==================== block 1
Block 1, sizing map:
Drawn at 12 px/um.
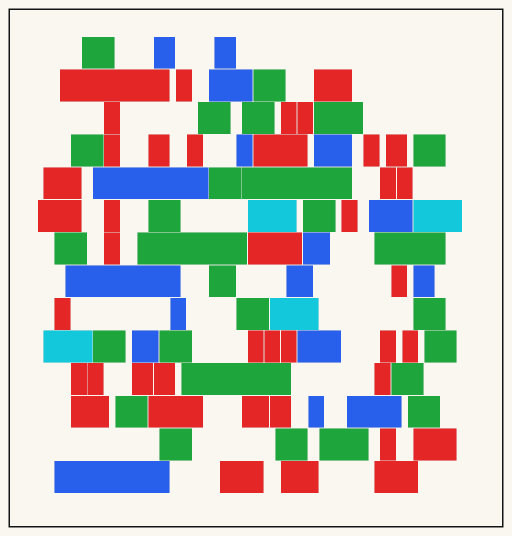

--- src/rtl/cpu_pkg.sv ---
// cpu_pkg: shared opcode and phase encodings for the 8-bit RISC CPU.
//   Opcodes HLT..JMP (shared with the ALU), phases INST_ADDR..STORE,
//   and is_aluop() which flags opcodes that read memory into the accumulator.
package cpu_pkg;
   localparam logic [2:0] HLT = 3'b000;
   localparam logic [2:0] SKZ = 3'b001;
   localparam logic [2:0] ADD = 3'b010;
   localparam logic [2:0] AND = 3'b011;
   localparam logic [2:0] XOR = 3'b100;
   localparam logic [2:0] LDA = 3'b101;
   localparam logic [2:0] STO = 3'b110;
   localparam logic [2:0] JMP = 3'b111;
   localparam logic [2:0] INST_ADDR  = 3'd0;
   localparam logic [2:0] INST_FETCH = 3'd1;
   localparam logic [2:0] INST_LOAD  = 3'd2;
   localparam logic [2:0] IDLE       = 3'd3;
   localparam logic [2:0] OP_ADDR    = 3'd4;
   localparam logic [2:0] OP_FETCH   = 3'd5;
   localparam logic [2:0] ALU_OP     = 3'd6;
   localparam logic [2:0] STORE      = 3'd7;
   function automatic logic is_aluop(input logic [2:0] op);
      return op == ADD || op == AND || op == XOR || op == LDA;
   endfunction
endpackage

--- src/rtl/risc_ctrl_decode.sv ---
// risc_ctrl_decode: combinational (phase, opcode, zero, halted) -> datapath strobes.
//   in : phase[2:0], opcode[2:0], zero, halted
//   out: sel, rd, wr, ld_ir, ld_ac, inc_pc, ld_pc, data_e, halt
//   Once halted, only halt stays asserted.
module risc_ctrl_decode
   import cpu_pkg::*;
(
   input  logic [2:0] phase,
   input  logic [2:0] opcode,
   input  logic       zero,
   input  logic       halted,
   output logic       sel,
   output logic       rd,
   output logic       wr,
   output logic       ld_ir,
   output logic       ld_ac,
   output logic       inc_pc,
   output logic       ld_pc,
   output logic       data_e,
   output logic       halt
);
   logic run, alu, exec;
   assign run    = !halted;
   assign alu    = is_aluop(opcode);
   assign exec   = phase == ALU_OP || phase == STORE;
   assign sel    = run && !phase[2];
   assign rd     = run && ((phase >= INST_FETCH && phase <= IDLE) || (phase >= OP_FETCH && alu));
   assign ld_ir  = run && (phase == INST_LOAD || phase == IDLE);
   assign inc_pc = run && (phase == OP_ADDR || (phase == ALU_OP && opcode == SKZ && zero));
   assign ld_pc  = run && exec && opcode == JMP;
   assign data_e = run && exec && opcode == STO;
   assign wr     = run && phase == STORE && opcode == STO;
   assign ld_ac  = run && phase == STORE && alu;
   assign halt   = halted || (phase == OP_ADDR && opcode == HLT);
endmodule

--- src/rtl/risc_ctrl_seq.sv ---
// risc_ctrl_seq: eight-phase instruction sequencer for the 8-bit RISC CPU.
//   in : clk, rst_n (async, active-low), opcode[2:0], zero,
//        mem_ready (only when RISC_CTRL_WAIT_EN is defined)
//   out: phase[2:0], sel, rd, wr, ld_ir, ld_ac, inc_pc, ld_pc, data_e, halt
//   HALT_STICKY=1 freezes in phase 4 with halt=1 after HLT until reset.
//   Define RISC_CTRL_WAIT_EN to stretch phases 1 and 5 (aluop only) until mem_ready.
module risc_ctrl_seq
   import cpu_pkg::*;
#(
   parameter int HALT_STICKY = 1
) (
   input  logic       clk,
   input  logic       rst_n,
   input  logic [2:0] opcode,
   input  logic       zero,
`ifdef RISC_CTRL_WAIT_EN
   input  logic       mem_ready,
`endif
   output logic [2:0] phase,
   output logic       sel,
   output logic       rd,
   output logic       wr,
   output logic       ld_ir,
   output logic       ld_ac,
   output logic       inc_pc,
   output logic       ld_pc,
   output logic       data_e,
   output logic       halt
);
   logic [2:0] phase_nxt;
   logic       halted, halted_nxt, stall;
`ifdef RISC_CTRL_WAIT_EN
   assign stall = !mem_ready && (phase == INST_FETCH || (phase == OP_FETCH && is_aluop(opcode)));
`else
   assign stall = 1'b0;
`endif
   always_comb begin
      phase_nxt  = phase + 3'd1;
      halted_nxt = halted;
      if (halted || stall)
         phase_nxt = phase;
      else if (HALT_STICKY != 0 && phase == OP_ADDR && opcode == HLT) begin
         phase_nxt  = phase;
         halted_nxt = 1'b1;
      end
   end
   always_ff @(posedge clk or negedge rst_n)
      if (!rst_n) begin
         phase  <= INST_ADDR;
         halted <= 1'b0;
      end else begin
         phase  <= phase_nxt;
         halted <= halted_nxt;
      end
   risc_ctrl_decode u_dec (
      .phase (phase),
      .opcode(opcode),
      .zero  (zero),
      .halted(halted),
      .sel   (sel),
      .rd    (rd),
      .wr    (wr),
      .ld_ir (ld_ir),
      .ld_ac (ld_ac),
      .inc_pc(inc_pc),
      .ld_pc (ld_pc),
      .data_e(data_e),
      .halt  (halt)
   );
endmodule

--- config.mk ---
export PLATFORM = sky130hd
export DESIGN_NAME = risc_ctrl_seq
export DESIGN_NICKNAME = d
export VERILOG_FILES = /design/src/rtl/cpu_pkg.sv /design/src/rtl/risc_ctrl_decode.sv /design/src/rtl/risc_ctrl_seq.sv
export SDC_FILE = /design/constraint.sdc
export NUM_CORES = 1
export LEC_CHECK = 0
export ABC_AREA = 1
export CAP_MARGIN = 20
export CORE_AREA = 2 2 39 41
export CTS_CLUSTER_SIZE = 30
export DETAILED_ROUTE_END_ITERATION = 8
export DIE_AREA = 0 0 41 43
export PLACE_DENSITY_LB_ADDON = 0.05
export SYNTH_ARGS = -nofsm -noshare
export SYNTH_HDL_FRONTEND = slang
export SYNTH_SLANG_ARGS = --single-unit
--- constraint.sdc ---
create_clock -name clk -period 1.5 [get_ports clk]
set_input_delay 0.3 -clock clk [delete_from_list [all_inputs] [get_ports clk]]
set_output_delay 0.3 -clock clk [all_outputs]
set_load 0.02 [all_outputs]
==================== block 2
## src/rtl/nibble_adder_pkg.sv

```systemverilog
// Shared types and helpers for the nibble-serial adder: FSM states, nibble
// width and the nibble-count helper.
package nibble_adder_pkg;

  localparam int NIBBLE_W = 4;

  typedef enum logic [1:0] {
    IDLE,
    RUN,
    DONE
  } state_e;

  function automatic int nibble_count(input int width);
    return width / NIBBLE_W;
  endfunction

endpackage

```

## src/rtl/fulladder4.sv

```systemverilog
// 4-bit ripple-carry adder. This is the only arithmetic element in the
// serial datapath.
module fulladder4 (
  input  logic [3:0] a_i,
  input  logic [3:0] b_i,
  input  logic       c_i,
  output logic [3:0] sum_o,
  output logic       c_o
);

  logic [4:0] carry;

  // NOTE: every signal written in always_comb is assigned on every path
  // before it is read, so no latch can be inferred.
  always_comb begin
    carry    = '0;
    sum_o    = '0;
    carry[0] = c_i;
    for (int i = 0; i < 4; i++) begin
      sum_o[i]   = a_i[i] ^ b_i[i] ^ carry[i];
      carry[i+1] = (a_i[i] & b_i[i]) | (carry[i] & (a_i[i] ^ b_i[i]));
    end
  end

  assign c_o = carry[4];

endmodule

```

## src/rtl/nibble_serial_adder.sv

```systemverilog
// WIDTH-bit adder that processes one nibble per clock, LSB first, through a
// shared fulladder4. Define NIBBLE_ADDER_SUB_EN to add the sub_i port and
// enable subtraction.
module nibble_serial_adder #(
  parameter int WIDTH = 16
) (
  input  logic             clk_i,
  input  logic             rst_ni,
  input  logic             valid_i,
  output logic             ready_o,
  input  logic [WIDTH-1:0] a_i,
  input  logic [WIDTH-1:0] b_i,
  input  logic             carry_i,
`ifdef NIBBLE_ADDER_SUB_EN
  input  logic             sub_i,
`endif
  output logic             valid_o,
  input  logic             ready_i,
  output logic [WIDTH-1:0] sum_o,
  output logic             carry_o,
  output logic             overflow_o
);

  import nibble_adder_pkg::*;

  localparam int N     = nibble_count(WIDTH);
  localparam int CNT_W = (N > 1) ? $clog2(N) : 1;
  localparam logic [CNT_W-1:0] LAST_NIB = CNT_W'(N - 1);

  if ((WIDTH % NIBBLE_W) != 0 || WIDTH < NIBBLE_W) begin : g_bad_width
    $error("nibble_serial_adder: WIDTH must be a positive multiple of 4");
  end

  state_e             state_q, state_d;
  logic [WIDTH-1:0]   a_sh, b_sh, sum_sh, sum_next;
  logic [WIDTH-1:0]   b_load;
  logic               carry_q, cin_load;
  logic               a_msb_q, b_msb_q;
  logic [CNT_W-1:0]   cnt_q;
  logic [NIBBLE_W-1:0] nib_sum;
  logic               nib_cout;
  logic               sub;
  logic               accept, last_nib;

`ifdef NIBBLE_ADDER_SUB_EN
  assign sub = sub_i;
`else
  assign sub = 1'b0;
`endif

  // Subtraction is a + ~b + 1, so only the B load and the initial carry change.
  assign b_load   = sub ? ~b_i : b_i;
  assign cin_load = sub ? 1'b1 : carry_i;

  assign ready_o  = (state_q == IDLE);
  assign valid_o  = (state_q == DONE);
  assign accept   = valid_i && ready_o;
  assign last_nib = (cnt_q == LAST_NIB);

  fulladder4 u_adder (
    .a_i   (a_sh[NIBBLE_W-1:0]),
    .b_i   (b_sh[NIBBLE_W-1:0]),
    .c_i   (carry_q),
    .sum_o (nib_sum),
    .c_o   (nib_cout)
  );

  // The new nibble enters at the top, so after N shifts the word is in place.
  assign sum_next = (sum_sh >> NIBBLE_W) | (WIDTH'(nib_sum) << (WIDTH - NIBBLE_W));

  always_comb begin
    state_d = state_q;
    unique case (state_q)
      IDLE:    if (accept)   state_d = RUN;
      RUN:     if (last_nib) state_d = DONE;
      DONE:    if (ready_i)  state_d = IDLE;
      default: state_d = IDLE;
    endcase
  end

  // NOTE: sequential state uses non-blocking assignments only, so every
  // register samples the values from before the edge.
  always_ff @(posedge clk_i) begin
    if (!rst_ni) begin
      state_q <= IDLE;
    end else begin
      state_q <= state_d;
    end
  end

  always_ff @(posedge clk_i) begin
    if (!rst_ni) begin
      a_sh       <= '0;
      b_sh       <= '0;
      sum_sh     <= '0;
      carry_q    <= 1'b0;
      a_msb_q    <= 1'b0;
      b_msb_q    <= 1'b0;
      cnt_q      <= '0;
      sum_o      <= '0;
      carry_o    <= 1'b0;
      overflow_o <= 1'b0;
    end else if (accept) begin
      a_sh    <= a_i;
      b_sh    <= b_load;
      carry_q <= cin_load;
      a_msb_q <= a_i[WIDTH-1];
      b_msb_q <= b_load[WIDTH-1];
      cnt_q   <= '0;
    end else if (state_q == RUN) begin
      a_sh    <= a_sh >> NIBBLE_W;
      b_sh    <= b_sh >> NIBBLE_W;
      sum_sh  <= sum_next;
      carry_q <= nib_cout;
      cnt_q   <= cnt_q + 1'b1;
      if (last_nib) begin
        sum_o      <= sum_next;
        carry_o    <= nib_cout;
        overflow_o <= (a_msb_q == b_msb_q) && (sum_next[WIDTH-1] != a_msb_q);
      end
    end
  end

endmodule
```

## config.mk

```make
export PLATFORM = sky130hd
export DESIGN_NAME = nibble_serial_adder
export DESIGN_NICKNAME = d
export VERILOG_FILES = /design/src/rtl/nibble_adder_pkg.sv /design/src/rtl/fulladder4.sv /design/src/rtl/nibble_serial_adder.sv
export SDC_FILE = /design/constraint.sdc
export NUM_CORES = 1
export LEC_CHECK = 0
export CAP_MARGIN = 20
export CORE_ASPECT_RATIO = 0.7
export CORE_UTILIZATION = 57
export CTS_BUF_LIST = sky130_fd_sc_hd__clkbuf_8
export DETAILED_ROUTE_END_ITERATION = 10
export PLACE_DENSITY = 0.95
export SLEW_MARGIN = 20
export SYNTH_ARGS = -nofsm -noshare
export SYNTH_HDL_FRONTEND = slang
export SYNTH_SLANG_ARGS = --single-unit
```

## constraint.sdc

```tcl
create_clock -name clk_i -period 5.1 [get_ports clk_i]
set_clock_uncertainty 0.2 [all_clocks]
set_input_delay 1.53 -clock clk_i [delete_from_list [all_inputs] [get_ports clk_i]]
set_output_delay 1.53 -clock clk_i [all_outputs]
set_load 0.005 [all_outputs]
```


==> gallery <==
Wires at chosen ports, followed through buffers.
image #1
Drawn at 8 px/um.
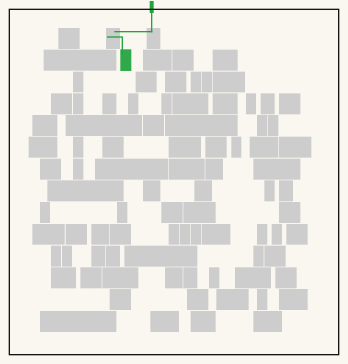
image #2
Drawn at 4 px/um.
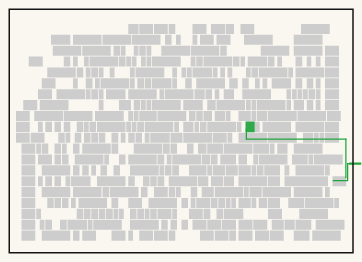
| from | picture |
|---|---|
| block 1 | image #1 |
| block 2 | image #2 |
The one with the most cells is image #2.
The one with the largest die is image #2.

Block 2, clock wiring as the flow saved it:
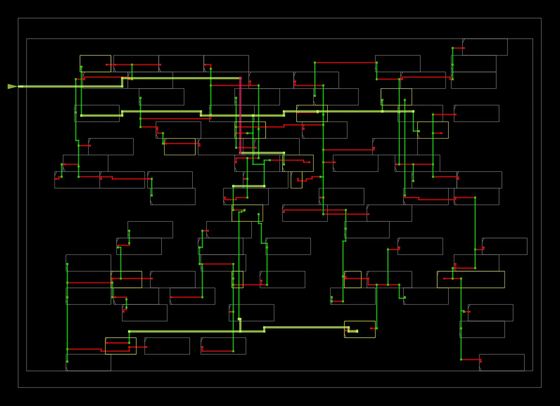
source-to-sink clock delay at the later pin of the worst-skew pair: 0.34 ns
clock sink count: 69
number of sequential cells: 69
total of clock buffers placed in the layout: 11

==> results.json, block 2 <==
{
  "port_buffers": 56,
  "ant_nets": 0,
  "fin_setup_tns_ns": 0,
  "critical_path.n_buffers_inverters": 1,
  "detailroute.wirelength.met2_mm": 2.98,
  "routed_via_density": 5.65,
  "drive_above_1_share": 0.0627,
  "power.share.combinational": 0.127,
  "post_synth_xor_area_fraction": 0.00314,
  "worst-endpoint-arrival_ns": 1.92,
  "outcome": "complete, no violations",
  "synth_area_leader": "dfxtp_1",
  "crit_family": "flip-flops",
  "comb_area_share": 0.352,
  "power.group.top": "sequential cells"
}
block 2: how the worst max path moves through the flow:
| stage | from | to | slack (ns) | cells past startpoint |
|---|---|---|---|---|
| after detailed placement | valid_i | b_sh[6] | 1.49 | 4 |
| after global routing | state_q[1] | valid_o | 1.31 | 2 |
| after floorplan | valid_i | a_sh[10] | 2.46 | 5 |
| after CTS | state_q[1] | valid_o | 1.42 | 2 |
| final | state_q[1] | valid_o | 1.45 | 2 |
| after global placement | valid_i | b_sh[13] | 1.51 | 4 |
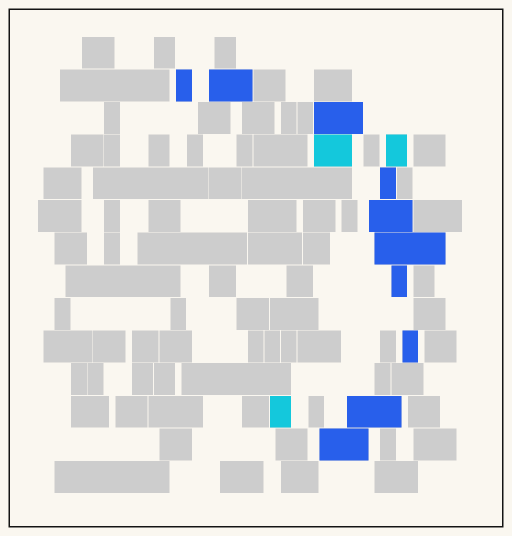
Block 1: gate-type map
Drawn at 12 px/um.
[nor cells] blue | cells: 10 | most used: nor2_1
[aoi and oai cells] cyan | cells: 3

## Picture notes: 'sizing map' of block 1
[_2 cells] blue | cells: 17
[_0 and _1 cells] red | cells: 41
[_3 and _4 cells] green | cells: 27
[_6 and larger] cyan | cells: 4

==> results.json, block 1 <==
{
  "grt_pass1_wl_mm": 1.64,
  "sequentialPowerShare": 0.384,
  "critPathMaxStageDelay_ns": 0.44,
  "failed_checks": "setup timing",
  "fin_ws_ns": -0.174,
  "critPathCaptureType": "primary output",
  "netlist_top_cells_area": "dfrtp_1 27%, ha_1 20%, nand2_1 15%",
  "seq_area_frac": 0.136,
  "power.group.top": "clock",
  "powerDensity_nw_per_um2": 369,
  "first_pass_iters": 2,
  "cts_repair_resize_count": 57,
  "nonClockBufferCount": 32,
  "crit-reg2reg-capture": "phase[0]",
  "p_int_mw": 0.223,
  "layout.area.seq_sq_um": 104,
  "timing.final.setup_violations": 6,
  "outcome": "complete, but fails checks",
  "htree_levels": 1,
  "ys_ff": 4,
  "design_power_total_mw": 0.282,
  "dieHeight_um": 43
}
-- block 1: logic make-up (layout without fill, tap and decap cells) --
kind of cell | Yosys count | count (layout) | synth area share
AND-OR/OR-AND | 3 | 3 | 0.0407
adder cells (fa/ha/maj) | 6 | 6 | 0.203
flip-flops | 4 | 4 | 0.271
buffers and inverters | 9 | 45 | 0.0915
AND/OR/NAND/NOR | 31 | 31 | 0.393
-- block 1: cell usage after synthesis, drive strengths merged --
master / n
nor4: 1
o21ai: 1
inv: 9
nand2: 16
nor3: 3
ha: 6
nor2: 6
dfrtp: 4
a21oi: 2
nand3: 4
nand4: 1

==================== block 3
Block 3, wires at chosen ports, followed through buffers:
Drawn at 4 px/um.
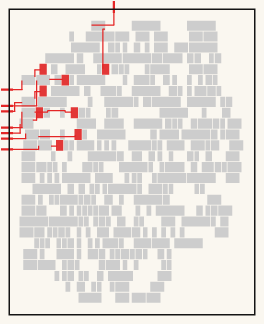

===== src/rtl/div_pkg.sv =====
// Shared types and defaults for the sequential repeated-subtraction divider.
package div_pkg;

  localparam int WIDTH_DEF = 8;

  typedef enum logic [1:0] {
    IDLE  = 2'd0,
    CHECK = 2'd1,
    DONE  = 2'd2
  } state_t;

endpackage


===== src/rtl/seq_divider_if.sv =====
// Request/result bundle of the divider; master issues divisions, slave serves them.
interface seq_divider_if import div_pkg::*; #(
  parameter int WIDTH = WIDTH_DEF
);

  logic             start;
  logic [WIDTH-1:0] a;
  logic [WIDTH-1:0] b;
  logic [WIDTH-1:0] quotient;
  logic [WIDTH-1:0] remainder;
  logic             complete;
  logic             div_by_zero;
  logic             busy;

  modport master (
    output start, a, b,
    input  quotient, remainder, complete, div_by_zero, busy
  );

  modport slave (
    input  start, a, b,
    output quotient, remainder, complete, div_by_zero, busy
  );

endinterface


===== src/rtl/div_datapath.sv =====
// Operand/result registers with comparator, subtractor and quotient incrementer.
module div_datapath import div_pkg::*; #(
  parameter int WIDTH = WIDTH_DEF
) (
  input  logic             clk,
  input  logic             rst,
  input  logic             ld,
  input  logic             sub,
  input  logic             set_dbz,
  input  logic [WIDTH-1:0] a,
  input  logic [WIDTH-1:0] b,
  output logic             ge,
  output logic             zero,
  output logic [WIDTH-1:0] quot,
  output logic [WIDTH-1:0] rem,
  output logic             dbz
);

  logic [WIDTH-1:0] rem_r;
  logic [WIDTH-1:0] div_r;
  logic [WIDTH-1:0] quot_r;
  logic             dbz_r;

  always_ff @(posedge clk) begin
    if (rst) begin
      rem_r  <= '0;
      div_r  <= '0;
      quot_r <= '0;
      dbz_r  <= 1'b0;
    end else if (ld) begin
      rem_r  <= a;
      div_r  <= b;
      quot_r <= '0;
      dbz_r  <= 1'b0;
    end else if (set_dbz) begin
      // remainder keeps the dividend so software can still see it
      quot_r <= '1;
      dbz_r  <= 1'b1;
    end else if (sub) begin
      rem_r  <= rem_r - div_r;
      quot_r <= quot_r + WIDTH'(1);
    end
  end

  assign ge   = (rem_r >= div_r);
  assign zero = (div_r == '0);
  assign quot = quot_r;
  assign rem  = rem_r;
  assign dbz  = dbz_r;

endmodule


===== src/rtl/seq_divider.sv =====
// Unsigned divider: controller FSM sequencing one subtraction per clock in div_datapath.
//   state | meaning
//   IDLE  | waiting for start; results held
//   CHECK | subtract while remainder >= divisor, or flag divide-by-zero
//   DONE  | result final; complete pulses in the following cycle
module seq_divider import div_pkg::*; #(
  parameter int WIDTH = WIDTH_DEF
) (
  input  logic        clk,
  input  logic        rst,
  seq_divider_if.slave bus
);

  state_t           state;
  logic             complete_r;
  logic             busy_r;
  logic             ld;
  logic             sub;
  logic             set_dbz;
  logic             ge;
  logic             zero;
  logic [WIDTH-1:0] quot;
  logic [WIDTH-1:0] rem;
  logic             dbz;

  always_comb begin
    ld      = 1'b0;
    sub     = 1'b0;
    set_dbz = 1'b0;
    case (state)
      IDLE:    ld = bus.start;
      CHECK: begin
        if (zero)    set_dbz = 1'b1;
        else if (ge) sub     = 1'b1;
      end
      default: ;
    endcase
  end

  always_ff @(posedge clk) begin
    if (rst) begin
      state      <= IDLE;
      complete_r <= 1'b0;
      busy_r     <= 1'b0;
    end else begin
      complete_r <= (state == DONE);
      case (state)
        IDLE: begin
          if (bus.start) begin
            state  <= CHECK;
            busy_r <= 1'b1;
          end
        end
        CHECK: begin
          if (zero || !ge) state <= DONE;
        end
        DONE: begin
          state  <= IDLE;
          busy_r <= 1'b0;
        end
        default: begin
          state  <= IDLE;
          busy_r <= 1'b0;
        end
      endcase
    end
  end

  div_datapath #(.WIDTH(WIDTH)) u_datapath (
    .clk     (clk),
    .rst     (rst),
    .ld      (ld),
    .sub     (sub),
    .set_dbz (set_dbz),
    .a       (bus.a),
    .b       (bus.b),
    .ge      (ge),
    .zero    (zero),
    .quot    (quot),
    .rem     (rem),
    .dbz     (dbz)
  );

  assign bus.quotient    = quot;
  assign bus.remainder   = rem;
  assign bus.div_by_zero = dbz;
  assign bus.complete    = complete_r;
  assign bus.busy        = busy_r;

endmodule


===== src/flat_wrapper.sv =====
// flat-port wrapper written by rule: the top's interface ports become plain ports
module seq_divider_flat import div_pkg::*;
#(
  parameter int WIDTH = WIDTH_DEF
)
  (clk, rst, bus_start, bus_a, bus_b, bus_quotient, bus_remainder, bus_complete, bus_div_by_zero, bus_busy);
  seq_divider_if #(.WIDTH(WIDTH)) bus_i ();
  input  logic clk;
  input  logic rst;
  input wire logic [$bits(bus_i.start)-1:0] bus_start;
  input wire logic [$bits(bus_i.a)-1:0] bus_a;
  input wire logic [$bits(bus_i.b)-1:0] bus_b;
  output wire logic [$bits(bus_i.quotient)-1:0] bus_quotient;
  output wire logic [$bits(bus_i.remainder)-1:0] bus_remainder;
  output wire logic [$bits(bus_i.complete)-1:0] bus_complete;
  output wire logic [$bits(bus_i.div_by_zero)-1:0] bus_div_by_zero;
  output wire logic [$bits(bus_i.busy)-1:0] bus_busy;
  assign bus_i.start = bus_start;
  assign bus_i.a = bus_a;
  assign bus_i.b = bus_b;
  assign bus_quotient = bus_i.quotient;
  assign bus_remainder = bus_i.remainder;
  assign bus_complete = bus_i.complete;
  assign bus_div_by_zero = bus_i.div_by_zero;
  assign bus_busy = bus_i.busy;
  seq_divider #(.WIDTH(WIDTH)) u_core (.clk(clk), .rst(rst), .bus(bus_i));
endmodule

===== config.mk =====
export PLATFORM = sky130hd
export DESIGN_NAME = seq_divider_flat
export DESIGN_NICKNAME = d
export VERILOG_FILES = /design/src/rtl/div_pkg.sv /design/src/rtl/seq_divider_if.sv /design/src/rtl/div_datapath.sv /design/src/rtl/seq_divider.sv /design/src/flat_wrapper.sv
export SDC_FILE = /design/constraint.sdc
export NUM_CORES = 1
export LEC_CHECK = 0
export ABC_AREA = 1
export CAP_MARGIN = 5
export CORE_AREA = 2 2 59 74
export CTS_BUF_LIST = sky130_fd_sc_hd__clkbuf_4 sky130_fd_sc_hd__clkbuf_8 sky130_fd_sc_hd__clkbuf_16
export DETAILED_ROUTE_END_ITERATION = 10
export DIE_AREA = 0 0 61 76
export PLACE_DENSITY = 0.75
export SYNTH_ARGS = -nofsm -noshare
export SYNTH_HDL_FRONTEND = slang
export SYNTH_SLANG_ARGS = --single-unit

===== constraint.sdc =====
create_clock -name clk -period 5.2 [get_ports clk]
set_input_delay 1.56 -clock clk [delete_from_list [all_inputs] [get_ports clk]]
set_output_delay 1.56 -clock clk [all_outputs]
set_load 0.1 [all_outputs]

==================== block 4
$ cat config.mk
export PLATFORM = sky130hd
export DESIGN_NAME = uf_union_ctrl
export DESIGN_NICKNAME = d
export VERILOG_FILES = /design/src/rtl/uf_pkg.sv /design/src/rtl/uf_union_ctrl.sv
export SDC_FILE = /design/constraint.sdc
export NUM_CORES = 1
export LEC_CHECK = 0
export CORE_UTILIZATION = 40
export DETAILED_ROUTE_END_ITERATION = 10
export GPL_ROUTABILITY_DRIVEN = 0
export PLACE_DENSITY_LB_ADDON = 0.12
export SETUP_SLACK_MARGIN = 0.05
export SLEW_MARGIN = 10
export SYNTH_ARGS = -nofsm -noshare
export SYNTH_HDL_FRONTEND = slang
export SYNTH_SLANG_ARGS = --single-unit
export TNS_END_PERCENT = 20
$ cat constraint.sdc
create_clock -name clk -period 6.6 [get_ports clk]
set_input_delay 1.32 -clock clk [delete_from_list [all_inputs] [get_ports clk]]
set_output_delay 1.32 -clock clk [all_outputs]
set_load 0.05 [all_outputs]
$ cat src/rtl/uf_pkg.sv
// Shared types for the union-find command sequencer: operation codes,
// controller state encoding and the default node/data width.
package uf_pkg;

    localparam int UF_WIDTH = 32;

    typedef enum logic {
        UF_FIND  = 1'b0,
        UF_UNION = 1'b1
    } uf_op_e;

    typedef enum logic [3:0] {
        ST_IDLE,
        ST_CHK,
        ST_FA_GO,
        ST_FA_WAIT,
        ST_FB_GO,
        ST_FB_WAIT,
        ST_LINK,
        ST_LINK_WAIT,
        ST_RESP
    } uf_ctrl_state_e;

endpackage

$ cat src/rtl/uf_union_ctrl.sv
// Find/union command sequencer: runs the find engine once per operand, links
// distinct roots with parent[max]=min, and arbitrates the single parent-memory port.
module uf_union_ctrl
    import uf_pkg::*;
#(
    parameter int WIDTH     = UF_WIDTH,
    parameter int NUM_NODES = 1024,
    parameter int CNT_W     = 16
) (
    input  logic             clk,
    input  logic             rst_n,
    input  logic             req_valid,
    output logic             req_ready,
    input  logic             req_op,
    input  logic [WIDTH-1:0] req_a,
    input  logic [WIDTH-1:0] req_b,
    output logic             rsp_valid,
    input  logic             rsp_ready,
    output logic [WIDTH-1:0] rsp_root,
    output logic             rsp_merged,
    output logic             rsp_err,
    output logic [CNT_W-1:0] merge_count,
    output logic             eng_start,
    output logic [WIDTH-1:0] eng_node,
    input  logic [WIDTH-1:0] eng_root,
    input  logic             eng_done,
    input  logic             eng_busy,
    input  logic             eng_rd_en,
    input  logic [WIDTH-1:0] eng_addr,
    output logic [WIDTH-1:0] eng_rdata,
    output logic             eng_ready,
    output logic             mem_rd_en,
    output logic             mem_wr_en,
    output logic [WIDTH-1:0] mem_addr,
    output logic [WIDTH-1:0] mem_wdata,
    input  logic [WIDTH-1:0] mem_rdata,
    input  logic             mem_ready
);

    localparam logic [WIDTH-1:0] NODES_W = WIDTH'(NUM_NODES);

    uf_ctrl_state_e   state_reg, state_next;
    uf_op_e           op_reg;
    logic [WIDTH-1:0] a_reg, b_reg;
    logic [WIDTH-1:0] root_a_reg, root_b_reg;
    logic             err_reg, merged_reg;
    logic [CNT_W-1:0] count_reg;

    logic             range_err;
    logic             in_find;
    logic [WIDTH-1:0] link_hi, link_lo;

    assign range_err = (a_reg >= NODES_W) || ((op_reg == UF_UNION) && (b_reg >= NODES_W));
    assign in_find   = (state_reg == ST_FA_GO) || (state_reg == ST_FA_WAIT) ||
                       (state_reg == ST_FB_GO) || (state_reg == ST_FB_WAIT);
    assign link_hi   = (root_a_reg > root_b_reg) ? root_a_reg : root_b_reg;
    assign link_lo   = (root_a_reg > root_b_reg) ? root_b_reg : root_a_reg;

    always_ff @(posedge clk or negedge rst_n) begin
        if (!rst_n) begin
            state_reg  <= ST_IDLE;
            op_reg     <= UF_FIND;
            a_reg      <= '0;
            b_reg      <= '0;
            root_a_reg <= '0;
            root_b_reg <= '0;
            err_reg    <= 1'b0;
            merged_reg <= 1'b0;
            count_reg  <= '0;
        end else begin
            state_reg <= state_next;
            if (state_reg == ST_IDLE && req_valid) begin
                op_reg     <= uf_op_e'(req_op);
                a_reg      <= req_a;
                b_reg      <= req_b;
                err_reg    <= 1'b0;
                merged_reg <= 1'b0;
            end
            if (state_reg == ST_CHK && range_err) begin
                err_reg <= 1'b1;
            end
            if (state_reg == ST_FA_WAIT && eng_done) begin
                root_a_reg <= eng_root;
            end
            if (state_reg == ST_FB_WAIT && eng_done) begin
                root_b_reg <= eng_root;
            end
            // The merge is only counted once the link write has completed.
            if (state_reg == ST_LINK_WAIT && mem_ready) begin
                merged_reg <= 1'b1;
                if (count_reg != {CNT_W{1'b1}}) begin
                    count_reg <= count_reg + {{(CNT_W-1){1'b0}}, 1'b1};
                end
            end
        end
    end

    always_comb begin
        state_next = state_reg;
        case (state_reg)
            ST_IDLE:      if (req_valid) state_next = ST_CHK;
            ST_CHK: begin
                if (range_err)      state_next = ST_RESP;
                else if (!eng_busy) state_next = ST_FA_GO;
            end
            ST_FA_GO:     state_next = ST_FA_WAIT;
            ST_FA_WAIT:   if (eng_done) state_next = (op_reg == UF_UNION) ? ST_FB_GO : ST_RESP;
            // The engine leaves its done state on the cycle we spend in FB_GO.
            ST_FB_GO:     state_next = ST_FB_WAIT;
            ST_FB_WAIT:   if (eng_done) state_next = (eng_root == root_a_reg) ? ST_RESP : ST_LINK;
            ST_LINK:      state_next = ST_LINK_WAIT;
            ST_LINK_WAIT: if (mem_ready) state_next = ST_RESP;
            ST_RESP:      if (rsp_ready) state_next = ST_IDLE;
            default:      state_next = ST_IDLE;
        endcase
    end

    always_comb begin
        req_ready  = (state_reg == ST_IDLE);
        rsp_valid  = (state_reg == ST_RESP);
        rsp_err    = 1'b0;
        rsp_merged = 1'b0;
        rsp_root   = '0;
        eng_start  = 1'b0;
        eng_node   = '0;
        eng_ready  = 1'b0;
        mem_rd_en  = 1'b0;
        mem_wr_en  = 1'b0;
        mem_addr   = '0;
        mem_wdata  = '0;
        if (state_reg == ST_RESP) begin
            rsp_err    = err_reg;
            rsp_merged = merged_reg;
            if (!err_reg) rsp_root = (op_reg == UF_FIND) ? root_a_reg : link_lo;
        end
        if (state_reg == ST_FA_GO) begin
            eng_start = 1'b1;
            eng_node  = a_reg;
        end else if (state_reg == ST_FB_GO) begin
            eng_start = 1'b1;
            eng_node  = b_reg;
        end
        if (in_find) begin
            mem_rd_en = eng_rd_en;
            mem_addr  = eng_addr;
            eng_ready = mem_ready;
        end else if (state_reg == ST_LINK || state_reg == ST_LINK_WAIT) begin
            mem_wr_en = (state_reg == ST_LINK);
            mem_addr  = link_hi;
            mem_wdata = link_lo;
        end
    end

    assign eng_rdata   = mem_rdata;
    assign merge_count = count_reg;

endmodule

==> gallery <==
Sequential cells coloured by netlist name.
Plate I
Drawn at 4 px/um. Other sequential cells in the stronger grey, the rest of the logic in the fainter grey.
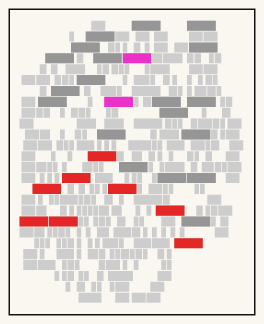
Plate II
Drawn at 2 px/um. Other sequential cells in the stronger grey, the rest of the logic in the fainter grey.
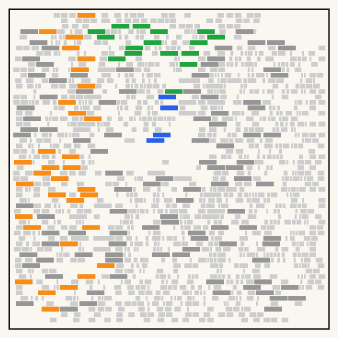
The one with the most sequential cells is Plate II.
The one with the largest die is Plate II.
block 4 -> Plate II
block 3 -> Plate I

Block 4, wires at chosen ports, followed through buffers:
Drawn at 2 px/um.
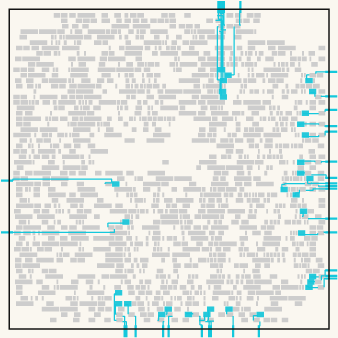
[rsp_root] cyan | direction: output | end cells: 32 | buffers: 32 | wire: 608 um

==> results.json, block 4 <==
{
  "outcome": "complete, no violations",
  "grt_pass1_wl_mm": 49.1,
  "ys.flop_type": "dfrtp_1",
  "crit_slowest_cell": "nor2_2",
  "mappedNetlistArea_sq_um": 9870,
  "power.group.top": "combinational cells",
  "detailroute.via_count": 8829,
  "port_buffers": 288,
  "ant_nets": 0,
  "cts_repair_resize_count": 0,
  "synth-seq-area-share": 0.383,
  "async_reset_ff_frac": 1.00,
  "seq_area_frac": 0.283,
  "path_max_fanout": 33,
  "reg2reg_from": "state_reg[2]",
  "finalMaxSlewViolations": 0,
  "numCtsBuffers": 17,
  "layout_top_cell_excl_fill_tap": "clkdlybuf4s50_1",
  "routed_via_density": 5.41,
  "hold_end": "merged_reg",
  "postSynthCellCount": 1076,
  "globalRouteOverflowTotal": 0,
  "startpoint": "root_b_reg[13]",
  "avgSynthCellArea_sq_um": 9.17,
  "power.share.combinational": 0.583,
  "placed_cell_area_sq_um": 12800,
  "relSlewSlack": 0.213,
  "n_antenna_cell": 0,
  "fin_setup_tns_ns": 0,
  "switching_power_mw": 3.39,
  "p_int_mw": 3.42,
  "synth-area-yosys_sq_um": 9870,
  "comb_area_share": 0.404,
  "design_power_total_mw": 6.81,
  "detail_route.wl_per_cell_um": 19.2,
  "finalClockSkew_ns": 0.00945,
  "dieHeight_um": 159,
  "tightest_slew_ns": 1.18,
  "synthDistinctLibCells": 54,
  "clock_sinks": 151,
  "hold_path.class": "flip-flop to flip-flop",
  "nets": 1496,
  "root_buffer": "clkbuf_16"
}
## block 4: Yosys cell counts (all sizes together) (2+ instances only)
cell	n	area, sq um
nand2	204	766
dfrtp	151	3780
mux2	130	1460
a21oi	77	397
buf	57	395
clkbuf	48	184
nand3	46	230
nand4	46	288
inv	41	154
o21ai	39	195
xor2	38	333
ha	33	413
mux2i	33	330
o211ai	33	248
nor4	19	119
nor2	15	56.3
xnor2	10	87.6
and2	6	37.5
a211oi	4	30.0
and3	4	25.0
nor2b	4	25.0
nor3	4	20.0
and4	3	26.3
nand3b	3	22.5
or3	3	23.8
or4	3	26.3
a21o	2	15.0
a41oi	2	25.0
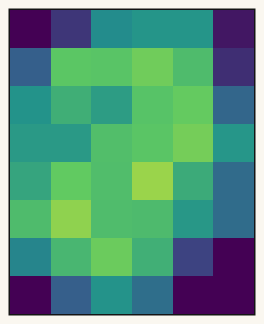
Block 3: cell area per tile
Drawn at 4 px/um. The die is cut into 6 by 8 equal tiles; dark purple is low, yellow is high, 0 to 100% covered.
nearly empty tiles: 10%
mean over tiles: 50%
fullest tile: 84%
densest ninth of the die: centre
tiles over 75% full: 15%

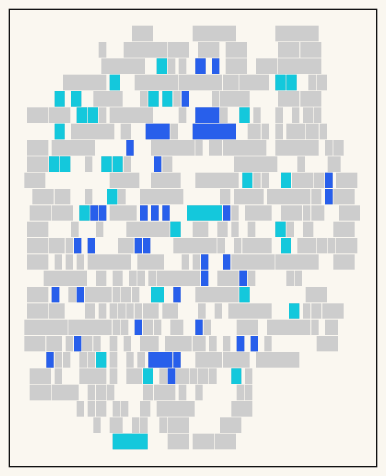
Block 3: gate-type map
Drawn at 6 px/um.
[nor cells] blue | cells: 36 | most used: nor2_1
[aoi and oai cells] cyan | cells: 31 | most used: a21oi_1 | where: widely spread

## Picture notes: 'wires at chosen ports, followed through buffers' of block 3
[bus_b] red | direction: input | end cells: 8 | buffers: 8 | wire: 97.1 um
I/O pins: 38
Port-buffer cells: 37

==> results.json, block 3 <==
{
  "hold_end": "u_core.u_datapath.dbz",
  "worst-endpoint-arrival_ns": 1.89,
  "synth_area_leader": "dfxtp_1",
  "clock_sinks": 29,
  "finalWorstPathRequiredPeriod_ns": 3.45,
  "stdcell_count": 362,
  "ys_sh_aoi": 0.0945,
  "cts_repair_resize_count": 0,
  "yosys_cells": 267,
  "final_core_utilization": 0.595,
  "routedLengthMet1_mm": 1.68,
  "cts.repair_timing.setup_buffer_count": 0,
  "ys.warnings.count": 0,
  "fin_ws_ns": 1.75,
  "drt_first_iter_violations": 62,
  "detailed_route_drc_error_count": 0,
  "path_depth": 1,
  "period_used_share": 0.664,
  "postLayoutCellArea_sq_um": 2380,
  "outcome": "complete, no violations",
  "layout_top_cells_excl_fill_tap": "66 x nand2_1, 37 x clkdlybuf4s50_1, 31 x nor2_1, 30 x inv_1, 29 x dfxtp_1"
}
==> block 3: worst min-delay path, delay by kind of cell (launching register included) <==
family	cells	cell delay, ns
AOI/OAI and AO/OA	1	0.05
buffers and inverters	1	0.05
DFF	1	0.31
==> block 3: layout make-up <==
| class | instances | share of cell area |
|---|---|---|
| multi-input combinational | 198 | 0.474 |
| sequential | 29 | 0.244 |
| timing repair buffer | 38 | 0.159 |
| inverter | 33 | 0.0520 |
| clock buffer | 7 | 0.0404 |
| tap | 56 | 0.0294 |
| clock inverter | 1 | 0.00210 |

==================== block 5
Block 5, wires at chosen ports, followed through buffers:
Drawn at 2 px/um.
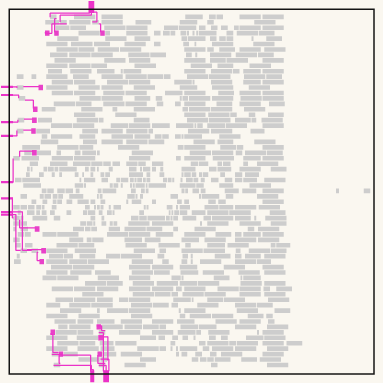

--- src/rtl/data_memory_ctrl.sv ---
// Single-port data memory with byte masks, req/ready handshake and zero-fill.
// Define DMEM_ADDR_ERR_EN to add the registered addr_err output.
module data_memory_ctrl #(
  parameter int DATA_WIDTH     = 16,
  parameter int DEPTH          = 16,
  parameter int ADDR_WIDTH     = 16,
  parameter bit CLEAR_ON_RESET = 1'b1
) (
  input  logic                    clock,
  input  logic                    reset_n,
  input  logic                    req,
  input  logic                    we,
  input  logic [ADDR_WIDTH-1:0]   addr,
  input  logic [DATA_WIDTH-1:0]   wdata,
  input  logic [DATA_WIDTH/8-1:0] wmask,
  output logic                    ready,
  output logic                    rvalid,
  output logic [DATA_WIDTH-1:0]   rdata
`ifdef DMEM_ADDR_ERR_EN
  ,
  output logic                    addr_err
`endif
);

  localparam int NB = DATA_WIDTH / 8;
  localparam int IW = (DEPTH > 1) ? $clog2(DEPTH) : 1;
  localparam logic [ADDR_WIDTH:0] DEPTH_A = (ADDR_WIDTH + 1)'(DEPTH);
  localparam logic [IW-1:0] LAST = IW'(DEPTH - 1);

  localparam logic [0:0] S_CLEAR = 1'b0;
  localparam logic [0:0] S_IDLE  = 1'b1;

  logic [0:0]            state;
  logic [IW-1:0]         cnt;
  logic [DATA_WIDTH-1:0] mem [DEPTH];

  logic          in_range;
  logic          accept;
  logic [IW-1:0] idx;

  // No aliasing: anything at or past DEPTH is out of range.
  assign in_range = {1'b0, addr} < DEPTH_A;
  assign accept   = req & ready;
  assign idx      = addr[IW-1:0];

  always_ff @(posedge clock or negedge reset_n) begin
    if (!reset_n) begin
      state <= CLEAR_ON_RESET ? S_CLEAR : S_IDLE;
      cnt   <= '0;
      ready <= 1'b0;
    end else begin
      unique case (state)
        S_CLEAR: begin
          cnt <= cnt + 1'b1;
          if (cnt == LAST) begin
            state <= S_IDLE;
            ready <= 1'b1;
            cnt   <= '0;
          end
        end
        S_IDLE: ready <= 1'b1;
      endcase
    end
  end

  // Array has no reset; the fill walks it one word per edge.
  always_ff @(posedge clock) begin
    if (state == S_CLEAR) begin
      mem[cnt] <= '0;
    end else if (accept && we && in_range) begin
      for (int i = 0; i < NB; i++) begin
        if (wmask[i]) mem[idx][8*i +: 8] <= wdata[8*i +: 8];
      end
    end
  end

  always_ff @(posedge clock or negedge reset_n) begin
    if (!reset_n) begin
      rvalid <= 1'b0;
      rdata  <= '0;
    end else begin
      rvalid <= accept & ~we;
      if (accept && !we) rdata <= in_range ? mem[idx] : '0;
    end
  end

`ifdef DMEM_ADDR_ERR_EN
  always_ff @(posedge clock or negedge reset_n) begin
    if (!reset_n) addr_err <= 1'b0;
    else          addr_err <= accept & ~in_range;
  end
`endif

endmodule

--- config.mk ---
export PLATFORM = sky130hd
export DESIGN_NAME = data_memory_ctrl
export DESIGN_NICKNAME = d
export VERILOG_FILES = /design/src/rtl/data_memory_ctrl.sv
export SDC_FILE = /design/constraint.sdc
export NUM_CORES = 1
export LEC_CHECK = 0
export CELL_PAD_IN_SITES_DETAIL_PLACEMENT = 0
export CELL_PAD_IN_SITES_GLOBAL_PLACEMENT = 2
export CORE_UTILIZATION = 35
export DETAILED_ROUTE_END_ITERATION = 10
export MAX_ROUTING_LAYER = met4
export PLACE_DENSITY = 0.71
export SYNTH_ARGS = -nofsm -noshare
export SYNTH_HDL_FRONTEND = slang
export SYNTH_SLANG_ARGS = --single-unit
--- constraint.sdc ---
create_clock -name clock -period 2.4 [get_ports clock]
set_input_delay 0.6 -clock clock [delete_from_list [all_inputs] [get_ports clock]]
set_output_delay 0.6 -clock clock [all_outputs]
set_load 0.02 [all_outputs]
==================== block 6
### src/rtl/vpu_pkg.sv
// Shared vector-unit types for the operand-fetch sequencer.
package vpu_pkg;

   typedef enum logic [2:0] {
      OF_IDLE = 3'd0,
      OF_RD2  = 3'd1,
      OF_RD1  = 3'd2,
      OF_CAP  = 3'd3,
      OF_OUT  = 3'd4
   } ofetch_state_e;

   typedef logic [1:0] lmul_t;

   localparam int VREG_ADDR_W = 5;
   typedef logic [VREG_ADDR_W-1:0] vreg_addr_t;

   // Index of the final register in a group of 1<<lmul registers.
   function automatic logic [2:0] group_last_idx(input lmul_t lmul);
      logic [3:0] sz;
      sz = 4'd1 << lmul;
      return 3'(sz - 4'd1);
   endfunction

endpackage

### src/rtl/vreg_operand_fetch.sv
// Walks an issued instruction's LMUL register group, reading vs2 (and vs1)
// from regMemory and presenting each operand pair over valid/ready.
module vreg_operand_fetch
   import vpu_pkg::*;
#(
   parameter int WIDTH      = 512,
   parameter int REG_COUNT  = 32,
   parameter int ADDR_WIDTH = $clog2(REG_COUNT)
) (
   input  logic                  clk,
   input  logic                  rst,
   input  logic                  flush,
   input  logic                  issue_valid,
   output logic                  issue_ready,
   input  logic [ADDR_WIDTH-1:0] issue_vs1,
   input  logic [ADDR_WIDTH-1:0] issue_vs2,
   input  logic [ADDR_WIDTH-1:0] issue_vd,
   input  logic                  issue_use_vs1,
   input  logic [1:0]            issue_lmul,
   output logic                  rf_read_en,
   output logic [ADDR_WIDTH-1:0] rf_read_addr,
   input  logic [WIDTH-1:0]      rf_read_data,
   output logic                  op_valid,
   input  logic                  op_ready,
   output logic [WIDTH-1:0]      op_vs1_data,
   output logic [WIDTH-1:0]      op_vs2_data,
   output logic [ADDR_WIDTH-1:0] op_vd,
   output logic [2:0]            op_idx,
   output logic                  op_last
);

   ofetch_state_e         state_q, state_d;
   logic [2:0]            idx_q, idx_d;
   logic [ADDR_WIDTH-1:0] vs1_q, vs1_d;
   logic [ADDR_WIDTH-1:0] vs2_q, vs2_d;
   logic [ADDR_WIDTH-1:0] vd_q, vd_d;
   logic                  use_vs1_q, use_vs1_d;
   lmul_t                 lmul_q, lmul_d;
   logic [WIDTH-1:0]      opnd1_q, opnd1_d;
   logic [WIDTH-1:0]      opnd2_q, opnd2_d;

   logic [ADDR_WIDTH-1:0] idx_ext;
   logic                  at_last;

   assign idx_ext = ADDR_WIDTH'(idx_q);
   assign at_last = (idx_q == group_last_idx(lmul_q));

   always_comb begin
      state_d   = state_q;
      idx_d     = idx_q;
      vs1_d     = vs1_q;
      vs2_d     = vs2_q;
      vd_d      = vd_q;
      use_vs1_d = use_vs1_q;
      lmul_d    = lmul_q;
      opnd1_d   = opnd1_q;
      opnd2_d   = opnd2_q;

      // Flush overrides every transition and drops any read in flight.
      if (flush) begin
         state_d = OF_IDLE;
         idx_d   = 3'd0;
      end else begin
         unique case (state_q)
            OF_IDLE: begin
               if (issue_valid) begin
                  vs1_d     = issue_vs1;
                  vs2_d     = issue_vs2;
                  vd_d      = issue_vd;
                  use_vs1_d = issue_use_vs1;
                  lmul_d    = issue_lmul;
                  idx_d     = 3'd0;
                  state_d   = OF_RD2;
               end
            end
            OF_RD2: begin
               state_d = use_vs1_q ? OF_RD1 : OF_CAP;
            end
            OF_RD1: begin
               opnd2_d = rf_read_data;
               state_d = OF_CAP;
            end
            OF_CAP: begin
               if (use_vs1_q) begin
                  opnd1_d = rf_read_data;
               end else begin
                  opnd2_d = rf_read_data;
                  opnd1_d = '0;
               end
               state_d = OF_OUT;
            end
            OF_OUT: begin
               if (op_ready) begin
                  if (at_last) begin
                     idx_d   = 3'd0;
                     state_d = OF_IDLE;
                  end else begin
                     idx_d   = idx_q + 3'd1;
                     state_d = OF_RD2;
                  end
               end
            end
            default: begin
               state_d = OF_IDLE;
               idx_d   = 3'd0;
            end
         endcase
      end
   end

   always_ff @(posedge clk or posedge rst) begin
      if (rst) begin
         state_q   <= OF_IDLE;
         idx_q     <= 3'd0;
         vs1_q     <= '0;
         vs2_q     <= '0;
         vd_q      <= '0;
         use_vs1_q <= 1'b0;
         lmul_q    <= '0;
         opnd1_q   <= '0;
         opnd2_q   <= '0;
      end else begin
         state_q   <= state_d;
         idx_q     <= idx_d;
         vs1_q     <= vs1_d;
         vs2_q     <= vs2_d;
         vd_q      <= vd_d;
         use_vs1_q <= use_vs1_d;
         lmul_q    <= lmul_d;
         opnd1_q   <= opnd1_d;
         opnd2_q   <= opnd2_d;
      end
   end

   // Register-file address wraps modulo REG_COUNT through truncation.
   always_comb begin
      rf_read_en   = 1'b0;
      rf_read_addr = '0;
      if (state_q == OF_RD2) begin
         rf_read_en   = 1'b1;
         rf_read_addr = vs2_q + idx_ext;
      end else if (state_q == OF_RD1) begin
         rf_read_en   = 1'b1;
         rf_read_addr = vs1_q + idx_ext;
      end
   end

   assign issue_ready = (state_q == OF_IDLE);
   assign op_valid    = (state_q == OF_OUT);
   assign op_vs1_data = opnd1_q;
   assign op_vs2_data = opnd2_q;
   assign op_vd       = vd_q + idx_ext;
   assign op_idx      = idx_q;
   assign op_last     = op_valid && at_last;

endmodule

### config.mk
export PLATFORM = sky130hd
export DESIGN_NAME = vreg_operand_fetch
export DESIGN_NICKNAME = d
export VERILOG_FILES = /design/src/rtl/vpu_pkg.sv /design/src/rtl/vreg_operand_fetch.sv
export SDC_FILE = /design/constraint.sdc
export NUM_CORES = 2
export LEC_CHECK = 0
export CORE_AREA = 10 10 600 602
export DETAILED_ROUTE_END_ITERATION = 6
export DIE_AREA = 0 0 610 612
export PLACE_DENSITY_LB_ADDON = 0.15
export SYNTH_ARGS = -nofsm -noshare
export SYNTH_HDL_FRONTEND = slang
export SYNTH_SLANG_ARGS = --single-unit
export TNS_END_PERCENT = 100
### constraint.sdc
create_clock -name clk -period 32.4 [get_ports clk]
set_input_delay 4.86 -clock clk [delete_from_list [all_inputs] [get_ports clk]]
set_output_delay 4.86 -clock clk [all_outputs]
set_load 0.005 [all_outputs]
Block 5, gate-type map:
Drawn at 2 px/um.
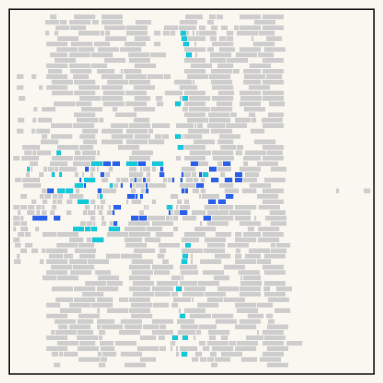
[aoi and oai cells] cyan | cells: 37 | most used: o221ai_1
[nor cells] blue | cells: 47 | most used: nor2_4
tally of non-filler cells in the final layout: 1149
Top cell excl fill/tap: edfxtp_1
combinational share of cell area: 0.220

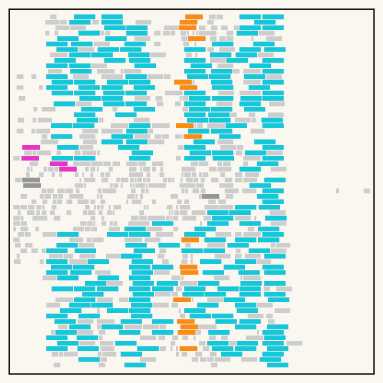
Block 5: sequential cells coloured by netlist name
Drawn at 2 px/um. Other sequential cells in the stronger grey, the rest of the logic in the fainter grey.
[mem] cyan | sequential cells: 256
[cnt] magenta | sequential cells: 4 | where: middle left
[rdata] orange | sequential cells: 16
flop share of the area: 0.570
sequential cell power: 5.23 mW

About 'wires at chosen ports, followed through buffers' of block 5:
[wdata] magenta | direction: input | end cells: 16 | buffers: 16 | wire: 378 um

==> results.json, block 5 <==
{
  "p_int_mw": 8.01,
  "initCoreUtil": 0.357,
  "max-cap-violations": 0,
  "post_cts_hold_buffer_count": 0,
  "placed_cell_area_sq_um": 13500,
  "power_consumed_by_combinational_cells_mw": 0.302,
  "placedCellCount": 1098,
  "grt_pass1_wl_mm": 37.5,
  "met3_usage_grt": 0.0164,
  "fin_ws_ns": 0.0216,
  "hpwl_mm": 17.2,
  "n_tap_cell": 402,
  "synth.area.mux_share": 0.167,
  "track_usage": 0.152,
  "row_count": 65,
  "n_antenna_cell": 0,
  "detailroute.wirelength.met2_mm": 11.8,
  "ys.flop_type": "edfxtp_1",
  "critical_path.n_buffers_inverters": 2,
  "top_logic_kind": "multiplexers",
  "yosys.area.top_type_share": 0.681,
  "clkSlewWorstSetupHoldPaths_ns": 0.07,
  "post_synth_xor_area_fraction": 0.000776,
  "drt_first_iter_violations": 350,
  "routed_via_density": 5.07,
  "relSlewSlack": 0.652,
  "outcome": "complete, no violations",
  "globalRouteOverflowTotal": 0,
  "io_pins": 56,
  "synthDistinctLibCells": 40,
  "combinational_gates": 281,
  "synth-seq-area-share": 0.732,
  "synthToLayoutAreaGrowth_pct": 28.4,
  "area_dominant_class": "flip-flops and latches",
  "worst-endpoint-arrival_ns": 2.58,
  "inverters": 1,
  "cts_repair_resize_count": 20,
  "routabilityCongestion": 0.802
}
[block 5: flip-flops by register name, summed over array words and instances (netlist names)]
register and cells:
mem 256, rdata 16, cnt 4, ready 1
rvalid 1, state 1
[block 5: final timing paths]
kind	cells past startpoint	endpoint	slack (ns)
setup reg to reg	7	mem[7][10]	0.22
hold reg to reg	2	rdata[11]	0.50
hold / removal	2	cnt[2]	0.46
max in group asynchronous	2	rdata[15]	1.65
setup / recovery	7	mem[0][2]	0.02
min in group clock	2	rdata[11]	0.50
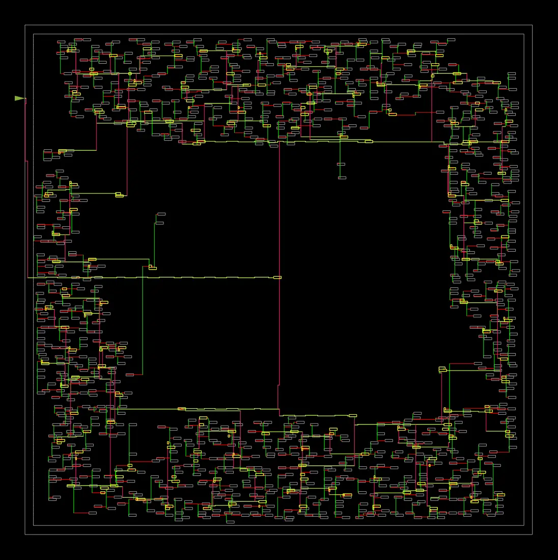
Block 6: clock wiring as the flow saved it
total of clock buffers placed in the layout: 218
clock sink count: 1048
cts bufs inserted: 147
Fin Clk Skew: 0.0276 ns
power in the clock group: 1.60 mW

==> results.json, block 6 <==
{
  "postLayoutCellArea_sq_um": 65500,
  "worst_ep_required_time_ns": 33.20,
  "nonClockBufferCount": 1625,
  "worst-endpoint-arrival_ns": 10.95,
  "outcome": "complete, no violations",
  "floorplan.core_area_sq_um": 348000,
  "gr-usage-met1": 0.158,
  "layout_top_cells_excl_fill_tap": "1575 x clkdlybuf4s50_1, 1048 x dfrtp_1, 512 x a22o_1, 400 x mux2_4, 149 x clkbuf_16",
  "p_int_mw": 4.55,
  "globalRouteOverflowTotal": 0,
  "fin_setup_tns_ns": 0,
  "timing_hold_violations_final": 0,
  "routed_via_density": 3.38,
  "edf_count": 0,
  "crit-reg2reg-capture": "op_vs2_data[201]",
  "flops": 1048,
  "clock_insertion_delay_worst_skew_ns": 0.81,
  "finalWorstPathRequiredPeriod_ns": 10.15,
  "fmaxAchievable_ghz": 0.0985,
  "track_usage": 0.136,
  "timing.final.setup_violations": 0,
  "nets": 4502,
  "area.combinational_sq_um": 12600,
  "detailed_route_drc_error_count": 0,
  "finalMaxSlewViolations": 0,
  "detailroute.wirelength.met2_mm": 134,
  "grt_pass1_vias": 30800,
  "synth.area.mux_share": 0.186,
  "gr-usage-met2": 0.240,
  "yosys_cells": 2354,
  "ys.warnings.count": 0
}
-- block 6: worst max path at each step --
stage                                  end  slack [ns]
after floorplan                  lmul_q[0]       13.09
after global placement    op_vs2_data[389]       21.12
after detailed placement  op_vs2_data[420]       21.02
after CTS                 op_vs1_data[380]       21.94
after global routing      op_vs1_data[380]       21.30
final                     op_vs1_data[380]       22.25
-- block 6: critical path, cell delays in order --
cell and delay, ns:
clkdlybuf4s50_1 0.45, clkinvlp_4 0.63, buf_4 0.71, buf_4 0.83, buf_4 0.86, buf_4 0.71
buf_4 0.74, buf_4 0.82

==================== block 7
Block 7, sequential cells coloured by netlist name:
Drawn at 2 px/um. Other sequential cells in the stronger grey, the rest of the logic in the fainter grey.
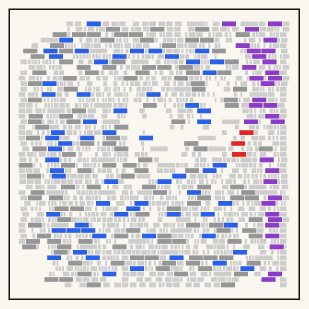

## src/rtl/instruction_fetch_unit_pkg.sv

```systemverilog
// Shared definitions for the fetch front-end: default widths, the NOP used as the
// reset instruction, fetch FSM state encodings and the PC next-value select.
package instruction_fetch_unit_pkg;

  localparam int unsigned WORDSIZE_DEFAULT         = 32'd64;
  localparam int unsigned INSTRUCTION_SIZE_DEFAULT = 32'd32;

  localparam logic [31:0] NOP_INSTRUCTION = 32'h0000_0013;

  typedef enum logic [2:0] {
    ST_IDLE  = 3'd0,
    ST_FETCH = 3'd1,
    ST_WAIT  = 3'd2,
    ST_HOLD  = 3'd3,
    ST_DRAIN = 3'd4,
    ST_ERROR = 3'd5
  } fetch_state_e;

  typedef enum logic [1:0] {
    PC_HOLD     = 2'd0,
    PC_INCR     = 2'd1,
    PC_REDIRECT = 2'd2
  } pc_sel_e;

  function automatic logic is_word_aligned(input logic [1:0] low_bits);
    return (low_bits == 2'b00);
  endfunction

endpackage

```

## src/rtl/instruction_fetch_unit_program_counter.sv

```systemverilog
// Program counter register with hold / fetch_pc+4 / redirect select, plus the
// word-alignment check applied to the redirect target.
module program_counter
  import instruction_fetch_unit_pkg::*;
#(
  parameter int unsigned          WORDSIZE = 32'd64,
  parameter logic [WORDSIZE-1:0]  RESET_PC = '0
) (
  input  logic                clk,
  input  logic                rst_n,
  input  pc_sel_e             pc_sel,
  input  logic [WORDSIZE-1:0] fetch_pc,
  input  logic [WORDSIZE-1:0] redirect_pc,
  output logic [WORDSIZE-1:0] pc,
  output logic                redirect_aligned
);

  logic [WORDSIZE-1:0] pc_d;
  logic [WORDSIZE-1:0] pc_q;

  // next-pc select; the increment wraps modulo 2^WORDSIZE
  always_comb begin
    pc_d = pc_q;
    case (pc_sel)
      PC_HOLD:     pc_d = pc_q;
      PC_INCR:     pc_d = fetch_pc + WORDSIZE'(3'd4);
      PC_REDIRECT: pc_d = redirect_pc;
      default:     pc_d = pc_q;
    endcase
  end

  // pc register
  always_ff @(posedge clk) begin
    if (!rst_n) begin
      pc_q <= RESET_PC;
    end else begin
      pc_q <= pc_d;
    end
  end

  assign pc               = pc_q;
  assign redirect_aligned = is_word_aligned(redirect_pc[1:0]);

endmodule

```

## src/rtl/instruction_fetch_unit.sv

```systemverilog
// Instruction fetch front-end: single outstanding imem request, instruction
// register held across decode stalls, redirect with in-flight discard, sticky misalignment error.
module instruction_fetch_unit
  import instruction_fetch_unit_pkg::*;
#(
  parameter int unsigned          WORDSIZE         = WORDSIZE_DEFAULT,
  parameter int unsigned          INSTRUCTION_SIZE = INSTRUCTION_SIZE_DEFAULT,
  parameter logic [WORDSIZE-1:0]  RESET_PC         = '0
) (
  input  logic                        clk,
  input  logic                        rst_n,
  output logic                        if_imem_req_valid,
  input  logic                        if_imem_req_ready,
  output logic [WORDSIZE-1:0]         if_imem_addr,
  input  logic                        if_imem_rsp_valid,
  input  logic [INSTRUCTION_SIZE-1:0] if_imem_rsp_data,
  input  logic                        if_redirect_en,
  input  logic [WORDSIZE-1:0]         if_redirect_pc,
  input  logic                        if_stall,
  output logic [INSTRUCTION_SIZE-1:0] if_instruction,
  output logic [WORDSIZE-1:0]         if_pc,
  output logic                        if_instr_valid,
  output logic                        if_misaligned
);

  localparam logic [INSTRUCTION_SIZE-1:0] RESET_INSTR = INSTRUCTION_SIZE'(NOP_INSTRUCTION);

  fetch_state_e                state_d,       state_q;
  logic [WORDSIZE-1:0]         fetch_pc_d,    fetch_pc_q;
  logic [INSTRUCTION_SIZE-1:0] instr_d,       instr_q;
  logic [WORDSIZE-1:0]         instr_pc_d,    instr_pc_q;
  logic                        instr_valid_d, instr_valid_q;
  logic                        misaligned_d,  misaligned_q;
  logic                        req_valid_d,   req_valid_q;

  pc_sel_e             pc_sel_s;
  logic [WORDSIZE-1:0] pc_s;
  logic                redirect_aligned_s;

  program_counter #(
    .WORDSIZE (WORDSIZE),
    .RESET_PC (RESET_PC)
  ) u_program_counter (
    .clk              (clk),
    .rst_n            (rst_n),
    .pc_sel           (pc_sel_s),
    .fetch_pc         (fetch_pc_q),
    .redirect_pc      (if_redirect_pc),
    .pc               (pc_s),
    .redirect_aligned (redirect_aligned_s)
  );

  // next-state and datapath control; redirect overrides every arc except ERROR
  always_comb begin
    state_d       = state_q;
    fetch_pc_d    = fetch_pc_q;
    instr_d       = instr_q;
    instr_pc_d    = instr_pc_q;
    instr_valid_d = instr_valid_q;
    misaligned_d  = misaligned_q;
    pc_sel_s      = PC_HOLD;

    case (state_q)
      ST_ERROR: begin
        state_d       = ST_ERROR;
        instr_valid_d = 1'b0;
        misaligned_d  = 1'b1;
      end
      default: begin
        if (if_redirect_en) begin
          if (!redirect_aligned_s) begin
            state_d       = ST_ERROR;
            instr_valid_d = 1'b0;
            misaligned_d  = 1'b1;
          end else begin
            pc_sel_s      = PC_REDIRECT;
            instr_valid_d = 1'b0;
            // an accepted-but-unanswered request must be drained before refetching
            case (state_q)
              ST_IDLE:  state_d = ST_FETCH;
              ST_FETCH: state_d = if_imem_req_ready ? ST_DRAIN : ST_FETCH;
              ST_WAIT:  state_d = if_imem_rsp_valid ? ST_FETCH : ST_DRAIN;
              ST_HOLD:  state_d = ST_FETCH;
              ST_DRAIN: state_d = ST_DRAIN;
              default:  state_d = ST_FETCH;
            endcase
          end
        end else begin
          case (state_q)
            ST_IDLE: state_d = ST_FETCH;
            ST_FETCH: begin
              if (if_imem_req_ready) begin
                fetch_pc_d = pc_s;
                state_d    = ST_WAIT;
              end else begin
                state_d    = ST_FETCH;
              end
            end
            ST_WAIT: begin
              if (if_imem_rsp_valid) begin
                instr_d       = if_imem_rsp_data;
                instr_pc_d    = fetch_pc_q;
                instr_valid_d = 1'b1;
                pc_sel_s      = PC_INCR;
                state_d       = ST_HOLD;
              end else begin
                state_d       = ST_WAIT;
              end
            end
            ST_HOLD: begin
              if (!if_stall) begin
                instr_valid_d = 1'b0;
                state_d       = ST_FETCH;
              end else begin
                state_d       = ST_HOLD;
              end
            end
            ST_DRAIN: begin
              if (if_imem_rsp_valid) begin
                state_d = ST_FETCH;
              end else begin
                state_d = ST_DRAIN;
              end
            end
            default: begin
              instr_valid_d = 1'b0;
              state_d       = ST_IDLE;
            end
          endcase
        end
      end
    endcase

    req_valid_d = (state_d == ST_FETCH);
  end

  // state and output registers
  always_ff @(posedge clk) begin
    if (!rst_n) begin
      state_q       <= ST_IDLE;
      fetch_pc_q    <= RESET_PC;
      instr_q       <= RESET_INSTR;
      instr_pc_q    <= RESET_PC;
      instr_valid_q <= 1'b0;
      misaligned_q  <= 1'b0;
      req_valid_q   <= 1'b0;
    end else begin
      state_q       <= state_d;
      fetch_pc_q    <= fetch_pc_d;
      instr_q       <= instr_d;
      instr_pc_q    <= instr_pc_d;
      instr_valid_q <= instr_valid_d;
      misaligned_q  <= misaligned_d;
      req_valid_q   <= req_valid_d;
    end
  end

  assign if_imem_req_valid = req_valid_q;
  assign if_imem_addr      = pc_s;
  assign if_instruction    = instr_q;
  assign if_pc             = instr_pc_q;
  assign if_instr_valid    = instr_valid_q;
  assign if_misaligned     = misaligned_q;

endmodule
```

## config.mk

```make
export PLATFORM = sky130hd
export DESIGN_NAME = instruction_fetch_unit
export DESIGN_NICKNAME = d
export VERILOG_FILES = /design/src/rtl/instruction_fetch_unit_pkg.sv /design/src/rtl/instruction_fetch_unit_program_counter.sv /design/src/rtl/instruction_fetch_unit.sv
export SDC_FILE = /design/constraint.sdc
export NUM_CORES = 1
export LEC_CHECK = 0
export CAP_MARGIN = 20
export CORE_MARGIN = 4
export CORE_UTILIZATION = 52
export DETAILED_ROUTE_END_ITERATION = 12
export PLACE_DENSITY = 0.85
export SYNTH_ARGS = -nofsm -noshare
export SYNTH_HDL_FRONTEND = slang
export SYNTH_SLANG_ARGS = --single-unit
```

## constraint.sdc

```tcl
create_clock -name clk -period 5.03 [get_ports clk]
set_clock_uncertainty 0.05 [all_clocks]
set_input_delay 1.2575 -clock clk [delete_from_list [all_inputs] [get_ports clk]]
set_output_delay 1.2575 -clock clk [all_outputs]
set_load 0.03 [all_outputs]
```

==================== block 8
File: src/rtl/controle_pc_fsm_pkg.sv
// controle_pkg: shared types and constants for the multicycle PC control FSM.
// Holds the state encoding, MIPS opcode/funct/rt constants, the datapath
// select encodings and the instruction-class type produced by classifica_instr.
// Optional feature macro: BRANCH_LINK_EN (consumed by controle_pc_fsm).
package controle_pkg;

  typedef enum logic [3:0] {
    ST_RESET       = 4'd0,
    ST_BUSCA       = 4'd1,
    ST_DECODIFICA  = 4'd2,
    ST_DESVIO      = 4'd3,
    ST_SALTO       = 4'd4,
    ST_JR          = 4'd5,
    ST_EXEC_INICIO = 4'd6,
    ST_EXEC_ESPERA = 4'd7,
    ST_LINK        = 4'd8
  } estado_e;

  localparam logic [5:0] OP_RTYPE  = 6'h00;
  localparam logic [5:0] OP_REGIMM = 6'h01;
  localparam logic [5:0] OP_J      = 6'h02;
  localparam logic [5:0] OP_JAL    = 6'h03;
  localparam logic [5:0] OP_BEQ    = 6'h04;
  localparam logic [5:0] OP_BNE    = 6'h05;
  localparam logic [5:0] OP_BLEZ   = 6'h06;
  localparam logic [5:0] OP_BGTZ   = 6'h07;
  localparam logic [5:0] FUNCT_JR  = 6'h08;

  localparam logic [4:0] RT_BLTZ   = 5'h00;
  localparam logic [4:0] RT_BGEZ   = 5'h01;
  localparam logic [4:0] RT_BLTZAL = 5'h10;
  localparam logic [4:0] RT_BGEZAL = 5'h11;

  localparam logic [1:0] ORIGPC_ALU    = 2'b00;
  localparam logic [1:0] ORIGPC_ALUOUT = 2'b01;
  localparam logic [1:0] ORIGPC_JUMP   = 2'b10;
  localparam logic [1:0] ORIGPC_REGA   = 2'b11;

  localparam logic [1:0] ALUB_REG     = 2'b00;
  localparam logic [1:0] ALUB_CONST4  = 2'b01;
  localparam logic [1:0] ALUB_IMM     = 2'b10;
  localparam logic [1:0] ALUB_IMM_SH2 = 2'b11;

  localparam logic [1:0] ALUOP_ADD = 2'b00;
  localparam logic [1:0] ALUOP_SUB = 2'b01;

  localparam logic [1:0] REGDST_RA   = 2'b10;
  localparam logic [1:0] MEMTOREG_PC = 2'b10;

  typedef enum logic [1:0] {
    CLS_EXEC   = 2'd0,
    CLS_DESVIO = 2'd1,
    CLS_SALTO  = 2'd2,
    CLS_JR     = 2'd3
  } classe_e;

  typedef struct packed {
    classe_e classe;
    logic    link;
  } classe_t;

  // Registered control word. 'busca' marks the fetch state so that
  // IREscreve/EscrevePC can be qualified by mem_ready outside the register.
  typedef struct packed {
    logic       mem_read;
    logic       busca;
    logic       pc_uncond;
    logic       pc_eq;
    logic       pc_ne;
    logic       pc_cond;
    logic [1:0] orig_pc;
    logic       alu_src_a;
    logic [1:0] alu_src_b;
    logic [1:0] alu_op;
    logic       exec_start;
    logic       reg_write;
    logic [1:0] reg_dst;
    logic [1:0] mem_to_reg;
  } ctrl_t;

endpackage

File: src/rtl/controle_pc_fsm_if.sv
// controle_pc_fsm_if: instruction fields, handshakes and datapath controls
// between the PC control FSM (master) and the datapath/execution side (slave).
// Parameter ESTADO_W sets the width of the debug state bus.
interface controle_pc_fsm_if #(parameter int ESTADO_W = 4) ();
  logic [5:0]          opcode;
  logic [5:0]          funct;
  logic [4:0]          rt;
  logic                mem_ready;
  logic                exec_done;
  logic                MemRead;
  logic                IREscreve;
  logic                EscrevePC;
  logic                EscrevePCCondEQ;
  logic                EscrevePCCondNE;
  logic                EscrevePCCond;
  logic [1:0]          OrigPC;
  logic                ALUSrcA;
  logic [1:0]          ALUSrcB;
  logic [1:0]          ALUOp;
  logic                RegWrite;
  logic [1:0]          RegDst;
  logic [1:0]          MemtoReg;
  logic                exec_start;
  logic [ESTADO_W-1:0] estado;

  modport master (
    input  opcode, funct, rt, mem_ready, exec_done,
    output MemRead, IREscreve, EscrevePC, EscrevePCCondEQ, EscrevePCCondNE,
           EscrevePCCond, OrigPC, ALUSrcA, ALUSrcB, ALUOp, RegWrite, RegDst,
           MemtoReg, exec_start, estado
  );

  modport slave (
    output opcode, funct, rt, mem_ready, exec_done,
    input  MemRead, IREscreve, EscrevePC, EscrevePCCondEQ, EscrevePCCondNE,
           EscrevePCCond, OrigPC, ALUSrcA, ALUSrcB, ALUOp, RegWrite, RegDst,
           MemtoReg, exec_start, estado
  );
endinterface

File: src/rtl/controle_pc_fsm_classifica_instr.sv
// classifica_instr: purely combinational instruction classifier.
// Ports: opcode_i/funct_i/rt_i (IR fields) -> classe_o (class + link flag).
// REGIMM encodings outside BLTZ/BGEZ/BLTZAL/BGEZAL are not branches here and
// go to the execution controller like any other instruction.
module classifica_instr
  import controle_pkg::*;
(
  input  logic [5:0] opcode_i,
  input  logic [5:0] funct_i,
  input  logic [4:0] rt_i,
  output classe_t    classe_o
);

  always_comb begin
    classe_o.classe = CLS_EXEC;
    classe_o.link   = 1'b0;
    case (opcode_i)
      OP_BEQ, OP_BNE, OP_BLEZ, OP_BGTZ: classe_o.classe = CLS_DESVIO;
      OP_REGIMM: begin
        if (rt_i == RT_BLTZ || rt_i == RT_BGEZ) begin
          classe_o.classe = CLS_DESVIO;
        end else if (rt_i == RT_BLTZAL || rt_i == RT_BGEZAL) begin
          classe_o.classe = CLS_DESVIO;
          classe_o.link   = 1'b1;
        end
      end
      OP_J:   classe_o.classe = CLS_SALTO;
      OP_JAL: begin
        classe_o.classe = CLS_SALTO;
        classe_o.link   = 1'b1;
      end
      OP_RTYPE: begin
        if (funct_i == FUNCT_JR) classe_o.classe = CLS_JR;
      end
      default: classe_o.classe = CLS_EXEC;
    endcase
  end

endmodule

File: src/rtl/controle_pc_fsm.sv
// controle_pc_fsm: multicycle MIPS control FSM for fetch, decode and every
// PC-changing instruction; other instructions are handed to the execution
// controller through exec_start/exec_done.
// Ports: clk, reset (async, active-high), bus (controle_pc_fsm_if.master:
// IR fields, mem_ready, exec_done in; PC enables, selects, IR load,
// exec_start and debug state out).
// Macro BRANCH_LINK_EN: adds the LINK state that writes $31 for JAL/BLTZAL/
// BGEZAL; without it those behave as J/BLTZ/BGEZ and the link controls stay 0.
module controle_pc_fsm
  import controle_pkg::*;
#(
  parameter int ESTADO_W = 4
) (
  input  logic             clk,
  input  logic             reset,
  controle_pc_fsm_if.master bus
);

  estado_e state_q, state_d;
  ctrl_t   ctrl_q, ctrl_d;
  classe_t cls;

  classifica_instr u_classifica (
    .opcode_i (bus.opcode),
    .funct_i  (bus.funct),
    .rt_i     (bus.rt),
    .classe_o (cls)
  );

`ifndef BRANCH_LINK_EN
  logic unused_link;
  assign unused_link = cls.link;
`endif

  always_comb begin
    state_d = ST_BUSCA;
    case (state_q)
      ST_RESET: state_d = ST_BUSCA;
      ST_BUSCA: state_d = bus.mem_ready ? ST_DECODIFICA : ST_BUSCA;
      ST_DECODIFICA: begin
        case (cls.classe)
          CLS_DESVIO: state_d = ST_DESVIO;
          CLS_SALTO:  state_d = ST_SALTO;
          CLS_JR:     state_d = ST_JR;
          default:    state_d = ST_EXEC_INICIO;
        endcase
`ifdef BRANCH_LINK_EN
        if (cls.link) state_d = ST_LINK;
`endif
      end
      ST_DESVIO, ST_SALTO, ST_JR: state_d = ST_BUSCA;
      ST_EXEC_INICIO: state_d = ST_EXEC_ESPERA;
      ST_EXEC_ESPERA: state_d = bus.exec_done ? ST_BUSCA : ST_EXEC_ESPERA;
`ifdef BRANCH_LINK_EN
      ST_LINK: state_d = (cls.classe == CLS_SALTO) ? ST_SALTO : ST_DESVIO;
`endif
      default: state_d = ST_BUSCA;
    endcase
  end

  // Outputs are decoded from the state being entered and registered, so they
  // equal a Moore function of the current state. The IR is already loaded
  // when DESVIO is entered, so the opcode picks the single branch enable.
  always_comb begin
    ctrl_d = '0;
    case (state_d)
      ST_BUSCA: begin
        ctrl_d.mem_read  = 1'b1;
        ctrl_d.busca     = 1'b1;
        ctrl_d.alu_src_b = ALUB_CONST4;
        ctrl_d.alu_op    = ALUOP_ADD;
        ctrl_d.orig_pc   = ORIGPC_ALU;
      end
      ST_DECODIFICA: begin
        ctrl_d.alu_src_b = ALUB_IMM_SH2;
        ctrl_d.alu_op    = ALUOP_ADD;
      end
      ST_DESVIO: begin
        ctrl_d.alu_src_a = 1'b1;
        ctrl_d.alu_src_b = ALUB_REG;
        ctrl_d.alu_op    = ALUOP_SUB;
        ctrl_d.orig_pc   = ORIGPC_ALUOUT;
        if (bus.opcode == OP_BEQ)      ctrl_d.pc_eq   = 1'b1;
        else if (bus.opcode == OP_BNE) ctrl_d.pc_ne   = 1'b1;
        else                           ctrl_d.pc_cond = 1'b1;
      end
      ST_SALTO: begin
        ctrl_d.pc_uncond = 1'b1;
        ctrl_d.orig_pc   = ORIGPC_JUMP;
      end
      ST_JR: begin
        ctrl_d.pc_uncond = 1'b1;
        ctrl_d.orig_pc   = ORIGPC_REGA;
      end
      ST_EXEC_INICIO: ctrl_d.exec_start = 1'b1;
`ifdef BRANCH_LINK_EN
      ST_LINK: begin
        ctrl_d.reg_write  = 1'b1;
        ctrl_d.reg_dst    = REGDST_RA;
        ctrl_d.mem_to_reg = MEMTOREG_PC;
      end
`endif
      default: ctrl_d = '0;
    endcase
  end

  // State and control word registers; reset clears every output at once.
  always_ff @(posedge clk or posedge reset) begin
    if (reset) begin
      state_q <= ST_RESET;
      ctrl_q  <= '0;
    end else begin
      state_q <= state_d;
      ctrl_q  <= ctrl_d;
    end
  end

  assign bus.MemRead         = ctrl_q.mem_read;
  assign bus.IREscreve       = ctrl_q.busca & bus.mem_ready;
  assign bus.EscrevePC       = ctrl_q.pc_uncond | (ctrl_q.busca & bus.mem_ready);
  assign bus.EscrevePCCondEQ = ctrl_q.pc_eq;
  assign bus.EscrevePCCondNE = ctrl_q.pc_ne;
  assign bus.EscrevePCCond   = ctrl_q.pc_cond;
  assign bus.OrigPC          = ctrl_q.orig_pc;
  assign bus.ALUSrcA         = ctrl_q.alu_src_a;
  assign bus.ALUSrcB         = ctrl_q.alu_src_b;
  assign bus.ALUOp           = ctrl_q.alu_op;
  assign bus.RegWrite        = ctrl_q.reg_write;
  assign bus.RegDst          = ctrl_q.reg_dst;
  assign bus.MemtoReg        = ctrl_q.mem_to_reg;
  assign bus.exec_start      = ctrl_q.exec_start;
  assign bus.estado          = ESTADO_W'(state_q);

endmodule

File: src/flat_wrapper.sv
// flat-port wrapper written by rule: the top's interface ports become plain ports
module controle_pc_fsm_flat import controle_pkg::*;
#(
  parameter int ESTADO_W = 4
)
  (clk, reset, bus_opcode, bus_funct, bus_rt, bus_mem_ready, bus_exec_done, bus_MemRead, bus_IREscreve, bus_EscrevePC, bus_EscrevePCCondEQ, bus_EscrevePCCondNE, bus_EscrevePCCond, bus_OrigPC, bus_ALUSrcA, bus_ALUSrcB, bus_ALUOp, bus_RegWrite, bus_RegDst, bus_MemtoReg, bus_exec_start, bus_estado);
  controle_pc_fsm_if #(.ESTADO_W(ESTADO_W)) bus_i ();
  input  logic clk;
  input  logic reset;
  input wire logic [$bits(bus_i.opcode)-1:0] bus_opcode;
  input wire logic [$bits(bus_i.funct)-1:0] bus_funct;
  input wire logic [$bits(bus_i.rt)-1:0] bus_rt;
  input wire logic [$bits(bus_i.mem_ready)-1:0] bus_mem_ready;
  input wire logic [$bits(bus_i.exec_done)-1:0] bus_exec_done;
  output wire logic [$bits(bus_i.MemRead)-1:0] bus_MemRead;
  output wire logic [$bits(bus_i.IREscreve)-1:0] bus_IREscreve;
  output wire logic [$bits(bus_i.EscrevePC)-1:0] bus_EscrevePC;
  output wire logic [$bits(bus_i.EscrevePCCondEQ)-1:0] bus_EscrevePCCondEQ;
  output wire logic [$bits(bus_i.EscrevePCCondNE)-1:0] bus_EscrevePCCondNE;
  output wire logic [$bits(bus_i.EscrevePCCond)-1:0] bus_EscrevePCCond;
  output wire logic [$bits(bus_i.OrigPC)-1:0] bus_OrigPC;
  output wire logic [$bits(bus_i.ALUSrcA)-1:0] bus_ALUSrcA;
  output wire logic [$bits(bus_i.ALUSrcB)-1:0] bus_ALUSrcB;
  output wire logic [$bits(bus_i.ALUOp)-1:0] bus_ALUOp;
  output wire logic [$bits(bus_i.RegWrite)-1:0] bus_RegWrite;
  output wire logic [$bits(bus_i.RegDst)-1:0] bus_RegDst;
  output wire logic [$bits(bus_i.MemtoReg)-1:0] bus_MemtoReg;
  output wire logic [$bits(bus_i.exec_start)-1:0] bus_exec_start;
  output wire logic [$bits(bus_i.estado)-1:0] bus_estado;
  assign bus_i.opcode = bus_opcode;
  assign bus_i.funct = bus_funct;
  assign bus_i.rt = bus_rt;
  assign bus_i.mem_ready = bus_mem_ready;
  assign bus_i.exec_done = bus_exec_done;
  assign bus_MemRead = bus_i.MemRead;
  assign bus_IREscreve = bus_i.IREscreve;
  assign bus_EscrevePC = bus_i.EscrevePC;
  assign bus_EscrevePCCondEQ = bus_i.EscrevePCCondEQ;
  assign bus_EscrevePCCondNE = bus_i.EscrevePCCondNE;
  assign bus_EscrevePCCond = bus_i.EscrevePCCond;
  assign bus_OrigPC = bus_i.OrigPC;
  assign bus_ALUSrcA = bus_i.ALUSrcA;
  assign bus_ALUSrcB = bus_i.ALUSrcB;
  assign bus_ALUOp = bus_i.ALUOp;
  assign bus_RegWrite = bus_i.RegWrite;
  assign bus_RegDst = bus_i.RegDst;
  assign bus_MemtoReg = bus_i.MemtoReg;
  assign bus_exec_start = bus_i.exec_start;
  assign bus_estado = bus_i.estado;
  controle_pc_fsm #(.ESTADO_W(ESTADO_W)) u_core (.clk(clk), .reset(reset), .bus(bus_i));
endmodule
File: config.mk
export PLATFORM = sky130hd
export DESIGN_NAME = controle_pc_fsm_flat
export DESIGN_NICKNAME = d
export VERILOG_FILES = /design/src/rtl/controle_pc_fsm_pkg.sv /design/src/rtl/controle_pc_fsm_if.sv /design/src/rtl/controle_pc_fsm_classifica_instr.sv /design/src/rtl/controle_pc_fsm.sv /design/src/flat_wrapper.sv
export SDC_FILE = /design/constraint.sdc
export NUM_CORES = 1
export LEC_CHECK = 0
export CAP_MARGIN = 40
export CORE_UTILIZATION = 36
export CTS_CLUSTER_SIZE = 24
export DETAILED_ROUTE_END_ITERATION = 10
export GPL_TIMING_DRIVEN = 0
export PLACE_DENSITY = 0.78
export SLEW_MARGIN = 10
export SYNTH_ARGS = -nofsm -noshare
export SYNTH_HDL_FRONTEND = slang
export SYNTH_SLANG_ARGS = --single-unit
File: constraint.sdc
create_clock -name clk -period 1.8 [get_ports clk]
set_input_delay 0.27 -clock clk [delete_from_list [all_inputs] [get_ports clk]]
set_output_delay 0.27 -clock clk [all_outputs]
set_load 0.005 [all_outputs]
==================== block 9
$ cat config.mk
export PLATFORM = sky130hd
export DESIGN_NAME = cordic_scheduler
export DESIGN_NICKNAME = d
export VERILOG_FILES = /design/src/rtl/cordic_pkg.sv /design/src/rtl/rr_arbiter.sv /design/src/rtl/cordic_scheduler.sv
export SDC_FILE = /design/constraint.sdc
export NUM_CORES = 1
export LEC_CHECK = 0
export CORE_MARGIN = 2
export CORE_UTILIZATION = 38
export CTS_CLUSTER_DIAMETER = 40
export CTS_CLUSTER_SIZE = 25
export DETAILED_ROUTE_END_ITERATION = 16
export PLACE_DENSITY = 0.78
export SLEW_MARGIN = 40
export SYNTH_ARGS = -nofsm -noshare
export SYNTH_HDL_FRONTEND = slang
export SYNTH_SLANG_ARGS = --single-unit
$ cat constraint.sdc
create_clock -name clk_i -period 4.28 [get_ports clk_i]
set_clock_uncertainty 0.15 [all_clocks]
set_input_delay 1.07 -clock clk_i [delete_from_list [all_inputs] [get_ports clk_i]]
set_output_delay 1.07 -clock clk_i [all_outputs]
set_load 0.005 [all_outputs]
$ cat src/rtl/cordic_pkg.sv
// Shared types and constants for the CORDIC request scheduler.
// Angles and results are signed Q7.8 fixed point.
package cordic_pkg;

  localparam int FRAC_BITS = 8;

  typedef logic signed [15:0] fixed_t;

  // x0 = 1/K pre-scales the rotation so the core output needs no gain correction.
  localparam fixed_t CORDIC_X0 = 16'sh009B;
  localparam fixed_t Z_LIMIT   = fixed_t'(90 << FRAC_BITS);

  typedef enum logic [1:0] {
    StIdle,
    StIssue,
    StWait,
    StResp
  } sched_state_t;

endpackage

$ cat src/rtl/rr_arbiter.sv
// Combinational round-robin arbiter: grants the first request at or after
// the pointer, wrapping modulo N.
module rr_arbiter #(
  parameter int unsigned N = 4,
  localparam int unsigned IdxW = (N > 1) ? $clog2(N) : 1
) (
  input  logic [N-1:0]    i_req,
  input  logic [IdxW-1:0] i_ptr,
  output logic [N-1:0]    o_grant,
  output logic [IdxW-1:0] o_idx
);

  always_comb begin : p_arb
    int unsigned j;
    logic        found;
    o_grant = '0;
    o_idx   = '0;
    found   = 1'b0;
    j       = 0;
    for (int unsigned k = 0; k < N; k++) begin
      j = (int'(i_ptr) + k) % N;
      if (!found && i_req[j]) begin
        found      = 1'b1;
        o_grant[j] = 1'b1;
        o_idx      = IdxW'(j);
      end
    end
  end

endmodule

$ cat src/rtl/cordic_scheduler.sv
// Shares one rotation-mode CORDIC core among N_REQ requesters, with round-robin
// arbitration, angle range check, fixed-latency capture and a tagged response.
module cordic_scheduler
  import cordic_pkg::*;
#(
  parameter int unsigned N_REQ      = 4,
  parameter int unsigned DATA_W     = 16,
  parameter int unsigned CORDIC_LAT = 18,
  localparam int unsigned IdW       = (N_REQ > 1) ? $clog2(N_REQ) : 1
) (
  input  logic                    clk_i,
  input  logic                    rst_i,
  input  logic [N_REQ-1:0]        req_valid_i,
  output logic [N_REQ-1:0]        req_ready_o,
  input  logic [N_REQ*DATA_W-1:0] req_z_i,
  output logic                    resp_valid_o,
  input  logic                    resp_ready_i,
  output logic [IdW-1:0]          resp_id_o,
  output logic [DATA_W-1:0]       resp_cos_o,
  output logic [DATA_W-1:0]       resp_sin_o,
  output logic                    resp_err_o,
  output logic                    core_start_o,
  output logic [DATA_W-1:0]       core_x0_o,
  output logic [DATA_W-1:0]       core_y0_o,
  output logic [DATA_W-1:0]       core_z0_o,
  input  logic [DATA_W-1:0]       core_xn_i,
  input  logic [DATA_W-1:0]       core_yn_i
);

  localparam int unsigned CntW = $clog2(CORDIC_LAT);
  localparam logic signed [DATA_W-1:0] ZMax = DATA_W'(Z_LIMIT);
  localparam logic signed [DATA_W-1:0] ZMin = -ZMax;

  sched_state_t r_state, w_state_d;

  logic [IdW-1:0]    r_ptr;
  logic [IdW-1:0]    r_id;
  logic [CntW-1:0]   r_cnt;
  logic [DATA_W-1:0] r_cos;
  logic [DATA_W-1:0] r_sin;
  logic              r_err;
  logic [DATA_W-1:0] r_z0;

  logic [N_REQ-1:0]         w_grant;
  logic [IdW-1:0]           w_idx;
  logic                     w_accept;
  logic signed [DATA_W-1:0] w_req_z;
  logic                     w_in_range;

  rr_arbiter #(
    .N(N_REQ)
  ) u_arb (
    .i_req  (req_valid_i),
    .i_ptr  (r_ptr),
    .o_grant(w_grant),
    .o_idx  (w_idx)
  );

  assign w_accept   = (r_state == StIdle) && (|w_grant);
  assign w_req_z    = req_z_i[w_idx*DATA_W +: DATA_W];
  assign w_in_range = (w_req_z <= ZMax) && (w_req_z >= ZMin);

  always_comb begin
    w_state_d = r_state;
    unique case (r_state)
      StIdle: begin
        if (w_accept) begin
          w_state_d = w_in_range ? StIssue : StResp;
        end
      end
      StIssue: w_state_d = StWait;
      StWait: begin
        if (r_cnt == '0) begin
          w_state_d = StResp;
        end
      end
      StResp: begin
        if (resp_ready_i) begin
          w_state_d = StIdle;
        end
      end
      default: w_state_d = StIdle;
    endcase
  end

  always_ff @(posedge clk_i or posedge rst_i) begin
    if (rst_i) begin
      r_state <= StIdle;
      r_ptr   <= '0;
      r_id    <= '0;
      r_cnt   <= '0;
      r_cos   <= '0;
      r_sin   <= '0;
      r_err   <= 1'b0;
      r_z0    <= '0;
    end else begin
      r_state <= w_state_d;
      if (w_accept) begin
        r_id  <= w_idx;
        r_ptr <= (w_idx == IdW'(N_REQ - 1)) ? '0 : w_idx + 1'b1;
        if (w_in_range) begin
          r_z0 <= w_req_z;
        end else begin
          r_cos <= '0;
          r_sin <= '0;
          r_err <= 1'b1;
        end
      end
      if (r_state == StIssue) begin
        r_cnt <= CntW'(CORDIC_LAT - 1);
      end
      // Core outputs are only meaningful on the final countdown edge.
      if (r_state == StWait) begin
        if (r_cnt == '0) begin
          r_cos <= core_xn_i;
          r_sin <= core_yn_i;
          r_err <= 1'b0;
        end else begin
          r_cnt <= r_cnt - 1'b1;
        end
      end
    end
  end

  assign req_ready_o  = (r_state == StIdle) ? w_grant : '0;
  assign core_start_o = (r_state == StIssue);
  assign core_x0_o    = DATA_W'(CORDIC_X0);
  assign core_y0_o    = '0;
  assign core_z0_o    = r_z0;
  assign resp_valid_o = (r_state == StResp);
  assign resp_id_o    = r_id;
  assign resp_cos_o   = r_cos;
  assign resp_sin_o   = r_sin;
  assign resp_err_o   = r_err;

endmodule

Block 8, gate-type map:
Drawn at 10 px/um.
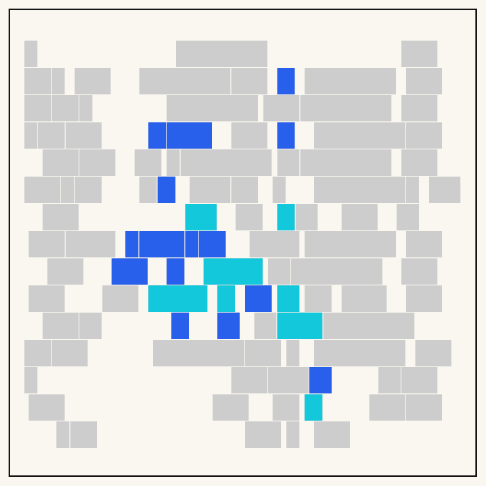
[nor cells] blue | cells: 15 | most used: nor3_1
[aoi and oai cells] cyan | cells: 8 | most used: o21ai_0

==> results.json, block 8 <==
{
  "worst-endpoint-arrival_ns": 1.87,
  "routed_via_density": 4.73,
  "floorplan.core_area_sq_um": 1800,
  "setup_repair_after_global_routing_missed_its_margin": "no",
  "path_max_fanout": 6,
  "top_logic_kind": "simple AND/OR/NAND/NOR gates",
  "row_count": 15,
  "n_antenna_cell": 0,
  "dieWidth_um": 46.6,
  "die_area_sq_um": 2170,
  "flops": 14,
  "grt_pass1_wl_mm": 2.18,
  "detailroute.via_count": 634,
  "outcome": "complete, no violations",
  "synth_area_leader": "dfrtp_1",
  "power.switching_fraction": 0.324,
  "timing_worst_setup_path_type": "primary input to flip-flop",
  "clock_cell_area_share": 0.0315,
  "largest_register_ffs": 3
}
-- block 8: what timing repair did --
item	CTS	global route
hold buffers	0	0
setup endpoints to repair	1	2
gates resized	1	2
-- block 8: metal layers --
layer | vias up | GRT usage | wire length (um)
met5 | - | 0 | 0
met4 | 0 | 0.0529 | 6
met3 | 2 | 0.0353 | 124
met2 | 37 | 0.283 | 782
met1 | 290 | 0.147 | 549
li1 | 305 | - | -
-- block 8: stage by stage --
stage	hold WS, ns	TNS (ns)
final	0.320	0
after global routing	0.385	0
after CTS	0.336	0
after detailed placement	0.601	-1.11
after global placement	0.580	-0.788
after floorplan	0.159	0
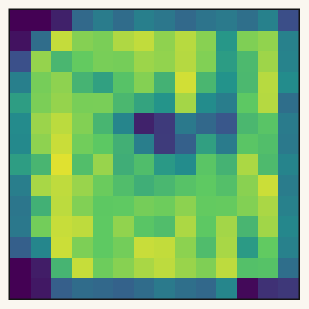
Block 7: cell area per tile
Drawn at 2 px/um. The die is cut into 14 by 14 equal tiles; dark purple is low, yellow is high, 0 to 100% covered.
tiles over 75% full: 40%
nearly empty tiles: 2.0%
mean over tiles: 62%

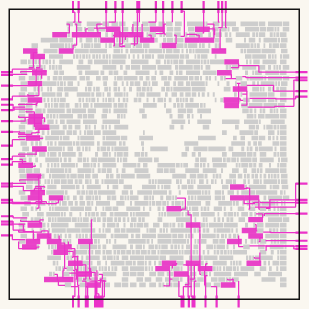
Block 7: wires at chosen ports, followed through buffers
Drawn at 2 px/um.
[if_pc] magenta | direction: output | end cells: 64 | buffers: 64 | wire: 1710 um
Port-buffer cells: 264
I/O pins: 265

## Picture notes: 'sequential cells coloured by netlist name' of block 7
[state_q] red | sequential cells: 3
[fetch_pc_q] blue | sequential cells: 64
[if_instruction] purple | sequential cells: 32 | where: a vertical strip on the right
not coloured: 131

==> results.json, block 7 <==
{
  "outcome": "complete, no violations",
  "hold_path.class": "flip-flop to flip-flop",
  "leakage_nw": 4.16,
  "grt_pass1_wl_mm": 48.0,
  "power.share.combinational": 0.062,
  "cts_repair_resize_count": 0,
  "fmaxAchievable_ghz": 0.243,
  "detailroute.wirelength.met2_mm": 14.5,
  "placedCellCount": 1658,
  "ys_sh_aoi": 0.170,
  "synth-area-yosys_sq_um": 9660,
  "worst-endpoint-arrival_ns": 4.49,
  "timing_worst_setup_path_type": "primary input to flip-flop",
  "drt_first_iter_violations": 843,
  "cts_buffer_depth": 3,
  "placed_cell_area_sq_um": 12400,
  "critical_path.endpoint": "u_program_counter.pc[52]",
  "power.switching_fraction": 0.222
}
## block 7: layout by cell type, fill, tap and decap left out, drive strengths merged, types with 26 or more instances in the layout
| cell | instances |
|---|---|
| dfxtp | 230 |
| nor2 | 52 |
| nand2 | 376 |
| clkbuf | 36 |
| nand3 | 33 |
| a21oi | 188 |
| clkdlybuf4s50 | 264 |
| nand4 | 27 |
| xnor2 | 48 |
| o22ai | 26 |
## block 7: worst min-delay path, stage by stage (launching register included)
cell and delay, ns:
dfxtp_1 0.31, nand2_1 0.05, a21oi_1 0.05
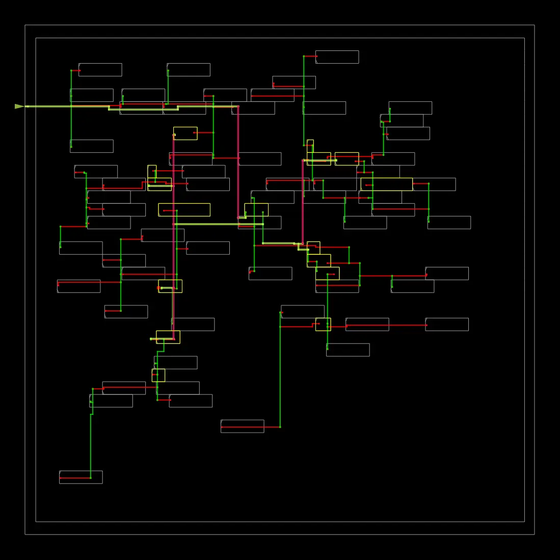
Block 9: clock wiring as the flow saved it
source-to-sink clock delay at the later pin of the worst-skew pair: 0.33 ns
number of sequential cells: 60
cts bufs inserted: 9
total of clock buffers placed in the layout: 10

==> results.json, block 9 <==
{
  "crit_slowest_cell": "mux4_2",
  "synth.area.mux_share": 0.161,
  "timing_hold_violations_final": 0,
  "finalMaxSlewViolations": 0,
  "post_place_setup_slack_ns": -0.715,
  "min_path_cells": 1,
  "initCoreUtil": 0.387,
  "post_cts_hold_buffer_count": 0,
  "hold_start": "resp_err_o",
  "placedCellCount": 767,
  "cts_repair_resize_count": 29,
  "timing_worst_setup_path_type": "primary input to flip-flop",
  "layout_top_cells_excl_fill_tap": "151 x clkdlybuf4s50_1, 81 x nand2_1, 60 x dfrtp_1, 50 x a21oi_1, 50 x buf_4",
  "first_pass_iters": 4,
  "postLayoutCellArea_sq_um": 6470,
  "root_buffer": "clkbuf_8",
  "synth-seq-area-share": 0.359,
  "finalWorstPathRequiredPeriod_ns": 4.24,
  "grt_pass1_wl_mm": 19.7,
  "antenna_found_initial": 0,
  "outcome": "complete, no violations",
  "yosys.area.top_type_share": 0.359,
  "port_buffers": 159,
  "cts_buffer_depth": 2,
  "tightest_slew_ns": 0.684,
  "layout_top_cell_excl_fill_tap": "clkdlybuf4s50_1",
  "vdd_ir_drop_max_mv": 0.440,
  "final_core_utilization": 0.599,
  "edf_count": 0,
  "worst_setup_sp_type": "primary input",
  "nets": 765,
  "reg2reg_from": "r_ptr[0]",
  "worstRegToRegCells": 12,
  "max-cap-violations": 0,
  "post_synth_xor_area_fraction": 0.00419,
  "crit-reg2reg-capture": "core_z0_o[2]",
  "area_share_of_and_or_nand_nor_cells_after_synthesis": 0.182,
  "critPathCaptureType": "flip-flop",
  "fin_ws_ns": 0.0408,
  "clock_sinks": 60
}
-- block 9: final cells by class --
class,instances,area (sq um)
multi-input cells,353,2420
flip-flops and latches,60,1500
inverters,12,45.0
clock inverters,6,88.8
repair buffers,217,2110
clock buffers,10,128
fillers,914,4330
well taps,140,175
-- block 9: routing by layer --
metal,up-vias,global-route usage,share of wire
met3,23,0.0472,0.066
li1,1945,-,-
met2,157,0.372,0.51
met5,-,0,0
met1,1891,0.266,0.40
met4,0,0.0614,0.020
-- block 9: power breakdown --
group | switching [mW] | internal, mW
Clock | 0.233 | 0.328
Combinational | 1.66 | 2.17
Sequential | 0.182 | 0.860

==================== block 10
Block 10, wires at chosen ports, followed through buffers:
Drawn at 1.5 px/um.
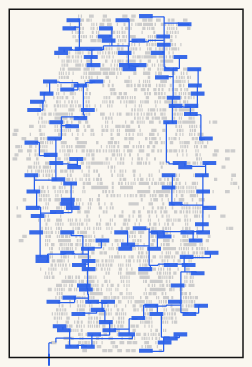

File: src/rtl/hazard_scoreboard_pkg.sv
`default_nettype none
// ============================================================================
// Module      : mips_hazard_pkg
// Description : Shared constants, consumer classes and stall predicate for the
//               hazard scoreboard. Optional feature macro: HAZARD_STATS_EN.
// Revision    : 1.0 - initial release
// ============================================================================
package mips_hazard_pkg;

  localparam int REG_ADDR_W       = 5;
  localparam int ALU_LAT_DEFAULT  = 1;
  localparam int LOAD_LAT_DEFAULT = 2;

  typedef enum logic [1:0] {
    CONS_EX,
    CONS_ID,
    CONS_MEM
  } cons_class_e;

  // EX consumers can take the MEM/WB forward, so only a countdown above 1 hurts.
  function automatic logic need_stall(input logic [1:0] rdy, input cons_class_e cls);
    logic r_need;
    r_need = 1'b0;
    case (cls)
      CONS_EX:  r_need = (rdy > 2'd1);
      CONS_ID:  r_need = (rdy != 2'd0);
      default:  r_need = 1'b0;
    endcase
    return r_need;
  endfunction

endpackage
`default_nettype wire

File: src/rtl/hazard_scoreboard_entry.sv
`default_nettype none
// ============================================================================
// Module      : hazard_sb_entry
// Description : Ready countdown and in-flight write count for one register.
// Revision    : 1.0 - initial release
// ============================================================================
module hazard_sb_entry
  import mips_hazard_pkg::*;
#(
  parameter int ALU_LAT  = ALU_LAT_DEFAULT,
  parameter int LOAD_LAT = LOAD_LAT_DEFAULT
) (
  input  logic       clk,
  input  logic       reset,
  input  logic       issue,
  input  logic       is_load,
  input  logic       retire,
  output logic [1:0] rdy,
  output logic [1:0] inflt
);

  logic [1:0] r_rdy;
  logic [1:0] r_inflt;

  always_ff @(posedge clk or negedge reset) begin
    if (!reset) begin
      r_rdy   <= 2'd0;
      r_inflt <= 2'd0;
    end else begin
      if (issue)
        r_rdy <= is_load ? 2'(LOAD_LAT) : 2'(ALU_LAT);
      else if (r_rdy != 2'd0)
        r_rdy <= r_rdy - 2'd1;

      if (issue && !retire)
        r_inflt <= r_inflt + 2'd1;
      else if (!issue && retire && (r_inflt != 2'd0))
        r_inflt <= r_inflt - 2'd1;
    end
  end

  // Pipeline depth bounds in-flight writes to three per register.
  always_ff @(posedge clk) begin
    if (reset && issue && !retire)
      assert (r_inflt != 2'd3);
  end

  assign rdy   = r_rdy;
  assign inflt = r_inflt;

endmodule
`default_nettype wire

File: src/rtl/hazard_scoreboard.sv
`default_nettype none
// ============================================================================
// Module      : hazard_scoreboard
// Description : ID-stage stall generator tracking in-flight register writes.
//               Optional statistics outputs under macro HAZARD_STATS_EN.
// Revision    : 1.0 - initial release
// ============================================================================
module hazard_scoreboard
  import mips_hazard_pkg::*;
#(
  parameter int NUM_REGS = 32,
  parameter int ALU_LAT  = ALU_LAT_DEFAULT,
  parameter int LOAD_LAT = LOAD_LAT_DEFAULT
) (
  input  logic                  clk,
  input  logic                  reset,
  input  logic                  id_valid,
  input  logic [REG_ADDR_W-1:0] id_rs,
  input  logic [REG_ADDR_W-1:0] id_rt,
  input  logic                  id_uses_rs,
  input  logic                  id_uses_rt,
  input  logic                  id_early,
  input  logic                  id_rt_late,
  input  logic                  id_regwrite,
  input  logic [REG_ADDR_W-1:0] id_wraddr,
  input  logic                  id_is_load,
  input  logic                  id_flush,
  input  logic                  wb_regwrite,
  input  logic [REG_ADDR_W-1:0] wb_wraddr,
  output logic                  stall,
  output logic [NUM_REGS-1:0]   pending_mask
`ifdef HAZARD_STATS_EN
  ,
  output logic [31:0]           stall_cycles,
  output logic [15:0]           load_use_events
`endif
);

  logic [NUM_REGS-1:0][1:0] w_rdy;
  logic [NUM_REGS-1:0][1:0] w_inflt;
  logic                     w_issue;
  logic                     w_retire;
  logic                     w_rs_haz;
  logic                     w_rt_haz;
  logic                     w_stall;
  cons_class_e              w_rs_cls;
  cons_class_e              w_rt_cls;

  assign w_rdy[0]   = 2'd0;
  assign w_inflt[0] = 2'd0;

  generate
    for (genvar r = 1; r < NUM_REGS; r++) begin : g_entry
      hazard_sb_entry #(
        .ALU_LAT  (ALU_LAT),
        .LOAD_LAT (LOAD_LAT)
      ) u_entry (
        .clk     (clk),
        .reset   (reset),
        .issue   (w_issue && (id_wraddr == REG_ADDR_W'(r))),
        .is_load (id_is_load),
        .retire  (w_retire && (wb_wraddr == REG_ADDR_W'(r))),
        .rdy     (w_rdy[r]),
        .inflt   (w_inflt[r])
      );
    end
  endgenerate

  // Branch/jump operands are needed in ID and override the store-data exemption.
  always_comb begin
    w_rs_cls = id_early ? CONS_ID : CONS_EX;
    w_rt_cls = id_early ? CONS_ID : (id_rt_late ? CONS_MEM : CONS_EX);
    w_rs_haz = id_uses_rs && (w_inflt[id_rs] != 2'd0) && need_stall(w_rdy[id_rs], w_rs_cls);
    w_rt_haz = id_uses_rt && (w_inflt[id_rt] != 2'd0) && need_stall(w_rdy[id_rt], w_rt_cls);
  end

  assign w_stall  = reset && id_valid && !id_flush && (w_rs_haz || w_rt_haz);
  assign w_issue  = id_valid && id_regwrite && (id_wraddr != '0) && !w_stall && !id_flush;
  assign w_retire = wb_regwrite && (wb_wraddr != '0);
  assign stall    = w_stall;

  always_comb begin
    pending_mask = '0;
    for (int r = 1; r < NUM_REGS; r++)
      pending_mask[r] = (w_inflt[r] != 2'd0);
  end

`ifdef HAZARD_STATS_EN
  logic [NUM_REGS-1:0] r_src_load;
  logic                r_stall_q;
  logic [31:0]         r_stall_cycles;
  logic [15:0]         r_load_use;
  logic                w_load_cause;

  assign w_load_cause = (w_rs_haz && r_src_load[id_rs]) || (w_rt_haz && r_src_load[id_rt]);

  always_ff @(posedge clk or negedge reset) begin
    if (!reset) begin
      r_src_load     <= '0;
      r_stall_q      <= 1'b0;
      r_stall_cycles <= 32'd0;
      r_load_use     <= 16'd0;
    end else begin
      if (w_issue)
        r_src_load[id_wraddr] <= id_is_load;
      r_stall_q <= w_stall;
      if (w_stall)
        r_stall_cycles <= r_stall_cycles + 32'd1;
      if (w_stall && !r_stall_q && w_load_cause && (r_load_use != 16'hFFFF))
        r_load_use <= r_load_use + 16'd1;
    end
  end

  assign stall_cycles    = r_stall_cycles;
  assign load_use_events = r_load_use;
`endif

endmodule
`default_nettype wire

File: config.mk
export PLATFORM = sky130hd
export DESIGN_NAME = hazard_scoreboard
export DESIGN_NICKNAME = d
export VERILOG_FILES = /design/src/rtl/hazard_scoreboard_pkg.sv /design/src/rtl/hazard_scoreboard_entry.sv /design/src/rtl/hazard_scoreboard.sv
export SDC_FILE = /design/constraint.sdc
export NUM_CORES = 1
export LEC_CHECK = 0
export ABC_AREA = 1
export CAP_MARGIN = 15
export CORE_ASPECT_RATIO = 1.5
export CORE_UTILIZATION = 30
export CTS_CLUSTER_SIZE = 28
export DETAILED_ROUTE_END_ITERATION = 8
export SLEW_MARGIN = 10
export SYNTH_ARGS = -nofsm -noshare
export SYNTH_HDL_FRONTEND = slang
export SYNTH_HIERARCHICAL = 1
export SYNTH_SLANG_ARGS = --single-unit
File: constraint.sdc
create_clock -name clk -period 2.85 [get_ports clk]
set_input_delay 0.7125 -clock clk [delete_from_list [all_inputs] [get_ports clk]]
set_output_delay 0.7125 -clock clk [all_outputs]
set_load 0.01 [all_outputs]
==================== block 11
`src/rtl/toggle_event_receiver.sv`:
```
// Receive end of a toggle-signalling link: synchronises TIN, turns each
// transition into a one-cycle pulse, queues it, and returns a two-phase ACK.
module toggle_event_receiver #(
  parameter int unsigned CNT_W      = 4,
  parameter bit          INIT_LEVEL = 1'b1,
  parameter int unsigned LOCK_CYC   = 4
) (
  input  logic             CP,
  input  logic             CD,
  input  logic             TIN,
  input  logic             RD,
  input  logic             CLR,
  output logic             PULSE,
  output logic [CNT_W-1:0] CNT,
  output logic             PEND,
  output logic             OVF,
  output logic             ACK,
  output logic             LOCK
);

  typedef enum logic {LOCKING, RUN} state_e;

  localparam logic [CNT_W-1:0] CNT_MAX  = {CNT_W{1'b1}};
  localparam logic [7:0]       LOCK_TOP = 8'(LOCK_CYC - 1);

  state_e           state_q, state_d;
  logic [7:0]       lock_cnt_q, lock_cnt_d;
  logic             s1_q, s2_q, s3_q;
  logic             pulse_q, pulse_d;
  logic [CNT_W-1:0] cnt_q, cnt_d;
  logic             ovf_q, ovf_d;
  logic             ack_q, ack_d;
  logic             t;
  logic             ev;

  assign t  = s2_q ^ s3_q;
  assign ev = (state_q == RUN) && t;

  // NOTE: every always_comb output gets a default first so no path can
  // leave it unassigned and infer a latch.
  always_comb begin
    state_d    = state_q;
    lock_cnt_d = lock_cnt_q;
    if (state_q == LOCKING) begin
      if (t) begin
        lock_cnt_d = '0;
      end else if (lock_cnt_q == LOCK_TOP) begin
        state_d = RUN;
      end else begin
        lock_cnt_d = lock_cnt_q + 8'd1;
      end
    end
  end

  always_comb begin
    pulse_d = ev;
    ack_d   = ack_q ^ ev;
    cnt_d   = cnt_q;
    ovf_d   = ovf_q;
    if (CLR) begin
      cnt_d = '0;
      ovf_d = 1'b0;
    end else if (ev && RD) begin
      // A read arriving with the first event cannot pop it.
      if (cnt_q == '0) cnt_d = CNT_W'(1);
    end else if (ev) begin
      if (cnt_q == CNT_MAX) ovf_d = 1'b1;
      else                  cnt_d = cnt_q + CNT_W'(1);
    end else if (RD && (cnt_q != '0)) begin
      cnt_d = cnt_q - CNT_W'(1);
    end
  end

  // NOTE: sequential state uses non-blocking assignments so all flops
  // sample the pre-edge values, as the synchroniser chain relies on.
  always_ff @(posedge CP) begin
    if (CD) begin
      s1_q       <= INIT_LEVEL;
      s2_q       <= INIT_LEVEL;
      s3_q       <= INIT_LEVEL;
      state_q    <= LOCKING;
      lock_cnt_q <= '0;
      pulse_q    <= 1'b0;
      cnt_q      <= '0;
      ovf_q      <= 1'b0;
      ack_q      <= 1'b0;
    end else begin
      s1_q       <= TIN;
      s2_q       <= s1_q;
      s3_q       <= s2_q;
      state_q    <= state_d;
      lock_cnt_q <= lock_cnt_d;
      pulse_q    <= pulse_d;
      cnt_q      <= cnt_d;
      ovf_q      <= ovf_d;
      ack_q      <= ack_d;
    end
  end

  assign PULSE = pulse_q;
  assign CNT   = cnt_q;
  assign PEND  = (cnt_q != '0);
  assign OVF   = ovf_q;
  assign ACK   = ack_q;
  assign LOCK  = (state_q == RUN);

endmodule

```
`config.mk`:
```
export PLATFORM = sky130hd
export DESIGN_NAME = toggle_event_receiver
export DESIGN_NICKNAME = d
export VERILOG_FILES = /design/src/rtl/toggle_event_receiver.sv
export SDC_FILE = /design/constraint.sdc
export NUM_CORES = 1
export LEC_CHECK = 0
export ABC_AREA = 1
export CORE_MARGIN = 2
export CORE_UTILIZATION = 53
export DETAILED_ROUTE_END_ITERATION = 8
export PLACE_DENSITY = 0.76
export SETUP_SLACK_MARGIN = 0.02
export SLEW_MARGIN = 40
export SYNTH_ARGS = -nofsm -noshare
export SYNTH_HDL_FRONTEND = slang
export SYNTH_SLANG_ARGS = --single-unit
```
`constraint.sdc`:
```
create_clock -name CP -period 1.7 [get_ports CP]
set_input_delay 0.34 -clock CP [delete_from_list [all_inputs] [get_ports CP]]
set_output_delay 0.34 -clock CP [all_outputs]
set_load 0.1 [all_outputs]
```
==================== block 12
===== src/rtl/flipflop_cntr_n.sv =====
// Synchronous up/down modulo counter with internal prescaler,
// saturating synchronous load and terminal-count / wrap flags.
module flipflop_cntr_n #(
  parameter int     WIDTH    = 4,
  parameter longint MODULUS  = 10,
  parameter int     PRESCALE = 4
) (
  input  logic             clk,
  input  logic             clr,
  input  logic             en,
  input  logic             up,
  input  logic             ld,
  input  logic [WIDTH-1:0] din,
  output logic [WIDTH-1:0] count,
  output logic             tc,
  output logic             wrap,
  output logic             tick
);

  localparam int PW =
    (PRESCALE > 1) ? $clog2(PRESCALE) : 1;

  localparam logic [PW-1:0] PMAX =
    PW'(PRESCALE - 1);

  localparam logic [WIDTH-1:0] CMAX =
    WIDTH'(MODULUS - 1);

  // One extra bit so MODULUS = 2**WIDTH still fits.
  localparam logic [WIDTH:0] MODW =
    (WIDTH + 1)'(MODULUS);

  logic [PW-1:0]    p_q, p_d;
  logic [WIDTH-1:0] count_q, count_d;
  logic             wrap_q, wrap_d;
  logic [WIDTH-1:0] ld_val;
  logic             at_max;
  logic             at_min;

  assign at_max = (count_q == CMAX);
  assign at_min = (count_q == '0);

  always_comb begin
    tick = en && (p_q == PMAX);
    tc   = up ? at_max : at_min;
  end

  always_comb begin
    if ({1'b0, din} >= MODW) begin
      ld_val = CMAX;
    end else begin
      ld_val = din;
    end
  end

  always_comb begin
    p_d     = p_q;
    count_d = count_q;
    wrap_d  = 1'b0;
    if (ld) begin
      count_d = ld_val;
      p_d     = '0;
    end else if (tick) begin
      p_d = '0;
      if (up) begin
        if (at_max) begin
          count_d = '0;
          wrap_d  = 1'b1;
        end else begin
          count_d = count_q + WIDTH'(1);
        end
      end else begin
        if (at_min) begin
          count_d = CMAX;
          wrap_d  = 1'b1;
        end else begin
          count_d = count_q - WIDTH'(1);
        end
      end
    end else if (en) begin
      p_d = p_q + PW'(1);
    end
  end

  always_ff @(posedge clk or negedge clr) begin
    if (!clr) begin
      p_q     <= '0;
      count_q <= '0;
      wrap_q  <= 1'b0;
    end else begin
      p_q     <= p_d;
      count_q <= count_d;
      wrap_q  <= wrap_d;
    end
  end

  assign count = count_q;
  assign wrap  = wrap_q;

endmodule


===== config.mk =====
export PLATFORM = sky130hd
export DESIGN_NAME = flipflop_cntr_n
export DESIGN_NICKNAME = d
export VERILOG_FILES = /design/src/rtl/flipflop_cntr_n.sv
export SDC_FILE = /design/constraint.sdc
export NUM_CORES = 1
export LEC_CHECK = 0
export ABC_AREA = 1
export CAP_MARGIN = 20
export CORE_MARGIN = 3
export CORE_UTILIZATION = 30
export CTS_BUF_LIST = sky130_fd_sc_hd__clkbuf_8 sky130_fd_sc_hd__clkbuf_16
export CTS_CLUSTER_DIAMETER = 100
export DETAILED_ROUTE_END_ITERATION = 8
export DONT_BUFFER_PORTS = 1
export GPL_TIMING_DRIVEN = 0
export PLACE_DENSITY = 0.54
export SYNTH_ARGS = -nofsm -noshare
export SYNTH_HDL_FRONTEND = slang
export SYNTH_SLANG_ARGS = --single-unit

===== constraint.sdc =====
create_clock -name clk -period 1.45 [get_ports clk]
set_input_delay 0.435 -clock clk [delete_from_list [all_inputs] [get_ports clk]]
set_output_delay 0.435 -clock clk [all_outputs]
set_load 0.005 [all_outputs]

==================== block 13
[config.mk]
export PLATFORM = sky130hd
export DESIGN_NAME = ecg_sample_sequencer
export DESIGN_NICKNAME = d
export VERILOG_FILES = /design/src/rtl/ecg_sample_sequencer.sv
export SDC_FILE = /design/constraint.sdc
export NUM_CORES = 1
export LEC_CHECK = 0
export CAP_MARGIN = 20
export CORE_AREA = 2 2 96 98
export DETAILED_ROUTE_END_ITERATION = 12
export DIE_AREA = 0 0 98 100
export DONT_BUFFER_PORTS = 1
export PLACE_DENSITY = 0.62
export SYNTH_ARGS = -nofsm -noshare
export SYNTH_HDL_FRONTEND = slang
export SYNTH_SLANG_ARGS = --single-unit
[constraint.sdc]
create_clock -name bigClk -period 7.8 [get_ports bigClk]
set_clock_uncertainty 0.1 [all_clocks]
set_input_delay 1.56 -clock bigClk [delete_from_list [all_inputs] [get_ports bigClk]]
set_output_delay 1.56 -clock bigClk [all_outputs]
set_load 0.005 [all_outputs]
[src/rtl/ecg_sample_sequencer.sv]
// ecg_sample_sequencer: derives a sample tick from bigClk with a programmable
// divider and, per tick, runs one ch_req/ch_ack handshake per lead, round-robin.
// Ports: bigClk, rst (async, active high); start/stop control; div_load/div_value
//   reprogram the divide ratio; ch_ack from the ADC; busy, tick, ch_req, ch_sel,
//   frame_done, overrun (sticky) and timeout_err (sticky) are registered outputs.
// Optional build macro ECG_SEQ_TIMEOUT_EN adds a per-lead ack timeout of
//   TIMEOUT_CYC cycles; without it REQ waits for ack indefinitely.
module ecg_sample_sequencer #(
  parameter int NUM_CH      = 3,
  parameter int DIV_W       = 16,
  parameter int DEFAULT_DIV = 3,
  parameter int TIMEOUT_CYC = 255
) (
  input  logic                      bigClk,
  input  logic                      rst,
  input  logic                      start,
  input  logic                      stop,
  input  logic                      div_load,
  input  logic [DIV_W-1:0]          div_value,
  input  logic                      ch_ack,
  output logic                      busy,
  output logic                      tick,
  output logic                      ch_req,
  output logic [$clog2(NUM_CH)-1:0] ch_sel,
  output logic                      frame_done,
  output logic                      overrun,
  output logic                      timeout_err
);

  localparam int SW = $clog2(NUM_CH);

  typedef enum logic [1:0] {IDLE, WAIT, REQ, NEXT} state_t;

  state_t           state, state_nxt;
  logic [SW-1:0]    sel_nxt;
  logic             fd_nxt;
  logic             start_acc;
  logic             last_lead;
  logic             to_hit;

  logic [DIV_W-1:0] div_reg, div_nxt;
  logic [DIV_W-1:0] pend_val, pend_val_nxt;
  logic             pend_vld, pend_vld_nxt;
  logic [DIV_W-1:0] cnt, cnt_nxt;
  logic [DIV_W-1:0] load_val;
  logic             wrap;
  logic             tick_nxt;

  assign start_acc = (state == IDLE) && start && !stop;
  assign last_lead = (ch_sel == SW'(NUM_CH - 1));

  // Ratios below 2 would make the tick permanently high.
  assign load_val = (div_value < DIV_W'(2)) ? DIV_W'(2) : div_value;
  assign wrap     = (state != IDLE) && (cnt == div_reg - DIV_W'(1));

  // ---------------------------------------------------------------- FSM
  always_ff @(posedge bigClk or posedge rst) begin
    if (rst) begin
      state      <= IDLE;
      ch_sel     <= '0;
      busy       <= 1'b0;
      ch_req     <= 1'b0;
      frame_done <= 1'b0;
    end else begin
      state      <= state_nxt;
      ch_sel     <= sel_nxt;
      busy       <= (state_nxt != IDLE);
      ch_req     <= (state_nxt == REQ);
      frame_done <= fd_nxt;
    end
  end

  always_comb begin
    state_nxt = state;
    sel_nxt   = ch_sel;
    fd_nxt    = 1'b0;
    case (state)
      IDLE: begin
        sel_nxt = '0;
        if (start) state_nxt = WAIT;
      end
      WAIT: begin
        if (tick) state_nxt = REQ;
      end
      REQ: begin
        // frame_done is registered, so it is raised on the way into the
        // last lead's NEXT cycle.
        if (ch_ack || to_hit) begin
          state_nxt = NEXT;
          fd_nxt    = last_lead;
        end
      end
      NEXT: begin
        if (last_lead) begin
          sel_nxt   = '0;
          state_nxt = WAIT;
        end else begin
          sel_nxt   = ch_sel + SW'(1);
          state_nxt = REQ;
        end
      end
      default: state_nxt = IDLE;
    endcase
    // stop overrides everything, including a simultaneous start.
    if (stop) begin
      state_nxt = IDLE;
      sel_nxt   = '0;
      fd_nxt    = 1'b0;
    end
  end

  // ------------------------------------------------------------ divider
  always_comb begin
    div_nxt      = div_reg;
    pend_val_nxt = pend_val;
    pend_vld_nxt = pend_vld;
    if (state == IDLE || wrap) begin
      // A fresh load beats an older pending value.
      if (div_load)      div_nxt = load_val;
      else if (pend_vld) div_nxt = pend_val;
      pend_vld_nxt = 1'b0;
    end else if (div_load) begin
      pend_val_nxt = load_val;
      pend_vld_nxt = 1'b1;
    end

    if (state == IDLE || state_nxt == IDLE || wrap) cnt_nxt = '0;
    else                                            cnt_nxt = cnt + DIV_W'(1);

    // Registered tick: predict the count of the next cycle against the ratio
    // that will be in force then.
    tick_nxt = (state_nxt != IDLE) && (cnt_nxt == div_nxt - DIV_W'(1));
  end

  always_ff @(posedge bigClk or posedge rst) begin
    if (rst) begin
      div_reg  <= DIV_W'(DEFAULT_DIV);
      pend_val <= '0;
      pend_vld <= 1'b0;
      cnt      <= '0;
      tick     <= 1'b0;
    end else begin
      div_reg  <= div_nxt;
      pend_val <= pend_val_nxt;
      pend_vld <= pend_vld_nxt;
      cnt      <= cnt_nxt;
      tick     <= tick_nxt;
    end
  end

  // ------------------------------------------------------------ overrun
  // A tick while a frame is still in flight is dropped; the frame completes.
  always_ff @(posedge bigClk or posedge rst) begin
    if (rst)                                       overrun <= 1'b0;
    else if (start_acc)                            overrun <= 1'b0;
    else if (tick && (state == REQ || state == NEXT)) overrun <= 1'b1;
  end

  // ------------------------------------------------------------ timeout
`ifdef ECG_SEQ_TIMEOUT_EN
  localparam int TW = $clog2(TIMEOUT_CYC + 1);
  logic [TW-1:0] tcnt;

  // REQ is never entered twice in a row, so clearing outside REQ restarts the
  // count at 0 for every lead.
  assign to_hit = (tcnt == TW'(TIMEOUT_CYC - 1));

  always_ff @(posedge bigClk or posedge rst) begin
    if (rst)               tcnt <= '0;
    else if (state == REQ) tcnt <= tcnt + TW'(1);
    else                   tcnt <= '0;
  end

  always_ff @(posedge bigClk or posedge rst) begin
    if (rst)                                        timeout_err <= 1'b0;
    else if (start_acc)                             timeout_err <= 1'b0;
    else if (state == REQ && !ch_ack && to_hit)     timeout_err <= 1'b1;
  end
`else
  assign to_hit = 1'b0;
  // TIMEOUT_CYC has no effect in this build; the flag is permanently clear.
  assign timeout_err = 1'b0 && (TIMEOUT_CYC != 0);
`endif

endmodule

==================== block 14
## config.mk

```make
export PLATFORM = sky130hd
export DESIGN_NAME = clk_edge_monitor
export DESIGN_NICKNAME = d
export VERILOG_FILES = /design/src/rtl/clk_edge_monitor.sv
export SDC_FILE = /design/constraint.sdc
export NUM_CORES = 1
export LEC_CHECK = 0
export CAP_MARGIN = 5
export CORE_MARGIN = 5
export CORE_UTILIZATION = 57
export DETAILED_ROUTE_END_ITERATION = 10
export GPL_TIMING_DRIVEN = 0
export PLACE_DENSITY = 0.9
export SKIP_LAST_GASP = 1
export SYNTH_ARGS = -nofsm -noshare
export SYNTH_HDL_FRONTEND = slang
export SYNTH_SLANG_ARGS = --single-unit
```

## constraint.sdc

```tcl
create_clock -name clk -period 6.4 [get_ports clk]
set_clock_uncertainty 0.2 [all_clocks]
set_input_delay 1.28 -clock clk [delete_from_list [all_inputs] [get_ports clk]]
set_output_delay 1.28 -clock clk [all_outputs]
set_load 0.005 [all_outputs]
```

## src/rtl/clk_edge_monitor.sv

```systemverilog
// clk_edge_monitor
// Brings a slow square wave into the clk domain. It synchronizes the input,
// produces single-cycle rise/fall enables, measures the period between rising
// edges in clk cycles, and flags an input that has stopped toggling.
module clk_edge_monitor #(
    parameter int SYNC_STAGES = 2,
    parameter int CNT_W       = 26,
    parameter int TIMEOUT     = 1000000
) (
    input  logic             clk,
    input  logic             rst,
    input  logic             clk_in,
    output logic             rise_pulse,
    output logic             fall_pulse,
    output logic [CNT_W-1:0] period,
    output logic             period_valid,
    output logic             period_stable,
    output logic             lost
);

    localparam logic [1:0] SEARCH = 2'd0;
    localparam logic [1:0] ARMED  = 2'd1;
    localparam logic [1:0] RUN    = 2'd2;
    localparam logic [1:0] LOST   = 2'd3;

    localparam logic [CNT_W-1:0] TIMEOUT_C = CNT_W'(TIMEOUT);

    logic [SYNC_STAGES-1:0] sync;
    logic                   prev;
    logic [SYNC_STAGES:0]   prime_sr;
    logic                   primed;
    logic                   sync_out;
    logic                   rise_det;
    logic                   fall_det;
    logic                   rise_q;
    logic                   fall_q;
    logic [CNT_W-1:0]       cnt;
    logic [1:0]             state;
    logic                   at_timeout;

    assign sync_out   = sync[SYNC_STAGES-1];
    // prime_sr fills with ones after reset; its top bit says prev now holds a
    // real post-reset sample, so a level that was already high is not an edge.
    assign primed     = prime_sr[SYNC_STAGES];
    assign rise_det   = primed & sync_out & ~prev;
    assign fall_det   = primed & ~sync_out & prev;
    assign at_timeout = (cnt == TIMEOUT_C);

    // Synchronizer chain, edge-detect history and priming shift register.
    always_ff @(posedge clk) begin
        if (rst) begin
            sync     <= '0;
            prev     <= 1'b0;
            prime_sr <= '0;
        end else begin
            sync     <= {sync[SYNC_STAGES-2:0], clk_in};
            prev     <= sync_out;
            prime_sr <= {prime_sr[SYNC_STAGES-1:0], 1'b1};
        end
    end

    // Registered edge detection, then an output stage; the counter and state
    // machine act on rise_q so their updates land on the edge raising rise_pulse.
    always_ff @(posedge clk) begin
        if (rst) begin
            rise_q     <= 1'b0;
            fall_q     <= 1'b0;
            rise_pulse <= 1'b0;
            fall_pulse <= 1'b0;
        end else begin
            rise_q     <= rise_det;
            fall_q     <= fall_det;
            rise_pulse <= rise_q;
            fall_pulse <= fall_q;
        end
    end

    // Period counter: restarts at 1 on every rise and saturates at TIMEOUT.
    always_ff @(posedge clk) begin
        if (rst) begin
            cnt <= '0;
        end else if (rise_q) begin
            cnt <= CNT_W'(1);
        end else if (!at_timeout) begin
            cnt <= cnt + CNT_W'(1);
        end
    end

    // Lock state machine; a rise always takes priority over the timeout.
    always_ff @(posedge clk) begin
        if (rst) begin
            state         <= SEARCH;
            period        <= '0;
            period_valid  <= 1'b0;
            period_stable <= 1'b0;
            lost          <= 1'b0;
        end else begin
            case (state)
                SEARCH: begin
                    if (rise_q) state <= ARMED;
                end
                ARMED: begin
                    if (rise_q) begin
                        period       <= cnt;
                        period_valid <= 1'b1;
                        state        <= RUN;
                    end else if (at_timeout) begin
                        state         <= LOST;
                        lost          <= 1'b1;
                        period_valid  <= 1'b0;
                        period_stable <= 1'b0;
                    end
                end
                RUN: begin
                    if (rise_q) begin
                        period        <= cnt;
                        period_stable <= (cnt == period);
                    end else if (at_timeout) begin
                        state         <= LOST;
                        lost          <= 1'b1;
                        period_valid  <= 1'b0;
                        period_stable <= 1'b0;
                    end
                end
                default: begin
                    if (rise_q) begin
                        state <= ARMED;
                        lost  <= 1'b0;
                    end
                end
            endcase
        end
    end

endmodule

```


==> notes/layouts.md <==
Pictures saved along the way, in no particular order.

Cell area per tile.
picture 1
Drawn at 6 px/um. The die is cut into 10 by 10 equal tiles; dark purple is low, yellow is high, 0 to 100% covered.
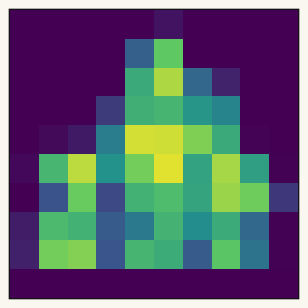
picture 2
Drawn at 6 px/um. The die is cut into 10 by 10 equal tiles; dark purple is low, yellow is high, 0 to 100% covered.
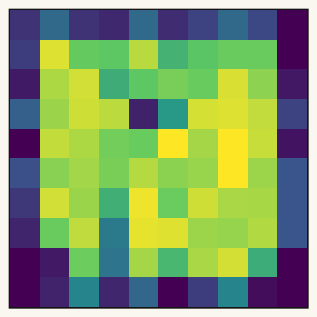
picture 3
Drawn at 3 px/um. The die is cut into 10 by 10 equal tiles; dark purple is low, yellow is high, 0 to 100% covered.
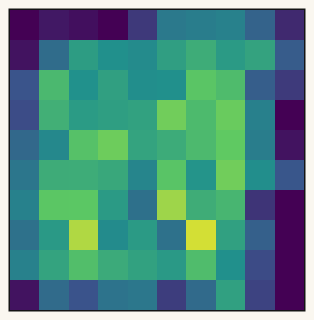
picture 4
Drawn at 3 px/um. The die is cut into 8 by 8 equal tiles; dark purple is low, yellow is high, 0 to 100% covered.
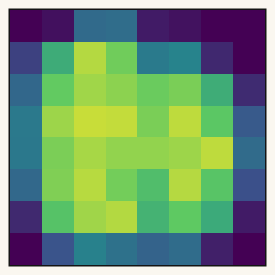
picture 5
Drawn at 1 px/um. The die is cut into 15 by 23 equal tiles; dark purple is low, yellow is high, 0 to 100% covered.
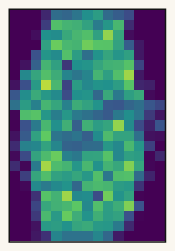
Picture 1 is block 12.
Picture 3 is block 13.
Picture 5 is block 10.
Picture 2 is block 11.
Picture 4 is block 14.
- largest die: picture 5

Key to picture 5:
nearly empty tiles: 21%
fullest tile: 90%
tiles over 75% full: 3.8%
mean over tiles: 37%

Block 13, wires at chosen ports, followed through buffers:
Drawn at 4 px/um.
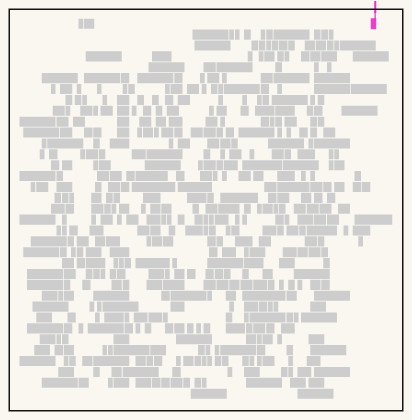
[timeout_err] magenta | direction: output | end cells: 1 | buffers: 0 | wire: 2.20 um

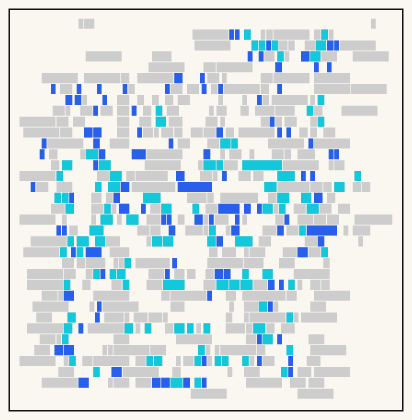
Block 13: gate-type map
Drawn at 4 px/um.
[nor cells] blue | cells: 104 | most used: nor2_1 | where: widely spread
[aoi and oai cells] cyan | cells: 94 | most used: a21oi_1 | where: widely spread
Top cell excl fill/tap: nor2_1
combinational share of cell area: 0.577
tally of non-filler cells in the final layout: 600

==> results.json, block 13 <==
{
  "ys_ff": 58,
  "design_power_total_mw": 0.921,
  "cts.repair_timing.setup_buffer_count": 0,
  "root_buffer": "clkbuf_8",
  "outcome": "complete, no violations",
  "startpoint": "div_reg[0]",
  "warning_count": 26,
  "area_share_of_and_or_nand_nor_cells_after_synthesis": 0.247,
  "fin_setup_tns_ns": 0,
  "timing_worst_setup_path_type": "flip-flop to flip-flop",
  "layout.area.seq_sq_um": 1450,
  "netlist_top_cells_area": "dfrtp_1 33%, nor2_1 5.5%, xnor2_1 5.1%",
  "nonClockBufferCount": 4,
  "crit_path_frequent_cell": "inv_1",
  "dieWidth_um": 98,
  "final_core_utilization": 0.513,
  "crit_slowest_cell": "nor3b_1",
  "critPathCaptureType": "flip-flop",
  "dieHeight_um": 100,
  "placedCellCount": 584,
  "period_used_share": 0.622,
  "hpwl_mm": 8.51,
  "ys_top_cells_by_count": "63 x nor2_1, 56 x dfrtp_1, 33 x nand2_1, 25 x a21oi_1, 25 x xnor2_1",
  "critPathMaxStageDelay_ns": 0.56,
  "crit_chain": "inv_1 > ha_1 > nor3b_1 > nand4b_1 > nand3b_1 > o2bb2ai_1 > o32ai_4 > buf_4 > nand2_2 > a22oi_2 > inv_1 > ha_1 > inv_1 > nor2_1 > a2111oi_0 > a311oi_1 > o2bb2ai_1 > nor3_2",
  "post_place_setup_slack_ns": 3.10,
  "routabilityCongestion": 0.919,
  "n_tap_cell": 111,
  "cts_tree": "built",
  "numCtsBuffers": 9,
  "hold_path.class": "flip-flop to flip-flop",
  "critical_path.endpoint": "tick",
  "detailed_route_drc_error_count": 0,
  "edf_count": 0,
  "placed_cell_area_sq_um": 4340,
  "timing_hold_violations_final": 0,
  "layout.buffer.nonclock.area_share": 0.00659,
  "timing.final.setup_violations": 0,
  "n_antenna_cell": 0,
  "postLayoutCellArea_sq_um": 4560,
  "totalWireLength_mm": 11.6,
  "path_max_fanout": 31,
  "ys.flop_type": "dfrtp_1",
  "crit-reg2reg-capture": "tick"
}
block 13: report_power, final:
part           internal (mW)  total, mW  switching [mW]
registers              0.333      0.386          0.0530
clock network          0.186      0.318           0.132
logic                 0.0964      0.216           0.120
block 13: metal layers:
layer / vias to the layer above / track usage / share of wire
met5: - / 0 / 0
li1: 1766 / - / -
met2: 122 / 0.390 / 0.47
met1: 1811 / 0.344 / 0.47
met4: 0 / 0.0759 / 0.018
met3: 22 / 0.0522 / 0.047
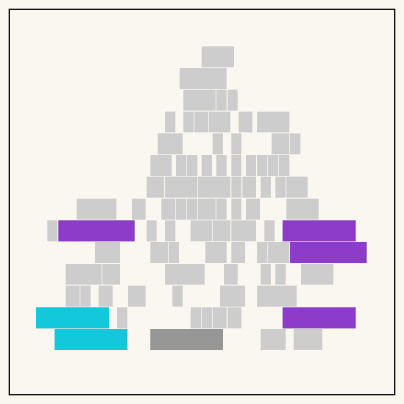
Block 12: sequential cells coloured by netlist name
Drawn at 8 px/um. Other sequential cells in the stronger grey, the rest of the logic in the fainter grey.
[count] purple | sequential cells: 4
[p_q] cyan | sequential cells: 2
Post-Route Utilization: 0.434
flip-flop and latch area: 178 sq um
flop share of the area: 0.260

==> results.json, block 12 <==
{
  "fin_ws_ns": -0.0480,
  "relSlewSlack": 0.788,
  "min_path_cells": 1,
  "critPathCaptureType": "primary output",
  "port_buffers": 0,
  "stdcell_count": 102,
  "vdd_ir_drop_max_mv": 0.537,
  "failed_checks": "setup timing",
  "outcome": "complete, but fails checks",
  "timing.final.setup_violations": 1,
  "fmaxAchievable_ghz": 0.668,
  "power.switching_fraction": 0.344,
  "tightest_slew_ns": 0.317,
  "clock_buffer_count": 3,
  "cts.repair_timing.setup_buffer_count": 4
}
block 12: layout by cell type, fill, tap and decap left out, types with 2 or more instances in the layout:
master,count
nor2_4,5
clkbuf_8,3
nand2_1,24
o21ai_0,4
a21oi_2,3
inv_1,6
nor2_1,4
o21ai_1,2
buf_6,2
buf_4,5
dfrtp_2,2
inv_4,2
dfrtp_1,5
nand3_1,5
nand2_2,2
block 12: state kept, by name (all words and copies together), names as in the netlist:
| register | count |
|---|---|
| p_q | 2 |
| wrap | 1 |
| count | 4 |
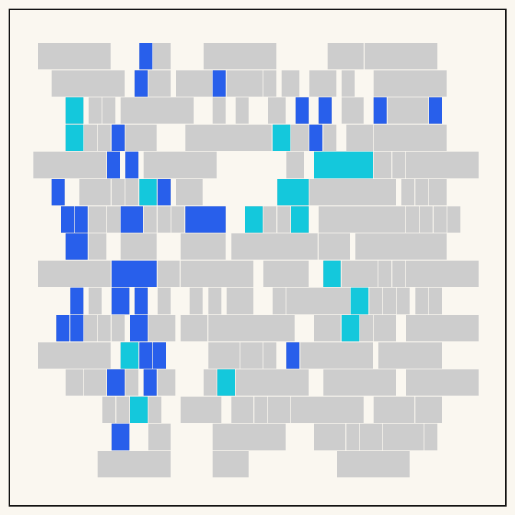
Block 11: gate-type map
Drawn at 10 px/um.
[nor cells] blue | cells: 31 | most used: nor2_1
[aoi and oai cells] cyan | cells: 14 | most used: a21oi_1
tally of non-filler cells in the final layout: 198
combinational share of cell area: 0.450
Top cell excl fill/tap: nand2_1

==> results.json, block 11 <==
{
  "netlist_top_cells_area": "dfxtp_1 35%, nand2_1 11%, nor2_1 7.9%",
  "sequentialPowerShare": 0.539,
  "cts_buffer_depth": 2,
  "most_flop_heavy_register": "lock_cnt_q",
  "powerDensity_nw_per_um2": 613,
  "async_reset_ff_frac": 0,
  "fmaxAchievable_ghz": 0.630,
  "setup_repair_after_global_routing_missed_its_margin": "yes",
  "row_count": 16,
  "totalWireLength_mm": 2.37,
  "fin_setup_tns_ns": 0,
  "switching_power_mw": 0.275,
  "worst-endpoint-arrival_ns": 1.83,
  "placed_cell_area_sq_um": 1400,
  "ys.flop_type": "dfxtp_1",
  "outcome": "complete, no violations",
  "holdWs_ns": 0.427,
  "design_power_total_mw": 0.880,
  "seq_area_frac": 0.278,
  "startpoint": "s2_q",
  "combinational_gates": 111,
  "nonClockBufferCount": 16,
  "floorplan.core_area_sq_um": 1960,
  "power.clock.fraction": 0.267,
  "critical_path.n_buffers_inverters": 1,
  "root_buffer": "clkbuf_4",
  "power_consumed_by_combinational_cells_mw": 0.171,
  "drt_first_iter_violations": 10,
  "routedLengthMet1_mm": 1.00,
  "mappedNetlistArea_sq_um": 1100,
  "crit_chain": "inv_2 > nand2_4 > nand3_4 > ha_4 > nand2_1 > nand3b_1 > nand3_1 > nand3_2 > a21oi_2"
}
-- block 11: cells in the mapped netlist, types with 3 or more instances --
cell type  count
nand2_1       31
nor2_1        23
dfxtp_1       19
inv_1         17
a21oi_1       10
nand3_1       10
nor3_1         4
or2_2          4
ha_1           3
nand2_4        3
nand4_1        3
xnor2_1        3
-- block 11: cells in the final DEF, fill, tap and decap left out, types with 4 or more instances in the layout --
cell             instances
nand3_1                 10
nand2_4                  4
a21oi_1                 10
inv_1                   17
buf_12                   9
nor3_1                   4
nand2_1                 30
dfxtp_4                  5
dfxtp_1                 14
nor2_1                  23
or2_2                    4
clkdlybuf4s50_1          4
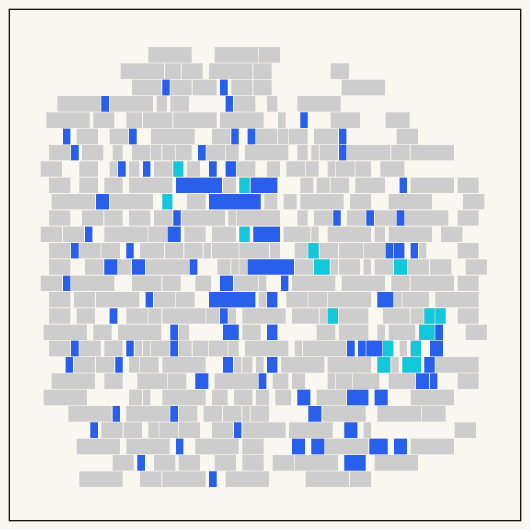
Block 14: gate-type map
Drawn at 6 px/um.
[aoi and oai cells] cyan | cells: 15 | most used: a21oi_1
[nor cells] blue | cells: 84 | most used: nor2_1
tally of non-filler cells in the final layout: 454
Top cell excl fill/tap: dfxtp_1

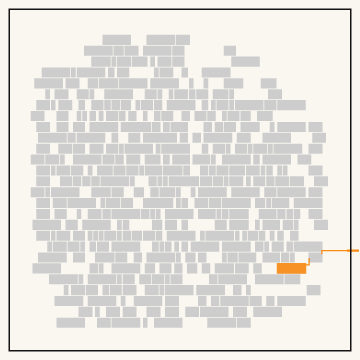
Block 14: wires at chosen ports, followed through buffers
Drawn at 4 px/um.
[rise_pulse] orange | direction: output | end cells: 1 | buffers: 1 | wire: 10.1 um

==> results.json, block 14 <==
{
  "layout.area.seq_sq_um": 1340,
  "holdWs_ns": 0.229,
  "clock_sinks": 67,
  "max-cap-violations": 0,
  "totalWireLength_mm": 6.90,
  "synth-seq-area-share": 0.418,
  "vdd_ir_drop_max_mv": 0.160,
  "synthDistinctLibCells": 45,
  "dr_wl_met3_um": 393,
  "async_reset_ff_frac": 0,
  "relSlewSlack": 0.500,
  "critical_path.n_buffers_inverters": 3,
  "htree_levels": 3,
  "outcome": "complete, no violations",
  "grt_pass1_vias": 2444,
  "seq_area_frac": 0.353,
  "placedCellCount": 438
}
-- block 14: routing by layer --
layer,track usage,vias up
li1,-,1223
met1,0.260,1175
met2,0.320,69
met3,0.0563,8
met4,0.0719,0
met5,0,-
-- block 14: Yosys cell counts, types with 8 or more instances --
cell type / n / share of area
dfxtp_1: 67 / 0.42
nor2_1: 50 / 0.059
xor2_1: 38 / 0.10
mux2i_1: 27 / 0.084
nand4_1: 12 / 0.023
nand2_1: 11 / 0.013
nand3_1: 11 / 0.017
clkbuf_1: 9 / 0.011
xnor2_1: 9 / 0.025
buf_6: 8 / 0.028
inv_1: 8 / 0.0094
nor2b_1: 8 / 0.016
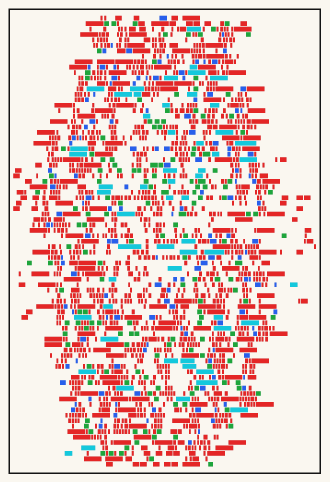
Block 10: sizing map
Drawn at 2 px/um.
[_6 and larger] cyan | cells: 56
[_3 and _4 cells] green | cells: 160
[_0 and _1 cells] red | cells: 1657
[_2 cells] blue | cells: 138
worst-case setup margin in the final layout: 0.0171 ns
Plain + repair buffers: 237
Post-Layout Inst Area: 13900 sq um

Notes on 'wires at chosen ports, followed through buffers' of block 10 above:
[reset] blue | direction: input | end cells: 125 | buffers: 2 | wire: 1370 um
I/O pins: 64
Port-buffer cells: 62

==> results.json, block 10 <==
{
  "routedLengthMet1_mm": 14.6,
  "ys_ff": 124,
  "cts_tree": "built",
  "vdd_ir_drop_max_mv": 0.410,
  "setup_repair_after_global_routing_missed_its_margin": "yes",
  "met3_usage_grt": 0.0366,
  "fp_nets": 1837,
  "yosys.cell_count.top_type": "nand2_1",
  "reg2reg_slack_ns": 0.23,
  "area_share_of_and_or_nand_nor_cells_after_synthesis": 0.455,
  "yosys.area.top_type_share": 0.295,
  "grt_pass1_wl_mm": 60.6,
  "post_synth_fa_ha_maj_area_fraction": 0.0369,
  "ant_nets": 0,
  "ys_top_cells_by_count": "539 x nand2_1, 353 x inv_1, 320 x nand3_1, 169 x nor2_1, 124 x dfrtp_1",
  "leakage_nw": 7.33,
  "fmaxAchievable_ghz": 0.353,
  "warning_count": 29,
  "clkSlewWorstSetupHoldPaths_ns": 0.05,
  "timing.final.setup_violations": 0,
  "synthToLayoutAreaGrowth_pct": 31.9,
  "finalMaxSlewViolations": 0,
  "worstRegToRegCells": 21,
  "yosys_cells": 1775,
  "powerDensity_nw_per_um2": 756,
  "outcome": "complete, no violations",
  "holdWs_ns": 0.354,
  "timing_worst_setup_path_type": "primary input to primary output",
  "crit_slowest_cell": "o211ai_1"
}
block 10: layout make-up:
cell class                      instances  area [sq um]
Tap cell                              467           584
Fill cell                            3612         20500
Clock inverter                          9          95.1
Multi-Input combinational cell       1231          5920
Inverter                              389          1470
Timing Repair Buffer                  237          2210
Clock buffer                           21           470
Sequential cell                       124          3100
block 10: critical path: cells and delay by family:
kind / cells / cell delay, ns
compound gates: 1 / 0.18
simple gates: 8 / 0.65
buf+inv: 5 / 0.56
block 10: where the power goes:
group / internal, mW / switching (mW)
clock: 1.33 / 0.830
combinational: 2.20 / 3.05
sequential: 2.44 / 0.623

==================== block 15
$ cat src/rtl/fifo_burst_reader.sv
`default_nettype none
// ============================================================================
// Module : fifo_burst_reader
// Brief  : Drains a showahead FIFO into sop/eop-framed bursts on a valid/ready
//          stream, with timeout- or request-driven flush of partial bursts.
// Rev    : 1.0 - initial release
// ============================================================================
module fifo_burst_reader #(
    parameter int DWIDTH    = 4,
    parameter int AWIDTH    = 7,
    parameter int BURST_LEN = 4,
    parameter int TIMEOUT   = 8
) (
    input  logic              clk_i,
    input  logic              srst_i,
    input  logic [DWIDTH-1:0] fifo_q_i,
    input  logic              fifo_empty_i,
    input  logic [AWIDTH:0]   fifo_usedw_i,
    output logic              fifo_rdreq_o,
    input  logic              flush_i,
    output logic [DWIDTH-1:0] data_o,
    output logic              valid_o,
    input  logic              ready_i,
    output logic              sop_o,
    output logic              eop_o,
    output logic              busy_o
);

    typedef enum logic [0:0] {
        ST_IDLE = 1'b0,
        ST_RUN  = 1'b1
    } state_t;

    localparam int              c_TMO_LAST_I = (TIMEOUT == 0) ? 0 : TIMEOUT - 1;
    localparam logic [AWIDTH:0] c_TMO_LAST   = c_TMO_LAST_I[AWIDTH:0];
    localparam logic [AWIDTH:0] c_BURST_LEN  = BURST_LEN[AWIDTH:0];
    localparam logic [AWIDTH:0] c_ONE        = {{AWIDTH{1'b0}}, 1'b1};

    state_t            r_state;
    state_t            w_state_nxt;
    logic [AWIDTH:0]   r_remaining;
    logic [AWIDTH:0]   w_remaining_nxt;
    logic [AWIDTH:0]   r_timer;
    logic [AWIDTH:0]   w_timer_nxt;
    logic              r_first;
    logic              w_first_nxt;
    logic              r_flush_pending;
    logic              w_flush_pending_nxt;

    logic [DWIDTH-1:0] r_data;
    logic              r_valid;
    logic              r_sop;
    logic              r_eop;

    logic              w_load;
    logic              w_pop;
    logic              w_full_start;
    logic              w_timeout_hit;
    logic              w_flush_start;

    assign w_load        = !r_valid | ready_i;
    assign w_pop         = (r_state == ST_RUN) & w_load & !fifo_empty_i;
    assign w_full_start  = (fifo_usedw_i >= c_BURST_LEN);
    assign w_timeout_hit = (TIMEOUT != 0) && (r_timer == c_TMO_LAST);
    assign w_flush_start = !fifo_empty_i & (r_flush_pending | w_timeout_hit);

    always_comb begin
        w_state_nxt         = r_state;
        w_remaining_nxt     = r_remaining;
        w_timer_nxt         = r_timer;
        w_first_nxt         = r_first;
        w_flush_pending_nxt = r_flush_pending | flush_i;
        case (r_state)
            ST_IDLE: begin
                if (fifo_empty_i) begin
                    // Nothing to flush: a pending request is discarded here.
                    w_timer_nxt         = '0;
                    w_flush_pending_nxt = 1'b0;
                end else if (w_full_start) begin
                    w_state_nxt     = ST_RUN;
                    w_remaining_nxt = c_BURST_LEN;
                    w_timer_nxt     = '0;
                    w_first_nxt     = 1'b1;
                end else if (w_flush_start) begin
                    w_state_nxt         = ST_RUN;
                    w_remaining_nxt     = fifo_usedw_i;
                    w_timer_nxt         = '0;
                    w_first_nxt         = 1'b1;
                    w_flush_pending_nxt = flush_i;
                end else if (r_timer < c_TMO_LAST) begin
                    w_timer_nxt = r_timer + c_ONE;
                end
            end
            ST_RUN: begin
                if (w_pop) begin
                    w_remaining_nxt = r_remaining - c_ONE;
                    w_first_nxt     = 1'b0;
                    if (r_remaining == c_ONE) begin
                        w_state_nxt = ST_IDLE;
                    end
                end
            end
            default: w_state_nxt = ST_IDLE;
        endcase
    end

    always_ff @(posedge clk_i) begin
        if (srst_i) begin
            r_state         <= ST_IDLE;
            r_remaining     <= '0;
            r_timer         <= '0;
            r_first         <= 1'b0;
            r_flush_pending <= 1'b0;
        end else begin
            r_state         <= w_state_nxt;
            r_remaining     <= w_remaining_nxt;
            r_timer         <= w_timer_nxt;
            r_first         <= w_first_nxt;
            r_flush_pending <= w_flush_pending_nxt;
        end
    end

    // Output register: data and framing move together, frozen while stalled.
    always_ff @(posedge clk_i) begin
        if (srst_i) begin
            r_data  <= '0;
            r_valid <= 1'b0;
            r_sop   <= 1'b0;
            r_eop   <= 1'b0;
        end else if (w_load) begin
            r_valid <= w_pop;
            if (w_pop) begin
                r_data <= fifo_q_i;
                r_sop  <= r_first;
                r_eop  <= (r_remaining == c_ONE);
            end else begin
                r_sop  <= 1'b0;
                r_eop  <= 1'b0;
            end
        end
    end

    assign fifo_rdreq_o = w_pop;
    assign data_o       = r_data;
    assign valid_o      = r_valid;
    assign sop_o        = r_sop;
    assign eop_o        = r_eop;
    assign busy_o       = (r_state == ST_RUN) | r_valid;

endmodule
`default_nettype wire

$ cat config.mk
export PLATFORM = sky130hd
export DESIGN_NAME = fifo_burst_reader
export DESIGN_NICKNAME = d
export VERILOG_FILES = /design/src/rtl/fifo_burst_reader.sv
export SDC_FILE = /design/constraint.sdc
export NUM_CORES = 1
export LEC_CHECK = 0
export CORE_ASPECT_RATIO = 0.7
export CORE_MARGIN = 2
export CORE_UTILIZATION = 55
export CTS_CLUSTER_DIAMETER = 200
export CTS_CLUSTER_SIZE = 10
export DETAILED_ROUTE_END_ITERATION = 7
export DONT_BUFFER_PORTS = 1
export GPL_TIMING_DRIVEN = 0
export PLACE_DENSITY = 0.75
export SYNTH_ARGS = -nofsm -noshare
export SYNTH_HDL_FRONTEND = slang
export SYNTH_SLANG_ARGS = --single-unit
$ cat constraint.sdc
create_clock -name clk_i -period 1.95 [get_ports clk_i]
set_input_delay 0.39 -clock clk_i [delete_from_list [all_inputs] [get_ports clk_i]]
set_output_delay 0.39 -clock clk_i [all_outputs]
set_load 0.1 [all_outputs]
==================== block 16
==> src/rtl/snn_cfg_loader.sv <==
// snn_cfg_loader: byte-stream configuration sequencer for the spiking network's
// parameter register file.
//
// A frame is a header byte ([7:4] start address, [3:0] N-1) followed by N payload
// bytes. Each payload byte becomes one write on cfg_addr/cfg_data/cfg_we. The
// address auto-increments and wraps from 14 to 0. Start address 15 is illegal, so
// that frame's payload is consumed and dropped. net_hold stays high while a burst
// is in flight so upstream logic can gate input spikes.
//
// Optional feature macro: SNN_CFG_CHECKSUM_EN
//   When defined, the payload is buffered and a checksum byte follows it. The burst
//   is replayed only when (header + payload + checksum) mod 256 == 0.
//
// Ports:
//   clk, rst_n          clock, asynchronous active-low reset
//   in_data, in_valid   input byte stream
//   in_ready            byte accepted on a rising edge where in_valid && in_ready
//   cfg_addr, cfg_data  register write address (0..14) and data
//   cfg_we              one-cycle write strobe
//   net_hold            burst in progress
//   done                pulses with the final write of a successful burst
//   err                 sticky error, cleared when the next header is accepted
module snn_cfg_loader #(
    parameter int unsigned BUF_DEPTH = 16
) (
    input  logic       clk,
    input  logic       rst_n,
    input  logic [7:0] in_data,
    input  logic       in_valid,
    output logic       in_ready,
    output logic [3:0] cfg_addr,
    output logic [7:0] cfg_data,
    output logic       cfg_we,
    output logic       net_hold,
    output logic       done,
    output logic       err
);

    if (BUF_DEPTH < 16) begin : g_depth_check
        $error("snn_cfg_loader: BUF_DEPTH must be at least 16");
    end

`ifdef SNN_CFG_CHECKSUM_EN
    typedef enum logic [2:0] {StIdle, StData, StDiscard, StChk, StDrain} state_e;
`else
    typedef enum logic [1:0] {StIdle, StData, StDiscard} state_e;
`endif

    state_e     state_q;
    logic [3:0] addr_q;   // address of the next write
    logic [3:0] cnt_q;    // bytes (or writes) still to go, minus one
    logic       xfer;

    assign xfer = in_valid & in_ready;

    function automatic logic [3:0] next_addr(input logic [3:0] a);
        return (a == 4'd14) ? 4'd0 : a + 4'd1;
    endfunction

`ifdef SNN_CFG_CHECKSUM_EN
    localparam int unsigned IDX_W = $clog2(BUF_DEPTH);

    logic [7:0]       buf_q [BUF_DEPTH];
    logic [7:0]       sum_q;
    logic [7:0]       sum_next;
    logic [3:0]       n_q;     // N-1 of the current burst, for the replay
    logic [IDX_W-1:0] widx_q;
    logic [IDX_W-1:0] ridx_q;

    assign sum_next = sum_q + in_data;

    // Payload storage; contents are don't-care until written, so no reset.
    always_ff @(posedge clk) begin
        if (state_q == StData && xfer) begin
            buf_q[widx_q] <= in_data;
        end
    end
`endif

    always_ff @(posedge clk or negedge rst_n) begin
        if (!rst_n) begin
            state_q  <= StIdle;
            addr_q   <= 4'd0;
            cnt_q    <= 4'd0;
            in_ready <= 1'b0;
            cfg_addr <= 4'd0;
            cfg_data <= 8'd0;
            cfg_we   <= 1'b0;
            net_hold <= 1'b0;
            done     <= 1'b0;
            err      <= 1'b0;
`ifdef SNN_CFG_CHECKSUM_EN
            sum_q    <= 8'd0;
            n_q      <= 4'd0;
            widx_q   <= '0;
            ridx_q   <= '0;
`endif
        end else begin
            cfg_we <= 1'b0;
            done   <= 1'b0;
            unique case (state_q)
                StIdle: begin
                    in_ready <= 1'b1;
                    // Hold drops one cycle after the final write of the previous burst.
                    net_hold <= 1'b0;
                    if (xfer) begin
                        addr_q   <= in_data[7:4];
                        cnt_q    <= in_data[3:0];
                        net_hold <= 1'b1;
`ifdef SNN_CFG_CHECKSUM_EN
                        n_q      <= in_data[3:0];
                        sum_q    <= in_data;
                        widx_q   <= '0;
`endif
                        if (in_data[7:4] == 4'hF) begin
                            err     <= 1'b1;
                            state_q <= StDiscard;
                        end else begin
                            err     <= 1'b0;
                            state_q <= StData;
                        end
                    end
                end
                StData: begin
                    if (xfer) begin
                        cnt_q <= cnt_q - 4'd1;
`ifdef SNN_CFG_CHECKSUM_EN
                        sum_q  <= sum_next;
                        widx_q <= widx_q + 1'b1;
                        if (cnt_q == 4'd0) begin
                            state_q <= StChk;
                        end
`else
                        cfg_we   <= 1'b1;
                        cfg_addr <= addr_q;
                        cfg_data <= in_data;
                        addr_q   <= next_addr(addr_q);
                        if (cnt_q == 4'd0) begin
                            done    <= 1'b1;
                            state_q <= StIdle;
                        end
`endif
                    end
                end
                StDiscard: begin
                    if (xfer) begin
                        cnt_q <= cnt_q - 4'd1;
                        if (cnt_q == 4'd0) begin
                            net_hold <= 1'b0;
                            state_q  <= StIdle;
                        end
                    end
                end
`ifdef SNN_CFG_CHECKSUM_EN
                StChk: begin
                    if (xfer) begin
                        if (sum_next == 8'd0) begin
                            // First replayed write leaves together with the checksum accept.
                            cfg_we   <= 1'b1;
                            cfg_addr <= addr_q;
                            cfg_data <= buf_q[0];
                            addr_q   <= next_addr(addr_q);
                            ridx_q   <= IDX_W'(1);
                            cnt_q    <= n_q;
                            done     <= (n_q == 4'd0);
                            in_ready <= 1'b0;
                            state_q  <= StDrain;
                        end else begin
                            err      <= 1'b1;
                            net_hold <= 1'b0;
                            state_q  <= StIdle;
                        end
                    end
                end
                StDrain: begin
                    if (cnt_q == 4'd0) begin
                        in_ready <= 1'b1;
                        net_hold <= 1'b0;
                        state_q  <= StIdle;
                    end else begin
                        cfg_we   <= 1'b1;
                        cfg_addr <= addr_q;
                        cfg_data <= buf_q[ridx_q];
                        addr_q   <= next_addr(addr_q);
                        ridx_q   <= ridx_q + 1'b1;
                        cnt_q    <= cnt_q - 4'd1;
                        done     <= (cnt_q == 4'd1);
                    end
                end
`endif
                default: state_q <= StIdle;
            endcase
        end
    end

endmodule

==> config.mk <==
export PLATFORM = sky130hd
export DESIGN_NAME = snn_cfg_loader
export DESIGN_NICKNAME = d
export VERILOG_FILES = /design/src/rtl/snn_cfg_loader.sv
export SDC_FILE = /design/constraint.sdc
export NUM_CORES = 1
export LEC_CHECK = 0
export CORE_ASPECT_RATIO = 1.1
export CORE_MARGIN = 8
export CORE_UTILIZATION = 40
export DETAILED_ROUTE_END_ITERATION = 7
export PLACE_DENSITY = 0.72
export SYNTH_ARGS = -nofsm -noshare
export SYNTH_HDL_FRONTEND = slang
export SYNTH_SLANG_ARGS = --single-unit
==> constraint.sdc <==
create_clock -name clk -period 1.6 [get_ports clk]
set_input_delay 0.32 -clock clk [delete_from_list [all_inputs] [get_ports clk]]
set_output_delay 0.32 -clock clk [all_outputs]
set_load 0.02 [all_outputs]
==================== block 17
### src/rtl/pc_sel_reg.sv
// Program counter register with next-PC source select and a two-state exception FSM.
// Optional target alignment trap is enabled by defining PC_ALIGN_CHECK_EN.
module pc_sel_reg #(
    parameter int              WIDTH    = 32,
    parameter int              NSRC     = 6,
    parameter int              SELW     = 3,
    parameter logic [WIDTH-1:0] RESET_PC = '0,
    parameter logic [WIDTH-1:0] EXC_VEC  = 'hFF
) (
    input  logic                  clk,
    input  logic                  reset,
    input  logic [NSRC*WIDTH-1:0] src,
    input  logic [SELW-1:0]       sel,
    input  logic                  pc_write,
    input  logic                  pc_write_cond,
    input  logic                  cond,
    input  logic                  exc_req,
    input  logic                  eret,
    output logic [WIDTH-1:0]      pc,
    output logic [WIDTH-1:0]      epc,
    output logic                  in_exc,
    output logic [1:0]            cause,
    output logic                  pc_changed
);

    typedef enum logic {
        IDLE = 1'b0,
        EXC  = 1'b1
    } state_t;

    localparam logic [1:0] C_NONE = 2'b00;
    localparam logic [1:0] C_EXT  = 2'b01;
    localparam logic [1:0] C_MIS  = 2'b10;

    state_t           state;
    state_t           state_d;
    logic [WIDTH-1:0] cand;
    logic [WIDTH-1:0] pc_d;
    logic [WIDTH-1:0] epc_d;
    logic [1:0]       cause_d;
    logic             chg_d;
    logic             ld;
    logic             mis;
    logic             take_exc;
    logic             take_ret;

    assign ld = pc_write | (pc_write_cond & cond);

    // Select the candidate target; out-of-range selects fall through to the last channel
    always_comb begin
        cand = src[(NSRC-1)*WIDTH +: WIDTH];
        for (int k = 0; k < NSRC; k++) begin
            if (sel == SELW'(k))
                cand = src[k*WIDTH +: WIDTH];
        end
    end

`ifdef PC_ALIGN_CHECK_EN
    assign mis = (cand[1:0] != 2'b00);
`else
    assign mis = 1'b0;
`endif

    // Exception entry only from IDLE (no nesting); eret only acts in EXC
    assign take_exc = (state == IDLE) & (exc_req | (ld & mis));
    assign take_ret = (state == EXC) & eret;

    // FSM state register
    always_ff @(posedge clk or posedge reset) begin
        if (reset)
            state <= IDLE;
        else
            state <= state_d;
    end

    // FSM next-state logic
    always_comb begin
        state_d = state;
        if (take_exc)
            state_d = EXC;
        else if (take_ret)
            state_d = IDLE;
    end

    // Next values of the PC, EPC and cause registers, with exception > eret > ld
    always_comb begin
        pc_d    = pc;
        epc_d   = epc;
        cause_d = cause;
        chg_d   = 1'b0;
        if (take_exc) begin
            epc_d   = pc;
            pc_d    = EXC_VEC;
            cause_d = exc_req ? C_EXT : C_MIS;
            chg_d   = 1'b1;
        end else if (take_ret) begin
            pc_d    = epc;
            cause_d = C_NONE;
            chg_d   = 1'b1;
        end else if (ld) begin
            pc_d    = cand;
            chg_d   = 1'b1;
        end
    end

    // Output registers
    always_ff @(posedge clk or posedge reset) begin
        if (reset) begin
            pc         <= RESET_PC;
            epc        <= '0;
            cause      <= C_NONE;
            pc_changed <= 1'b0;
        end else begin
            pc         <= pc_d;
            epc        <= epc_d;
            cause      <= cause_d;
            pc_changed <= chg_d;
        end
    end

    assign in_exc = (state == EXC);

endmodule

### config.mk
export PLATFORM = sky130hd
export DESIGN_NAME = pc_sel_reg
export DESIGN_NICKNAME = d
export VERILOG_FILES = /design/src/rtl/pc_sel_reg.sv
export SDC_FILE = /design/constraint.sdc
export NUM_CORES = 1
export LEC_CHECK = 0
export ABC_AREA = 1
export CAP_MARGIN = 20
export CORE_UTILIZATION = 37
export CTS_BUF_LIST = sky130_fd_sc_hd__clkbuf_16
export DETAILED_ROUTE_END_ITERATION = 8
export HOLD_SLACK_MARGIN = 0.03
export PLACE_DENSITY = 0.82
export SLEW_MARGIN = 25
export SYNTH_ARGS = -nofsm -noshare
export SYNTH_HDL_FRONTEND = slang
export SYNTH_SLANG_ARGS = --single-unit
### constraint.sdc
create_clock -name clk -period 2.2 [get_ports clk]
set_input_delay 0.44 -clock clk [delete_from_list [all_inputs] [get_ports clk]]
set_output_delay 0.44 -clock clk [all_outputs]
set_load 0.005 [all_outputs]
==================== block 18
[config.mk]
export PLATFORM = sky130hd
export DESIGN_NAME = mips_multicycle_ctrl_flat
export DESIGN_NICKNAME = d
export VERILOG_FILES = /design/src/rtl/mips_multicycle_ctrl_pkg.sv /design/src/rtl/mips_multicycle_ctrl_if.sv /design/src/rtl/mips_multicycle_ctrl_wait_timer.sv /design/src/rtl/mips_multicycle_ctrl.sv /design/src/flat_wrapper.sv
export SDC_FILE = /design/constraint.sdc
export NUM_CORES = 1
export LEC_CHECK = 0
export ABC_AREA = 0
export CAP_MARGIN = 20
export CORE_MARGIN = 2
export CORE_UTILIZATION = 40
export DETAILED_ROUTE_END_ITERATION = 7
export MAX_ROUTING_LAYER = met4
export PLACE_DENSITY = 0.8
export SYNTH_ARGS = -nofsm -noshare
export SYNTH_HDL_FRONTEND = slang
export SYNTH_SLANG_ARGS = --single-unit
[constraint.sdc]
create_clock -name clk -period 5.6 [get_ports clk]
set_clock_uncertainty 0.2 [all_clocks]
set_input_delay 1.12 -clock clk [delete_from_list [all_inputs] [get_ports clk]]
set_output_delay 1.12 -clock clk [all_outputs]
set_load 0.05 [all_outputs]
[src/rtl/mips_multicycle_ctrl_pkg.sv]
// Shared types and encodings for the multicycle MIPS controller:
// state encodings, opcodes, datapath select codes and small decode helpers.
package mips_ctrl_pkg;

    typedef enum logic [3:0] {
        S_FETCH    = 4'd0,
        S_DECODE   = 4'd1,
        S_MEM_ADDR = 4'd2,
        S_MEM_RD   = 4'd3,
        S_MEM_WB   = 4'd4,
        S_MEM_WR   = 4'd5,
        S_EXEC_R   = 4'd6,
        S_R_WB     = 4'd7,
        S_EXEC_I   = 4'd8,
        S_I_WB     = 4'd9,
        S_BRANCH   = 4'd10,
        S_JUMP     = 4'd11,
        S_TRAP     = 4'd12
    } state_t;

    localparam logic [5:0] OP_LW    = 6'b100011;
    localparam logic [5:0] OP_LB    = 6'b100000;
    localparam logic [5:0] OP_LH    = 6'b100001;
    localparam logic [5:0] OP_SW    = 6'b101011;
    localparam logic [5:0] OP_SB    = 6'b101000;
    localparam logic [5:0] OP_SH    = 6'b101001;
    localparam logic [5:0] OP_ADDI  = 6'b001000;
    localparam logic [5:0] OP_ANDI  = 6'b001100;
    localparam logic [5:0] OP_ORI   = 6'b001101;
    localparam logic [5:0] OP_SLTI  = 6'b001010;
    localparam logic [5:0] OP_RTYPE = 6'b000000;
    localparam logic [5:0] OP_BEQ   = 6'b000100;
    localparam logic [5:0] OP_BNE   = 6'b000101;
    localparam logic [5:0] OP_BGTZ  = 6'b000111;
    localparam logic [5:0] OP_J     = 6'b000010;
    localparam logic [5:0] OP_JAL   = 6'b000011;

    localparam logic [1:0] ALU_ADD   = 2'b00;
    localparam logic [1:0] ALU_SUB   = 2'b01;
    localparam logic [1:0] ALU_FUNCT = 2'b10;
    localparam logic [1:0] ALU_IMM   = 2'b11;

    localparam logic [1:0] SRCB_RT     = 2'b00;
    localparam logic [1:0] SRCB_FOUR   = 2'b01;
    localparam logic [1:0] SRCB_IMM    = 2'b10;
    localparam logic [1:0] SRCB_IMM_SH = 2'b11;

    localparam logic [1:0] PC_SRC_ALU    = 2'b00;
    localparam logic [1:0] PC_SRC_ALUOUT = 2'b01;
    localparam logic [1:0] PC_SRC_JUMP   = 2'b10;
    localparam logic [1:0] PC_SRC_TRAP   = 2'b11;

    localparam logic [1:0] REG_DST_RT  = 2'b00;
    localparam logic [1:0] REG_DST_RD  = 2'b01;
    localparam logic [1:0] REG_DST_R31 = 2'b10;

    localparam logic [1:0] SIZE_BYTE = 2'b00;
    localparam logic [1:0] SIZE_HALF = 2'b01;
    localparam logic [1:0] SIZE_WORD = 2'b10;

    localparam logic [1:0] BR_EQ  = 2'b00;
    localparam logic [1:0] BR_NE  = 2'b01;
    localparam logic [1:0] BR_GTZ = 2'b10;

    function automatic logic is_load(input logic [5:0] op);
        return (op == OP_LW) || (op == OP_LB) || (op == OP_LH);
    endfunction

    function automatic logic [1:0] access_size(input logic [5:0] op);
        case (op)
            OP_LB, OP_SB: return SIZE_BYTE;
            OP_LH, OP_SH: return SIZE_HALF;
            default:      return SIZE_WORD;
        endcase
    endfunction

    function automatic logic [1:0] branch_kind(input logic [5:0] op);
        case (op)
            OP_BNE:  return BR_NE;
            OP_BGTZ: return BR_GTZ;
            default: return BR_EQ;
        endcase
    endfunction

    // States that stall on the memory handshake.
    function automatic logic is_wait_state(input state_t s);
        return (s == S_FETCH) || (s == S_MEM_RD) || (s == S_MEM_WR);
    endfunction

endpackage

[src/rtl/mips_multicycle_ctrl_if.sv]
// Controller bundle: instruction/handshake inputs and all datapath controls.
// master = controller side, slave = datapath/memory side.
interface mips_multicycle_ctrl_if
    import mips_ctrl_pkg::*;
#(
    parameter int INSTR_W = 32
);
    logic [INSTR_W-1:0] instr;
    logic               mem_ready;
    logic               pc_write;
    logic               pc_write_cond;
    logic [1:0]         branch_type;
    logic [1:0]         pc_src;
    logic               iord;
    logic               mem_read;
    logic               mem_write;
    logic [1:0]         mem_size;
    logic               ir_write;
    logic [1:0]         reg_dst;
    logic               mem_to_reg;
    logic               reg_write;
    logic               alu_src_a;
    logic [1:0]         alu_src_b;
    logic [1:0]         alu_op;
    logic               trap;
    logic               instr_done;
    logic [3:0]         state_o;

    modport master (
        input  instr, mem_ready,
        output pc_write, pc_write_cond, branch_type, pc_src, iord, mem_read,
               mem_write, mem_size, ir_write, reg_dst, mem_to_reg, reg_write,
               alu_src_a, alu_src_b, alu_op, trap, instr_done, state_o
    );

    modport slave (
        output instr, mem_ready,
        input  pc_write, pc_write_cond, branch_type, pc_src, iord, mem_read,
               mem_write, mem_size, ir_write, reg_dst, mem_to_reg, reg_write,
               alu_src_a, alu_src_b, alu_op, trap, instr_done, state_o
    );
endinterface

[src/rtl/mips_multicycle_ctrl_wait_timer.sv]
// Counts stalled cycles in a memory-wait state; flags a timeout when the
// count hits the limit while memory is still not ready.
module mips_ctrl_wait_timer
    import mips_ctrl_pkg::*;
#(
    parameter int TIMEOUT_CYC = 15
) (
    input  logic clk,
    input  logic rst,
    input  logic i_clear,
    input  logic i_waiting,
    output logic o_timeout
);
    localparam logic [7:0] LIMIT = 8'(TIMEOUT_CYC);

    logic [7:0] r_cnt;

    // Stall counter: cleared on every state entry, saturates at 8'hFF.
    always_ff @(posedge clk or negedge rst) begin
        if (!rst) begin
            r_cnt <= 8'd0;
        end else if (i_clear) begin
            r_cnt <= 8'd0;
        end else if (i_waiting && (r_cnt != 8'hFF)) begin
            r_cnt <= r_cnt + 8'd1;
        end else begin
            r_cnt <= r_cnt;
        end
    end

    assign o_timeout = i_waiting && (r_cnt == LIMIT);
endmodule

[src/rtl/mips_multicycle_ctrl.sv]
// Multicycle MIPS control FSM: sequences each instruction and decodes all
// datapath enables/selects from the registered state (plus mem_ready).
module mips_multicycle_ctrl
    import mips_ctrl_pkg::*;
#(
    parameter int INSTR_W     = 32,
    parameter int MEM_WAIT_EN = 1,
    parameter int TIMEOUT_CYC = 15,
    parameter int TRAP_EN     = 1
) (
    input logic                   clk,
    input logic                   rst,
    mips_multicycle_ctrl_if.master bus
);
    state_t     r_state;
    state_t     w_next;
    logic [5:0] w_op;
    logic       w_ready;
    logic       w_timeout;
    logic       w_to_trap;
    logic       w_unused_bits;

    assign w_op          = bus.instr[INSTR_W-1 -: 6];
    assign w_unused_bits = ^bus.instr[INSTR_W-7:0];
    assign w_ready       = (MEM_WAIT_EN != 0) ? bus.mem_ready : 1'b1;
    assign w_to_trap     = (TRAP_EN != 0) && (MEM_WAIT_EN != 0) && w_timeout;
    assign bus.state_o   = r_state;

    mips_ctrl_wait_timer #(
        .TIMEOUT_CYC (TIMEOUT_CYC)
    ) u_wait_timer (
        .clk       (clk),
        .rst       (rst),
        .i_clear   (w_next != r_state),
        .i_waiting (is_wait_state(r_state) && !w_ready),
        .o_timeout (w_timeout)
    );

    // State register; reset aborts any instruction in flight.
    always_ff @(posedge clk or negedge rst) begin
        if (!rst) begin
            r_state <= S_FETCH;
        end else begin
            r_state <= w_next;
        end
    end

    // Next-state and output decode.
    always_comb begin
        w_next            = r_state;
        bus.pc_write      = 1'b0;
        bus.pc_write_cond = 1'b0;
        bus.branch_type   = BR_EQ;
        bus.pc_src        = PC_SRC_ALU;
        bus.iord          = 1'b0;
        bus.mem_read      = 1'b0;
        bus.mem_write     = 1'b0;
        bus.mem_size      = SIZE_WORD;
        bus.ir_write      = 1'b0;
        bus.reg_dst       = REG_DST_RT;
        bus.mem_to_reg    = 1'b0;
        bus.reg_write     = 1'b0;
        bus.alu_src_a     = 1'b0;
        bus.alu_src_b     = SRCB_RT;
        bus.alu_op        = ALU_ADD;
        bus.trap          = 1'b0;
        bus.instr_done    = 1'b0;

        case (r_state)
            S_FETCH: begin
                bus.mem_read  = 1'b1;
                bus.alu_src_b = SRCB_FOUR;
                bus.ir_write  = w_ready;
                bus.pc_write  = w_ready;
                if (w_ready) begin
                    w_next = S_DECODE;
                end else if (w_to_trap) begin
                    w_next = S_TRAP;
                end else begin
                    w_next = S_FETCH;
                end
            end
            S_DECODE: begin
                bus.alu_src_b = SRCB_IMM_SH;
                case (w_op)
                    OP_LW, OP_LB, OP_LH, OP_SW, OP_SB, OP_SH: w_next = S_MEM_ADDR;
                    OP_RTYPE:                           w_next = S_EXEC_R;
                    OP_ADDI, OP_ANDI, OP_ORI, OP_SLTI:  w_next = S_EXEC_I;
                    OP_BEQ, OP_BNE, OP_BGTZ:            w_next = S_BRANCH;
                    OP_J, OP_JAL:                       w_next = S_JUMP;
                    default: begin
                        // Without traps an unknown opcode retires as a NOP here.
                        if (TRAP_EN != 0) begin
                            w_next = S_TRAP;
                        end else begin
                            w_next         = S_FETCH;
                            bus.instr_done = 1'b1;
                        end
                    end
                endcase
            end
            S_MEM_ADDR: begin
                bus.alu_src_a = 1'b1;
                bus.alu_src_b = SRCB_IMM;
                if (is_load(w_op)) begin
                    w_next = S_MEM_RD;
                end else begin
                    w_next = S_MEM_WR;
                end
            end
            S_MEM_RD: begin
                bus.mem_read = 1'b1;
                bus.iord     = 1'b1;
                bus.mem_size = access_size(w_op);
                if (w_ready) begin
                    w_next = S_MEM_WB;
                end else if (w_to_trap) begin
                    w_next = S_TRAP;
                end else begin
                    w_next = S_MEM_RD;
                end
            end
            S_MEM_WB: begin
                bus.reg_write  = 1'b1;
                bus.mem_to_reg = 1'b1;
                bus.instr_done = 1'b1;
                w_next         = S_FETCH;
            end
            S_MEM_WR: begin
                bus.mem_write  = 1'b1;
                bus.iord       = 1'b1;
                bus.mem_size   = access_size(w_op);
                bus.instr_done = w_ready;
                if (w_ready) begin
                    w_next = S_FETCH;
                end else if (w_to_trap) begin
                    w_next = S_TRAP;
                end else begin
                    w_next = S_MEM_WR;
                end
            end
            S_EXEC_R: begin
                bus.alu_src_a = 1'b1;
                bus.alu_op    = ALU_FUNCT;
                w_next        = S_R_WB;
            end
            S_R_WB: begin
                bus.reg_write  = 1'b1;
                bus.reg_dst    = REG_DST_RD;
                bus.instr_done = 1'b1;
                w_next         = S_FETCH;
            end
            S_EXEC_I: begin
                bus.alu_src_a = 1'b1;
                bus.alu_src_b = SRCB_IMM;
                bus.alu_op    = ALU_IMM;
                w_next        = S_I_WB;
            end
            S_I_WB: begin
                bus.reg_write  = 1'b1;
                bus.instr_done = 1'b1;
                w_next         = S_FETCH;
            end
            S_BRANCH: begin
                bus.alu_src_a     = 1'b1;
                bus.alu_op        = ALU_SUB;
                bus.pc_write_cond = 1'b1;
                bus.pc_src        = PC_SRC_ALUOUT;
                bus.branch_type   = branch_kind(w_op);
                bus.instr_done    = 1'b1;
                w_next            = S_FETCH;
            end
            S_JUMP: begin
                bus.pc_write   = 1'b1;
                bus.pc_src     = PC_SRC_JUMP;
                bus.instr_done = 1'b1;
                if (w_op == OP_JAL) begin
                    bus.reg_write = 1'b1;
                    bus.reg_dst   = REG_DST_R31;
                end else begin
                    bus.reg_write = 1'b0;
                end
                w_next = S_FETCH;
            end
            S_TRAP: begin
                bus.trap     = 1'b1;
                bus.pc_write = 1'b1;
                bus.pc_src   = PC_SRC_TRAP;
                w_next       = S_FETCH;
            end
            default: begin
                w_next = S_FETCH;
            end
        endcase
    end
endmodule

[src/flat_wrapper.sv]
// flat-port wrapper written by rule: the top's interface ports become plain ports
module mips_multicycle_ctrl_flat import mips_ctrl_pkg::*;
#(
    parameter int INSTR_W     = 32,
    parameter int MEM_WAIT_EN = 1,
    parameter int TIMEOUT_CYC = 15,
    parameter int TRAP_EN     = 1
)
  (clk, rst, bus_instr, bus_mem_ready, bus_pc_write, bus_pc_write_cond, bus_branch_type, bus_pc_src, bus_iord, bus_mem_read, bus_mem_write, bus_mem_size, bus_ir_write, bus_reg_dst, bus_mem_to_reg, bus_reg_write, bus_alu_src_a, bus_alu_src_b, bus_alu_op, bus_trap, bus_instr_done, bus_state_o);
  mips_multicycle_ctrl_if #(.INSTR_W(INSTR_W)) bus_i ();
  input logic clk;
  input logic rst;
  input wire logic [$bits(bus_i.instr)-1:0] bus_instr;
  input wire logic [$bits(bus_i.mem_ready)-1:0] bus_mem_ready;
  output wire logic [$bits(bus_i.pc_write)-1:0] bus_pc_write;
  output wire logic [$bits(bus_i.pc_write_cond)-1:0] bus_pc_write_cond;
  output wire logic [$bits(bus_i.branch_type)-1:0] bus_branch_type;
  output wire logic [$bits(bus_i.pc_src)-1:0] bus_pc_src;
  output wire logic [$bits(bus_i.iord)-1:0] bus_iord;
  output wire logic [$bits(bus_i.mem_read)-1:0] bus_mem_read;
  output wire logic [$bits(bus_i.mem_write)-1:0] bus_mem_write;
  output wire logic [$bits(bus_i.mem_size)-1:0] bus_mem_size;
  output wire logic [$bits(bus_i.ir_write)-1:0] bus_ir_write;
  output wire logic [$bits(bus_i.reg_dst)-1:0] bus_reg_dst;
  output wire logic [$bits(bus_i.mem_to_reg)-1:0] bus_mem_to_reg;
  output wire logic [$bits(bus_i.reg_write)-1:0] bus_reg_write;
  output wire logic [$bits(bus_i.alu_src_a)-1:0] bus_alu_src_a;
  output wire logic [$bits(bus_i.alu_src_b)-1:0] bus_alu_src_b;
  output wire logic [$bits(bus_i.alu_op)-1:0] bus_alu_op;
  output wire logic [$bits(bus_i.trap)-1:0] bus_trap;
  output wire logic [$bits(bus_i.instr_done)-1:0] bus_instr_done;
  output wire logic [$bits(bus_i.state_o)-1:0] bus_state_o;
  assign bus_i.instr = bus_instr;
  assign bus_i.mem_ready = bus_mem_ready;
  assign bus_pc_write = bus_i.pc_write;
  assign bus_pc_write_cond = bus_i.pc_write_cond;
  assign bus_branch_type = bus_i.branch_type;
  assign bus_pc_src = bus_i.pc_src;
  assign bus_iord = bus_i.iord;
  assign bus_mem_read = bus_i.mem_read;
  assign bus_mem_write = bus_i.mem_write;
  assign bus_mem_size = bus_i.mem_size;
  assign bus_ir_write = bus_i.ir_write;
  assign bus_reg_dst = bus_i.reg_dst;
  assign bus_mem_to_reg = bus_i.mem_to_reg;
  assign bus_reg_write = bus_i.reg_write;
  assign bus_alu_src_a = bus_i.alu_src_a;
  assign bus_alu_src_b = bus_i.alu_src_b;
  assign bus_alu_op = bus_i.alu_op;
  assign bus_trap = bus_i.trap;
  assign bus_instr_done = bus_i.instr_done;
  assign bus_state_o = bus_i.state_o;
  mips_multicycle_ctrl #(.INSTR_W(INSTR_W), .MEM_WAIT_EN(MEM_WAIT_EN), .TIMEOUT_CYC(TIMEOUT_CYC), .TRAP_EN(TRAP_EN)) u_core (.clk(clk), .rst(rst), .bus(bus_i));
endmodule
Block 16, sequential cells coloured by netlist name:
Drawn at 4 px/um. Other sequential cells in the stronger grey, the rest of the logic in the fainter grey.
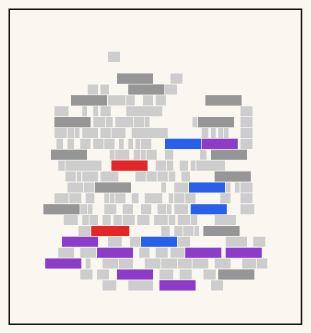
[state_q] red | sequential cells: 2
[addr_q] blue | sequential cells: 4
[cfg_data] purple | sequential cells: 8
not coloured: 13
sequential cell power: 1.21 mW
flip-flop and latch area: 677 sq um

==> results.json, block 16 <==
{
  "outcome": "complete, no violations",
  "design_power_total_mw": 3.29,
  "power.clock.fraction": 0.095,
  "powerDensity_nw_per_um2": 1760,
  "ant_nets": 0,
  "path_depth": 5,
  "yosys.cell_count.top_type": "dfrtp_1",
  "critPathCaptureType": "flip-flop",
  "inverters": 10,
  "worst_setup_sp_type": "flip-flop",
  "async_reset_ff_frac": 1.00,
  "row_count": 22,
  "yosys_cells": 127,
  "dieHeight_um": 78.4,
  "dieWidth_um": 72.7,
  "leakage_nw": 0.857,
  "power.group.top": "combinational cells",
  "detailroute.via_count": 1124,
  "root_buffer": "clkbuf_4",
  "tightest_slew_ns": 0.347,
  "antenna_found_initial": 0,
  "grt_pass1_vias": 1149,
  "reg2reg_slack_ns": 0.09,
  "power.share.combinational": 0.536,
  "placedCellCount": 211,
  "io_pins": 28,
  "cts_buffer_depth": 2,
  "netlist_top_cells_area": "dfrtp_1 48%, mux2_2 5.6%, ha_1 4.4%",
  "grt_start_max_net_pins": 28
}
block 16: per-layer routing:
metal / routed length (um) / vias to the layer above / track usage
met5: 0 / - / 0
met4: 103 / 0 / 0.0561
met3: 157 / 9 / 0.0280
met2: 1680 / 21 / 0.199
met1: 1380 / 547 / 0.123
li1: - / 547 / -
block 16: state kept, by name (all words and copies together), names as in the netlist:
| register | cells |
|---|---|
| cfg_data | 8 |
| addr_q | 4 |
| cfg_addr | 4 |
| cnt_q | 4 |
| state_q | 2 |
| cfg_we | 1 |
| done | 1 |
| err | 1 |
| in_ready | 1 |
| net_hold | 1 |
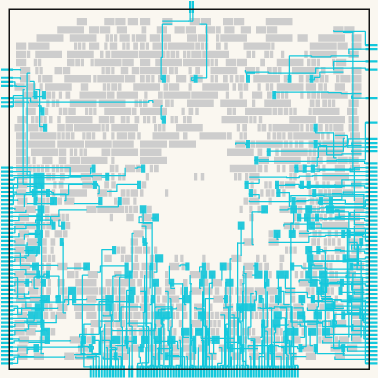
Block 17: wires at chosen ports, followed through buffers
Drawn at 3 px/um.
[src] cyan | direction: input | end cells: 193 | buffers: 192 | wire: 5060 um
Port-buffer cells: 269
I/O pins: 270

==> results.json, block 17 <==
{
  "power_sequential_mw": 1.81,
  "outcome": "complete, no violations",
  "critPathCaptureType": "flip-flop",
  "routed_via_density": 4.96,
  "yosys_cells": 826,
  "globalRouteOverflowTotal": 0,
  "post_cts_hold_buffer_count": 0,
  "hold_path.class": "primary input to async pin",
  "detailroute.wirelength.met2_mm": 9.56,
  "top_layer_used": "met4",
  "post_place_setup_slack_ns": -0.0234,
  "nets": 1296,
  "synthDistinctLibCells": 29,
  "timing_hold_violations_final": 0,
  "switching_power_mw": 1.66,
  "gr-usage-met2": 0.491
}
block 17: worst register-to-register path, delay by kind of cell, from the launching register on:
kind,cells,cell delay [ns]
flops,1,0.39
compound gates,2,0.35
simple gates,1,0.08
buf+inv,4,0.58
block 17: cells in the mapped netlist, types with 4 or more instances:
cell	instances
or2_0	7
inv_2	4
a211oi_1	7
inv_1	79
clkbuf_8	9
dfrtp_1	67
nor2_1	72
nand3_1	103
o21ai_0	24
clkbuf_1	18
a21oi_1	32
buf_2	13
buf_4	7
nand3b_1	24
nand2_1	320
or2_2	24
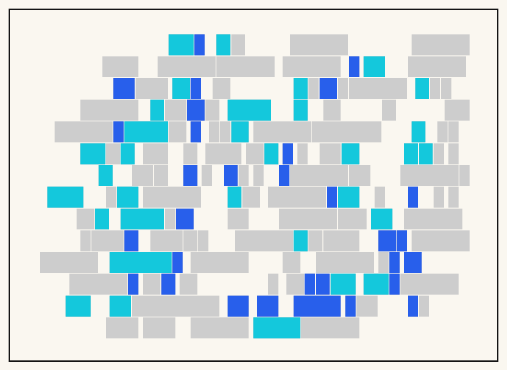
Block 15: gate-type map
Drawn at 8 px/um.
[nor cells] blue | cells: 31 | most used: nor2_1
[aoi and oai cells] cyan | cells: 33 | most used: a21oi_1

==> results.json, block 15 <==
{
  "powerDensity_nw_per_um2": 846,
  "critPathMaxStageDelay_ns": 0.57,
  "flops": 26,
  "finalMaxSlewViolations": 0,
  "detailroute.wirelength.met2_mm": 1.27,
  "totalWireLength_mm": 2.82,
  "gr-usage-met1": 0.300,
  "outcome": "complete, no violations",
  "post_synth_fa_ha_maj_area_fraction": 0.0302,
  "worst_setup_sp_type": "flip-flop",
  "power.share.combinational": 0.159,
  "combinational_gates": 107,
  "crit_chain": "nand2b_1 > nand2_2 > clkinv_4",
  "first_pass_iters": 4,
  "clk-power_mw": 0.373,
  "dieWidth_um": 60.9,
  "cts.repair_timing.setup_buffer_count": 0,
  "synth-seq-area-share": 0.418,
  "layout.buffer.nonclock.area_share": 0.0290,
  "synth_area_leader": "dfxtp_1",
  "track_usage": 0.231,
  "inverters": 7,
  "sequentialPowerShare": 0.522,
  "drive_above_1_share": 0.159,
  "crit_slowest_cell": "dfxtp_4",
  "power.group.top": "sequential cells",
  "path_max_fanout": 5,
  "area_share_of_and_or_nand_nor_cells_after_synthesis": 0.286,
  "area_dominant_class": "multi-input combinational cells",
  "yosys.area.top_type_share": 0.418,
  "row_count": 14,
  "numCtsBuffers": 3,
  "root_buffer": "clkbuf_4",
  "period_used_share": 0.978,
  "postSynthCellCount": 145,
  "vdd_ir_drop_max_mv": 0.456,
  "area.combinational_sq_um": 692
}
[block 15: flip-flops by register name (all words and copies together) (netlist names)]
name / flops
r_state: 1
r_remaining: 8
valid_o: 1
eop_o: 1
r_timer: 8
r_flush_pending: 1
data_o: 4
sop_o: 1
r_first: 1
[block 15: final timing paths]
check | from | end | slack (ns) | cells past startpoint
hold reg to reg | r_timer[5] | r_timer[5] | 0.44 | 2
setup reg to reg | r_timer[3] | r_remaining[1] | 0.06 | 6
hold / removal | fifo_q_i[2] | data_o[2] | 0.18 | 2
setup / recovery | valid_o | fifo_rdreq_o | 0.04 | 3
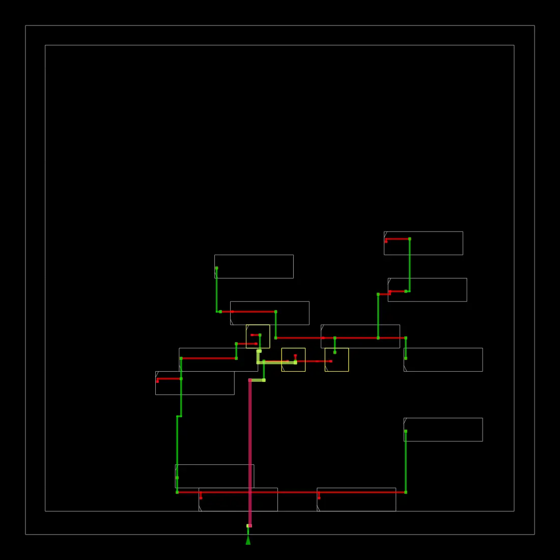
Block 18: clock wiring as the flow saved it
power in the clock group: 0.0514 mW
total of clock buffers placed in the layout: 3
clock sink count: 12
cts bufs inserted: 3

==> results.json, block 18 <==
{
  "finalMaxSlewViolations": 0,
  "ys.flop_type": "dfrtp_1",
  "power_sequential_mw": 0.162,
  "totalWireLength_mm": 3.05,
  "drt_first_iter_violations": 43,
  "clock_cell_area_share": 0.0142,
  "detailed_route_drc_error_count": 0,
  "nets": 231,
  "nonClockBufferCount": 35,
  "area_dominant_class": "multi-input combinational cells",
  "initCoreUtil": 0.413,
  "seq_area_frac": 0.189,
  "postSynthCellCount": 166,
  "startpoint": "bus_instr[26]",
  "row_count": 20,
  "dieHeight_um": 59.4,
  "ys_sh_aoi": 0.227,
  "htree_levels": 1,
  "grt_most_used_layer": "met2",
  "stdcell_count": 226,
  "cts_buffer_depth": 2,
  "synth-area-yosys_sq_um": 1230,
  "routedLengthMet1_mm": 1.48,
  "reg2reg_from": "u_core.bus.state_o[2]",
  "met3_usage_grt": 0.0197,
  "critical_path.n_buffers_inverters": 3,
  "power.share.combinational": 0.734,
  "synth.area.mux_share": 0.00815,
  "outcome": "complete, no violations",
  "relSlewSlack": 0.459,
  "drive_above_1_share": 0.0622,
  "critPathCaptureType": "primary output",
  "vdd_ir_drop_max_mv": 0.243,
  "hold_path.class": "flip-flop to flip-flop",
  "area.combinational_sq_um": 845,
  "crit_family": "buffers and inverters",
  "holdWs_ns": 0.414,
  "hold_start": "u_core.u_wait_timer.r_cnt[3]",
  "fin_setup_tns_ns": 0
}
[block 18: cells in the final DEF (no fill, tap or decap), types with 2 or more instances in the layout]
cell type / n
nor2_1: 22
or3_1: 2
nor2b_1: 4
nand2_1: 10
dfrtp_1: 12
clkdlybuf4s50_1: 35
a211o_1: 2
and2_1: 3
inv_1: 7
and3_1: 2
a211oi_1: 2
nand3b_1: 2
nand2b_1: 5
nor4_1: 8
a31oi_1: 4
nand4_1: 3
o211ai_1: 2
nand3_1: 6
a21oi_1: 10
xnor2_1: 5
nor4b_1: 2
clkbuf_4: 3
nor3_1: 12
or2_2: 3
o21ai_0: 8


==> screenshots <==
Wires at chosen ports, followed through buffers.
(a)
Drawn at 1 px/um.
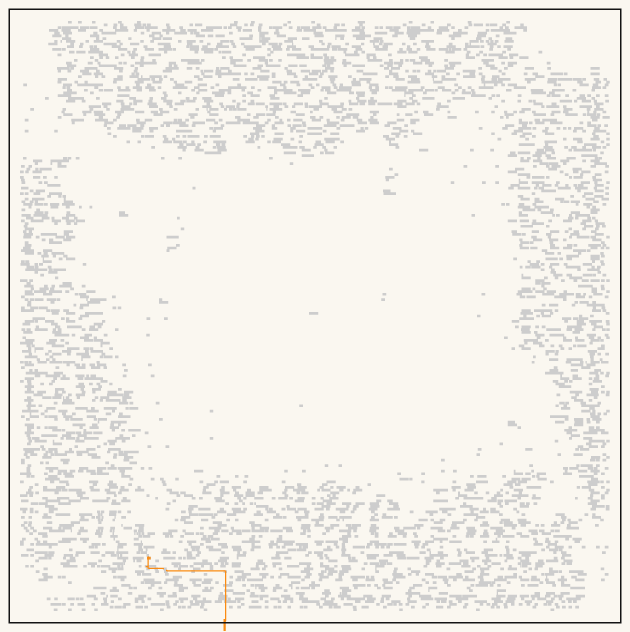
(b)
Drawn at 4 px/um.
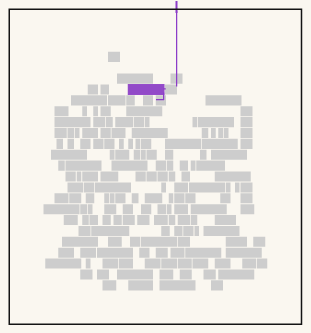
(c)
Drawn at 8 px/um.
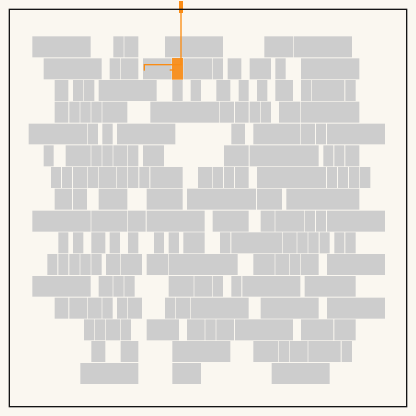
(d)
Drawn at 6 px/um.
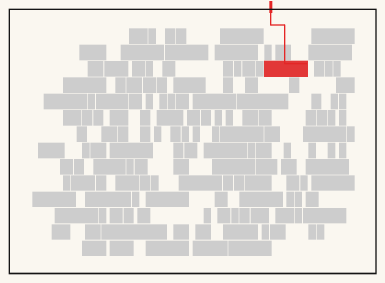
(e)
Drawn at 8 px/um.
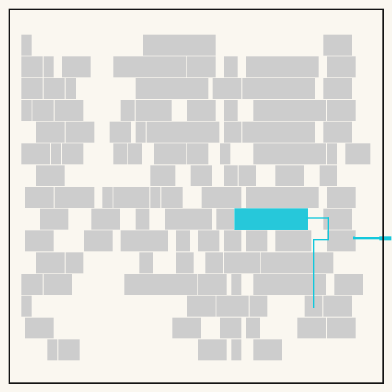
(f)
Drawn at 6 px/um.
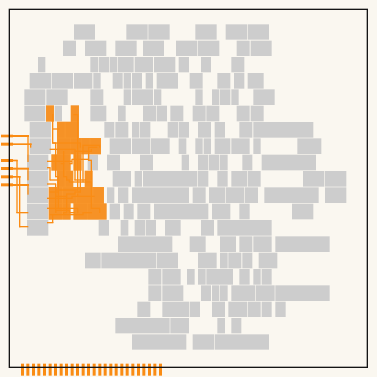
Block 11 is (c).
Block 8 is (e).
Block 16 is (b).
Block 15 is (d).
Block 18 is (f).
Block 6 is (a).
The one with the largest die is (a).

Key to (c):
[CLR] orange | direction: input | end cells: 1 | buffers: 1 | wire: 12.4 um


==> gallery <==
Sequential cells coloured by netlist name.
panel A
Drawn at 4 px/um. Other sequential cells in the stronger grey, the rest of the logic in the fainter grey.
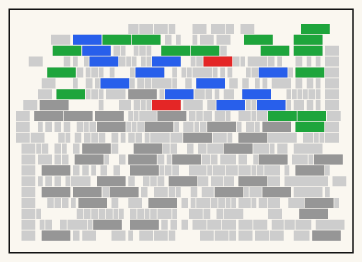
panel B
Drawn at 3 px/um. Other sequential cells in the stronger grey, the rest of the logic in the fainter grey.
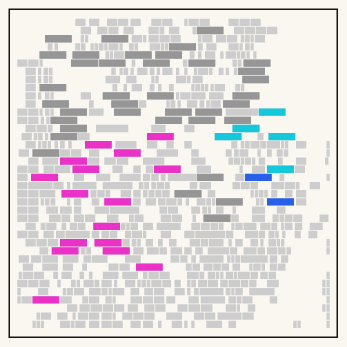
panel C
Drawn at 4 px/um. Other sequential cells in the stronger grey, the rest of the logic in the fainter grey.
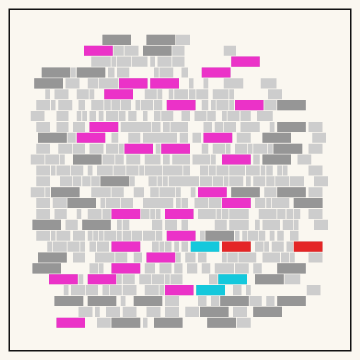
panel D
Drawn at 4 px/um. Other sequential cells in the stronger grey, the rest of the logic in the fainter grey.
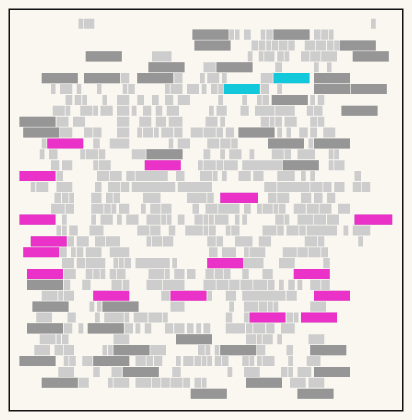
panel E
Drawn at 8 px/um. Other sequential cells in the stronger grey, the rest of the logic in the fainter grey.
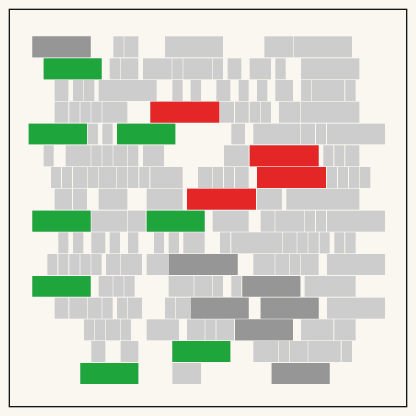
panel F
Drawn at 3 px/um. Other sequential cells in the stronger grey, the rest of the logic in the fainter grey.
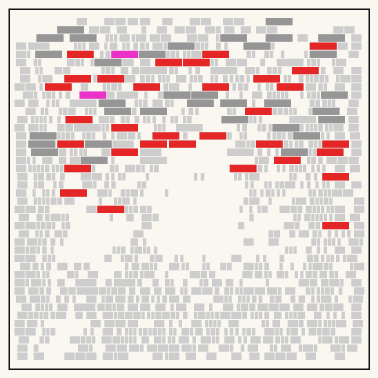
| picture | from |
|---|---|
| panel F | block 17 |
| panel D | block 13 |
| panel A | block 2 |
| panel E | block 11 |
| panel B | block 9 |
| panel C | block 14 |
The one with the most cells is panel F.
The one with the fewest cells is panel E.

Key to panel C:
[cnt] magenta | sequential cells: 26
[prime_sr] cyan | sequential cells: 3
[state] red | sequential cells: 2

Power is estimated from default activity; no workload was simulated.
